=== mem_port_arbiter ===
## config.mk

```make
export PLATFORM = sky130hd
export DESIGN_NAME = mem_port_arbiter
export DESIGN_NICKNAME = d
export VERILOG_FILES = /design/src/rtl/mem_port_arbiter.sv
export SDC_FILE = /design/constraint.sdc
export NUM_CORES = 1
export LEC_CHECK = 0
export ABC_AREA = 1
export CAP_MARGIN = 20
export CORE_UTILIZATION = 30
export DETAILED_ROUTE_END_ITERATION = 12
export PLACE_DENSITY_LB_ADDON = 0.25
export SLEW_MARGIN = 20
export SYNTH_ARGS = -nofsm -noshare
export SYNTH_HDL_FRONTEND = slang
export SYNTH_SLANG_ARGS = --single-unit
```

## constraint.sdc

```tcl
create_clock -name clk -period 4.35 [get_ports clk]
set_input_delay 1.0875 -clock clk [delete_from_list [all_inputs] [get_ports clk]]
set_output_delay 1.0875 -clock clk [all_outputs]
set_load 0.01 [all_outputs]
```

## src/rtl/mem_port_arbiter.sv

```systemverilog
`default_nettype none
// ============================================================================
//  Module   : mem_port_arbiter
//  Purpose  : Shares one single-port, byte-enabled data BRAM between the
//             instruction-fetch path and the load/store path. Every access
//             takes three cycles: IDLE (arbitrate and latch), ISSUE (BRAM
//             strobe), DONE (ack and return extended read data).
//  Options  : define MISALIGN_TRAP_EN to trap misaligned half/word data
//             accesses (no BRAM strobe, d_err=1 with d_ack).
//  Revision : 1.0 - initial release
// ============================================================================
module mem_port_arbiter #(
  parameter int AW = 10
) (
  input  logic          clk,
  input  logic          rst,
  input  logic          if_req,
  input  logic [31:0]   if_addr,
  output logic          if_ack,
  output logic [31:0]   if_rdata,
  input  logic          d_req,
  input  logic          d_we,
  input  logic [1:0]    d_size,
  input  logic          d_sign,
  input  logic [31:0]   d_addr,
  input  logic [31:0]   d_wdata,
  output logic          d_ack,
  output logic [31:0]   d_rdata,
  output logic          d_err,
  output logic          mem_en,
  output logic [3:0]    mem_we,
  output logic [AW-1:0] mem_addr,
  output logic [31:0]   mem_wdata,
  input  logic [31:0]   mem_rdata
);

  typedef enum logic [1:0] {
    S_IDLE  = 2'd0,
    S_ISSUE = 2'd1,
    S_DONE  = 2'd2
  } state_t;

  localparam logic [1:0] c_SZ_BYTE = 2'd0;
  localparam logic [1:0] c_SZ_HALF = 2'd1;
  localparam logic [1:0] c_SZ_WORD = 2'd2;

  state_t        r_state;
  state_t        w_state_nxt;
  logic          w_grant;
  logic          w_gnt_d;
  logic          w_mis;
  logic          w_en;
  logic          w_store;
  logic [3:0]    w_mask;
  logic [31:0]   w_wdata;
  logic          w_trap;

  // Latched attributes of the access in flight (needed in DONE)
  logic          r_last_d;   // 1 = data port won the last grant
  logic          r_gnt_d;
  logic          r_we;
  logic          r_sign;
  logic [1:0]    r_size;
  logic [1:0]    r_off;

  logic [7:0]    w_lane8;
  logic [15:0]   w_lane16;
  logic [31:0]   w_ext;
  logic          w_done;

  // Upper address bits and fetch offset are intentionally ignored
  logic          w_unused;
  assign w_unused = ^{if_addr[31:AW+2], if_addr[1:0], d_addr[31:AW+2]};

  // Round-robin: on conflict the port not granted last wins (reset = fetch)
  assign w_gnt_d = d_req & (~if_req | ~r_last_d);

`ifdef MISALIGN_TRAP_EN
  logic r_err;
  assign w_mis  = w_gnt_d &
                  (((d_size == c_SZ_HALF) & d_addr[0]) |
                   ((d_size == c_SZ_WORD) & (d_addr[1:0] != 2'b00)));
  assign w_trap = r_err;
`else
  assign w_mis  = 1'b0;
  assign w_trap = 1'b0;
`endif

  // Fetches always strobe; data strobes unless no-op or trapped
  assign w_en    = ~w_gnt_d | ((d_size != 2'd3) & ~w_mis);
  assign w_store = w_gnt_d & d_we & w_en;

  // Byte-lane mask and lane-replicated write data for the data request
  always_comb begin
    w_mask  = 4'b0000;
    w_wdata = 32'h0;
    case (d_size)
      c_SZ_BYTE: begin
        w_mask  = 4'b0001 << d_addr[1:0];
        w_wdata = {4{d_wdata[7:0]}};
      end
      c_SZ_HALF: begin
        w_mask  = d_addr[1] ? 4'b1100 : 4'b0011;
        w_wdata = {2{d_wdata[15:0]}};
      end
      c_SZ_WORD: begin
        w_mask  = 4'b1111;
        w_wdata = d_wdata;
      end
      default: begin
        w_mask  = 4'b0000;
        w_wdata = 32'h0;
      end
    endcase
  end

  // FSM state register
  always_ff @(posedge clk) begin
    if (rst) r_state <= S_IDLE;
    else     r_state <= w_state_nxt;
  end

  // FSM next state; a grant happens only in IDLE with a pending request
  always_comb begin
    w_state_nxt = r_state;
    w_grant     = 1'b0;
    case (r_state)
      S_IDLE: begin
        if (if_req | d_req) begin
          w_grant     = 1'b1;
          w_state_nxt = S_ISSUE;
        end
      end
      S_ISSUE: w_state_nxt = S_DONE;
      S_DONE:  w_state_nxt = S_IDLE;
      default: w_state_nxt = S_IDLE;
    endcase
  end

  // Latch the granted access; the grant history drives round-robin
  always_ff @(posedge clk) begin
    if (rst) begin
      r_last_d <= 1'b0;
      r_gnt_d  <= 1'b0;
      r_we     <= 1'b0;
      r_sign   <= 1'b0;
      r_size   <= 2'd0;
      r_off    <= 2'd0;
    end else if (w_grant) begin
      r_last_d <= w_gnt_d;
      r_gnt_d  <= w_gnt_d;
      r_we     <= w_gnt_d & d_we;
      r_sign   <= w_gnt_d & d_sign;
      r_size   <= w_gnt_d ? d_size : c_SZ_WORD;
      r_off    <= w_gnt_d ? d_addr[1:0] : 2'b00;
    end
  end

`ifdef MISALIGN_TRAP_EN
  // Remember whether the granted access trapped
  always_ff @(posedge clk) begin
    if (rst)          r_err <= 1'b0;
    else if (w_grant) r_err <= w_mis;
  end
`endif

  // BRAM strobe registers: loaded on grant so they are live only in ISSUE
  always_ff @(posedge clk) begin
    if (rst || !w_grant) begin
      mem_en    <= 1'b0;
      mem_we    <= 4'b0000;
      mem_addr  <= '0;
      mem_wdata <= 32'h0;
    end else begin
      mem_en    <= w_en;
      mem_we    <= w_store ? w_mask : 4'b0000;
      mem_addr  <= w_en ? (w_gnt_d ? d_addr[AW+1:2] : if_addr[AW+1:2]) : '0;
      mem_wdata <= w_store ? w_wdata : 32'h0;
    end
  end

  // Load data extraction and sign/zero extension from the latched offset
  always_comb begin
    w_lane8  = mem_rdata[{r_off, 3'b000} +: 8];
    w_lane16 = r_off[1] ? mem_rdata[31:16] : mem_rdata[15:0];
    w_ext    = 32'h0;
    case (r_size)
      c_SZ_BYTE: w_ext = {{24{r_sign & w_lane8[7]}}, w_lane8};
      c_SZ_HALF: w_ext = {{16{r_sign & w_lane16[15]}}, w_lane16};
      c_SZ_WORD: w_ext = mem_rdata;
      default:   w_ext = 32'h0;
    endcase
  end

  assign w_done   = (r_state == S_DONE);
  assign if_ack   = w_done & ~r_gnt_d;
  assign d_ack    = w_done &  r_gnt_d;
  assign if_rdata = if_ack ? mem_rdata : 32'h0;
  assign d_rdata  = (d_ack & ~r_we & ~w_trap) ? w_ext : 32'h0;
  assign d_err    = d_ack & w_trap;

endmodule
`default_nettype wire
```

=== operand_b_stage ===
## src/rtl/opb_pkg.sv

```systemverilog
// ---------------------------------------------------------------------------
// opb_pkg: constants shared by the B-operand stage and the downstream shifter.
//   DATA_W  : width of each general register and of the B operand
//   REG_CNT : number of general registers
//   IDX_W   : register index width
//   SH_*    : 2-bit shift codes carried alongside the operand
//   slot_state_t : B-slot state encoding
// ---------------------------------------------------------------------------
package opb_pkg;
   localparam int DATA_W  = 16;
   localparam int REG_CNT = 8;
   localparam int IDX_W   = 3;

   localparam logic [1:0] SH_NONE = 2'b00;
   localparam logic [1:0] SH_LSL  = 2'b01;
   localparam logic [1:0] SH_LSR  = 2'b10;
   localparam logic [1:0] SH_ASR  = 2'b11;

   typedef enum logic {
      ST_EMPTY = 1'b0,
      ST_FULL  = 1'b1
   } slot_state_t;
endpackage

```

## src/rtl/regfile8.sv

```systemverilog
// ---------------------------------------------------------------------------
// regfile8: 8 x 16-bit general register file, one write port, one
// combinational read port.
//   i_clk      : rising-edge clock
//   i_reset_n  : synchronous active-low reset, clears every register
//   i_we       : write enable
//   i_wr_idx   : write index
//   i_wr_data  : write data
//   i_rd_idx   : read index
//   o_rd_data  : current contents of register[i_rd_idx] (old value during a
//                same-cycle write)
// ---------------------------------------------------------------------------
module regfile8
   import opb_pkg::*;
(
   input  logic              i_clk,
   input  logic              i_reset_n,
   input  logic              i_we,
   input  logic [IDX_W-1:0]  i_wr_idx,
   input  logic [DATA_W-1:0] i_wr_data,
   input  logic [IDX_W-1:0]  i_rd_idx,
   output logic [DATA_W-1:0] o_rd_data
);

   logic [DATA_W-1:0] r_mem [REG_CNT];

   always_ff @(posedge i_clk) begin
      if (!i_reset_n) begin
         for (int i = 0; i < REG_CNT; i++) begin
            r_mem[i] <= '0;
         end
      end else if (i_we) begin
         r_mem[i_wr_idx] <= i_wr_data;
      end
   end

   assign o_rd_data = r_mem[i_rd_idx];

endmodule

```

## src/rtl/operand_b_stage.sv

```systemverilog
// ---------------------------------------------------------------------------
// operand_b_stage: register file plus the registered B operand slot that
// feeds the shifter, with a valid/ready handshake toward the consumer.
//
// Optional build macro: OPB_WRITE_FWD_EN
//   defined   - a load that reads the register being written in the same
//               cycle captures data_in (the new value)
//   undefined - such a load captures the old register value
//
// Ports:
//   clk, reset_n          : clock, synchronous active-low reset
//   write/writenum/data_in: register-file write port
//   readnum, loadb        : load request for register[readnum]
//   shift_in              : shift code captured with the operand
//   load_ack              : combinational, load accepted this cycle
//   b_out, shift_out      : registered operand and shift code
//   b_valid               : slot holds an unconsumed operand
//   b_ready               : consumer takes the slot this cycle
//
// Slot states:
//   state    | meaning
//   ST_EMPTY | no operand held, b_valid = 0, any loadb is accepted
//   ST_FULL  | operand held, b_valid = 1, loadb accepted only with b_ready
// ---------------------------------------------------------------------------
module operand_b_stage
   import opb_pkg::*;
(
   input  logic              clk,
   input  logic              reset_n,
   input  logic              write,
   input  logic [IDX_W-1:0]  writenum,
   input  logic [DATA_W-1:0] data_in,
   input  logic [IDX_W-1:0]  readnum,
   input  logic              loadb,
   input  logic [1:0]        shift_in,
   output logic              load_ack,
   output logic [DATA_W-1:0] b_out,
   output logic [1:0]        shift_out,
   output logic              b_valid,
   input  logic              b_ready
);

   slot_state_t       r_state;
   logic [DATA_W-1:0] r_b;
   logic [1:0]        r_shift;
   logic              r_valid;

   logic [DATA_W-1:0] w_rd_data;
   logic [DATA_W-1:0] w_b_next;
   logic              w_load_ack;

   regfile8 u_regfile (
      .i_clk     (clk),
      .i_reset_n (reset_n),
      .i_we      (write),
      .i_wr_idx  (writenum),
      .i_wr_data (data_in),
      .i_rd_idx  (readnum),
      .o_rd_data (w_rd_data)
   );

`ifdef OPB_WRITE_FWD_EN
   assign w_b_next = (write && (writenum == readnum)) ? data_in : w_rd_data;
`else
   assign w_b_next = w_rd_data;
`endif

   // A full slot can only take a new operand when the current one leaves.
   assign w_load_ack = loadb & ((r_state == ST_EMPTY) | b_ready);

   always_ff @(posedge clk) begin
      if (!reset_n) begin
         r_state <= ST_EMPTY;
         r_b     <= '0;
         r_shift <= SH_NONE;
         r_valid <= 1'b0;
      end else begin
         case (r_state)
            ST_EMPTY: begin
               if (w_load_ack) begin
                  r_b     <= w_b_next;
                  r_shift <= shift_in;
                  r_valid <= 1'b1;
                  r_state <= ST_FULL;
               end
            end
            ST_FULL: begin
               if (w_load_ack) begin
                  r_b     <= w_b_next;
                  r_shift <= shift_in;
                  r_valid <= 1'b1;
               end else if (b_ready) begin
                  r_valid <= 1'b0;
                  r_state <= ST_EMPTY;
               end
            end
            default: begin
               r_valid <= 1'b0;
               r_state <= ST_EMPTY;
            end
         endcase
      end
   end

   assign load_ack  = w_load_ack;
   assign b_out     = r_b;
   assign shift_out = r_shift;
   assign b_valid   = r_valid;

endmodule

```

## config.mk

```make
export PLATFORM = sky130hd
export DESIGN_NAME = operand_b_stage
export DESIGN_NICKNAME = d
export VERILOG_FILES = /design/src/rtl/opb_pkg.sv /design/src/rtl/regfile8.sv /design/src/rtl/operand_b_stage.sv
export SDC_FILE = /design/constraint.sdc
export NUM_CORES = 1
export LEC_CHECK = 0
export CAP_MARGIN = 20
export CORE_ASPECT_RATIO = 1.75
export CORE_MARGIN = 10
export CORE_UTILIZATION = 50
export DETAILED_ROUTE_END_ITERATION = 12
export GPL_TIMING_DRIVEN = 0
export PLACE_DENSITY = 0.7
export SLEW_MARGIN = 20
export SYNTH_ARGS = -nofsm -noshare
export SYNTH_HDL_FRONTEND = slang
export SYNTH_SLANG_ARGS = --single-unit
```

## constraint.sdc

```tcl
create_clock -name clk -period 4.1 [get_ports clk]
set_input_delay 1.025 -clock clk [delete_from_list [all_inputs] [get_ports clk]]
set_output_delay 1.025 -clock clk [all_outputs]
set_load 0.005 [all_outputs]
```

=== audio_frame_sequencer_flat ===
==> src/rtl/audio_seq_pkg.sv <==
// Shared types for the audio frame sequencer: FSM state encoding and stereo sample pair.
// Latency: n/a (type definitions only).
// Backpressure: n/a.
package audio_seq_pkg;

  localparam int AUDIO_DATA_W = 16;

  typedef enum logic [1:0] {
    S_CAPTURE,
    S_START,
    S_WAIT,
    S_PLAY
  } seq_state_t;

  typedef struct packed {
    logic [AUDIO_DATA_W-1:0] left;
    logic [AUDIO_DATA_W-1:0] right;
  } stereo_t;

endpackage

==> src/rtl/audio_frame_sequencer_if.sv <==
// Bundles the codec ADC/DAC streams and the FX core handshake seen by the sequencer.
// Latency: n/a (wiring only).
// Backpressure: valid/ready on the codec streams; start/done toward the FX core.
// Ports: master = sequencer side, slave = codec + FX core side.
interface audio_frame_sequencer_if
  import audio_seq_pkg::*;
#(
  parameter int DATA_W = AUDIO_DATA_W
);

  logic [DATA_W-1:0] from_adc_left_channel_data;
  logic              from_adc_left_channel_valid;
  logic              from_adc_left_channel_ready;
  logic [DATA_W-1:0] from_adc_right_channel_data;
  logic              from_adc_right_channel_valid;
  logic              from_adc_right_channel_ready;

  logic [DATA_W-1:0] to_dac_left_channel_data;
  logic              to_dac_left_channel_valid;
  logic              to_dac_left_channel_ready;
  logic [DATA_W-1:0] to_dac_right_channel_data;
  logic              to_dac_right_channel_valid;
  logic              to_dac_right_channel_ready;

  logic              fx_start;
  logic [DATA_W-1:0] fx_left_in;
  logic [DATA_W-1:0] fx_right_in;
  logic              fx_done;
  logic [DATA_W-1:0] fx_left_out;
  logic [DATA_W-1:0] fx_right_out;

  modport master (
    input  from_adc_left_channel_data, from_adc_left_channel_valid,
    output from_adc_left_channel_ready,
    input  from_adc_right_channel_data, from_adc_right_channel_valid,
    output from_adc_right_channel_ready,
    output to_dac_left_channel_data, to_dac_left_channel_valid,
    input  to_dac_left_channel_ready,
    output to_dac_right_channel_data, to_dac_right_channel_valid,
    input  to_dac_right_channel_ready,
    output fx_start, fx_left_in, fx_right_in,
    input  fx_done, fx_left_out, fx_right_out
  );

  modport slave (
    output from_adc_left_channel_data, from_adc_left_channel_valid,
    input  from_adc_left_channel_ready,
    output from_adc_right_channel_data, from_adc_right_channel_valid,
    input  from_adc_right_channel_ready,
    input  to_dac_left_channel_data, to_dac_left_channel_valid,
    output to_dac_left_channel_ready,
    input  to_dac_right_channel_data, to_dac_right_channel_valid,
    output to_dac_right_channel_ready,
    input  fx_start, fx_left_in, fx_right_in,
    output fx_done, fx_left_out, fx_right_out
  );

endinterface

==> src/rtl/audio_seq_timer.sv <==
// FX watchdog: saturating cycle counter with clear/enable, flags when LIMIT is reached.
// Latency: expired rises LIMIT enabled cycles after the clear.
// Backpressure: none; holds at LIMIT until cleared.
// Ports: clk, reset (async active-low), clr (sync clear, wins over en), en (count), expired.
module audio_seq_timer #(
  parameter int unsigned LIMIT = 1024
) (
  input  logic clk,
  input  logic reset,
  input  logic clr,
  input  logic en,
  output logic expired
);

  localparam int W = $clog2(LIMIT + 1);

  logic [W-1:0] count;

  always_ff @(posedge clk or negedge reset) begin
    if (!reset) begin
      count <= '0;
    end else if (clr) begin
      count <= '0;
    end else if (en && !expired) begin
      count <= count + W'(1);
    end
  end

  assign expired = (count == W'(LIMIT));

endmodule

==> src/rtl/audio_frame_sequencer.sv <==
// Captures a stereo ADC pair, runs it through the FX core (start/done), plays the result to the DAC.
// Latency: 2nd capture -> fx_start 1 cycle; fx_done -> DAC valid 1 cycle; last DAC xfer -> ADC ready 1 cycle.
// Backpressure: ADC readies low outside S_CAPTURE; DAC valid/data held until each channel's ready.
// Ports: clk, reset (async active-low), enable, bus (codec + FX, master modport), frame_count, fx_timeout.
// Build option: AUDIO_SEQ_TIMEOUT_EN adds the FX_TIMEOUT watchdog with dry passthrough on expiry.
module audio_frame_sequencer
  import audio_seq_pkg::*;
#(
  parameter int          DATA_W     = AUDIO_DATA_W,
  parameter int unsigned FX_TIMEOUT = 1024,
  parameter int          CNT_W      = 32
) (
  input  logic                    clk,
  input  logic                    reset,
  input  logic                    enable,
  audio_frame_sequencer_if.master bus,
  output logic [CNT_W-1:0]        frame_count,
  output logic                    fx_timeout
);

  seq_state_t       state, state_n;
  logic             cap_l, cap_l_n, cap_r, cap_r_n;
  stereo_t          dry, dry_n;
  stereo_t          dac, dac_n;
  logic             dac_l_vld, dac_l_vld_n, dac_r_vld, dac_r_vld_n;
  logic             adc_l_rdy, adc_l_rdy_n, adc_r_rdy, adc_r_rdy_n;
  logic [CNT_W-1:0] frame_cnt, frame_cnt_n;
  logic             adc_l_xfer, adc_r_xfer;

  // Sample width is carried by stereo_t; DATA_W only sizes the interface.
  logic [31:0] unused_data_w;
  assign unused_data_w = 32'(DATA_W);

`ifdef AUDIO_SEQ_TIMEOUT_EN
  logic timer_expired;
  logic fx_timeout_q, fx_timeout_n;

  audio_seq_timer #(.LIMIT(FX_TIMEOUT)) u_timer (
    .clk     (clk),
    .reset   (reset),
    .clr     (state == S_START),
    .en      (state == S_WAIT),
    .expired (timer_expired)
  );

  always_ff @(posedge clk or negedge reset) begin
    if (!reset) fx_timeout_q <= 1'b0;
    else        fx_timeout_q <= fx_timeout_n;
  end

  assign fx_timeout = fx_timeout_q;
`else
  logic [31:0] unused_fx_timeout;
  assign unused_fx_timeout = 32'(FX_TIMEOUT);
  assign fx_timeout        = 1'b0;
`endif

  assign adc_l_xfer = adc_l_rdy & bus.from_adc_left_channel_valid;
  assign adc_r_xfer = adc_r_rdy & bus.from_adc_right_channel_valid;

  always_ff @(posedge clk or negedge reset) begin
    if (!reset) begin
      state     <= S_CAPTURE;
      cap_l     <= 1'b0;
      cap_r     <= 1'b0;
      dry       <= '0;
      dac       <= '0;
      dac_l_vld <= 1'b0;
      dac_r_vld <= 1'b0;
      adc_l_rdy <= 1'b0;
      adc_r_rdy <= 1'b0;
      frame_cnt <= '0;
    end else begin
      state     <= state_n;
      cap_l     <= cap_l_n;
      cap_r     <= cap_r_n;
      dry       <= dry_n;
      dac       <= dac_n;
      dac_l_vld <= dac_l_vld_n;
      dac_r_vld <= dac_r_vld_n;
      adc_l_rdy <= adc_l_rdy_n;
      adc_r_rdy <= adc_r_rdy_n;
      frame_cnt <= frame_cnt_n;
    end
  end

  always_comb begin
    state_n     = state;
    cap_l_n     = cap_l;
    cap_r_n     = cap_r;
    dry_n       = dry;
    dac_n       = dac;
    // Each DAC valid drops independently once its own channel transfers.
    dac_l_vld_n = dac_l_vld & ~bus.to_dac_left_channel_ready;
    dac_r_vld_n = dac_r_vld & ~bus.to_dac_right_channel_ready;
    frame_cnt_n = frame_cnt;
`ifdef AUDIO_SEQ_TIMEOUT_EN
    fx_timeout_n = fx_timeout_q;
`endif

    unique case (state)
      S_CAPTURE: begin
        if (enable) begin
          if (adc_l_xfer) begin
            cap_l_n    = 1'b1;
            dry_n.left = bus.from_adc_left_channel_data;
          end
          if (adc_r_xfer) begin
            cap_r_n     = 1'b1;
            dry_n.right = bus.from_adc_right_channel_data;
          end
          if (cap_l_n && cap_r_n) state_n = S_START;
        end else begin
          // Disabled: keep draining the codec, drop any half-captured frame.
          cap_l_n = 1'b0;
          cap_r_n = 1'b0;
        end
      end
      S_START: begin
        cap_l_n = 1'b0;
        cap_r_n = 1'b0;
        state_n = S_WAIT;
      end
      S_WAIT: begin
        // fx_done has priority over a same-cycle watchdog expiry.
        if (bus.fx_done) begin
          dac_n.left  = bus.fx_left_out;
          dac_n.right = bus.fx_right_out;
          dac_l_vld_n = 1'b1;
          dac_r_vld_n = 1'b1;
          state_n     = S_PLAY;
        end
`ifdef AUDIO_SEQ_TIMEOUT_EN
        else if (timer_expired) begin
          dac_n        = dry;
          dac_l_vld_n  = 1'b1;
          dac_r_vld_n  = 1'b1;
          fx_timeout_n = 1'b1;
          state_n      = S_PLAY;
        end
`endif
      end
      S_PLAY: begin
        if (!dac_l_vld_n && !dac_r_vld_n) begin
          frame_cnt_n = frame_cnt + CNT_W'(1);
          state_n     = S_CAPTURE;
        end
      end
      default: state_n = S_CAPTURE;
    endcase

    // Readies are registered so they are cleanly 0 during reset.
    adc_l_rdy_n = (state_n == S_CAPTURE) && !cap_l_n;
    adc_r_rdy_n = (state_n == S_CAPTURE) && !cap_r_n;
  end

  assign bus.from_adc_left_channel_ready  = adc_l_rdy;
  assign bus.from_adc_right_channel_ready = adc_r_rdy;
  assign bus.to_dac_left_channel_data     = dac.left;
  assign bus.to_dac_left_channel_valid    = dac_l_vld;
  assign bus.to_dac_right_channel_data    = dac.right;
  assign bus.to_dac_right_channel_valid   = dac_r_vld;
  assign bus.fx_start                     = (state == S_START);
  assign bus.fx_left_in                   = dry.left;
  assign bus.fx_right_in                  = dry.right;
  assign frame_count                      = frame_cnt;

endmodule
==> src/flat_wrapper.sv <==
// flat-port wrapper written by rule: the top's interface ports become plain ports
module audio_frame_sequencer_flat import audio_seq_pkg::*;
#(
  parameter int          DATA_W     = AUDIO_DATA_W,
  parameter int unsigned FX_TIMEOUT = 1024,
  parameter int          CNT_W      = 32
)
  (clk, reset, enable, frame_count, fx_timeout, bus_from_adc_left_channel_data, bus_from_adc_left_channel_valid, bus_from_adc_left_channel_ready, bus_from_adc_right_channel_data, bus_from_adc_right_channel_valid, bus_from_adc_right_channel_ready, bus_to_dac_left_channel_data, bus_to_dac_left_channel_valid, bus_to_dac_left_channel_ready, bus_to_dac_right_channel_data, bus_to_dac_right_channel_valid, bus_to_dac_right_channel_ready, bus_fx_start, bus_fx_left_in, bus_fx_right_in, bus_fx_done, bus_fx_left_out, bus_fx_right_out);
  audio_frame_sequencer_if #(.DATA_W(DATA_W)) bus_i ();
  input  logic clk;
  input  logic reset;
  input  logic enable;
  output logic [CNT_W-1:0] frame_count;
  output logic fx_timeout;
  input wire logic [$bits(bus_i.from_adc_left_channel_data)-1:0] bus_from_adc_left_channel_data;
  input wire logic [$bits(bus_i.from_adc_left_channel_valid)-1:0] bus_from_adc_left_channel_valid;
  output wire logic [$bits(bus_i.from_adc_left_channel_ready)-1:0] bus_from_adc_left_channel_ready;
  input wire logic [$bits(bus_i.from_adc_right_channel_data)-1:0] bus_from_adc_right_channel_data;
  input wire logic [$bits(bus_i.from_adc_right_channel_valid)-1:0] bus_from_adc_right_channel_valid;
  output wire logic [$bits(bus_i.from_adc_right_channel_ready)-1:0] bus_from_adc_right_channel_ready;
  output wire logic [$bits(bus_i.to_dac_left_channel_data)-1:0] bus_to_dac_left_channel_data;
  output wire logic [$bits(bus_i.to_dac_left_channel_valid)-1:0] bus_to_dac_left_channel_valid;
  input wire logic [$bits(bus_i.to_dac_left_channel_ready)-1:0] bus_to_dac_left_channel_ready;
  output wire logic [$bits(bus_i.to_dac_right_channel_data)-1:0] bus_to_dac_right_channel_data;
  output wire logic [$bits(bus_i.to_dac_right_channel_valid)-1:0] bus_to_dac_right_channel_valid;
  input wire logic [$bits(bus_i.to_dac_right_channel_ready)-1:0] bus_to_dac_right_channel_ready;
  output wire logic [$bits(bus_i.fx_start)-1:0] bus_fx_start;
  output wire logic [$bits(bus_i.fx_left_in)-1:0] bus_fx_left_in;
  output wire logic [$bits(bus_i.fx_right_in)-1:0] bus_fx_right_in;
  input wire logic [$bits(bus_i.fx_done)-1:0] bus_fx_done;
  input wire logic [$bits(bus_i.fx_left_out)-1:0] bus_fx_left_out;
  input wire logic [$bits(bus_i.fx_right_out)-1:0] bus_fx_right_out;
  assign bus_i.from_adc_left_channel_data = bus_from_adc_left_channel_data;
  assign bus_i.from_adc_left_channel_valid = bus_from_adc_left_channel_valid;
  assign bus_from_adc_left_channel_ready = bus_i.from_adc_left_channel_ready;
  assign bus_i.from_adc_right_channel_data = bus_from_adc_right_channel_data;
  assign bus_i.from_adc_right_channel_valid = bus_from_adc_right_channel_valid;
  assign bus_from_adc_right_channel_ready = bus_i.from_adc_right_channel_ready;
  assign bus_to_dac_left_channel_data = bus_i.to_dac_left_channel_data;
  assign bus_to_dac_left_channel_valid = bus_i.to_dac_left_channel_valid;
  assign bus_i.to_dac_left_channel_ready = bus_to_dac_left_channel_ready;
  assign bus_to_dac_right_channel_data = bus_i.to_dac_right_channel_data;
  assign bus_to_dac_right_channel_valid = bus_i.to_dac_right_channel_valid;
  assign bus_i.to_dac_right_channel_ready = bus_to_dac_right_channel_ready;
  assign bus_fx_start = bus_i.fx_start;
  assign bus_fx_left_in = bus_i.fx_left_in;
  assign bus_fx_right_in = bus_i.fx_right_in;
  assign bus_i.fx_done = bus_fx_done;
  assign bus_i.fx_left_out = bus_fx_left_out;
  assign bus_i.fx_right_out = bus_fx_right_out;
  audio_frame_sequencer #(.DATA_W(DATA_W), .FX_TIMEOUT(FX_TIMEOUT), .CNT_W(CNT_W)) u_core (.clk(clk), .reset(reset), .enable(enable), .bus(bus_i), .frame_count(frame_count), .fx_timeout(fx_timeout));
endmodule
==> config.mk <==
export PLATFORM = sky130hd
export DESIGN_NAME = audio_frame_sequencer_flat
export DESIGN_NICKNAME = d
export VERILOG_FILES = /design/src/rtl/audio_seq_pkg.sv /design/src/rtl/audio_frame_sequencer_if.sv /design/src/rtl/audio_seq_timer.sv /design/src/rtl/audio_frame_sequencer.sv /design/src/flat_wrapper.sv
export SDC_FILE = /design/constraint.sdc
export NUM_CORES = 1
export LEC_CHECK = 0
export CAP_MARGIN = 25
export CORE_ASPECT_RATIO = 1.2
export CORE_MARGIN = 3
export CORE_UTILIZATION = 38
export CTS_BUF_LIST = sky130_fd_sc_hd__clkbuf_16
export DETAILED_ROUTE_END_ITERATION = 7
export PLACE_DENSITY = 0.82
export SYNTH_ARGS = -nofsm -noshare
export SYNTH_HDL_FRONTEND = slang
export SYNTH_SLANG_ARGS = --single-unit
==> constraint.sdc <==
create_clock -name clk -period 1.71 [get_ports clk]
set_input_delay 0.171 -clock clk [delete_from_list [all_inputs] [get_ports clk]]
set_output_delay 0.171 -clock clk [all_outputs]
set_load 0.03 [all_outputs]
=== mac_sequencer ===
## config.mk

```make
export PLATFORM = sky130hd
export DESIGN_NAME = mac_sequencer
export DESIGN_NICKNAME = d
export VERILOG_FILES = /design/src/rtl/mac_sequencer.sv
export SDC_FILE = /design/constraint.sdc
export NUM_CORES = 1
export LEC_CHECK = 0
export CAP_MARGIN = 20
export CORE_ASPECT_RATIO = 0.5
export CORE_MARGIN = 4
export CORE_UTILIZATION = 53
export DETAILED_ROUTE_END_ITERATION = 12
export PLACE_DENSITY = 0.76
export SYNTH_ARGS = -nofsm -noshare
export SYNTH_HDL_FRONTEND = slang
export SYNTH_SLANG_ARGS = --single-unit
```

## constraint.sdc

```tcl
create_clock -name CLK -period 4.5 [get_ports CLK]
set_clock_uncertainty 0.15 [all_clocks]
set_input_delay 1.125 -clock CLK [delete_from_list [all_inputs] [get_ports CLK]]
set_output_delay 1.125 -clock CLK [all_outputs]
set_load 0.01 [all_outputs]
```

## src/rtl/mac_sequencer.sv

```systemverilog
// mac_sequencer: LOAD/MAC sequencer accumulating N_TERMS 8x8 products; MAC_SATURATE_EN selects clamp+ovf over wrap
module mac_sequencer #(
  parameter int N_TERMS = 4,
  parameter int ACC_W   = 20
) (
  input  logic             CLK,
  input  logic             R,
  input  logic             start,
  input  logic [7:0]       a_in,
  input  logic [7:0]       b_in,
  input  logic             in_valid,
  output logic             in_ready,
  output logic [ACC_W-1:0] res,
  output logic             res_valid,
  input  logic             res_ready,
  output logic             busy,
  output logic             ovf
);
  localparam int CW = $clog2(N_TERMS + 1);
  typedef enum logic [1:0] {IDLE, LOAD, MAC, DONE} state_t;
  state_t           state_q, state_d;
  logic [7:0]       a_q, a_d, b_q, b_d;
  logic [ACC_W-1:0] acc_q, acc_d, acc_mac;
  logic [CW-1:0]    cnt_q, cnt_d;
  logic [15:0]      prod;
  assign prod = a_q * b_q;
`ifdef MAC_SATURATE_EN
  logic [ACC_W:0] sum;
  logic           ovf_q;
  assign sum     = {1'b0, acc_q} + (ACC_W + 1)'(prod);
  assign acc_mac = sum[ACC_W] ? '1 : sum[ACC_W-1:0];
  assign ovf     = ovf_q;
  // sticky overflow: cleared when a run starts, set by any clamped MAC step
  always_ff @(posedge CLK)
    if (R) ovf_q <= 1'b0;
    else if (state_q == IDLE && start) ovf_q <= 1'b0;
    else if (state_q == MAC && sum[ACC_W]) ovf_q <= 1'b1;
`else
  assign acc_mac = acc_q + ACC_W'(prod);
  assign ovf     = 1'b0;
`endif
  assign in_ready  = state_q == LOAD;
  assign res_valid = state_q == DONE;
  assign busy      = state_q != IDLE;
  assign res       = acc_q;
  // state, operand, accumulator and term-count registers
  always_ff @(posedge CLK)
    if (R) begin
      state_q <= IDLE;
      a_q     <= '0;
      b_q     <= '0;
      acc_q   <= '0;
      cnt_q   <= '0;
    end else begin
      state_q <= state_d;
      a_q     <= a_d;
      b_q     <= b_d;
      acc_q   <= acc_d;
      cnt_q   <= cnt_d;
    end
  // next-state: LOAD and MAC alternate once per term until N_TERMS products are summed
  always_comb begin
    state_d = state_q;
    a_d     = a_q;
    b_d     = b_q;
    acc_d   = acc_q;
    cnt_d   = cnt_q;
    case (state_q)
      IDLE: if (start) begin
        acc_d   = '0;
        cnt_d   = '0;
        state_d = LOAD;
      end
      LOAD: if (in_valid) begin
        a_d     = a_in;
        b_d     = b_in;
        state_d = MAC;
      end
      MAC: begin
        acc_d   = acc_mac;
        cnt_d   = cnt_q + 1'b1;
        state_d = cnt_q == CW'(N_TERMS - 1) ? DONE : LOAD;
      end
      DONE: state_d = res_ready ? IDLE : DONE;
      default: state_d = IDLE;
    endcase
  end
endmodule

```


==> notes/layouts.md <==
Pictures saved along the way, in no particular order.

Placement view.
panel A
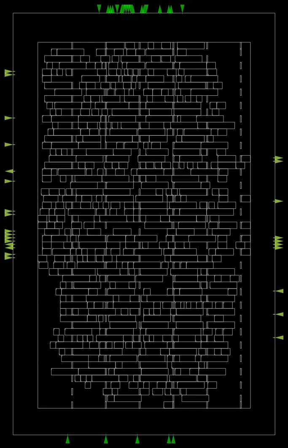
panel B
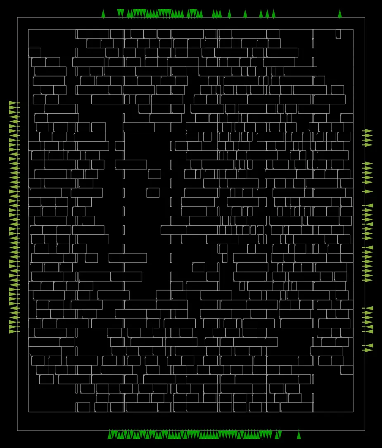
panel C
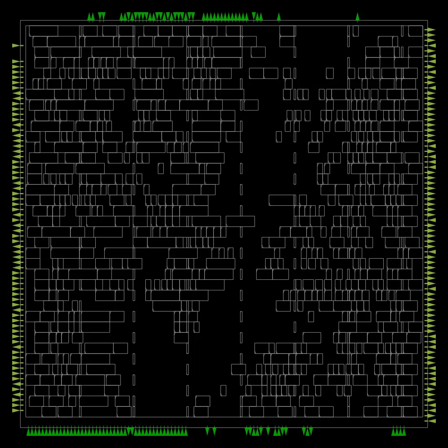
panel D
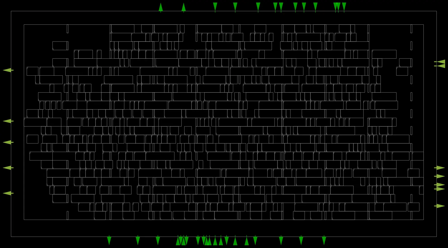
For mem_port_arbiter, see panel C.
For audio_frame_sequencer_flat, see panel B.
For operand_b_stage, see panel A.
For mac_sequencer, see panel D.
Of these, most cells: panel C
Of these, fewest sequential cells: panel D

Figure 1. Wiring by layer (operand_b_stage).
Two of the layers only.
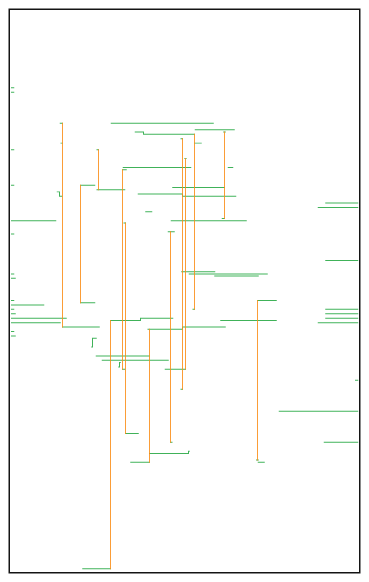
Key: green = met3 [wire length 565 um]; orange = met4 [wire length 689 um]
Routed WL: 15.8 mm
GRT Overall Usage: 0.177

==> results.yml, operand_b_stage <==
# flow metrics
detailed_routing:
  drc: 0
  wl_met2_mm: 8.83
  routedWlPerCell_um: 22.2
  highest_layer: "met4"
  first_iter_violations: 272
  wl_met1_mm: 5.68
power:
  power_sequential_mw: 1.77
  pwr-share-comb: 0.087
  clkPwrFrac: 0.428
  comb-power_mw: 0.316
synthesis:
  ys_sh_adder: 0
  synthTopLogicFamily: "simple AND/OR/NAND/NOR gates"
  yosys_cells: 454
  synthDominantCellAreaShare: 0.579
  synth_nets: 483
  top_cells_by_area: "edfxtp_1 (58%), and2_1 (12%), mux2i_1 (9.7%)"
  ff_type: "edfxtp_1"
  syn_avg_cell_area_um2: 14.6
layout:
  layout.nonclk_buf_frac: 0.0961
  flop-count: 148
  fin_util: 0.616
  biggestCellCategory: "flip-flops and latches"
  comb_share: 0.273
  nClkBuffers: 19
  n_antenna_cell: 0
  mostFrequentLayoutCell: "and2_1"
  nonClockBufferCount: 78
  layout_top_cells: "and2_1 (129), edfxtp_1 (128), mux2i_1 (64), clkdlybuf4s50_1 (47), a22oi_1 (32)"
  register_area_mm2: 0.00424
worst_setup_path:
  reg2regPathDepth: 4
  worst-path-buf-inv: 2
  cp.depth: 4
  worstReg2RegStart: "r_state$_SDFF_PN0_"
  setup.worst_path.class: "in2out"
  worstPathMaxFanout: 4
  worstSetupStartpointType: "input port"
  crit_path_start: "b_ready"
outcome:
  status: "complete, no violations"
timing:
  period_needed_ns: 3.41
  hold_ws_ns: 0.467
grt:
  grt_max_degree: 17
  antenna_found_initial: 0
  grt_use_met3: 0.0321
  met1_usage: 0.178
  top_usage_layer: "met2"
placement:
  place_area_mm2: 0.00742
  io_buffers: 47
  hpwl_mm: 11.3
  dp_cells: 678
cts:
  cts-resized-gates: 0
  cts_tree: "done"
  cts.root.buffer_cell: "clkbuf_16"
  cts_buffers: 17
floorplan:
  tapCellCount: 171
  die-area_mm2: 0.0185
  rows: 55
  die_x_um: 107
job:
  cap_violations: 0
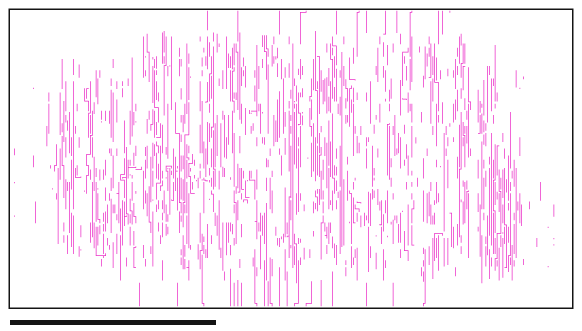
Figure 2: mac_sequencer, met2 routing.
Bar = 50 um.
593 nets have wire on it. The layer carries 4480 um of wire.
GR Util met2: 0.334
routed via count: 3684

==> results.yml, mac_sequencer <==
# flow metrics
cts:
  clk_path_buf_depth: 2
  cts.root.buffer_cell: "clkbuf_16"
  cts-resized-gates: 8
detailed_routing:
  firstDrtPassIters: 5
outcome:
  status: "complete, no violations"
power:
  powerDensity_mw_per_mm2: 157
grt:
  met1_usage: 0.318
  antenna_found_initial: 0
placement:
  hpwl_mm: 8.08
  io_buffers: 43
synthesis:
  compound_area_frac: 0.136
  edf_count: 0
  ys_sh_adder: 0.351
layout:
  layout_top_cells: "inv_1 (103), nand2_1 (87), fa_1 (50), clkdlybuf4s50_1 (43)"
min_path:
  holdPathEnd: "res[19]$_SDFFE_PP0P_"
floorplan:
  tapCellCount: 112
worst_setup_path:
  regToRegSetupSlack_ns: 0.15
  cp.arrival_ns: 4.39
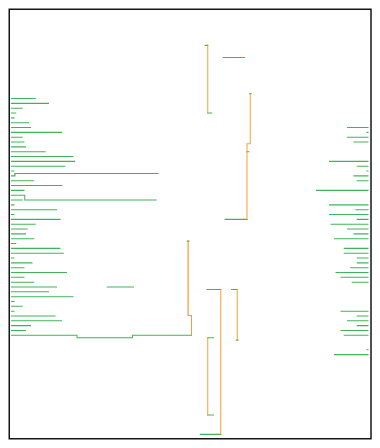
Figure 3: audio_frame_sequencer_flat, wiring by layer.
Two of the layers only.
Key: green = met3 [wire length 706 um]; orange = met4 [wire length 160 um]
Avg WL per Cell: 16.0 um
routed via count: 3062
Routed WL: 10.1 mm
GRT Overall Usage: 0.170

Figure 4. Where the registers sit (audio_frame_sequencer_flat).
Other sequential cells in the stronger gray, the rest of the logic in the fainter gray.
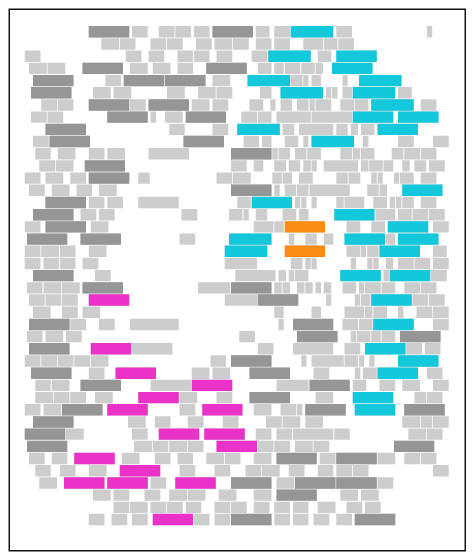
Key: orange = u_core.state [placed flops 2]; magenta = u_core.bus.fx_right_in [placed flops 16]; cyan = u_core.frame_count [placed flops 32]
Another 54 sequential cells are not colored.
Sequential Area: 0.00262 mm2
Seq/total area: 0.398

==> results.yml, audio_frame_sequencer_flat <==
# flow metrics
outcome:
  status: "complete, no violations"
power:
  p_total_mw: 10.6
  powerDensity_mw_per_mm2: 1620
  clkPwrFrac: 0.186
  p_int_mw: 6.72
floorplan:
  die_y_um: 120
  fp_util: 0.393
cts:
  cts_tree: "done"
  postCtsSetupBuffers: 0
  cts-resized-gates: 2
layout:
  instances_no_fill: 631
  layout.nonclk_buf_frac: 0.301
  comb_share: 0.231
  fin_util: 0.622
  logic_area_mm2: 0.00152
worst_setup_path:
  worstSetupStartpointType: "register"
  worst-path-buf-inv: 1
  cp-endpoint: "frame_count[21]"
  cp.depth: 1
  slowest_delay_ns: 0.71
  reg2reg_to: "u_core.frame_count[28]$_DFFE_PN0P_"
  setup.worst_path.class: "reg2out"
  regToRegSetupSlack_ns: 0.11
  end_kind: "output port"
synthesis:
  yosysUniqueCellTypes: 31
  top_cells_by_area: "dfrtp_1 (63%), mux2_2 (18%), xnor2_1 (3.6%)"
  ys_async_sr_fraction: 1.00
  compound_area_frac: 0.00694
  synth.most_common_cell: "dfrtp_1"
  syn_avg_cell_area_um2: 14.1
  synth-simple-area-share: 0.109
  yosys_cells: 295
  yosysChipArea_mm2: 0.00415
  xor_share: 0.0654
placement:
  io_buffers: 172
  routabilityCongestion: 0.771
grt:
  antenna_found_initial: 0
  met1_usage: 0.196
  use_met2: 0.294
min_path:
  hp-class: "in2async"
detailed_routing:
  first_iter_violations: 39
  wl_met3_um: 705
  antenna_left: 0
  drc: 0
  vias_per_cell: 4.85
  wl_met2_mm: 5.48
timing:
  period_needed_ns: 1.64
  hold_ws_ns: 0.330
  min_period_over_period: 0.957
job:
  cap_violations: 0
Figure 5. Met2 routing (mem_port_arbiter).
Bar = 20 um.
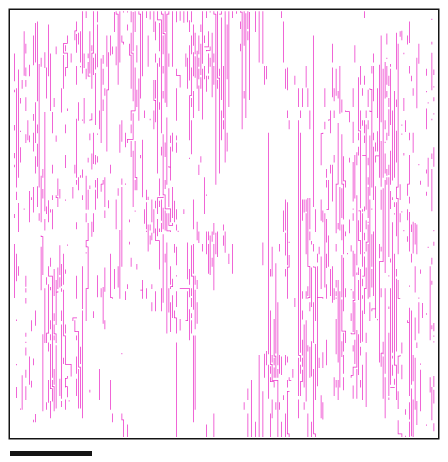
The wires run mostly vertical. The layer holds 48% of the routed length. The longest straight run is 57.5 um. 645 nets have wire on it. The layer carries 5410 um of wire.
routed via count: 3915
Routed WL: 11.2 mm
GR Util met2: 0.364

Figure 6. Where the registers sit (mem_port_arbiter).
Other sequential cells in the stronger gray, the rest of the logic in the fainter gray.
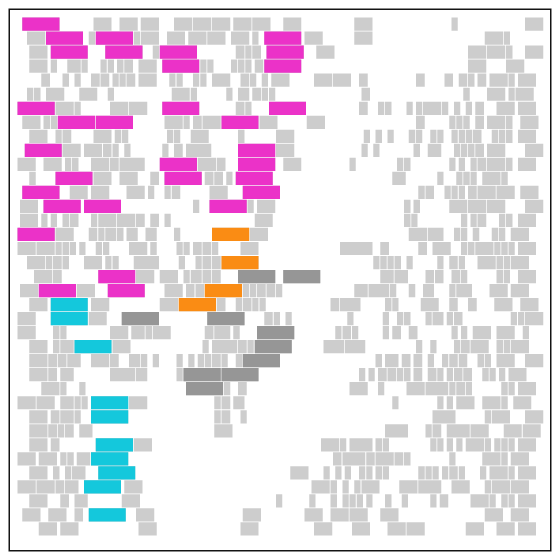
Key: cyan = mem_addr [placed flops 10, where bottom left]; magenta = mem_wdata [placed flops 32]; orange = mem_we [placed flops 4, where middle]
Seq/total area: 0.207
Sequential Area: 0.00112 mm2
fin util: 0.527
Sequential Power: 0.543 mW

==> results.yml, mem_port_arbiter <==
# flow metrics
placement:
  dp_slack_ns: 0.161
  dp_cells: 836
  hpwl_mm: 8.97
grt:
  top_usage_layer: "met2"
  antenna_found_initial: 0
  grt.overflow.total: 0
timing:
  fin_setup_tns_ns: 0
  slew_headroom: 0.373
  rsz0062_at_grt: "false"
  hold_viol: 0
  period_needed_ns: 4.14
cts:
  holdBufCountCts: 0
  postCtsSetupBuffers: 0
  clk_path_buf_depth: 2
  clk_pin_slew_ns: 0.09
layout:
  nonClockBufferCount: 213
  mostFrequentLayoutCell: "clkdlybuf4s50_1"
  final_nets: 843
  n_all_inverters: 88
  nClkBuffers: 5
  comb_share: 0.295
power:
  comb-power_mw: 0.341
  clkPwrFrac: 0.237
  peakVddDrop_uv: 198
  leakagePower_nw: 2.36
  pwr-share-comb: 0.294
  p_sw_frac: 0.299
synthesis:
  edf_count: 0
  yosysUniqueCellTypes: 27
  synth.most_common_cell: "nand2_1"
  compound_area_frac: 0.195
worst_setup_path:
  end_kind: "output port"
  setup.worst_path.class: "in2out"
  cp-endpoint: "d_rdata[31]"
  worst-path-buf-inv: 3
floorplan:
  fp_util: 0.308
  die_y_um: 105
job:
  cap_violations: 0
detailed_routing:
  drc: 0
  firstDrtPassIters: 4
  vias_per_cell: 4.64
  wl_met1_mm: 4.41
outcome:
  status: "complete, no violations"
min_path:
  hp-class: "reg2reg"

=== regfile_dump_tx_flat ===
Figure 7. Wires at chosen ports, followed through buffers (regfile_dump_tx_flat).
Bar = 100 um.
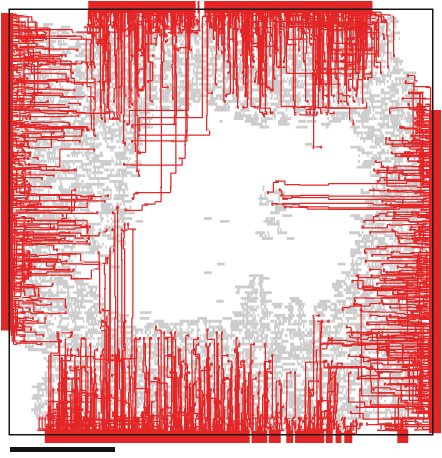

$ cat src/rtl/regfile_dump_tx_if.sv
// Byte stream with valid/ready handshake between the register dump
// streamer (master) and its sink, normally the UART transmitter (slave).
interface regfile_dump_tx_if #(
  parameter int NB_BYTE = 8
);
  logic [NB_BYTE-1:0] tx_data;
  logic               tx_valid;
  logic               tx_ready;

  modport master (output tx_data, output tx_valid, input tx_ready);
  modport slave  (input tx_data, input tx_valid, output tx_ready);
endinterface

$ cat src/rtl/regfile_dump_tx.sv
// Snapshots the flat register-file dump bus and streams it byte by byte,
// register 0 MSB byte first, followed by an XOR checksum byte.
module regfile_dump_tx #(
  parameter int NB_REG  = 32,
  parameter int N_REGS  = 32,
  parameter int NB_BYTE = 8
) (
  input  logic                     clk,
  input  logic                     i_rst_n,
  input  logic                     i_start,
  input  logic [NB_REG*N_REGS-1:0] i_registers,
  regfile_dump_tx_if.master        tx_if,
  output logic                     o_busy,
  output logic                     o_done
);
  localparam int NB_ALL  = NB_REG * N_REGS;
  localparam int N_BYTES = NB_ALL / NB_BYTE;
  localparam int NB_CNT  = $clog2(N_BYTES);

  typedef enum logic [1:0] {IDLE, SEND, CHKSUM, DONE} state_t;

  state_t              r_state,   w_state_nxt;
  logic [NB_CNT-1:0]   r_cnt,     w_cnt_nxt;
  logic [NB_BYTE-1:0]  r_chk,     w_chk_nxt;
  logic [NB_ALL-1:0]   r_snap,    w_snap_nxt;
  logic [NB_BYTE-1:0]  r_tx_data, w_tx_data_nxt;
  logic                r_tx_valid, w_tx_valid_nxt;

  logic w_accept;
  logic w_last;

  assign w_accept = r_tx_valid & tx_if.tx_ready;
  assign w_last   = (r_cnt == NB_CNT'(N_BYTES - 1));

  always_ff @(posedge clk or negedge i_rst_n) begin
    if (!i_rst_n) begin
      r_state    <= IDLE;
      r_cnt      <= '0;
      r_chk      <= '0;
      r_snap     <= '0;
      r_tx_data  <= '0;
      r_tx_valid <= 1'b0;
    end else begin
      r_state    <= w_state_nxt;
      r_cnt      <= w_cnt_nxt;
      r_chk      <= w_chk_nxt;
      r_snap     <= w_snap_nxt;
      r_tx_data  <= w_tx_data_nxt;
      r_tx_valid <= w_tx_valid_nxt;
    end
  end

  // The snapshot shifts left on every accept so the next byte always sits
  // just below the top byte; the first SEND cycle only loads the output.
  always_comb begin
    w_state_nxt    = r_state;
    w_cnt_nxt      = r_cnt;
    w_chk_nxt      = r_chk;
    w_snap_nxt     = r_snap;
    w_tx_data_nxt  = r_tx_data;
    w_tx_valid_nxt = r_tx_valid;
    case (r_state)
      IDLE: begin
        if (i_start) begin
          w_snap_nxt  = i_registers;
          w_cnt_nxt   = '0;
          w_chk_nxt   = '0;
          w_state_nxt = SEND;
        end
      end
      SEND: begin
        if (!r_tx_valid) begin
          w_tx_valid_nxt = 1'b1;
          w_tx_data_nxt  = r_snap[NB_ALL-1 -: NB_BYTE];
        end else if (w_accept) begin
          w_chk_nxt = r_chk ^ r_tx_data;
          if (w_last) begin
            w_tx_data_nxt = r_chk ^ r_tx_data;
            w_state_nxt   = CHKSUM;
          end else begin
            w_cnt_nxt     = r_cnt + 1'b1;
            w_snap_nxt    = r_snap << NB_BYTE;
            w_tx_data_nxt = r_snap[NB_ALL-NB_BYTE-1 -: NB_BYTE];
          end
        end
      end
      CHKSUM: begin
        if (w_accept) begin
          w_tx_valid_nxt = 1'b0;
          w_state_nxt    = DONE;
        end
      end
      DONE:    w_state_nxt = IDLE;
      default: w_state_nxt = IDLE;
    endcase
  end

  assign tx_if.tx_data  = r_tx_data;
  assign tx_if.tx_valid = r_tx_valid;
  assign o_busy         = (r_state != IDLE);
  assign o_done         = (r_state == DONE);
endmodule

$ cat src/flat_wrapper.sv
// flat-port wrapper written by rule: the top's interface ports become plain ports
module regfile_dump_tx_flat 
#(
  parameter int NB_REG  = 32,
  parameter int N_REGS  = 32,
  parameter int NB_BYTE = 8
)
  (clk, i_rst_n, i_start, i_registers, o_busy, o_done, tx_if_tx_data, tx_if_tx_valid, tx_if_tx_ready);
  regfile_dump_tx_if #(.NB_BYTE(NB_BYTE)) tx_if_i ();
  input  logic clk;
  input  logic i_rst_n;
  input  logic i_start;
  input  logic [NB_REG*N_REGS-1:0] i_registers;
  output logic o_busy;
  output logic o_done;
  output wire logic [$bits(tx_if_i.tx_data)-1:0] tx_if_tx_data;
  output wire logic [$bits(tx_if_i.tx_valid)-1:0] tx_if_tx_valid;
  input wire logic [$bits(tx_if_i.tx_ready)-1:0] tx_if_tx_ready;
  assign tx_if_tx_data = tx_if_i.tx_data;
  assign tx_if_tx_valid = tx_if_i.tx_valid;
  assign tx_if_i.tx_ready = tx_if_tx_ready;
  regfile_dump_tx #(.NB_REG(NB_REG), .N_REGS(N_REGS), .NB_BYTE(NB_BYTE)) u_core (.clk(clk), .i_rst_n(i_rst_n), .i_start(i_start), .i_registers(i_registers), .tx_if(tx_if_i), .o_busy(o_busy), .o_done(o_done));
endmodule
$ cat config.mk
export PLATFORM = sky130hd
export DESIGN_NAME = regfile_dump_tx_flat
export DESIGN_NICKNAME = d
export VERILOG_FILES = /design/src/rtl/regfile_dump_tx_if.sv /design/src/rtl/regfile_dump_tx.sv /design/src/flat_wrapper.sv
export SDC_FILE = /design/constraint.sdc
export NUM_CORES = 2
export LEC_CHECK = 0
export ABC_AREA = 1
export CAP_MARGIN = 25
export CORE_AREA = 2 2 400 402
export DETAILED_ROUTE_END_ITERATION = 10
export DIE_AREA = 0 0 402 404
export SLEW_MARGIN = 25
export SYNTH_ARGS = -nofsm -noshare
export SYNTH_HDL_FRONTEND = slang
export SYNTH_SLANG_ARGS = --single-unit
$ cat constraint.sdc
create_clock -name clk -period 2.46 [get_ports clk]
set_clock_uncertainty 0.1 [all_clocks]
set_input_delay 0.615 -clock clk [delete_from_list [all_inputs] [get_ports clk]]
set_output_delay 0.615 -clock clk [all_outputs]
set_load 0.05 [all_outputs]
=== keystream_gen_ctrl_flat ===
==> config.mk <==
export PLATFORM = sky130hd
export DESIGN_NAME = keystream_gen_ctrl_flat
export DESIGN_NICKNAME = d
export VERILOG_FILES = /design/src/rtl/aes_model_pack.sv /design/src/rtl/avalon_st_if.sv /design/src/rtl/ctr_inc.sv /design/src/rtl/keystream_gen_ctrl.sv /design/src/flat_wrapper.sv
export SDC_FILE = /design/constraint.sdc
export NUM_CORES = 1
export LEC_CHECK = 0
export CORE_AREA = 2 2 252 254
export CTS_CLUSTER_SIZE = 24
export DETAILED_ROUTE_END_ITERATION = 8
export DIE_AREA = 0 0 254 256
export HOLD_SLACK_MARGIN = 0.02
export PLACE_DENSITY = 0.53
export SYNTH_ARGS = -nofsm -noshare
export SYNTH_HDL_FRONTEND = slang
export SYNTH_SLANG_ARGS = --single-unit
==> constraint.sdc <==
create_clock -name clk -period 2.28 [get_ports clk]
set_input_delay 0.684 -clock clk [delete_from_list [all_inputs] [get_ports clk]]
set_output_delay 0.684 -clock clk [all_outputs]
set_load 0.05 [all_outputs]
==> src/rtl/aes_model_pack.sv <==
// Shared types and constants for the AES-128 CTR keystream path.
package aes_model_pack;

  localparam int unsigned KSG_CTR_W_DEFAULT = 32;
  localparam int unsigned AES_BLK_W         = 128;

  // 16-byte AES block, byte 15 in the most significant position
  typedef logic [15:0][7:0] byte_table;

  typedef enum logic [2:0] {
    S_IDLE      = 3'd0,
    S_LOAD_KEY  = 3'd1,
    S_LOAD_SYNC = 3'd2,
    S_KEY_VLD   = 3'd3,
    S_READY     = 3'd4,
    S_ENC       = 3'd5,
    S_BLK_VLD   = 3'd6
  } ksg_state_t;

endpackage

==> src/rtl/avalon_st_if.sv <==
// Minimal Avalon-ST bundle with start/end-of-packet markers.
interface avalon_st_if #(
  parameter int unsigned DATA_W = 128
);
  logic [DATA_W-1:0] data;
  logic              vld;
  logic              rdy;
  logic              sop;
  logic              eop;

  modport source (output data, output vld, output sop, output eop, input rdy);
  modport sink   (input data, input vld, input sop, input eop, output rdy);
endinterface

==> src/rtl/ctr_inc.sv <==
// Combinational CTR_W-bit incrementer; the all-ones value wraps to zero.
module ctr_inc #(
  parameter int unsigned CTR_W = 32
) (
  input  logic [CTR_W-1:0] ctr,
  output logic [CTR_W-1:0] ctr_inc_c
);

  // Modulo 2^CTR_W increment, no carry out
  always_comb begin
    ctr_inc_c = ctr + CTR_W'(1);
  end

endmodule

==> src/rtl/keystream_gen_ctrl.sv <==
// Key/sync loader and CTR block sequencer in front of an external AES core.
module keystream_gen_ctrl
  import aes_model_pack::*;
#(
  parameter int unsigned CTR_W = KSG_CTR_W_DEFAULT
) (
  input  logic                 clk,
  input  logic                 rst,
  avalon_st_if.sink            cfg_st,
  input  logic                 key_and_sync_req,
  input  logic                 new_sync_req,
  output logic                 key_and_sync_vld,
  output logic                 cipher_block_vld,
  output byte_table            cipher_block,
  output logic                 aes_start,
  output logic [AES_BLK_W-1:0] aes_key,
  output logic [AES_BLK_W-1:0] aes_in_block,
  input  logic                 aes_done,
  input  logic [AES_BLK_W-1:0] aes_out_block,
  output logic                 seq_err
);

  ksg_state_t           state_q, state_d;
  logic [AES_BLK_W-1:0] key_q, key_d;
  logic [AES_BLK_W-1:0] sync_q, sync_d;
  logic [CTR_W-1:0]     ctr_q, ctr_d;
  logic [CTR_W-1:0]     ctr_nxt_c;
  byte_table            cipher_q, cipher_d;
  logic                 blk_pend_q, blk_pend_d;
  logic                 key_pend_q, key_pend_d;
  logic                 seq_err_q, seq_err_d;
  logic                 rdy_q, rdy_d;
  logic                 ksv_q, ksv_d;
  logic                 blk_vld_q, blk_vld_d;
  logic                 start_q, start_d;
  logic                 beat_c;
  logic                 blk_req_c;

  ctr_inc #(.CTR_W(CTR_W)) u_ctr_inc (
    .ctr       (ctr_q),
    .ctr_inc_c (ctr_nxt_c)
  );

  assign beat_c           = cfg_st.vld & rdy_q;
  assign cfg_st.rdy       = rdy_q;
  assign key_and_sync_vld = ksv_q;
  assign cipher_block_vld = blk_vld_q;
  assign cipher_block     = cipher_q;
  assign aes_start        = start_q;
  assign aes_key          = key_q;
  assign aes_in_block     = {sync_q[AES_BLK_W-1:CTR_W], ctr_q};
  assign seq_err          = seq_err_q;

  // Block requests that arrive while busy are parked, one deep
  assign blk_req_c = new_sync_req &&
                     (state_q == S_LOAD_KEY || state_q == S_LOAD_SYNC ||
                      state_q == S_KEY_VLD  || state_q == S_ENC ||
                      state_q == S_BLK_VLD);

  // Next-state, datapath and registered-output decode
  always_comb begin
    state_d    = state_q;
    key_d      = key_q;
    sync_d     = sync_q;
    ctr_d      = ctr_q;
    cipher_d   = cipher_q;
    blk_pend_d = blk_pend_q;
    key_pend_d = key_pend_q;
    seq_err_d  = seq_err_q;

    if (aes_done && state_q != S_ENC) seq_err_d = 1'b1;

    if (blk_req_c) begin
      if (blk_pend_q) seq_err_d  = 1'b1;
      else            blk_pend_d = 1'b1;
    end

    case (state_q)
      S_IDLE: begin
        if (new_sync_req)     seq_err_d = 1'b1;
        if (key_and_sync_req) state_d   = S_LOAD_KEY;
      end
      S_LOAD_KEY: begin
        if (beat_c) begin
          if (cfg_st.sop) begin
            key_d   = cfg_st.data;
            state_d = S_LOAD_SYNC;
          end else begin
            seq_err_d = 1'b1;
          end
        end
      end
      S_LOAD_SYNC: begin
        if (beat_c) begin
          if (cfg_st.eop) begin
            sync_d  = cfg_st.data;
            ctr_d   = cfg_st.data[CTR_W-1:0];
            state_d = S_KEY_VLD;
          end else if (cfg_st.sop) begin
            key_d = cfg_st.data;
          end else begin
            seq_err_d = 1'b1;
          end
        end
      end
      S_KEY_VLD: begin
        state_d = S_READY;
      end
      S_READY: begin
        if (key_and_sync_req) begin
          state_d = S_LOAD_KEY;
          if (new_sync_req) begin
            if (blk_pend_q) seq_err_d  = 1'b1;
            else            blk_pend_d = 1'b1;
          end
        end else if (new_sync_req || blk_pend_q) begin
          state_d    = S_ENC;
          blk_pend_d = 1'b0;
          if (new_sync_req && blk_pend_q) seq_err_d = 1'b1;
        end
      end
      S_ENC: begin
        if (key_and_sync_req) key_pend_d = 1'b1;
        if (aes_done) begin
          cipher_d = aes_out_block;
          state_d  = S_BLK_VLD;
        end
      end
      S_BLK_VLD: begin
        ctr_d = ctr_nxt_c;
        if (key_pend_q || key_and_sync_req) begin
          key_pend_d = 1'b0;
          state_d    = S_LOAD_KEY;
        end else begin
          state_d = S_READY;
        end
      end
      default: begin
        state_d = S_IDLE;
      end
    endcase

    rdy_d     = (state_d == S_LOAD_KEY) || (state_d == S_LOAD_SYNC);
    ksv_d     = (state_d == S_KEY_VLD);
    blk_vld_d = (state_d == S_BLK_VLD);
    start_d   = (state_d == S_ENC) && (state_q != S_ENC);
  end

  // State, datapath and output registers
  always_ff @(posedge clk or negedge rst) begin
    if (!rst) begin
      state_q    <= S_IDLE;
      key_q      <= '0;
      sync_q     <= '0;
      ctr_q      <= '0;
      cipher_q   <= '0;
      blk_pend_q <= 1'b0;
      key_pend_q <= 1'b0;
      seq_err_q  <= 1'b0;
      rdy_q      <= 1'b0;
      ksv_q      <= 1'b0;
      blk_vld_q  <= 1'b0;
      start_q    <= 1'b0;
    end else begin
      state_q    <= state_d;
      key_q      <= key_d;
      sync_q     <= sync_d;
      ctr_q      <= ctr_d;
      cipher_q   <= cipher_d;
      blk_pend_q <= blk_pend_d;
      key_pend_q <= key_pend_d;
      seq_err_q  <= seq_err_d;
      rdy_q      <= rdy_d;
      ksv_q      <= ksv_d;
      blk_vld_q  <= blk_vld_d;
      start_q    <= start_d;
    end
  end

endmodule

==> src/flat_wrapper.sv <==
// flat-port wrapper written by rule: the top's interface ports become plain ports
module keystream_gen_ctrl_flat import aes_model_pack::*;
#(
  parameter int unsigned CTR_W = KSG_CTR_W_DEFAULT
)
  (clk, rst, key_and_sync_req, new_sync_req, key_and_sync_vld, cipher_block_vld, cipher_block, aes_start, aes_key, aes_in_block, aes_done, aes_out_block, seq_err, cfg_st_data, cfg_st_vld, cfg_st_sop, cfg_st_eop, cfg_st_rdy);
  avalon_st_if #(.DATA_W(128)) cfg_st_i ();
  input  logic clk;
  input  logic rst;
  input  logic key_and_sync_req;
  input  logic new_sync_req;
  output logic key_and_sync_vld;
  output logic cipher_block_vld;
  output byte_table cipher_block;
  output logic aes_start;
  output logic [AES_BLK_W-1:0] aes_key;
  output logic [AES_BLK_W-1:0] aes_in_block;
  input  logic aes_done;
  input  logic [AES_BLK_W-1:0] aes_out_block;
  output logic seq_err;
  input wire logic [$bits(cfg_st_i.data)-1:0] cfg_st_data;
  input wire logic [$bits(cfg_st_i.vld)-1:0] cfg_st_vld;
  input wire logic [$bits(cfg_st_i.sop)-1:0] cfg_st_sop;
  input wire logic [$bits(cfg_st_i.eop)-1:0] cfg_st_eop;
  output wire logic [$bits(cfg_st_i.rdy)-1:0] cfg_st_rdy;
  assign cfg_st_i.data = cfg_st_data;
  assign cfg_st_i.vld = cfg_st_vld;
  assign cfg_st_i.sop = cfg_st_sop;
  assign cfg_st_i.eop = cfg_st_eop;
  assign cfg_st_rdy = cfg_st_i.rdy;
  keystream_gen_ctrl #(.CTR_W(CTR_W)) u_core (.clk(clk), .rst(rst), .cfg_st(cfg_st_i), .key_and_sync_req(key_and_sync_req), .new_sync_req(new_sync_req), .key_and_sync_vld(key_and_sync_vld), .cipher_block_vld(cipher_block_vld), .cipher_block(cipher_block), .aes_start(aes_start), .aes_key(aes_key), .aes_in_block(aes_in_block), .aes_done(aes_done), .aes_out_block(aes_out_block), .seq_err(seq_err));
endmodule
=== disc_scheduler ===
==> config.mk <==
export PLATFORM = sky130hd
export DESIGN_NAME = disc_scheduler
export DESIGN_NICKNAME = d
export VERILOG_FILES = /design/src/rtl/disc_pkg.sv /design/src/rtl/disc_tag_fifo.sv /design/src/rtl/disc_scheduler.sv
export SDC_FILE = /design/constraint.sdc
export NUM_CORES = 1
export LEC_CHECK = 0
export ABC_AREA = 1
export ABC_CLOCK_PERIOD_IN_PS = 5100
export CORE_AREA = 4 4 231 233
export DETAILED_ROUTE_END_ITERATION = 12
export DIE_AREA = 0 0 235 237
export HOLD_SLACK_MARGIN = 0.06
export SYNTH_ARGS = -nofsm -noshare
export SYNTH_HDL_FRONTEND = slang
export SYNTH_SLANG_ARGS = --single-unit
==> constraint.sdc <==
create_clock -name clk -period 5.1 [get_ports clk]
set_clock_uncertainty 0.1 [all_clocks]
set_input_delay 1.02 -clock clk [delete_from_list [all_inputs] [get_ports clk]]
set_output_delay 1.02 -clock clk [all_outputs]
set_load 0.05 [all_outputs]
==> src/rtl/disc_pkg.sv <==
// Shared types and widths for the discriminator scheduler.
// The FLUSH state exists only when DISC_WATCHDOG_EN is defined.
package disc_pkg;

   localparam int IN_W  = 32;
   localparam int OUT_W = 27;

   typedef enum logic [1:0] {
      ST_IDLE,
      ST_ACTIVE
`ifdef DISC_WATCHDOG_EN
      ,
      ST_FLUSH
`endif
   } disc_state_t;

   typedef struct packed {
      logic [OUT_W-1:0] prob;
      logic             state;
   } disc_res_t;

endpackage

==> src/rtl/disc_tag_fifo.sv <==
// Synchronous tag FIFO holding the channel index of each in-flight inference.
module disc_tag_fifo #(
   parameter int DEPTH = 8,
   parameter int W     = 2
) (
   input  logic         clk,
   input  logic         rst,
   input  logic         push,
   input  logic         pop,
   input  logic         flush,
   input  logic [W-1:0] din,
   output logic [W-1:0] dout,
   output logic         full,
   output logic         empty
);

   localparam int AW = $clog2(DEPTH);

   logic [W-1:0]  mem [DEPTH];
   logic [AW-1:0] wr_ptr, rd_ptr;
   logic [AW:0]   count;
   logic          push_ok, pop_ok;

   assign full    = (count == (AW+1)'(DEPTH));
   assign empty   = (count == '0);
   assign pop_ok  = pop & ~empty;
   // A push while full is accepted only when a pop frees the head in the same cycle.
   assign push_ok = push & (~full | pop_ok);
   assign dout    = mem[rd_ptr];

   always_ff @(posedge clk) begin
      if (push_ok && !flush) mem[wr_ptr] <= din;
   end

   always_ff @(posedge clk or negedge rst) begin
      if (!rst) begin
         wr_ptr <= '0;
         rd_ptr <= '0;
         count  <= '0;
      end else if (flush) begin
         wr_ptr <= '0;
         rd_ptr <= '0;
         count  <= '0;
      end else begin
         if (push_ok) wr_ptr <= wr_ptr + 1'b1;
         if (pop_ok)  rd_ptr <= rd_ptr + 1'b1;
         case ({push_ok, pop_ok})
            2'b10:   count <= count + 1'b1;
            2'b01:   count <= count - 1'b1;
            default: count <= count;
         endcase
      end
   end

endmodule

==> src/rtl/disc_scheduler.sv <==
// Round-robin scheduler sharing one discriminator across NUM_CH channels, with tagged results.
// Defining DISC_WATCHDOG_EN adds the in-flight watchdog, sticky timeout and FLUSH state.
module disc_scheduler
   import disc_pkg::*;
#(
   parameter int NUM_CH    = 4,
   parameter int TAG_DEPTH = 8,
   parameter int TIMEOUT   = 1024
) (
   input  logic                      clk,
   input  logic                      rst,
   input  logic [NUM_CH-1:0]         ch_valid,
   input  logic [NUM_CH*2*IN_W-1:0]  ch_data,
   output logic [NUM_CH-1:0]         ch_pending,
   output logic                      disc_start,
   output logic [2*IN_W-1:0]         disc_data,
   input  logic                      disc_ready,
   input  logic                      disc_done,
   input  logic                      disc_state,
   input  logic [OUT_W-1:0]          disc_prob,
   output logic                      res_valid,
   output logic [$clog2(NUM_CH)-1:0] res_ch,
   output logic [OUT_W-1:0]          res_prob,
   output logic                      res_state,
   output logic [NUM_CH-1:0]         overflow,
   output logic                      timeout
);

   localparam int CH_W = $clog2(NUM_CH);
   localparam int DW   = 2*IN_W;

   logic [NUM_CH-1:0] pending, pending_nxt, ovf_set;
   logic [DW-1:0]     hold [NUM_CH];
   logic [CH_W-1:0]   rr_ptr, gnt_idx, cand, tag_head;
   logic              gnt_found, granted, issue, pop, flush, busy, wd_fire;
   logic              fifo_full, fifo_empty;
   disc_state_t       state, state_nxt;
   disc_res_t         res_q;

   assign ch_pending = pending;
   assign res_prob   = res_q.prob;
   assign res_state  = res_q.state;
   assign busy       = (|pending) | ~fifo_empty;
   assign pop        = disc_done & ~fifo_empty & ~flush;
   assign issue      = disc_ready & gnt_found & (~fifo_full | pop) & ~flush;

   // Search starts at rr_ptr, the channel after the last grant.
   always_comb begin
      gnt_found = 1'b0;
      gnt_idx   = '0;
      cand      = '0;
      for (int unsigned k = 0; k < NUM_CH; k++) begin
         cand = CH_W'((32'(rr_ptr) + k) % 32'(NUM_CH));
         if (!gnt_found && pending[cand]) begin
            gnt_found = 1'b1;
            gnt_idx   = cand;
         end
      end
   end

   always_comb begin
      pending_nxt = pending;
      ovf_set     = '0;
      granted     = 1'b0;
      for (int unsigned i = 0; i < NUM_CH; i++) begin
         granted        = issue && (gnt_idx == CH_W'(i));
         ovf_set[i]     = ch_valid[i] & pending[i] & ~granted;
         pending_nxt[i] = ch_valid[i] | (pending[i] & ~granted);
      end
   end

   always_ff @(posedge clk or negedge rst) begin
      if (!rst) begin
         pending    <= '0;
         overflow   <= '0;
         rr_ptr     <= '0;
         disc_start <= 1'b0;
         disc_data  <= '0;
         res_valid  <= 1'b0;
         res_ch     <= '0;
         res_q      <= '0;
         for (int unsigned i = 0; i < NUM_CH; i++) hold[i] <= '0;
      end else begin
         pending    <= pending_nxt;
         overflow   <= overflow | ovf_set;
         disc_start <= issue;
         res_valid  <= pop;
         // Hold is read before this cycle's writes, so a same-cycle request is queued, not issued.
         for (int unsigned i = 0; i < NUM_CH; i++)
            if (ch_valid[i]) hold[i] <= ch_data[i*DW +: DW];
         if (issue) begin
            disc_data <= hold[gnt_idx];
            rr_ptr    <= (gnt_idx == CH_W'(NUM_CH-1)) ? '0 : gnt_idx + 1'b1;
         end
         if (pop) begin
            res_ch      <= tag_head;
            res_q.prob  <= disc_prob;
            res_q.state <= disc_state;
         end
      end
   end

   disc_tag_fifo #(
      .DEPTH (TAG_DEPTH),
      .W     (CH_W)
   ) u_fifo (
      .clk   (clk),
      .rst   (rst),
      .push  (issue),
      .pop   (pop),
      .flush (flush),
      .din   (gnt_idx),
      .dout  (tag_head),
      .full  (fifo_full),
      .empty (fifo_empty)
   );

`ifdef DISC_WATCHDOG_EN
   localparam int WD_W = $clog2(TIMEOUT+1);
   logic [WD_W-1:0] wd_cnt;

   assign wd_fire = (state == ST_ACTIVE) && !fifo_empty && !disc_done &&
                    (wd_cnt == WD_W'(TIMEOUT-1));

   always_ff @(posedge clk or negedge rst) begin
      if (!rst) begin
         wd_cnt  <= '0;
         timeout <= 1'b0;
      end else begin
         timeout <= timeout | wd_fire;
         if (disc_done || fifo_empty || state != ST_ACTIVE || wd_fire) wd_cnt <= '0;
         else wd_cnt <= wd_cnt + 1'b1;
      end
   end
`else
   assign wd_fire = 1'b0;
   assign timeout = 1'b0;
`endif

   always_ff @(posedge clk or negedge rst) begin
      if (!rst) state <= ST_IDLE;
      else      state <= state_nxt;
   end

   always_comb begin
      state_nxt = state;
      flush     = 1'b0;
      case (state)
         ST_IDLE:   if (busy) state_nxt = ST_ACTIVE;
         ST_ACTIVE: begin
`ifdef DISC_WATCHDOG_EN
            if (wd_fire)    state_nxt = ST_FLUSH;
            else
`endif
            if (!busy)      state_nxt = ST_IDLE;
         end
`ifdef DISC_WATCHDOG_EN
         ST_FLUSH: begin
            flush     = 1'b1;
            state_nxt = (|pending) ? ST_ACTIVE : ST_IDLE;
         end
`endif
         default:   state_nxt = ST_IDLE;
      endcase
   end

endmodule

Figure 8. Wiring by layer (regfile_dump_tx_flat).
Two of the layers only.
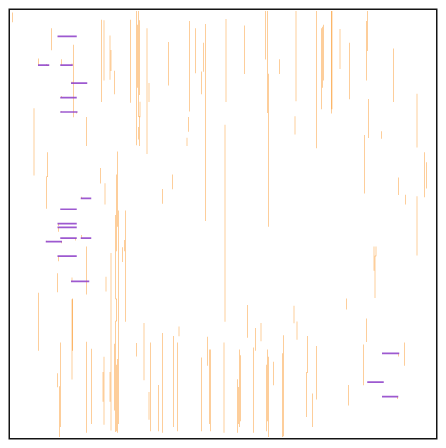
Key: purple = met5 [wire length 244 um]; orange = met4 [wire length 7030 um]
routed via count: 46800
GRT Overall Usage: 0.218
Avg WL per Cell: 18.3 um

Figure 9. Met2 routing (regfile_dump_tx_flat).
Bar = 100 um.
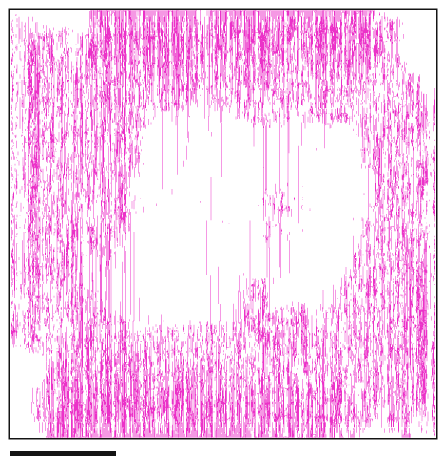
6932 nets have wire on it. The layer carries 86.6 mm of wire. The wires run mostly vertical. The layer holds 48% of the routed length. The longest straight run is 115 um.
Routed WL: 182 mm
GR Util met2: 0.359

## Picture notes: Figure 7
Key: red = i_registers [bits 1024, direction input, edge 294 bottom, 282 top, 226 right, 222 left, end cells 1024, buffers 1024, wire 56.9 mm]
port bufs: 1038
I/O pins: 1039

==> results.yml, regfile_dump_tx_flat <==
# flow metrics
outcome:
  status: "complete, no violations"
power:
  comb-power_mw: 43.6
  power.switching_mw: 38.0
  power_sequential_mw: 28.2
  leakagePower_nw: 32.7
  pwr-share-comb: 0.483
  clkPwrFrac: 0.204
  p_sw_frac: 0.421
  p_int_mw: 52.2
placement:
  hpwl_mm: 139
  place_area_mm2: 0.0647
  routabilityCongestion: 0.935
worst_setup_path:
  worstSetupStartpointType: "register"
  worst-path-buf-inv: 4
  cpMostUsedCell: "inv_2"
  setup.worst_path.class: "reg2out"
  end_kind: "output port"
  worstReg2RegStart: "u_core.r_state[1]$_DFFE_PN0P_"
  reg2regPathDepth: 7
  worstPathMaxFanout: 3
  slowest_delay_ns: 0.40
job:
  tool_warnings: 40
detailed_routing:
  highest_layer: "met5"
  vias_per_cell: 4.70
  antenna_left: 0
  first_iter_violations: 3754
grt:
  grt.overflow.total: 0
  antenna_found_initial: 62
  grt_pass1_wl_mm: 272
  grt_max_degree: 108
  grt_use_met3: 0.0383
layout:
  drive_gt1_frac: 0.0599
  n_all_inverters: 1029
  n_antenna_cell: 33
  register_area_mm2: 0.0263
  mostFrequentLayoutCell: "nand2_1"
  logic_area_mm2: 0.0187
  sh_seq_area: 0.381
floorplan:
  die_x_um: 402
  die_y_um: 404
  fp_util: 0.323
synthesis:
  mux_area_frac: 0
  top_cells_by_count: "nand2_1 (2175), o21ai_0 (2004), dfrtp_1 (1050)"
  synthTopLogicFamily: "AND-OR/OR-AND gates"
  synthesis.area_mm2: 0.0509
  yosysChipArea_mm2: 0.0509
  xor_share: 0.000172
  yosys_cells: 6806
  synth_seq_share: 0.516
  yosysUniqueCellTypes: 24
  ys_async_sr_fraction: 1.00
  synth-seq-cells: 1050
cts:
  cts_tree: "done"
  clk_latency_ns: 0.74
  clk_path_buf_depth: 3
timing:
  hold_viol: 0
  worstMarginPinSlew_ns: 0.750
  setup_viol: 0
  period_needed_ns: 2.39
  fmax_ghz: 0.418
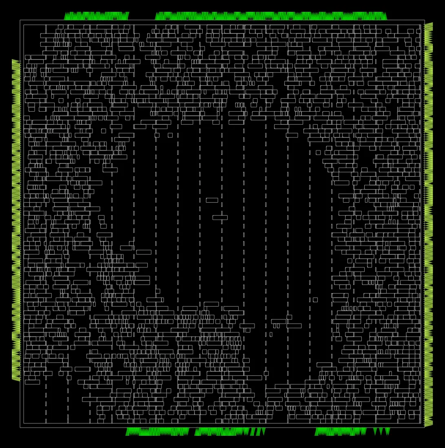
Figure 10: keystream_gen_ctrl_flat, placement view.
Seq/total area: 0.399
TAP cells: 846
Rows: 92

==> results.yml, keystream_gen_ctrl_flat <==
# flow metrics
power:
  seqPwrFrac: 0.289
  power.switching_mw: 21.2
  p_total_mw: 42.9
  peakVddDrop_uv: 1160
  power_sequential_mw: 12.4
  pwr-share-comb: 0.534
layout:
  instances_no_fill: 2853
  layout.nonclk_buf_frac: 0.274
  drive_gt1_frac: 0.294
  layout_top_cells: "dfrtp_1 (393), nand2_1 (316), clkdlybuf4s50_1 (262), mux2_2 (256), buf_4 (230)"
  clk_share: 0.0636
  n_antenna_cell: 2
  multi_input_comb_cells: 779
  comb_share: 0.219
worst_setup_path:
  cp-endpoint: "aes_key[59]"
  regToRegSetupSlack_ns: 0.26
  worstPathMaxFanout: 2
  reg2regPathDepth: 5
  end_kind: "output port"
  cp.arrival_ns: 1.51
  crit_slowest_cell: "dlygate4sd2_1"
  path_delay_family: "buffers and inverters"
  cp.required_ns: 1.60
detailed_routing:
  wl_met3_mm: 5.64
  routedWlPerCell_um: 20.1
  num_vias: 12400
  firstDrtPassIters: 5
  wl_met2_mm: 28.4
  vias_per_cell: 4.34
synthesis:
  synthDominantCellAreaShare: 0.632
  yosys_cells: 1246
  synthTopLogicFamily: "multiplexers"
  top_cells_by_area: "dfrtp_1 (63%), mux2_2 (18%), nand2_1 (7.6%)"
  yosysChipArea_mm2: 0.0156
  synthCells: 1246
  yosysUniqueCellTypes: 54
  syn_avg_cell_area_um2: 12.5
timing:
  maxSlewViolCount: 0
  setup_viol: 0
  hold_viol: 0
  worstMarginPinSlew_ns: 0.568
outcome:
  status: "complete, no violations"
cts:
  cts.root.buffer_cell: "clkbuf_16"
  holdBufCountCts: 0
  cts-resized-gates: 228
  postCtsSetupBuffers: 0
  cts_max_level: 2
  clk_latency_ns: 0.58
placement:
  routabilityCongestion: 0.813
  dp_cells: 2767
  io_buffers: 652
  place_area_mm2: 0.0234
floorplan:
  die_y_um: 256
  die_x_um: 254
grt:
  grt_pass1_wl_mm: 84.8
Figure 11. Met2 routing (disc_scheduler).
Bar = 50 um.
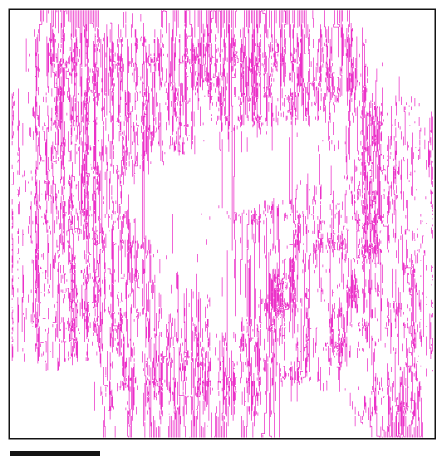
The wires run mostly vertical. The layer carries 27.2 mm of wire. 2293 nets have wire on it.
GR Util met2: 0.328
routed via count: 16100
Routed WL: 58.8 mm

Figure 12. Wires at chosen ports, followed through buffers (disc_scheduler).
Bar = 50 um.
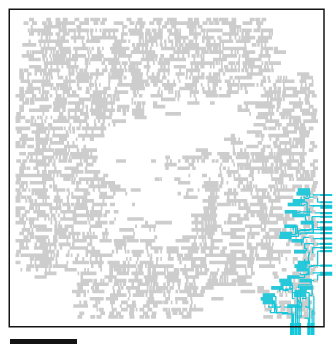
Key: cyan = res_prob [bits 27, direction output, edge 17 right, 10 bottom, end cells 27, buffers 27, wire 707 um]
I/O pins: 397
port bufs: 395

==> results.yml, disc_scheduler <==
# flow metrics
detailed_routing:
  antenna_left: 0
  drc: 0
  routedWlPerCell_um: 18.1
  wl_met2_mm: 27.2
  wl_met3_mm: 3.90
grt:
  antenna_found_initial: 9
  first_global_vias: 16100
synthesis:
  synth_seq_share: 0.549
  yosysUniqueCellTypes: 29
  synthDominantCellAreaShare: 0.522
  synthesis.area_mm2: 0.0178
  yosysWarnings: 0
  ys_async_sr_fraction: 0.959
worst_setup_path:
  reg2reg_to: "overflow[3]$_DFF_PN0_"
  cp.arrival_ns: 4.20
  cp.depth: 14
  cp.required_ns: 5.49
  path_cells: "inv_4 > nand2_1 > nand3_1 > nand2_1 > inv_1 > nand2_1 > nand2_4 > nand3_4 > buf_4 > inv_1 > ha_1 > inv_1 > o21ai_0 > o21bai_1"
  setup.worst_path.class: "reg2reg"
  reg2regPathDepth: 14
  slowest_delay_ns: 0.59
  end_kind: "register"
  cp-endpoint: "overflow[3]$_DFF_PN0_"
power:
  top_power_group: "combinational logic"
  leakagePower_nw: 11.6
  p_clk_mw: 3.48
  seqPwrFrac: 0.279
  p_sw_frac: 0.452
  power.switching_mw: 6.73
  clkPwrFrac: 0.234
  powerDensity_mw_per_mm2: 626
job:
  tool_warnings: 30
timing:
  fin_setup_tns_ns: 0
  setup_viol: 0
  slew_headroom: 0.308
  worstMarginPinSlew_ns: 1.04
  min_period_over_period: 0.747
layout:
  largest_register: "hold"
  sh_seq_area: 0.412
  instances_no_fill: 3244
  multi_input_comb_cells: 1389
  final_nets: 2826
  nClkBuffers: 59
  n_fill_cell: 4963
  logic_area_mm2: 0.00629
  layout.nonclk_buf_frac: 0.173
  n_antenna_cell: 4
min_path:
  min_from: "res_prob[10]$_DFFE_PN0P_"
  hold_path_depth: 2
outcome:
  status: "complete, no violations"
floorplan:
  tapCellCount: 680
  rows: 83
  core-area_mm2: 0.0512
cts:
  clk_latency_ns: 0.56
  clk_path_buf_depth: 3
  postCtsSetupBuffers: 0
placement:
  dp_slack_ns: 1.32

## Gallery

Where the registers sit.
Other sequential cells in the stronger gray, the rest of the logic in the fainter gray.
image #1
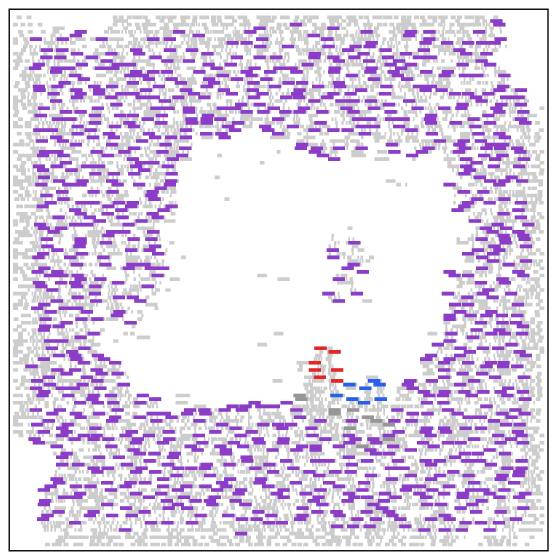
image #2
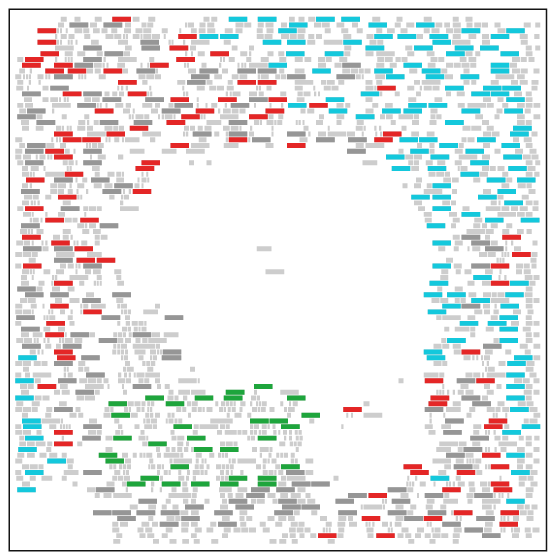
image #3
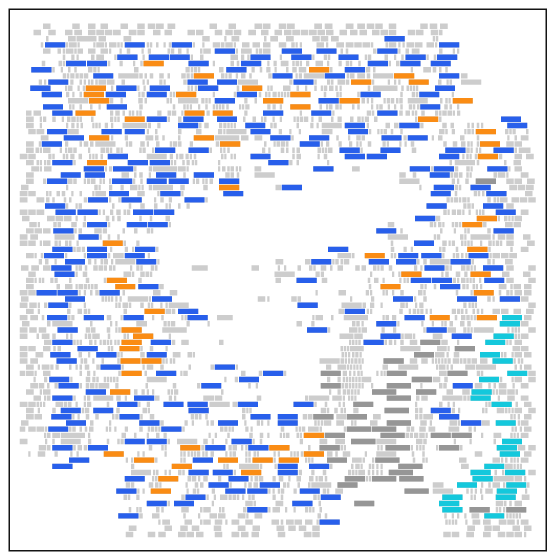
- image #3 = disc_scheduler
- image #2 = keystream_gen_ctrl_flat
- image #1 = regfile_dump_tx_flat
The one with the most sequential cells is image #1.
The one with the most cells is image #1.


=== stim_sequencer ===
Figure 13. Placement view (stim_sequencer).
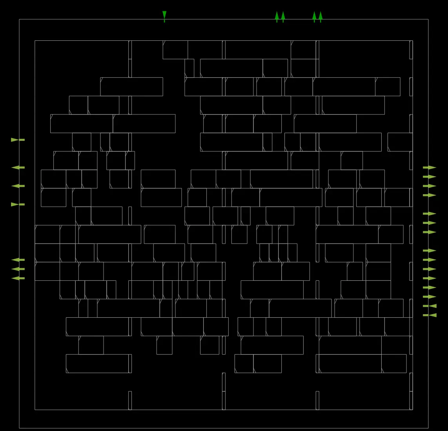

## src/rtl/stim_sequencer_pkg.sv

```systemverilog
// Shared types and sizes for the stimulus sequencer.
// Sized for the 3-input / 2-output combinational lab blocks it drives.
package stim_pkg;

    typedef enum logic [1:0] {
        IDLE,
        DRIVE,
        DONE
    } stim_state_t;

    localparam int N_IN    = 3;
    localparam int N_OUT   = 2;
    localparam int N_VEC   = 8;
    localparam int TABLE_W = N_OUT * N_VEC;

endpackage

```

## src/rtl/stim_sequencer_dwell_timer.sv

```systemverilog
// Down-counter that times how long each input vector is held.
// Loading sets it to DWELL-1; it then counts down to zero and stays there.
module dwell_timer #(
    parameter int DWELL = 4
) (
    input  logic clk,
    input  logic reset,
    input  logic load,
    input  logic enable,
    output logic zero
);

    localparam int W = (DWELL < 2) ? 1 : $clog2(DWELL);
    localparam logic [W-1:0] RELOAD = W'(DWELL - 1);

    logic [W-1:0] cnt;

    always_ff @(posedge clk or posedge reset) begin
        if (reset) begin
            cnt <= '0;
        end else if (load) begin
            cnt <= RELOAD;
        end else if (enable && (cnt != '0)) begin
            cnt <= cnt - 1'b1;
        end
    end

    assign zero = (cnt == '0);

endmodule

```

## src/rtl/stim_sequencer.sv

```systemverilog
// Sweeps {p,q,r} through 000..111, holds each vector DWELL cycles, captures {y,x}
// at the end of each dwell and compares the captured truth table against EXPECT.
module stim_sequencer
    import stim_pkg::*;
#(
    parameter int                   DWELL  = 4,
    parameter logic [TABLE_W-1:0]   EXPECT = '0
) (
    input  logic               clk,
    input  logic               reset,
    input  logic               start,
    output logic               p,
    output logic               q,
    output logic               r,
    input  logic               x,
    input  logic               y,
    output logic               busy,
    output logic               done,
    output logic [TABLE_W-1:0] table_out,
    output logic               pass
);

    stim_state_t        state;
    stim_state_t        next_state;
    logic [N_IN-1:0]    idx;
    logic [TABLE_W-1:0] table_q;
    logic               load;
    logic               enable;
    logic               zero;
    logic               capture;
    logic               last_vec;

    assign last_vec = (idx == N_IN'(N_VEC - 1));

    dwell_timer #(
        .DWELL(DWELL)
    ) u_timer (
        .clk   (clk),
        .reset (reset),
        .load  (load),
        .enable(enable),
        .zero  (zero)
    );

    always_ff @(posedge clk or posedge reset) begin
        if (reset) begin
            state <= IDLE;
        end else begin
            state <= next_state;
        end
    end

    // The timer reaching zero marks the last cycle of a dwell: sample, then advance or finish.
    always_comb begin
        next_state = state;
        load       = 1'b0;
        enable     = 1'b0;
        capture    = 1'b0;
        case (state)
            IDLE: begin
                if (start) begin
                    next_state = DRIVE;
                    load       = 1'b1;
                end
            end
            DRIVE: begin
                if (zero) begin
                    capture = 1'b1;
                    if (last_vec) begin
                        next_state = DONE;
                    end else begin
                        load = 1'b1;
                    end
                end else begin
                    enable = 1'b1;
                end
            end
            DONE: begin
                next_state = IDLE;
            end
            default: begin
                next_state = IDLE;
            end
        endcase
    end

    always_ff @(posedge clk or posedge reset) begin
        if (reset) begin
            idx <= '0;
        end else if ((state == IDLE) && start) begin
            idx <= '0;
        end else if (capture && !last_vec) begin
            idx <= idx + 1'b1;
        end
    end

    // Entries are overwritten one at a time; the table is deliberately not cleared on start.
    always_ff @(posedge clk or posedge reset) begin
        if (reset) begin
            table_q <= '0;
        end else if (capture) begin
            table_q[N_OUT*idx +: N_OUT] <= {y, x};
        end
    end

    assign {p, q, r}  = (state == DRIVE) ? idx : '0;
    assign busy       = (state == DRIVE);
    assign done       = (state == DONE);
    assign table_out  = table_q;
    assign pass       = (table_q == EXPECT);

endmodule

```

## config.mk

```make
export PLATFORM = sky130hd
export DESIGN_NAME = stim_sequencer
export DESIGN_NICKNAME = d
export VERILOG_FILES = /design/src/rtl/stim_sequencer_pkg.sv /design/src/rtl/stim_sequencer_dwell_timer.sv /design/src/rtl/stim_sequencer.sv
export SDC_FILE = /design/constraint.sdc
export NUM_CORES = 1
export LEC_CHECK = 0
export CAP_MARGIN = 30
export CORE_MARGIN = 2
export CORE_UTILIZATION = 40
export DETAILED_ROUTE_END_ITERATION = 7
export GPL_TIMING_DRIVEN = 0
export PLACE_DENSITY = 0.75
export SLEW_MARGIN = 20
export SYNTH_ARGS = -nofsm -noshare
export SYNTH_HDL_FRONTEND = slang
export SYNTH_SLANG_ARGS = --single-unit
```

## constraint.sdc

```tcl
create_clock -name clk -period 5.2 [get_ports clk]
set_input_delay 1.04 -clock clk [delete_from_list [all_inputs] [get_ports clk]]
set_output_delay 1.04 -clock clk [all_outputs]
set_load 0.02 [all_outputs]
```

=== e1_tx_hdb3 ===
### config.mk
export PLATFORM = sky130hd
export DESIGN_NAME = e1_tx_hdb3
export DESIGN_NICKNAME = d
export VERILOG_FILES = /design/src/rtl/e1_tx_hdb3.sv
export SDC_FILE = /design/constraint.sdc
export NUM_CORES = 1
export LEC_CHECK = 0
export ABC_CLOCK_PERIOD_IN_PS = 3600
export CORE_MARGIN = 4
export CORE_UTILIZATION = 40
export DETAILED_ROUTE_END_ITERATION = 10
export HOLD_SLACK_MARGIN = 0.06
export SETUP_SLACK_MARGIN = 0.5
export SYNTH_ARGS = -nofsm -noshare
export SYNTH_HDL_FRONTEND = slang
export SYNTH_SLANG_ARGS = --single-unit
### constraint.sdc
create_clock -name clk -period 3.6 [get_ports clk]
set_clock_uncertainty 0.2 [all_clocks]
set_input_delay 0.72 -clock clk [delete_from_list [all_inputs] [get_ports clk]]
set_output_delay 0.72 -clock clk [all_outputs]
set_load 0.01 [all_outputs]
### src/rtl/e1_tx_hdb3.sv
// -----------------------------------------------------------------------------
// e1_tx_hdb3
//
// Transmit line coder for E1. Takes the framer's serial NRZ stream (one bit per
// in_valid strobe) and produces HDB3- or AMI-coded bipolar return-to-zero
// pulses on two unipolar lines for the line interface.
//
// A 4-slot symbol delay line gives the encoder enough lookahead to replace the
// first zero of a four-zero run with a B pulse once the fourth zero is known.
// Each strobe shifts the line by one slot. The symbol that leaves the oldest
// slot is turned into a pulse in the following cycle.
//
// Ports:
//   clk          system clock
//   rst_n        asynchronous active-low reset
//   in_bit       NRZ data bit, 1 = mark
//   in_valid     single-cycle strobe qualifying in_bit
//   ctrl_hdb3    1 = HDB3 substitution, 0 = plain AMI (sampled per strobe)
//   ctrl_invert  1 = swap the pos/neg lines (sampled per strobe)
//   out_pos      positive pulse line, active high
//   out_neg      negative pulse line, active high
//   out_stb      one-cycle strobe at the start of every output symbol slot
//   stat_bpv     one-cycle strobe when the slot carries a V (bipolar violation)
//
// Parameter:
//   PULSE_W      RZ pulse length in clk cycles, 1..15. Must be shorter than
//                the minimum spacing between in_valid strobes.
// -----------------------------------------------------------------------------
module e1_tx_hdb3 #(
    parameter int unsigned PULSE_W = 6
) (
    input  logic clk,
    input  logic rst_n,
    input  logic in_bit,
    input  logic in_valid,
    input  logic ctrl_hdb3,
    input  logic ctrl_invert,
    output logic out_pos,
    output logic out_neg,
    output logic out_stb,
    output logic stat_bpv
);

    typedef enum logic [1:0] {
        SYM_ZERO = 2'b00,
        SYM_ONE  = 2'b01,
        SYM_B    = 2'b10,
        SYM_V    = 2'b11
    } sym_t;

    // The pulse counter holds the cycles that remain after the current one.
    localparam logic [3:0] PCNT_LOAD = 4'(PULSE_W - 1);

    // Delay line: index 0 holds the newest symbol and index 3 the oldest.
    sym_t       dly_q [4];
    sym_t       dly_d [4];
    logic [1:0] zcnt_q, zcnt_d;           // consecutive zeros seen (0..3)
    logic       parity_q, parity_d;       // marks since the last V, modulo 2
    logic       last_pol_q, last_pol_d;   // polarity of the last pulse, 1 = positive
    logic [3:0] pcnt_q, pcnt_d;
    logic       pos_q, pos_d;
    logic       neg_q, neg_d;
    logic       stb_q, stb_d;
    logic       bpv_q, bpv_d;

    sym_t       emit_sym;
    logic       emit_mark;
    logic       emit_pol;
    logic       line_pos;

    // ---------------------------------------------------------------------
    // Input side: shift the delay line and apply HDB3 substitution.
    // ---------------------------------------------------------------------
    always_comb begin
        // NOTE: every variable gets a hold value first, so no path through
        // this block leaves one unassigned, and no latch is inferred.
        dly_d    = dly_q;
        zcnt_d   = zcnt_q;
        parity_d = parity_q;

        if (in_valid) begin
            dly_d[3] = dly_q[2];
            dly_d[2] = dly_q[1];
            dly_d[1] = dly_q[0];

            if (in_bit) begin
                dly_d[0] = SYM_ONE;
                zcnt_d   = 2'd0;
                parity_d = ~parity_q;
            end else if (!ctrl_hdb3 || (zcnt_q != 2'd3)) begin
                dly_d[0] = SYM_ZERO;
                // In AMI the count saturates. A switch to HDB3 after a long
                // run therefore substitutes on the next zero.
                if (zcnt_q != 2'd3) begin
                    zcnt_d = zcnt_q + 2'd1;
                end
            end else begin
                // This is the fourth zero in a row. After the shift, the first
                // zero of the run sits in slot 3. That zero becomes B when an
                // even number of marks since the last V would otherwise give
                // two V pulses of the same polarity in a row.
                dly_d[0] = SYM_V;
                if (!parity_q) begin
                    dly_d[3] = SYM_B;
                end
                zcnt_d   = 2'd0;
                parity_d = 1'b0;
            end
        end
    end

    // ---------------------------------------------------------------------
    // Output side: polarity bookkeeping and RZ pulse shaping.
    // ---------------------------------------------------------------------
    always_comb begin
        emit_sym  = dly_q[3];
        emit_mark = (emit_sym != SYM_ZERO);
        // A V repeats the previous polarity. ONE and B alternate the polarity.
        emit_pol  = (emit_sym == SYM_V) ? last_pol_q : ~last_pol_q;
        line_pos  = emit_pol ^ ctrl_invert;

        last_pol_d = last_pol_q;
        pcnt_d     = pcnt_q;
        pos_d      = pos_q;
        neg_d      = neg_q;
        stb_d      = in_valid;
        bpv_d      = in_valid && (emit_sym == SYM_V);

        if (in_valid) begin
            // A new slot replaces any pulse still in progress. Both lines are
            // loaded together from complementary terms, so they can never be
            // high at the same time, even on a restart.
            if (emit_mark) begin
                last_pol_d = emit_pol;
            end
            pos_d  = emit_mark && line_pos;
            neg_d  = emit_mark && !line_pos;
            pcnt_d = emit_mark ? PCNT_LOAD : 4'd0;
        end else if (pcnt_q != 4'd0) begin
            pcnt_d = pcnt_q - 4'd1;
        end else begin
            pos_d = 1'b0;
            neg_d = 1'b0;
        end
    end

    // ---------------------------------------------------------------------
    // State registers
    // ---------------------------------------------------------------------
    // NOTE: the delay line is reset like any other register. It holds encoder
    // state, not buffered data, so stale symbols after reset would emit
    // spurious pulses.
    always_ff @(posedge clk or negedge rst_n) begin
        if (!rst_n) begin
            for (int i = 0; i < 4; i++) begin
                dly_q[i] <= SYM_ZERO;
            end
            zcnt_q     <= 2'd0;
            parity_q   <= 1'b0;
            last_pol_q <= 1'b0;
            pcnt_q     <= 4'd0;
            pos_q      <= 1'b0;
            neg_q      <= 1'b0;
            stb_q      <= 1'b0;
            bpv_q      <= 1'b0;
        end else begin
            // NOTE: non-blocking assignments make every register in this block
            // take its value from the pre-edge state, whatever the statement
            // order.
            dly_q      <= dly_d;
            zcnt_q     <= zcnt_d;
            parity_q   <= parity_d;
            last_pol_q <= last_pol_d;
            pcnt_q     <= pcnt_d;
            pos_q      <= pos_d;
            neg_q      <= neg_d;
            stb_q      <= stb_d;
            bpv_q      <= bpv_d;
        end
    end

    assign out_pos  = pos_q;
    assign out_neg  = neg_q;
    assign out_stb  = stb_q;
    assign stat_bpv = bpv_q;

endmodule


==> notes/layouts.md <==
Pictures saved along the way, in no particular order.

Met2 routing.
Bar = 20 um.
picture 1
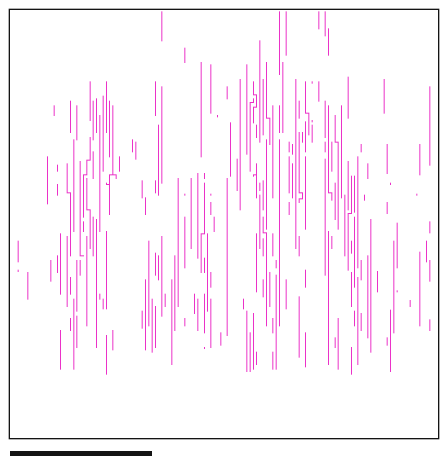
picture 2
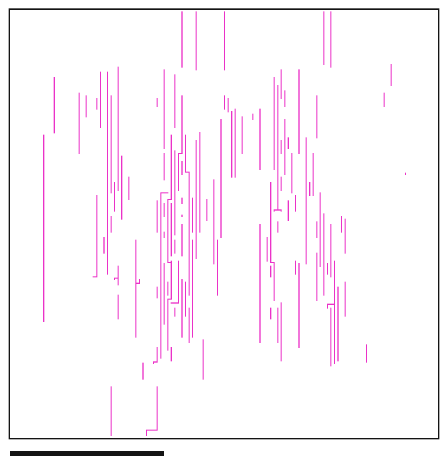
- largest die: picture 1
picture 1: stim_sequencer
picture 2: e1_tx_hdb3

Key to picture 1:
The wires run mostly vertical. The longest straight run is 26.2 um. The layer carries 1250 um of wire. The layer holds 48% of the routed length.

Figure 14. Where the registers sit (stim_sequencer).
Other sequential cells in the stronger gray, the rest of the logic in the fainter gray.
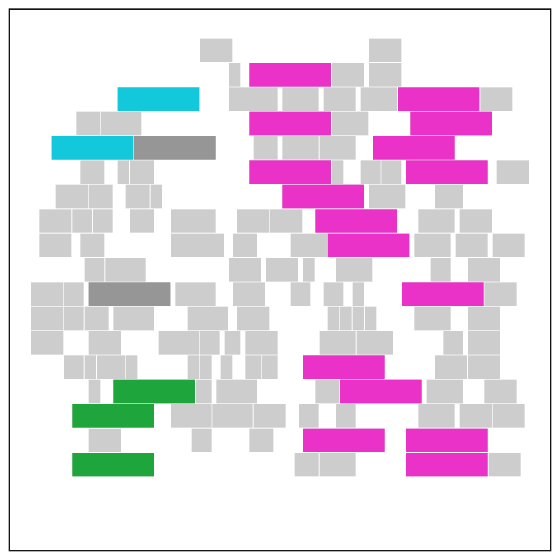
Key: green = idx [placed flops 3]; magenta = table_out [placed flops 16]; cyan = u_timer.cnt [placed flops 2]
Another 2 sequential cells are not colored.
Sequential Power: 0.339 mW
fin util: 0.536

## Picture notes: Figure 13
TAP cells: 44
fill count: 284

==> results.yml, stim_sequencer <==
# flow metrics
detailed_routing:
  vias_per_cell: 5.21
  firstDrtPassIters: 4
  antenna_left: 0
  wl_mm: 2.59
power:
  peakVddDrop_uv: 274
  p_clk_mw: 0.0818
  p_total_mw: 1.01
  seqPwrFrac: 0.335
  top_power_group: "combinational logic"
  power.switching_mw: 0.436
  clkPwrFrac: 0.081
synthesis:
  synthTopLogicFamily: "simple AND/OR/NAND/NOR gates"
  synth-simple-area-share: 0.247
  top_cells_by_area: "dfrtp_1 (45%), mux2_1 (14%), ha_1 (7.9%)"
  yosysChipArea_mm2: 0.00127
  top_area_cell: "dfrtp_1"
  synth.most_common_cell: "dfrtp_1"
  synth_seq_share: 0.455
  ys_sh_adder: 0.0791
  ys_async_sr_fraction: 1.00
placement:
  routabilityCongestion: 0.737
  place_area_mm2: 0.00158
  dp_slack_ns: 2.61
  hpwl_mm: 2.03
layout:
  drive_gt1_frac: 0.123
  sh_seq_area: 0.354
  nonClockBufferCount: 29
  mostFrequentLayoutCell: "clkdlybuf4s50_1"
  final_nets: 152
  logic_area_um2: 658
  comb_share: 0.405
  areaGrowthSynthToFinish_pct: 28.3
  fin_area_mm2: 0.00162
worst_setup_path:
  crit_slowest_cell: "clkdlybuf4s50_1"
  cp.required_ns: 4.16
  cp.arrival_ns: 1.91
  slowest_delay_ns: 0.60
  setup.worst_path.class: "reg2out"
  worstPathMaxFanout: 9
  reg2reg_to: "table_out[10]$_DFFE_PP0P_"
job:
  cap_violations: 0
  tool_warnings: 30
grt:
  first_global_vias: 961
  grt_max_degree: 24
  grt.overflow.total: 0
  met1_usage: 0.223
timing:
  fmax_ghz: 0.339
  worstMarginPinSlew_ns: 0.464
  period_needed_ns: 2.95
  hold_viol: 0
cts:
  cts_tree: "done"
  postCtsSetupBuffers: 0
  holdBufCountCts: 0
floorplan:
  die_x_um: 60.3
min_path:
  min_from: "u_timer.cnt[1]$_DFFE_PP0P_"
  hp-class: "reg2reg"
outcome:
  status: "complete, no violations"
Figure 15. Wiring by layer (e1_tx_hdb3).
Two of the layers only.
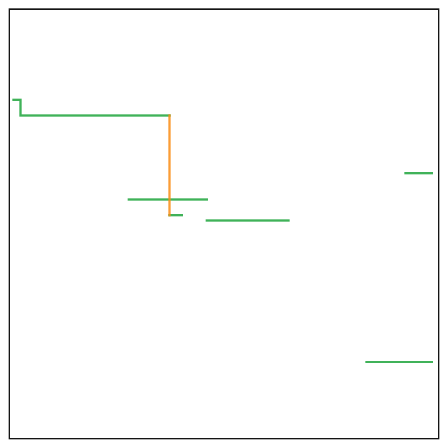
Key: orange = met4 [wire length 12.9 um]; green = met3 [wire length 56.5 um]
Routed WL: 1.49 mm
Avg WL per Cell: 12.4 um
routed via count: 602
GRT Overall Usage: 0.114

==> results.yml, e1_tx_hdb3 <==
# flow metrics
worst_setup_path:
  reg2reg_to: "pcnt_q[0]$_DFFE_PN0P_"
  slowest_delay_ns: 0.99
  end_kind: "register"
  crit_path_start: "in_valid"
  cp-endpoint: "zcnt_q[1]$_DFFE_PN0P_"
synthesis:
  ys_async_sr_fraction: 1.00
  synthesis.area_um2: 903
  synth-simple-area-share: 0.133
  synth_seq_share: 0.554
  synthDominantCellAreaShare: 0.554
  ys_sh_adder: 0.0277
  yosys_cells: 84
  xor_share: 0.0291
  edf_count: 0
  synthCells: 84
layout:
  flop-count: 20
  fin_util: 0.502
  largestRegisters: "dly_q: 6 flops, pcnt_q: 4 flops"
  drive_gt1_frac: 0.0860
  logic_area_um2: 363
  largest_register: "dly_q"
  largest_reg_flops: 6
  areaGrowthSynthToFinish_pct: 14.7
  n_all_inverters: 7
placement:
  dp_slack_ns: 0.970
  hpwl_mm: 1.07
  routabilityCongestion: 0.691
  io_buffers: 9
  dp_cells: 117
floorplan:
  core-area_mm2: 0.00206
  tapCellCount: 27
  die_x_um: 55.5
power:
  p_clk_mw: 0.0992
  powerDensity_mw_per_mm2: 552
  p_int_mw: 0.396
  pwr-share-comb: 0.299
  top_power_group: "registers"
  peakVddDrop_uv: 299
  comb-power_mw: 0.171
detailed_routing:
  drc: 0
  antenna_left: 0
grt:
  antenna_found_initial: 0
  top_usage_layer: "met2"
  use_met2: 0.182
  grt.overflow.total: 0
  grt_use_met3: 0.0443
  grt_max_degree: 26
cts:
  cts.root.buffer_cell: "clkbuf_4"
  cts-resized-gates: 0
  cts_buffers: 3
  clk_pin_slew_ns: 0.11
  cts_tree: "done"
job:
  cap_violations: 0
min_path:
  hold_path_depth: 1
timing:
  rsz0062_at_grt: "false"
  slew_headroom: 0.422
  fin_setup_tns_ns: 0
  fmax_ghz: 0.417
outcome:
  status: "complete, no violations"

=== ex_stage_flat ===
==> config.mk <==
export PLATFORM = sky130hd
export DESIGN_NAME = ex_stage_flat
export DESIGN_NICKNAME = d
export VERILOG_FILES = /design/src/rtl/ex_pkg.sv /design/src/rtl/ex_stage_if.sv /design/src/rtl/mul_iter.sv /design/src/rtl/ex_stage.sv /design/src/flat_wrapper.sv
export SDC_FILE = /design/constraint.sdc
export NUM_CORES = 1
export LEC_CHECK = 0
export CORE_MARGIN = 4
export CORE_UTILIZATION = 30
export CTS_BUF_LIST = sky130_fd_sc_hd__clkbuf_8
export CTS_CLUSTER_DIAMETER = 40
export DETAILED_ROUTE_END_ITERATION = 8
export DONT_BUFFER_PORTS = 1
export MAX_ROUTING_LAYER = met4
export PLACE_DENSITY = 0.43
export REMOVE_ABC_BUFFERS = 1
export SETUP_SLACK_MARGIN = 0.05
export SLEW_MARGIN = 20
export SYNTH_ARGS = -nofsm -noshare
export SYNTH_HDL_FRONTEND = slang
export SYNTH_SLANG_ARGS = --single-unit
==> constraint.sdc <==
create_clock -name clk_i -period 4.7 [get_ports clk_i]
set_input_delay 0.94 -clock clk_i [delete_from_list [all_inputs] [get_ports clk_i]]
set_output_delay 0.94 -clock clk_i [all_outputs]
set_load 0.02 [all_outputs]
==> src/rtl/ex_pkg.sv <==
// Shared types and encodings for the execute stage: ALUOp codes, funct fields,
// decoded ALU operation and multiplier FSM states.
package ex_pkg;

    localparam logic [1:0] ALUOP_ADD   = 2'b00;
    localparam logic [1:0] ALUOP_SUB   = 2'b01;
    localparam logic [1:0] ALUOP_RTYPE = 2'b10;
    localparam logic [1:0] ALUOP_ITYPE = 2'b11;

    localparam logic [6:0] F7_BASE   = 7'b0000000;
    localparam logic [6:0] F7_ALT    = 7'b0100000;
    localparam logic [6:0] F7_MULDIV = 7'b0000001;

    localparam logic [2:0] F3_ADD = 3'b000;
    localparam logic [2:0] F3_SLL = 3'b001;
    localparam logic [2:0] F3_XOR = 3'b100;
    localparam logic [2:0] F3_SRA = 3'b101;
    localparam logic [2:0] F3_AND = 3'b111;

    typedef enum logic [2:0] {
        ALU_ADD,
        ALU_SUB,
        ALU_AND,
        ALU_XOR,
        ALU_SLL,
        ALU_SRA,
        ALU_MUL,
        ALU_NOP
    } alu_op_e;

    typedef enum logic {
        ST_IDLE,
        ST_MUL_BUSY
    } ex_state_e;

    // EX/MEM control bits carried alongside the result.
    typedef struct packed {
        logic reg_write;
        logic mem_to_reg;
        logic mem_read;
        logic mem_write;
    } ctrl_t;

endpackage

==> src/rtl/ex_stage_if.sv <==
// ID/EX inputs, EX/MEM outputs and the upstream stall of the execute stage.
// master = upstream pipeline driving ID/EX; slave = ex_stage.
interface ex_stage_if;
    logic        valid_i;
    logic        RegWrite_i;
    logic        MemToReg_i;
    logic        MemRead_i;
    logic        MemWrite_i;
    logic [1:0]  ALUOp_i;
    logic        ALUSrc_i;
    logic [31:0] Readdata1_i;
    logic [31:0] Readdata2_i;
    logic [31:0] Imm_i;
    logic [9:0]  ALU_i;
    logic [4:0]  INS_11_7_i;

    logic        stall_o;
    logic        valid_o;
    logic        RegWrite_o;
    logic        MemToReg_o;
    logic        MemRead_o;
    logic        MemWrite_o;
    logic [31:0] ALUResult_o;
    logic [31:0] MemWdata_o;
    logic [4:0]  RdAddr_o;

    modport master (
        output valid_i, RegWrite_i, MemToReg_i, MemRead_i, MemWrite_i,
        output ALUOp_i, ALUSrc_i, Readdata1_i, Readdata2_i, Imm_i, ALU_i, INS_11_7_i,
        input  stall_o, valid_o, RegWrite_o, MemToReg_o, MemRead_o, MemWrite_o,
        input  ALUResult_o, MemWdata_o, RdAddr_o
    );

    modport slave (
        input  valid_i, RegWrite_i, MemToReg_i, MemRead_i, MemWrite_i,
        input  ALUOp_i, ALUSrc_i, Readdata1_i, Readdata2_i, Imm_i, ALU_i, INS_11_7_i,
        output stall_o, valid_o, RegWrite_o, MemToReg_o, MemRead_o, MemWrite_o,
        output ALUResult_o, MemWdata_o, RdAddr_o
    );
endinterface

==> src/rtl/mul_iter.sv <==
// Iterative 32-cycle shift-add multiplier, low 32 bits of the product.
// done is high during the last iteration; product then already includes it.
module mul_iter
    import ex_pkg::*;
(
    input  logic        clk,
    input  logic        rst_n,
    input  logic        start,
    input  logic [31:0] a,
    input  logic [31:0] b,
    output logic        busy,
    output logic        done,
    output logic [31:0] product
);

    ex_state_e   state;
    logic [4:0]  cnt;
    logic [31:0] mcand;
    logic [31:0] mplier;
    logic [31:0] acc;
    logic [31:0] acc_nxt;

    assign acc_nxt = acc + (mplier[0] ? mcand : 32'd0);

    always_ff @(posedge clk or negedge rst_n) begin
        if (!rst_n) begin
            state  <= ST_IDLE;
            cnt    <= 5'd0;
            mcand  <= 32'd0;
            mplier <= 32'd0;
            acc    <= 32'd0;
        end else begin
            case (state)
                ST_IDLE: begin
                    if (start) begin
                        mcand  <= a;
                        mplier <= b;
                        acc    <= 32'd0;
                        cnt    <= 5'd0;
                        state  <= ST_MUL_BUSY;
                    end
                end
                ST_MUL_BUSY: begin
                    acc    <= acc_nxt;
                    mcand  <= mcand << 1;
                    mplier <= mplier >> 1;
                    cnt    <= cnt + 5'd1;
                    if (cnt == 5'd31) begin
                        state <= ST_IDLE;
                    end
                end
                default: state <= ST_IDLE;
            endcase
        end
    end

    assign busy    = (state == ST_MUL_BUSY);
    assign done    = busy && (cnt == 5'd31);
    assign product = acc_nxt;

endmodule

==> src/rtl/ex_stage.sv <==
// Execute stage: ALU control decode, single-cycle ALU, iterative mul and EX/MEM register.
// Latency 1 cycle (mul 33); stall_o holds upstream for the first 32 cycles of a mul.
module ex_stage
    import ex_pkg::*;
(
    input  logic      clk_i,
    input  logic      rst_i,
    ex_stage_if.slave bus
);

    alu_op_e     op;
    logic [6:0]  f7;
    logic [2:0]  f3;
    logic [31:0] opa;
    logic [31:0] opb;
    logic [31:0] alu_res;
    ctrl_t       ctrl_in;

    logic        mul_start;
    logic        mul_busy;
    logic        mul_done;
    logic [31:0] mul_product;

    logic        valid_q;
    ctrl_t       ctrl_q;
    logic [31:0] result_q;
    logic [31:0] wdata_q;
    logic [4:0]  rd_q;

    assign f7  = bus.ALU_i[9:3];
    assign f3  = bus.ALU_i[2:0];
    assign opa = bus.Readdata1_i;
    assign opb = bus.ALUSrc_i ? bus.Imm_i : bus.Readdata2_i;

    assign ctrl_in = '{reg_write:  bus.RegWrite_i,
                       mem_to_reg: bus.MemToReg_i,
                       mem_read:   bus.MemRead_i,
                       mem_write:  bus.MemWrite_i};

    always_comb begin
        op = ALU_NOP;
        case (bus.ALUOp_i)
            ALUOP_ADD: op = ALU_ADD;
            ALUOP_SUB: op = ALU_SUB;
            ALUOP_RTYPE: begin
                case ({f7, f3})
                    {F7_BASE,   F3_ADD}: op = ALU_ADD;
                    {F7_ALT,    F3_ADD}: op = ALU_SUB;
                    {F7_BASE,   F3_AND}: op = ALU_AND;
                    {F7_BASE,   F3_XOR}: op = ALU_XOR;
                    {F7_BASE,   F3_SLL}: op = ALU_SLL;
                    {F7_MULDIV, F3_ADD}: op = ALU_MUL;
                    default:             op = ALU_NOP;
                endcase
            end
            ALUOP_ITYPE: begin
                // funct7 is immediate bits for addi, so only srai looks at it.
                if (f3 == F3_ADD) begin
                    op = ALU_ADD;
                end else if (f3 == F3_SRA && f7 == F7_ALT) begin
                    op = ALU_SRA;
                end
            end
            default: op = ALU_NOP;
        endcase
    end

    always_comb begin
        alu_res = 32'd0;
        case (op)
            ALU_ADD: alu_res = opa + opb;
            ALU_SUB: alu_res = opa - opb;
            ALU_AND: alu_res = opa & opb;
            ALU_XOR: alu_res = opa ^ opb;
            ALU_SLL: alu_res = opa << opb[4:0];
            ALU_SRA: alu_res = $signed(opa) >>> opb[4:0];
            default: alu_res = 32'd0;
        endcase
    end

    assign mul_start = !mul_busy && bus.valid_i && (op == ALU_MUL);

    mul_iter u_mul (
        .clk     (clk_i),
        .rst_n   (rst_i),
        .start   (mul_start),
        .a       (opa),
        .b       (opb),
        .busy    (mul_busy),
        .done    (mul_done),
        .product (mul_product)
    );

    // Gated by reset so a held mul on the inputs cannot raise stall while in reset.
    assign bus.stall_o = rst_i && (mul_start || (mul_busy && !mul_done));

    always_ff @(posedge clk_i or negedge rst_i) begin
        if (!rst_i) begin
            valid_q  <= 1'b0;
            ctrl_q   <= '0;
            result_q <= 32'd0;
            wdata_q  <= 32'd0;
            rd_q     <= 5'd0;
        end else if (mul_done) begin
            // Upstream held the mul instruction, so its control/rd/store data are still on the inputs.
            valid_q  <= 1'b1;
            ctrl_q   <= ctrl_in;
            result_q <= mul_product;
            wdata_q  <= bus.Readdata2_i;
            rd_q     <= bus.INS_11_7_i;
        end else if (!mul_busy && bus.valid_i && op != ALU_MUL) begin
            valid_q  <= 1'b1;
            ctrl_q   <= ctrl_in;
            result_q <= alu_res;
            wdata_q  <= bus.Readdata2_i;
            rd_q     <= bus.INS_11_7_i;
        end else begin
            valid_q <= 1'b0;
            ctrl_q  <= '0;
        end
    end

    assign bus.valid_o     = valid_q;
    assign bus.RegWrite_o  = ctrl_q.reg_write;
    assign bus.MemToReg_o  = ctrl_q.mem_to_reg;
    assign bus.MemRead_o   = ctrl_q.mem_read;
    assign bus.MemWrite_o  = ctrl_q.mem_write;
    assign bus.ALUResult_o = result_q;
    assign bus.MemWdata_o  = wdata_q;
    assign bus.RdAddr_o    = rd_q;

endmodule

==> src/flat_wrapper.sv <==
// flat-port wrapper written by rule: the top's interface ports become plain ports
module ex_stage_flat import ex_pkg::*;
  (clk_i, rst_i, bus_valid_i, bus_RegWrite_i, bus_MemToReg_i, bus_MemRead_i, bus_MemWrite_i, bus_ALUOp_i, bus_ALUSrc_i, bus_Readdata1_i, bus_Readdata2_i, bus_Imm_i, bus_ALU_i, bus_INS_11_7_i, bus_stall_o, bus_valid_o, bus_RegWrite_o, bus_MemToReg_o, bus_MemRead_o, bus_MemWrite_o, bus_ALUResult_o, bus_MemWdata_o, bus_RdAddr_o);
  ex_stage_if bus_i ();
  input  logic clk_i;
  input  logic rst_i;
  input wire logic [$bits(bus_i.valid_i)-1:0] bus_valid_i;
  input wire logic [$bits(bus_i.RegWrite_i)-1:0] bus_RegWrite_i;
  input wire logic [$bits(bus_i.MemToReg_i)-1:0] bus_MemToReg_i;
  input wire logic [$bits(bus_i.MemRead_i)-1:0] bus_MemRead_i;
  input wire logic [$bits(bus_i.MemWrite_i)-1:0] bus_MemWrite_i;
  input wire logic [$bits(bus_i.ALUOp_i)-1:0] bus_ALUOp_i;
  input wire logic [$bits(bus_i.ALUSrc_i)-1:0] bus_ALUSrc_i;
  input wire logic [$bits(bus_i.Readdata1_i)-1:0] bus_Readdata1_i;
  input wire logic [$bits(bus_i.Readdata2_i)-1:0] bus_Readdata2_i;
  input wire logic [$bits(bus_i.Imm_i)-1:0] bus_Imm_i;
  input wire logic [$bits(bus_i.ALU_i)-1:0] bus_ALU_i;
  input wire logic [$bits(bus_i.INS_11_7_i)-1:0] bus_INS_11_7_i;
  output wire logic [$bits(bus_i.stall_o)-1:0] bus_stall_o;
  output wire logic [$bits(bus_i.valid_o)-1:0] bus_valid_o;
  output wire logic [$bits(bus_i.RegWrite_o)-1:0] bus_RegWrite_o;
  output wire logic [$bits(bus_i.MemToReg_o)-1:0] bus_MemToReg_o;
  output wire logic [$bits(bus_i.MemRead_o)-1:0] bus_MemRead_o;
  output wire logic [$bits(bus_i.MemWrite_o)-1:0] bus_MemWrite_o;
  output wire logic [$bits(bus_i.ALUResult_o)-1:0] bus_ALUResult_o;
  output wire logic [$bits(bus_i.MemWdata_o)-1:0] bus_MemWdata_o;
  output wire logic [$bits(bus_i.RdAddr_o)-1:0] bus_RdAddr_o;
  assign bus_i.valid_i = bus_valid_i;
  assign bus_i.RegWrite_i = bus_RegWrite_i;
  assign bus_i.MemToReg_i = bus_MemToReg_i;
  assign bus_i.MemRead_i = bus_MemRead_i;
  assign bus_i.MemWrite_i = bus_MemWrite_i;
  assign bus_i.ALUOp_i = bus_ALUOp_i;
  assign bus_i.ALUSrc_i = bus_ALUSrc_i;
  assign bus_i.Readdata1_i = bus_Readdata1_i;
  assign bus_i.Readdata2_i = bus_Readdata2_i;
  assign bus_i.Imm_i = bus_Imm_i;
  assign bus_i.ALU_i = bus_ALU_i;
  assign bus_i.INS_11_7_i = bus_INS_11_7_i;
  assign bus_stall_o = bus_i.stall_o;
  assign bus_valid_o = bus_i.valid_o;
  assign bus_RegWrite_o = bus_i.RegWrite_o;
  assign bus_MemToReg_o = bus_i.MemToReg_o;
  assign bus_MemRead_o = bus_i.MemRead_o;
  assign bus_MemWrite_o = bus_i.MemWrite_o;
  assign bus_ALUResult_o = bus_i.ALUResult_o;
  assign bus_MemWdata_o = bus_i.MemWdata_o;
  assign bus_RdAddr_o = bus_i.RdAddr_o;
  ex_stage u_core (.clk_i(clk_i), .rst_i(rst_i), .bus(bus_i));
endmodule
=== robo_n ===
--- src/rtl/robo_pkg.sv ---
// Shared types and helpers for the wall-following robot controller:
// heading encoding, FSM state encoding and the two rotation functions.
package robo_pkg;

    typedef enum logic [1:0] {
        DIR_N = 2'b00,
        DIR_S = 2'b01,
        DIR_L = 2'b10,
        DIR_O = 2'b11
    } dir_t;

    typedef enum logic [2:0] {
        ST_SEEK,
        ST_FOLLOW,
        ST_STEP,
        ST_ROTATE,
        ST_HALT
    } state_t;

    // Two more turns after the first one put the wall on the follow side.
    localparam logic [1:0] ROT_INIT = 2'd2;

    function automatic dir_t rot_ccw(input dir_t d);
        case (d)
            DIR_N:   rot_ccw = DIR_O;
            DIR_O:   rot_ccw = DIR_S;
            DIR_S:   rot_ccw = DIR_L;
            default: rot_ccw = DIR_N;
        endcase
    endfunction

    function automatic dir_t rot_cw(input dir_t d);
        case (d)
            DIR_N:   rot_cw = DIR_L;
            DIR_L:   rot_cw = DIR_S;
            DIR_S:   rot_cw = DIR_O;
            default: rot_cw = DIR_N;
        endcase
    endfunction

endpackage

--- src/rtl/robo_pose.sv ---
// Pose tracker: row/col/heading registers updated on the same edge as the
// action, plus detection of the map boundary directly ahead.
module robo_pose
    import robo_pkg::*;
#(
    parameter int         GRID         = 20,
    parameter int         POS_W        = 5,
    parameter int         FOLLOW_RIGHT = 0,
    parameter int         START_ROW    = 1,
    parameter int         START_COL    = 1,
    parameter logic [1:0] START_DIR    = 2'b00
) (
    input  logic             clock,
    input  logic             reset,
    input  logic             adv_i,
    input  logic             turn_i,
    output logic [POS_W-1:0] row_o,
    output logic [POS_W-1:0] col_o,
    output logic [1:0]       dir_o,
    output logic             at_edge_ahead_o
);

    logic [POS_W-1:0] row_q, row_d;
    logic [POS_W-1:0] col_q, col_d;
    dir_t             dir_q, dir_d;
    logic             at_edge;

    always_comb begin
        unique case (dir_q)
            DIR_N:   at_edge = (row_q == POS_W'(1));
            DIR_S:   at_edge = (row_q == POS_W'(GRID));
            DIR_L:   at_edge = (col_q == POS_W'(GRID));
            default: at_edge = (col_q == POS_W'(1));
        endcase
    end

    always_comb begin
        row_d = row_q;
        col_d = col_q;
        dir_d = dir_q;
        if (turn_i) begin
            dir_d = (FOLLOW_RIGHT != 0) ? rot_cw(dir_q) : rot_ccw(dir_q);
        end else if (adv_i && !at_edge) begin
            // The edge guard keeps the pose inside 1..GRID even if misdriven.
            unique case (dir_q)
                DIR_N:   row_d = row_q - POS_W'(1);
                DIR_S:   row_d = row_q + POS_W'(1);
                DIR_L:   col_d = col_q + POS_W'(1);
                default: col_d = col_q - POS_W'(1);
            endcase
        end
    end

    always_ff @(posedge clock) begin
        if (reset) begin
            row_q <= POS_W'(START_ROW);
            col_q <= POS_W'(START_COL);
            dir_q <= dir_t'(START_DIR);
        end else begin
            row_q <= row_d;
            col_q <= col_d;
            dir_q <= dir_d;
        end
    end

    assign row_o           = row_q;
    assign col_o           = col_q;
    assign dir_o           = dir_q;
    assign at_edge_ahead_o = at_edge;

endmodule

--- src/rtl/robo_n.sv ---
// Wall-following robot controller: sensor-driven FSM issuing one registered
// action per cycle, with move/removal counters and sticky halt detection.
module robo_n
    import robo_pkg::*;
#(
    parameter int         GRID         = 20,
    parameter int         POS_W        = 5,
    parameter int         FOLLOW_RIGHT = 0,
    parameter int         START_ROW    = 1,
    parameter int         START_COL    = 1,
    parameter logic [1:0] START_DIR    = 2'b00,
    parameter int         MAX_MOVES    = 200,
    parameter int         STUCK_TURNS  = 8,
    parameter int         CNT_W        = 8
) (
    input  logic             clock,
    input  logic             reset,
    input  logic             head,
    input  logic             side,
    input  logic             under,
    input  logic             barrier,
    output logic             avancar,
    output logic             girar,
    output logic             remover,
    output logic             halt,
    output logic [POS_W-1:0] row,
    output logic [POS_W-1:0] col,
    output logic [1:0]       dir,
    output logic [CNT_W-1:0] move_count,
    output logic [CNT_W-1:0] rem_count
);

    localparam int TR_W = $clog2(STUCK_TURNS + 1);

    state_t           state_q, state_d;
    logic [1:0]       rot_q, rot_d;
    logic [TR_W-1:0]  turn_run_q, turn_run_d;
    logic [CNT_W-1:0] move_q, move_d;
    logic [CNT_W-1:0] rem_q, rem_d;
    logic             adv_q, gir_q, rmv_q, halt_q;
    logic             adv_d, gir_d, rmv_d, halt_set;
    logic             at_edge, head_eff, rmv_cond;

    // A virtual wall counts as an obstacle but can never be removed.
    assign head_eff = head | at_edge;
    assign rmv_cond = under | (head & barrier & ~at_edge);

    always_comb begin
        adv_d   = 1'b0;
        gir_d   = 1'b0;
        rmv_d   = 1'b0;
        state_d = state_q;
        rot_d   = rot_q;
        if (state_q == ST_SEEK || state_q == ST_FOLLOW || state_q == ST_STEP) begin
            if (rmv_cond) begin
                rmv_d = 1'b1;
            end else if (state_q == ST_FOLLOW && !side) begin
                gir_d   = 1'b1;
                state_d = ST_STEP;
            end else if (!head_eff) begin
                adv_d = 1'b1;
                if (state_q == ST_STEP) state_d = ST_FOLLOW;
            end else begin
                gir_d   = 1'b1;
                rot_d   = ROT_INIT;
                state_d = ST_ROTATE;
            end
        end else if (state_q == ST_ROTATE) begin
            gir_d = 1'b1;
            rot_d = rot_q - 2'd1;
            if (rot_q == 2'd1) state_d = ST_FOLLOW;
        end

        halt_set = (gir_d && turn_run_q == TR_W'(STUCK_TURNS - 1)) ||
                   (adv_d && move_q == CNT_W'(MAX_MOVES - 1));
        if (halt_set) state_d = ST_HALT;

        turn_run_d = turn_run_q;
        if (adv_d)      turn_run_d = '0;
        else if (gir_d) turn_run_d = turn_run_q + TR_W'(1);

        move_d = move_q + CNT_W'(adv_d);
        rem_d  = (rmv_d && rem_q != '1) ? rem_q + CNT_W'(1) : rem_q;
    end

    always_ff @(posedge clock) begin
        if (reset) begin
            state_q    <= ST_SEEK;
            rot_q      <= '0;
            turn_run_q <= '0;
            move_q     <= '0;
            rem_q      <= '0;
            adv_q      <= 1'b0;
            gir_q      <= 1'b0;
            rmv_q      <= 1'b0;
            halt_q     <= 1'b0;
        end else begin
            state_q    <= state_d;
            rot_q      <= rot_d;
            turn_run_q <= turn_run_d;
            move_q     <= move_d;
            rem_q      <= rem_d;
            adv_q      <= adv_d;
            gir_q      <= gir_d;
            rmv_q      <= rmv_d;
            halt_q     <= halt_q | halt_set;
        end
    end

    robo_pose #(
        .GRID         (GRID),
        .POS_W        (POS_W),
        .FOLLOW_RIGHT (FOLLOW_RIGHT),
        .START_ROW    (START_ROW),
        .START_COL    (START_COL),
        .START_DIR    (START_DIR)
    ) u_pose (
        .clock           (clock),
        .reset           (reset),
        .adv_i           (adv_d),
        .turn_i          (gir_d),
        .row_o           (row),
        .col_o           (col),
        .dir_o           (dir),
        .at_edge_ahead_o (at_edge)
    );

    assign avancar    = adv_q;
    assign girar      = gir_q;
    assign remover    = rmv_q;
    assign halt       = halt_q;
    assign move_count = move_q;
    assign rem_count  = rem_q;

endmodule

--- config.mk ---
export PLATFORM = sky130hd
export DESIGN_NAME = robo_n
export DESIGN_NICKNAME = d
export VERILOG_FILES = /design/src/rtl/robo_pkg.sv /design/src/rtl/robo_pose.sv /design/src/rtl/robo_n.sv
export SDC_FILE = /design/constraint.sdc
export NUM_CORES = 1
export LEC_CHECK = 0
export ABC_AREA = 1
export CAP_MARGIN = 40
export CORE_MARGIN = 5
export CORE_UTILIZATION = 40
export CTS_CLUSTER_DIAMETER = 60
export DETAILED_ROUTE_END_ITERATION = 16
export GPL_TIMING_DRIVEN = 0
export SETUP_SLACK_MARGIN = 0.3
export SLEW_MARGIN = 20
export SYNTH_ARGS = -nofsm -noshare
export SYNTH_HDL_FRONTEND = slang
export SYNTH_SLANG_ARGS = --single-unit
export TNS_END_PERCENT = 30
--- constraint.sdc ---
create_clock -name clock -period 2.56 [get_ports clock]
set_input_delay 0.512 -clock clock [delete_from_list [all_inputs] [get_ports clock]]
set_output_delay 0.512 -clock clock [all_outputs]
set_load 0.05 [all_outputs]
=== i2c_req_arbiter ===
`src/rtl/i2c_req_arbiter_pkg.sv`:
```
// Shared definitions for the I2C request arbiter: bus widths and FSM state encoding.
package i2c_req_arbiter_pkg;

  localparam int I2C_DEVADR_W = 7;
  localparam int I2C_DATA_W   = 8;
  localparam int I2C_CNT_W    = 16;

  typedef enum logic [2:0] {
    ST_IDLE   = 3'd0,
    ST_LATCH  = 3'd1,
    ST_LAUNCH = 3'd2,
    ST_RUN    = 3'd3,
    ST_FIN    = 3'd4
  } state_t;

endpackage

```
`src/rtl/i2c_req_arbiter_rr_pick.sv`:
```
// Combinational round-robin pick: first requesting index at or after ptr, wrapping.
module i2c_rr_pick #(
  parameter int NREQ = 4,
  parameter int IW   = $clog2(NREQ)
) (
  input  logic [NREQ-1:0] req,
  input  logic [IW-1:0]   ptr,
  output logic [NREQ-1:0] onehot,
  output logic [IW-1:0]   idx,
  output logic            any
);

  localparam int unsigned N = NREQ;

  int unsigned k;

  always_comb begin
    onehot = '0;
    idx    = '0;
    any    = 1'b0;
    k      = 0;
    for (int unsigned i = 0; i < N; i++) begin
      k = 32'(ptr) + i;
      if (k >= N) k = k - N;
      if (!any && req[k[IW-1:0]]) begin
        any               = 1'b1;
        onehot[k[IW-1:0]] = 1'b1;
        idx               = k[IW-1:0];
      end
    end
  end

endmodule

```
`src/rtl/i2c_req_arbiter.sv`:
```
// Round-robin arbiter sharing one I2C byte-transaction master between NREQ requesters.
module i2c_req_arbiter
  import i2c_req_arbiter_pkg::*;
#(
  parameter int NREQ     = 4,
  parameter int START_TO = 16
) (
  input  logic                        clock_i,
  input  logic                        reset_i,
  input  logic [NREQ-1:0]             req_i,
  input  logic [NREQ-1:0]             rw_i,
  input  logic [NREQ-1:0]             ur_i,
  input  logic [I2C_DEVADR_W*NREQ-1:0] devadr_i,
  input  logic [I2C_DATA_W*NREQ-1:0]  regadr_i,
  input  logic [I2C_CNT_W*NREQ-1:0]   datnum_i,
  input  logic [I2C_DATA_W*NREQ-1:0]  wdat_i,
  output logic [NREQ-1:0]             gnt_o,
  output logic [NREQ-1:0]             wnext_o,
  output logic [NREQ-1:0]             rvalid_o,
  output logic [I2C_DATA_W-1:0]       rdat_o,
  output logic [NREQ-1:0]             done_o,
  output logic [NREQ-1:0]             err_o,
  output logic                        m_enable_o,
  output logic                        m_rw_o,
  output logic                        m_ur_o,
  output logic [I2C_DEVADR_W-1:0]     m_devadr_o,
  output logic [I2C_DATA_W-1:0]       m_regadr_o,
  output logic [I2C_CNT_W-1:0]        m_datnum_o,
  output logic [I2C_DATA_W-1:0]       m_dat_o,
  input  logic [I2C_DATA_W-1:0]       m_dat_i,
  input  logic                        m_busy_i,
  input  logic                        m_dvalid_i
);

  localparam int IW = $clog2(NREQ);
  localparam int TW = $clog2(START_TO + 1);

  state_t            state;
  logic [IW-1:0]     ptr;
  logic [IW-1:0]     win;
  logic [NREQ-1:0]   win_oh;
  logic [TW-1:0]     tcnt;

  logic [NREQ-1:0]   pick_oh;
  logic [IW-1:0]     pick_idx;
  logic              pick_any;

  logic [I2C_DEVADR_W-1:0] sel_devadr;
  logic [I2C_DATA_W-1:0]   sel_regadr;
  logic [I2C_CNT_W-1:0]    sel_datnum;
  logic [I2C_DATA_W-1:0]   sel_wdat;

  i2c_rr_pick #(
    .NREQ (NREQ),
    .IW   (IW)
  ) u_pick (
    .req    (req_i),
    .ptr    (ptr),
    .onehot (pick_oh),
    .idx    (pick_idx),
    .any    (pick_any)
  );

  always_comb begin
    sel_devadr = devadr_i[I2C_DEVADR_W*win +: I2C_DEVADR_W];
    sel_regadr = regadr_i[I2C_DATA_W*win +: I2C_DATA_W];
    sel_datnum = datnum_i[I2C_CNT_W*win +: I2C_CNT_W];
    sel_wdat   = wdat_i[I2C_DATA_W*win +: I2C_DATA_W];
  end

  // Write data is gated by the grant so the bus reads zero whenever nobody owns the master.
  assign m_dat_o = (gnt_o != '0) ? sel_wdat : '0;

  always_ff @(posedge clock_i or posedge reset_i) begin
    if (reset_i) begin
      state      <= ST_IDLE;
      ptr        <= '0;
      win        <= '0;
      win_oh     <= '0;
      tcnt       <= '0;
      gnt_o      <= '0;
      wnext_o    <= '0;
      rvalid_o   <= '0;
      rdat_o     <= '0;
      done_o     <= '0;
      err_o      <= '0;
      m_enable_o <= 1'b0;
      m_rw_o     <= 1'b0;
      m_ur_o     <= 1'b0;
      m_devadr_o <= '0;
      m_regadr_o <= '0;
      m_datnum_o <= '0;
    end else begin
      wnext_o  <= '0;
      rvalid_o <= '0;
      done_o   <= '0;
      err_o    <= '0;
      case (state)
        ST_IDLE: begin
          if (pick_any && !m_busy_i) begin
            win    <= pick_idx;
            win_oh <= pick_oh;
            state  <= ST_LATCH;
          end
        end
        ST_LATCH: begin
          m_rw_o     <= rw_i[win];
          m_ur_o     <= ur_i[win];
          m_devadr_o <= sel_devadr;
          m_regadr_o <= sel_regadr;
          m_datnum_o <= (sel_datnum == '0) ? I2C_CNT_W'(1) : sel_datnum;
          gnt_o      <= win_oh;
          m_enable_o <= 1'b1;
          tcnt       <= '0;
          state      <= ST_LAUNCH;
        end
        ST_LAUNCH: begin
          if (m_busy_i) begin
            m_enable_o <= 1'b0;
            state      <= ST_RUN;
          end else if (tcnt == TW'(START_TO - 1)) begin
            m_enable_o <= 1'b0;
            err_o      <= gnt_o;
            state      <= ST_FIN;
          end else begin
            tcnt <= tcnt + 1'b1;
          end
        end
        ST_RUN: begin
          // RUN is entered with busy high, so the first low busy here is the falling edge.
          if (m_dvalid_i) begin
            if (m_rw_o) begin
              rdat_o   <= m_dat_i;
              rvalid_o <= gnt_o;
            end else begin
              wnext_o <= gnt_o;
            end
          end
          if (!m_busy_i) begin
            done_o <= gnt_o;
            state  <= ST_FIN;
          end
        end
        ST_FIN: begin
          gnt_o <= '0;
          ptr   <= (win == IW'(NREQ - 1)) ? '0 : win + 1'b1;
          state <= ST_IDLE;
        end
        default: state <= ST_IDLE;
      endcase
    end
  end

endmodule
```
`config.mk`:
```
export PLATFORM = sky130hd
export DESIGN_NAME = i2c_req_arbiter
export DESIGN_NICKNAME = d
export VERILOG_FILES = /design/src/rtl/i2c_req_arbiter_pkg.sv /design/src/rtl/i2c_req_arbiter_rr_pick.sv /design/src/rtl/i2c_req_arbiter.sv
export SDC_FILE = /design/constraint.sdc
export NUM_CORES = 1
export LEC_CHECK = 0
export CAP_MARGIN = 20
export CORE_MARGIN = 2
export CORE_UTILIZATION = 36
export CTS_CLUSTER_SIZE = 10
export DETAILED_ROUTE_END_ITERATION = 10
export PLACE_DENSITY_LB_ADDON = 0.15
export RECOVER_POWER = 50
export SYNTH_ARGS = -nofsm -noshare
export SYNTH_HDL_FRONTEND = slang
export SYNTH_HIERARCHICAL = 1
export SYNTH_SLANG_ARGS = --single-unit
```
`constraint.sdc`:
```
create_clock -name clock_i -period 2.8 [get_ports clock_i]
set_input_delay 0.84 -clock clock_i [delete_from_list [all_inputs] [get_ports clock_i]]
set_output_delay 0.84 -clock clock_i [all_outputs]
set_load 0.02 [all_outputs]
```
Figure 16. Where the registers sit (robo_n).
Other sequential cells in the stronger gray, the rest of the logic in the fainter gray.
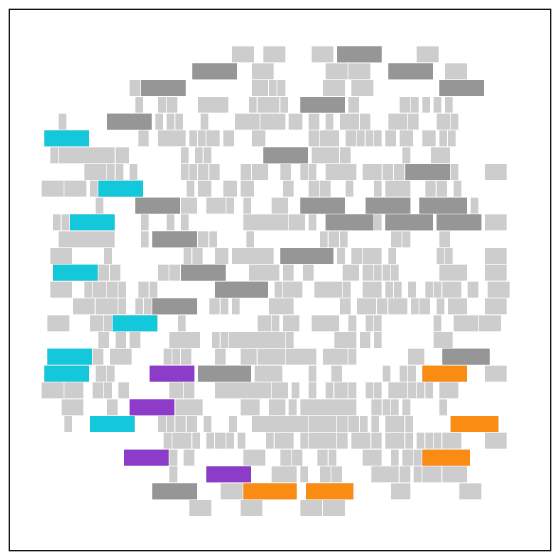
Key: purple = turn_run_q [placed flops 4, where bottom left]; orange = u_pose.col_o [placed flops 5, where bottom right]; cyan = move_count [placed flops 8, where left middle]
fin util: 0.534
Sequential Area: 845 um2
Seq/total area: 0.269
Sequential Power: 0.779 mW

==> results.yml, robo_n <==
# flow metrics
power:
  comb-power_mw: 0.848
  power.switching_mw: 0.830
  pwr-share-comb: 0.401
  p_int_mw: 1.28
  p_sw_frac: 0.393
synthesis:
  synth-seq-cells: 41
  synth-simple-area-share: 0.307
  yosysChipArea_mm2: 0.00240
placement:
  dp_slack_ns: -0.157
  io_buffers: 37
  place_area_mm2: 0.00295
cts:
  clk_pin_slew_ns: 0.09
  holdBufCountCts: 0
  cts.root.buffer_cell: "clkbuf_8"
  clk_path_buf_depth: 2
layout:
  n_fill_cell: 609
  clk_share: 0.0314
grt:
  grt.overflow.total: 0
worst_setup_path:
  end_kind: "register"
  cp.arrival_ns: 2.54
  crit_slowest_cell: "dfxtp_4"
  worstReg2RegStart: "u_pose.dir_o[1]$_SDFFE_PP0P_"
  path_cells: "inv_4 > ha_4 > nand2_1 > nor2_1 > nand2_1 > nand2_2 > nand2_4 > nand4_1 > nor2_8 > ha_4 > ha_4 > nand2_2 > nor2_1 > inv_1 > nor3_2 > o21ai_1 > a21oi_1"
  reg2regPathDepth: 17
floorplan:
  die_y_um: 87.4
  core-area_mm2: 0.00589
detailed_routing:
  wl_met2_mm: 2.38
timing:
  worstMarginPinSlew_ns: 0.589
  fmax_ghz: 0.435
  fin_setup_tns_ns: 0
outcome:
  status: "complete, no violations"
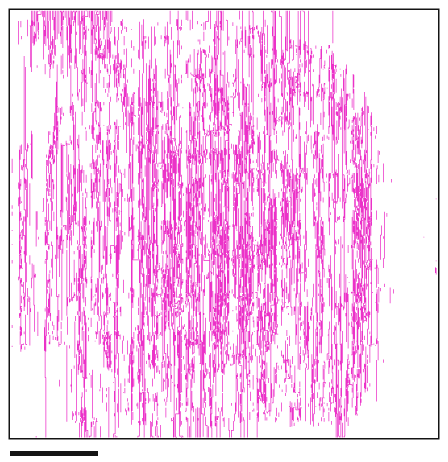
Figure 17: ex_stage_flat, met2 routing.
Bar = 50 um.
1908 nets have wire on it. The layer holds 47% of the routed length. The longest straight run is 122 um.
routed via count: 16300
Routed WL: 71.3 mm

==> results.yml, ex_stage_flat <==
# flow metrics
outcome:
  status: "complete, no violations"
layout:
  nClkBuffers: 19
  sh_seq_area: 0.226
  register_area_mm2: 0.00441
  n_antenna_cell: 2
detailed_routing:
  wl_met1_mm: 31.3
  vias_per_cell: 5.67
  wl_met2_mm: 33.3
worst_setup_path:
  crit_path_start: "bus_ALU_i[4]"
  cp.required_ns: 5.17
min_path:
  hp-class: "in2async"
synthesis:
  ys_async_sr_fraction: 1.00
  edf_count: 0
  yosysWarnings: 0
  ff_type: "dfrtp_1"
  synth.most_common_cell: "nand2_1"
  synth_seq_share: 0.263
cts:
  postCtsSetupBuffers: 2
power:
  p_clk_mw: 1.20
  p_total_mw: 7.47
timing:
  fin_setup_tns_ns: 0
  min_period_over_period: 0.975
floorplan:
  io_pins: 196
  die_y_um: 244
  die-area_mm2: 0.0596
job:
  cap_violations: 0
grt:
  met1_usage: 0.315
  top_usage_layer: "met2"
Figure 18. Wires at chosen ports, followed through buffers (i2c_req_arbiter).
Bar = 20 um.
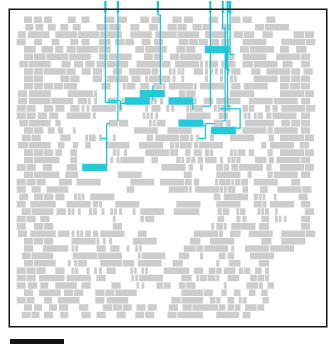
Key: cyan = m_devadr_o [bits 7, direction output, edge top, end cells 7, buffers 7, wire 327 um]
port bufs: 249
I/O pins: 250

Figure 19. Met2 routing (i2c_req_arbiter).
Bar = 20 um.
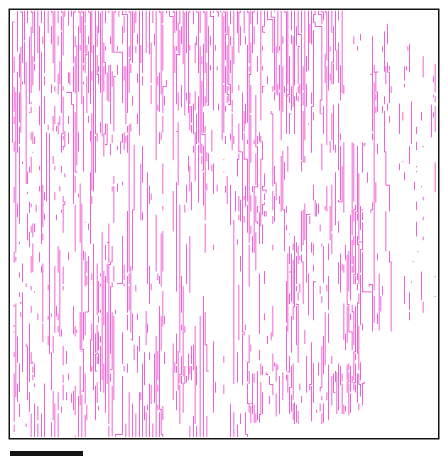
The longest straight run is 59.8 um. The layer carries 7730 um of wire.
Routed WL: 14.1 mm
routed via count: 4072
GR Util met2: 0.374

==> results.yml, i2c_req_arbiter <==
# flow metrics
cts:
  clk_pin_slew_ns: 0.06
  cts_buffers: 9
  cts_tree: "done"
  cts_max_level: 3
synthesis:
  ys_sh_adder: 0.0220
  syn_avg_cell_area_um2: 11.6
  edf_count: 0
  synth_seq_share: 0.428
  top_cells_by_count: "nand2_1 (108), dfrtp_1 (78), mux4_2 (36)"
  synthTopLogicFamily: "multiplexers"
  synth-seq-cells: 78
  synthesis.area_mm2: 0.00456
  compound_area_frac: 0.0489
  yosys_cells: 394
  synth_nets: 582
timing:
  hold_viol: 0
  min_period_over_period: 0.968
  period_needed_ns: 2.71
  worstMarginPinSlew_ns: 1.07
  hold_ws_ns: 0.472
  fmax_ghz: 0.369
placement:
  dp_slack_ns: -0.540
  place_area_mm2: 0.00733
  routabilityCongestion: 0.788
  hpwl_mm: 11.5
grt:
  grt_pass1_wl_mm: 20.7
  first_global_vias: 4062
floorplan:
  die_y_um: 117
  rows: 41
  die-area_mm2: 0.0136
  die_x_um: 117
layout:
  fin_util: 0.610
  nonClockBufferCount: 272
  flop-count: 78
  largest_reg_flops: 16
  logic_area_mm2: 0.00245
  sh_seq_area: 0.257
worst_setup_path:
  cp.depth: 4
  worst-path-buf-inv: 2
  worstSetupStartpointType: "input port"
  reg2reg_to: "win[0]$_DFFE_PP0P_"
  crit_path_start: "wdat_i[25]"
  reg2regPathDepth: 8
  worstReg2RegStart: "ptr[1]$_DFFE_PP0P_"
  regToRegSetupSlack_ns: 0.47
  cp-endpoint: "m_dat_o[1]"
  path_cells: "dlygate4sd2_1 > mux4_2 > nor2b_4 > buf_6"
  end_kind: "output port"
  crit_slowest_cell: "mux4_2"
  worstPathMaxFanout: 1
detailed_routing:
  drc: 0
  antenna_left: 0
  routedWlPerCell_um: 17.0
  wl_met2_mm: 7.73
power:
  p_clk_mw: 1.15
  top_power_group: "combinational logic"
  p_int_mw: 4.36
  pwr-share-comb: 0.570
  comb-power_mw: 4.11
  p_total_mw: 7.22
outcome:
  status: "complete, no violations"
min_path:
  hold_path_depth: 2
  min_from: "m_regadr_o[2]$_DFFE_PP0P_"

==> layout pictures side by side <==
Wiring by layer.
Two of the layers only.
Plate I
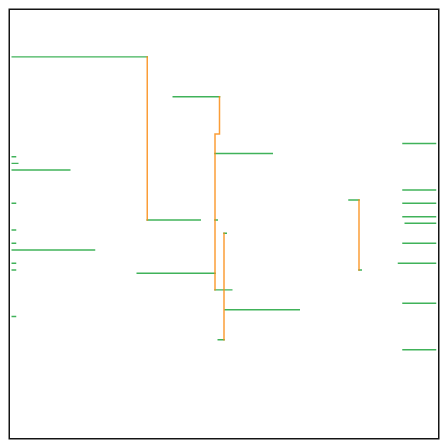
Plate II
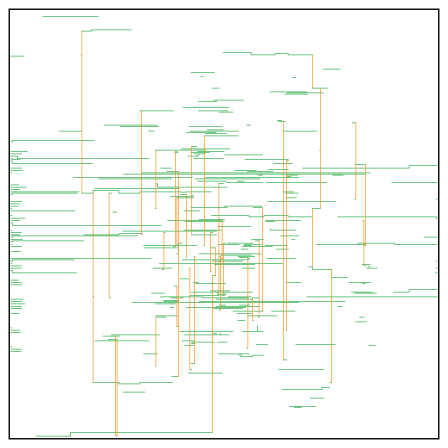
Plate III
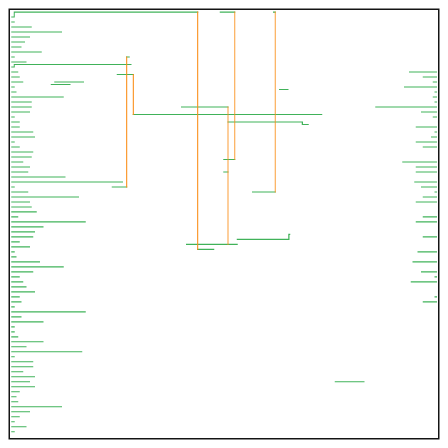
For ex_stage_flat, see Plate II.
For robo_n, see Plate I.
For i2c_req_arbiter, see Plate III.



==> notes/layouts.md <==
Pictures saved along the way, in no particular order.

Wiring by layer.
Two of the layers only.
shot_01.png
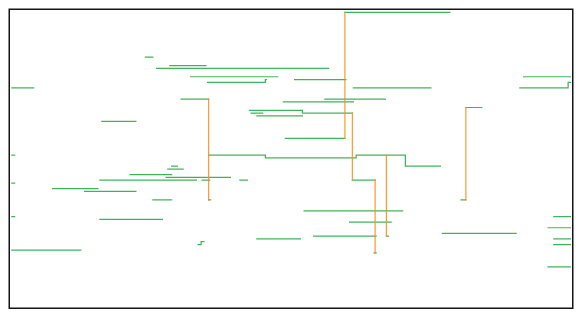
shot_02.png
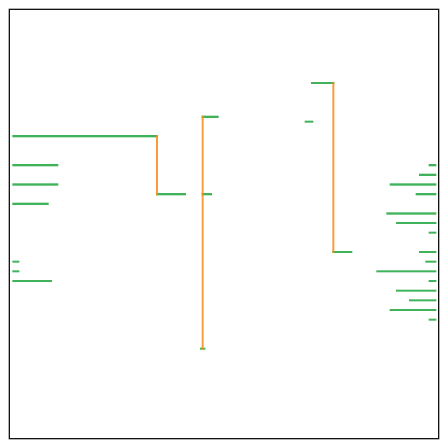
shot_03.png
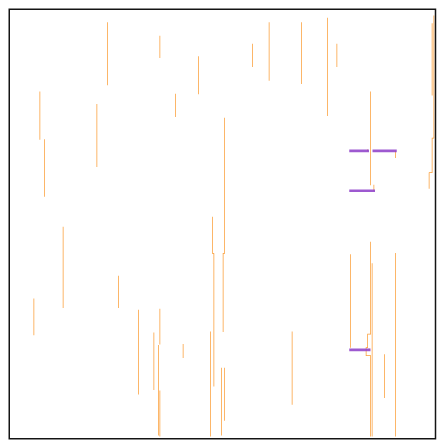
shot_04.png
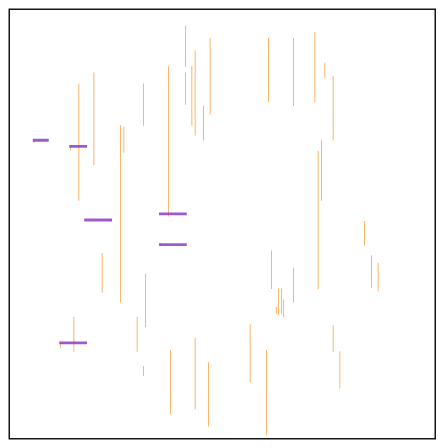
shot_05.png
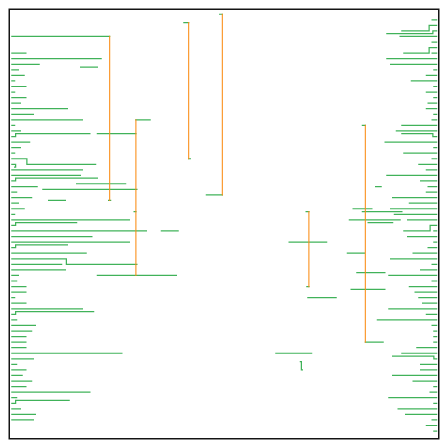
shot_04.png -> disc_scheduler
shot_05.png -> mem_port_arbiter
shot_02.png -> stim_sequencer
shot_01.png -> mac_sequencer
shot_03.png -> keystream_gen_ctrl_flat


==> layout pictures side by side <==
Met2 routing.
(a)
Bar = 20 um.
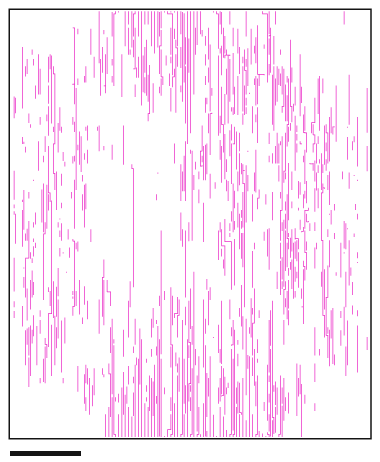
(b)
Bar = 100 um.
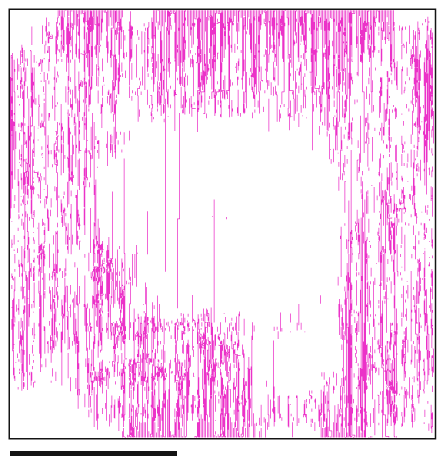
(c)
Bar = 20 um.
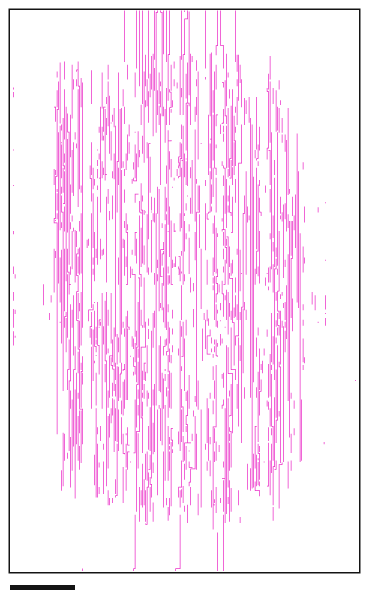
(d)
Bar = 20 um.
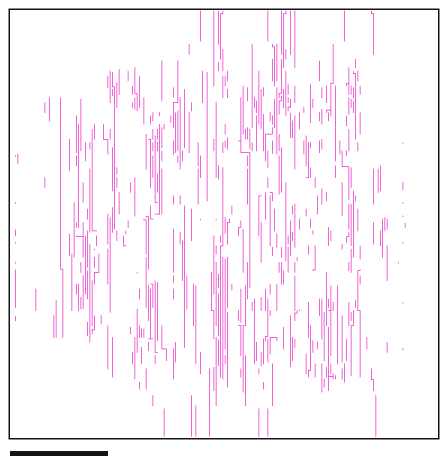
keystream_gen_ctrl_flat -> (b)
robo_n -> (d)
audio_frame_sequencer_flat -> (a)
operand_b_stage -> (c)
Of these, smallest die: (d)
Of these, largest die: (b)

Power is estimated from default activity; no workload was simulated.
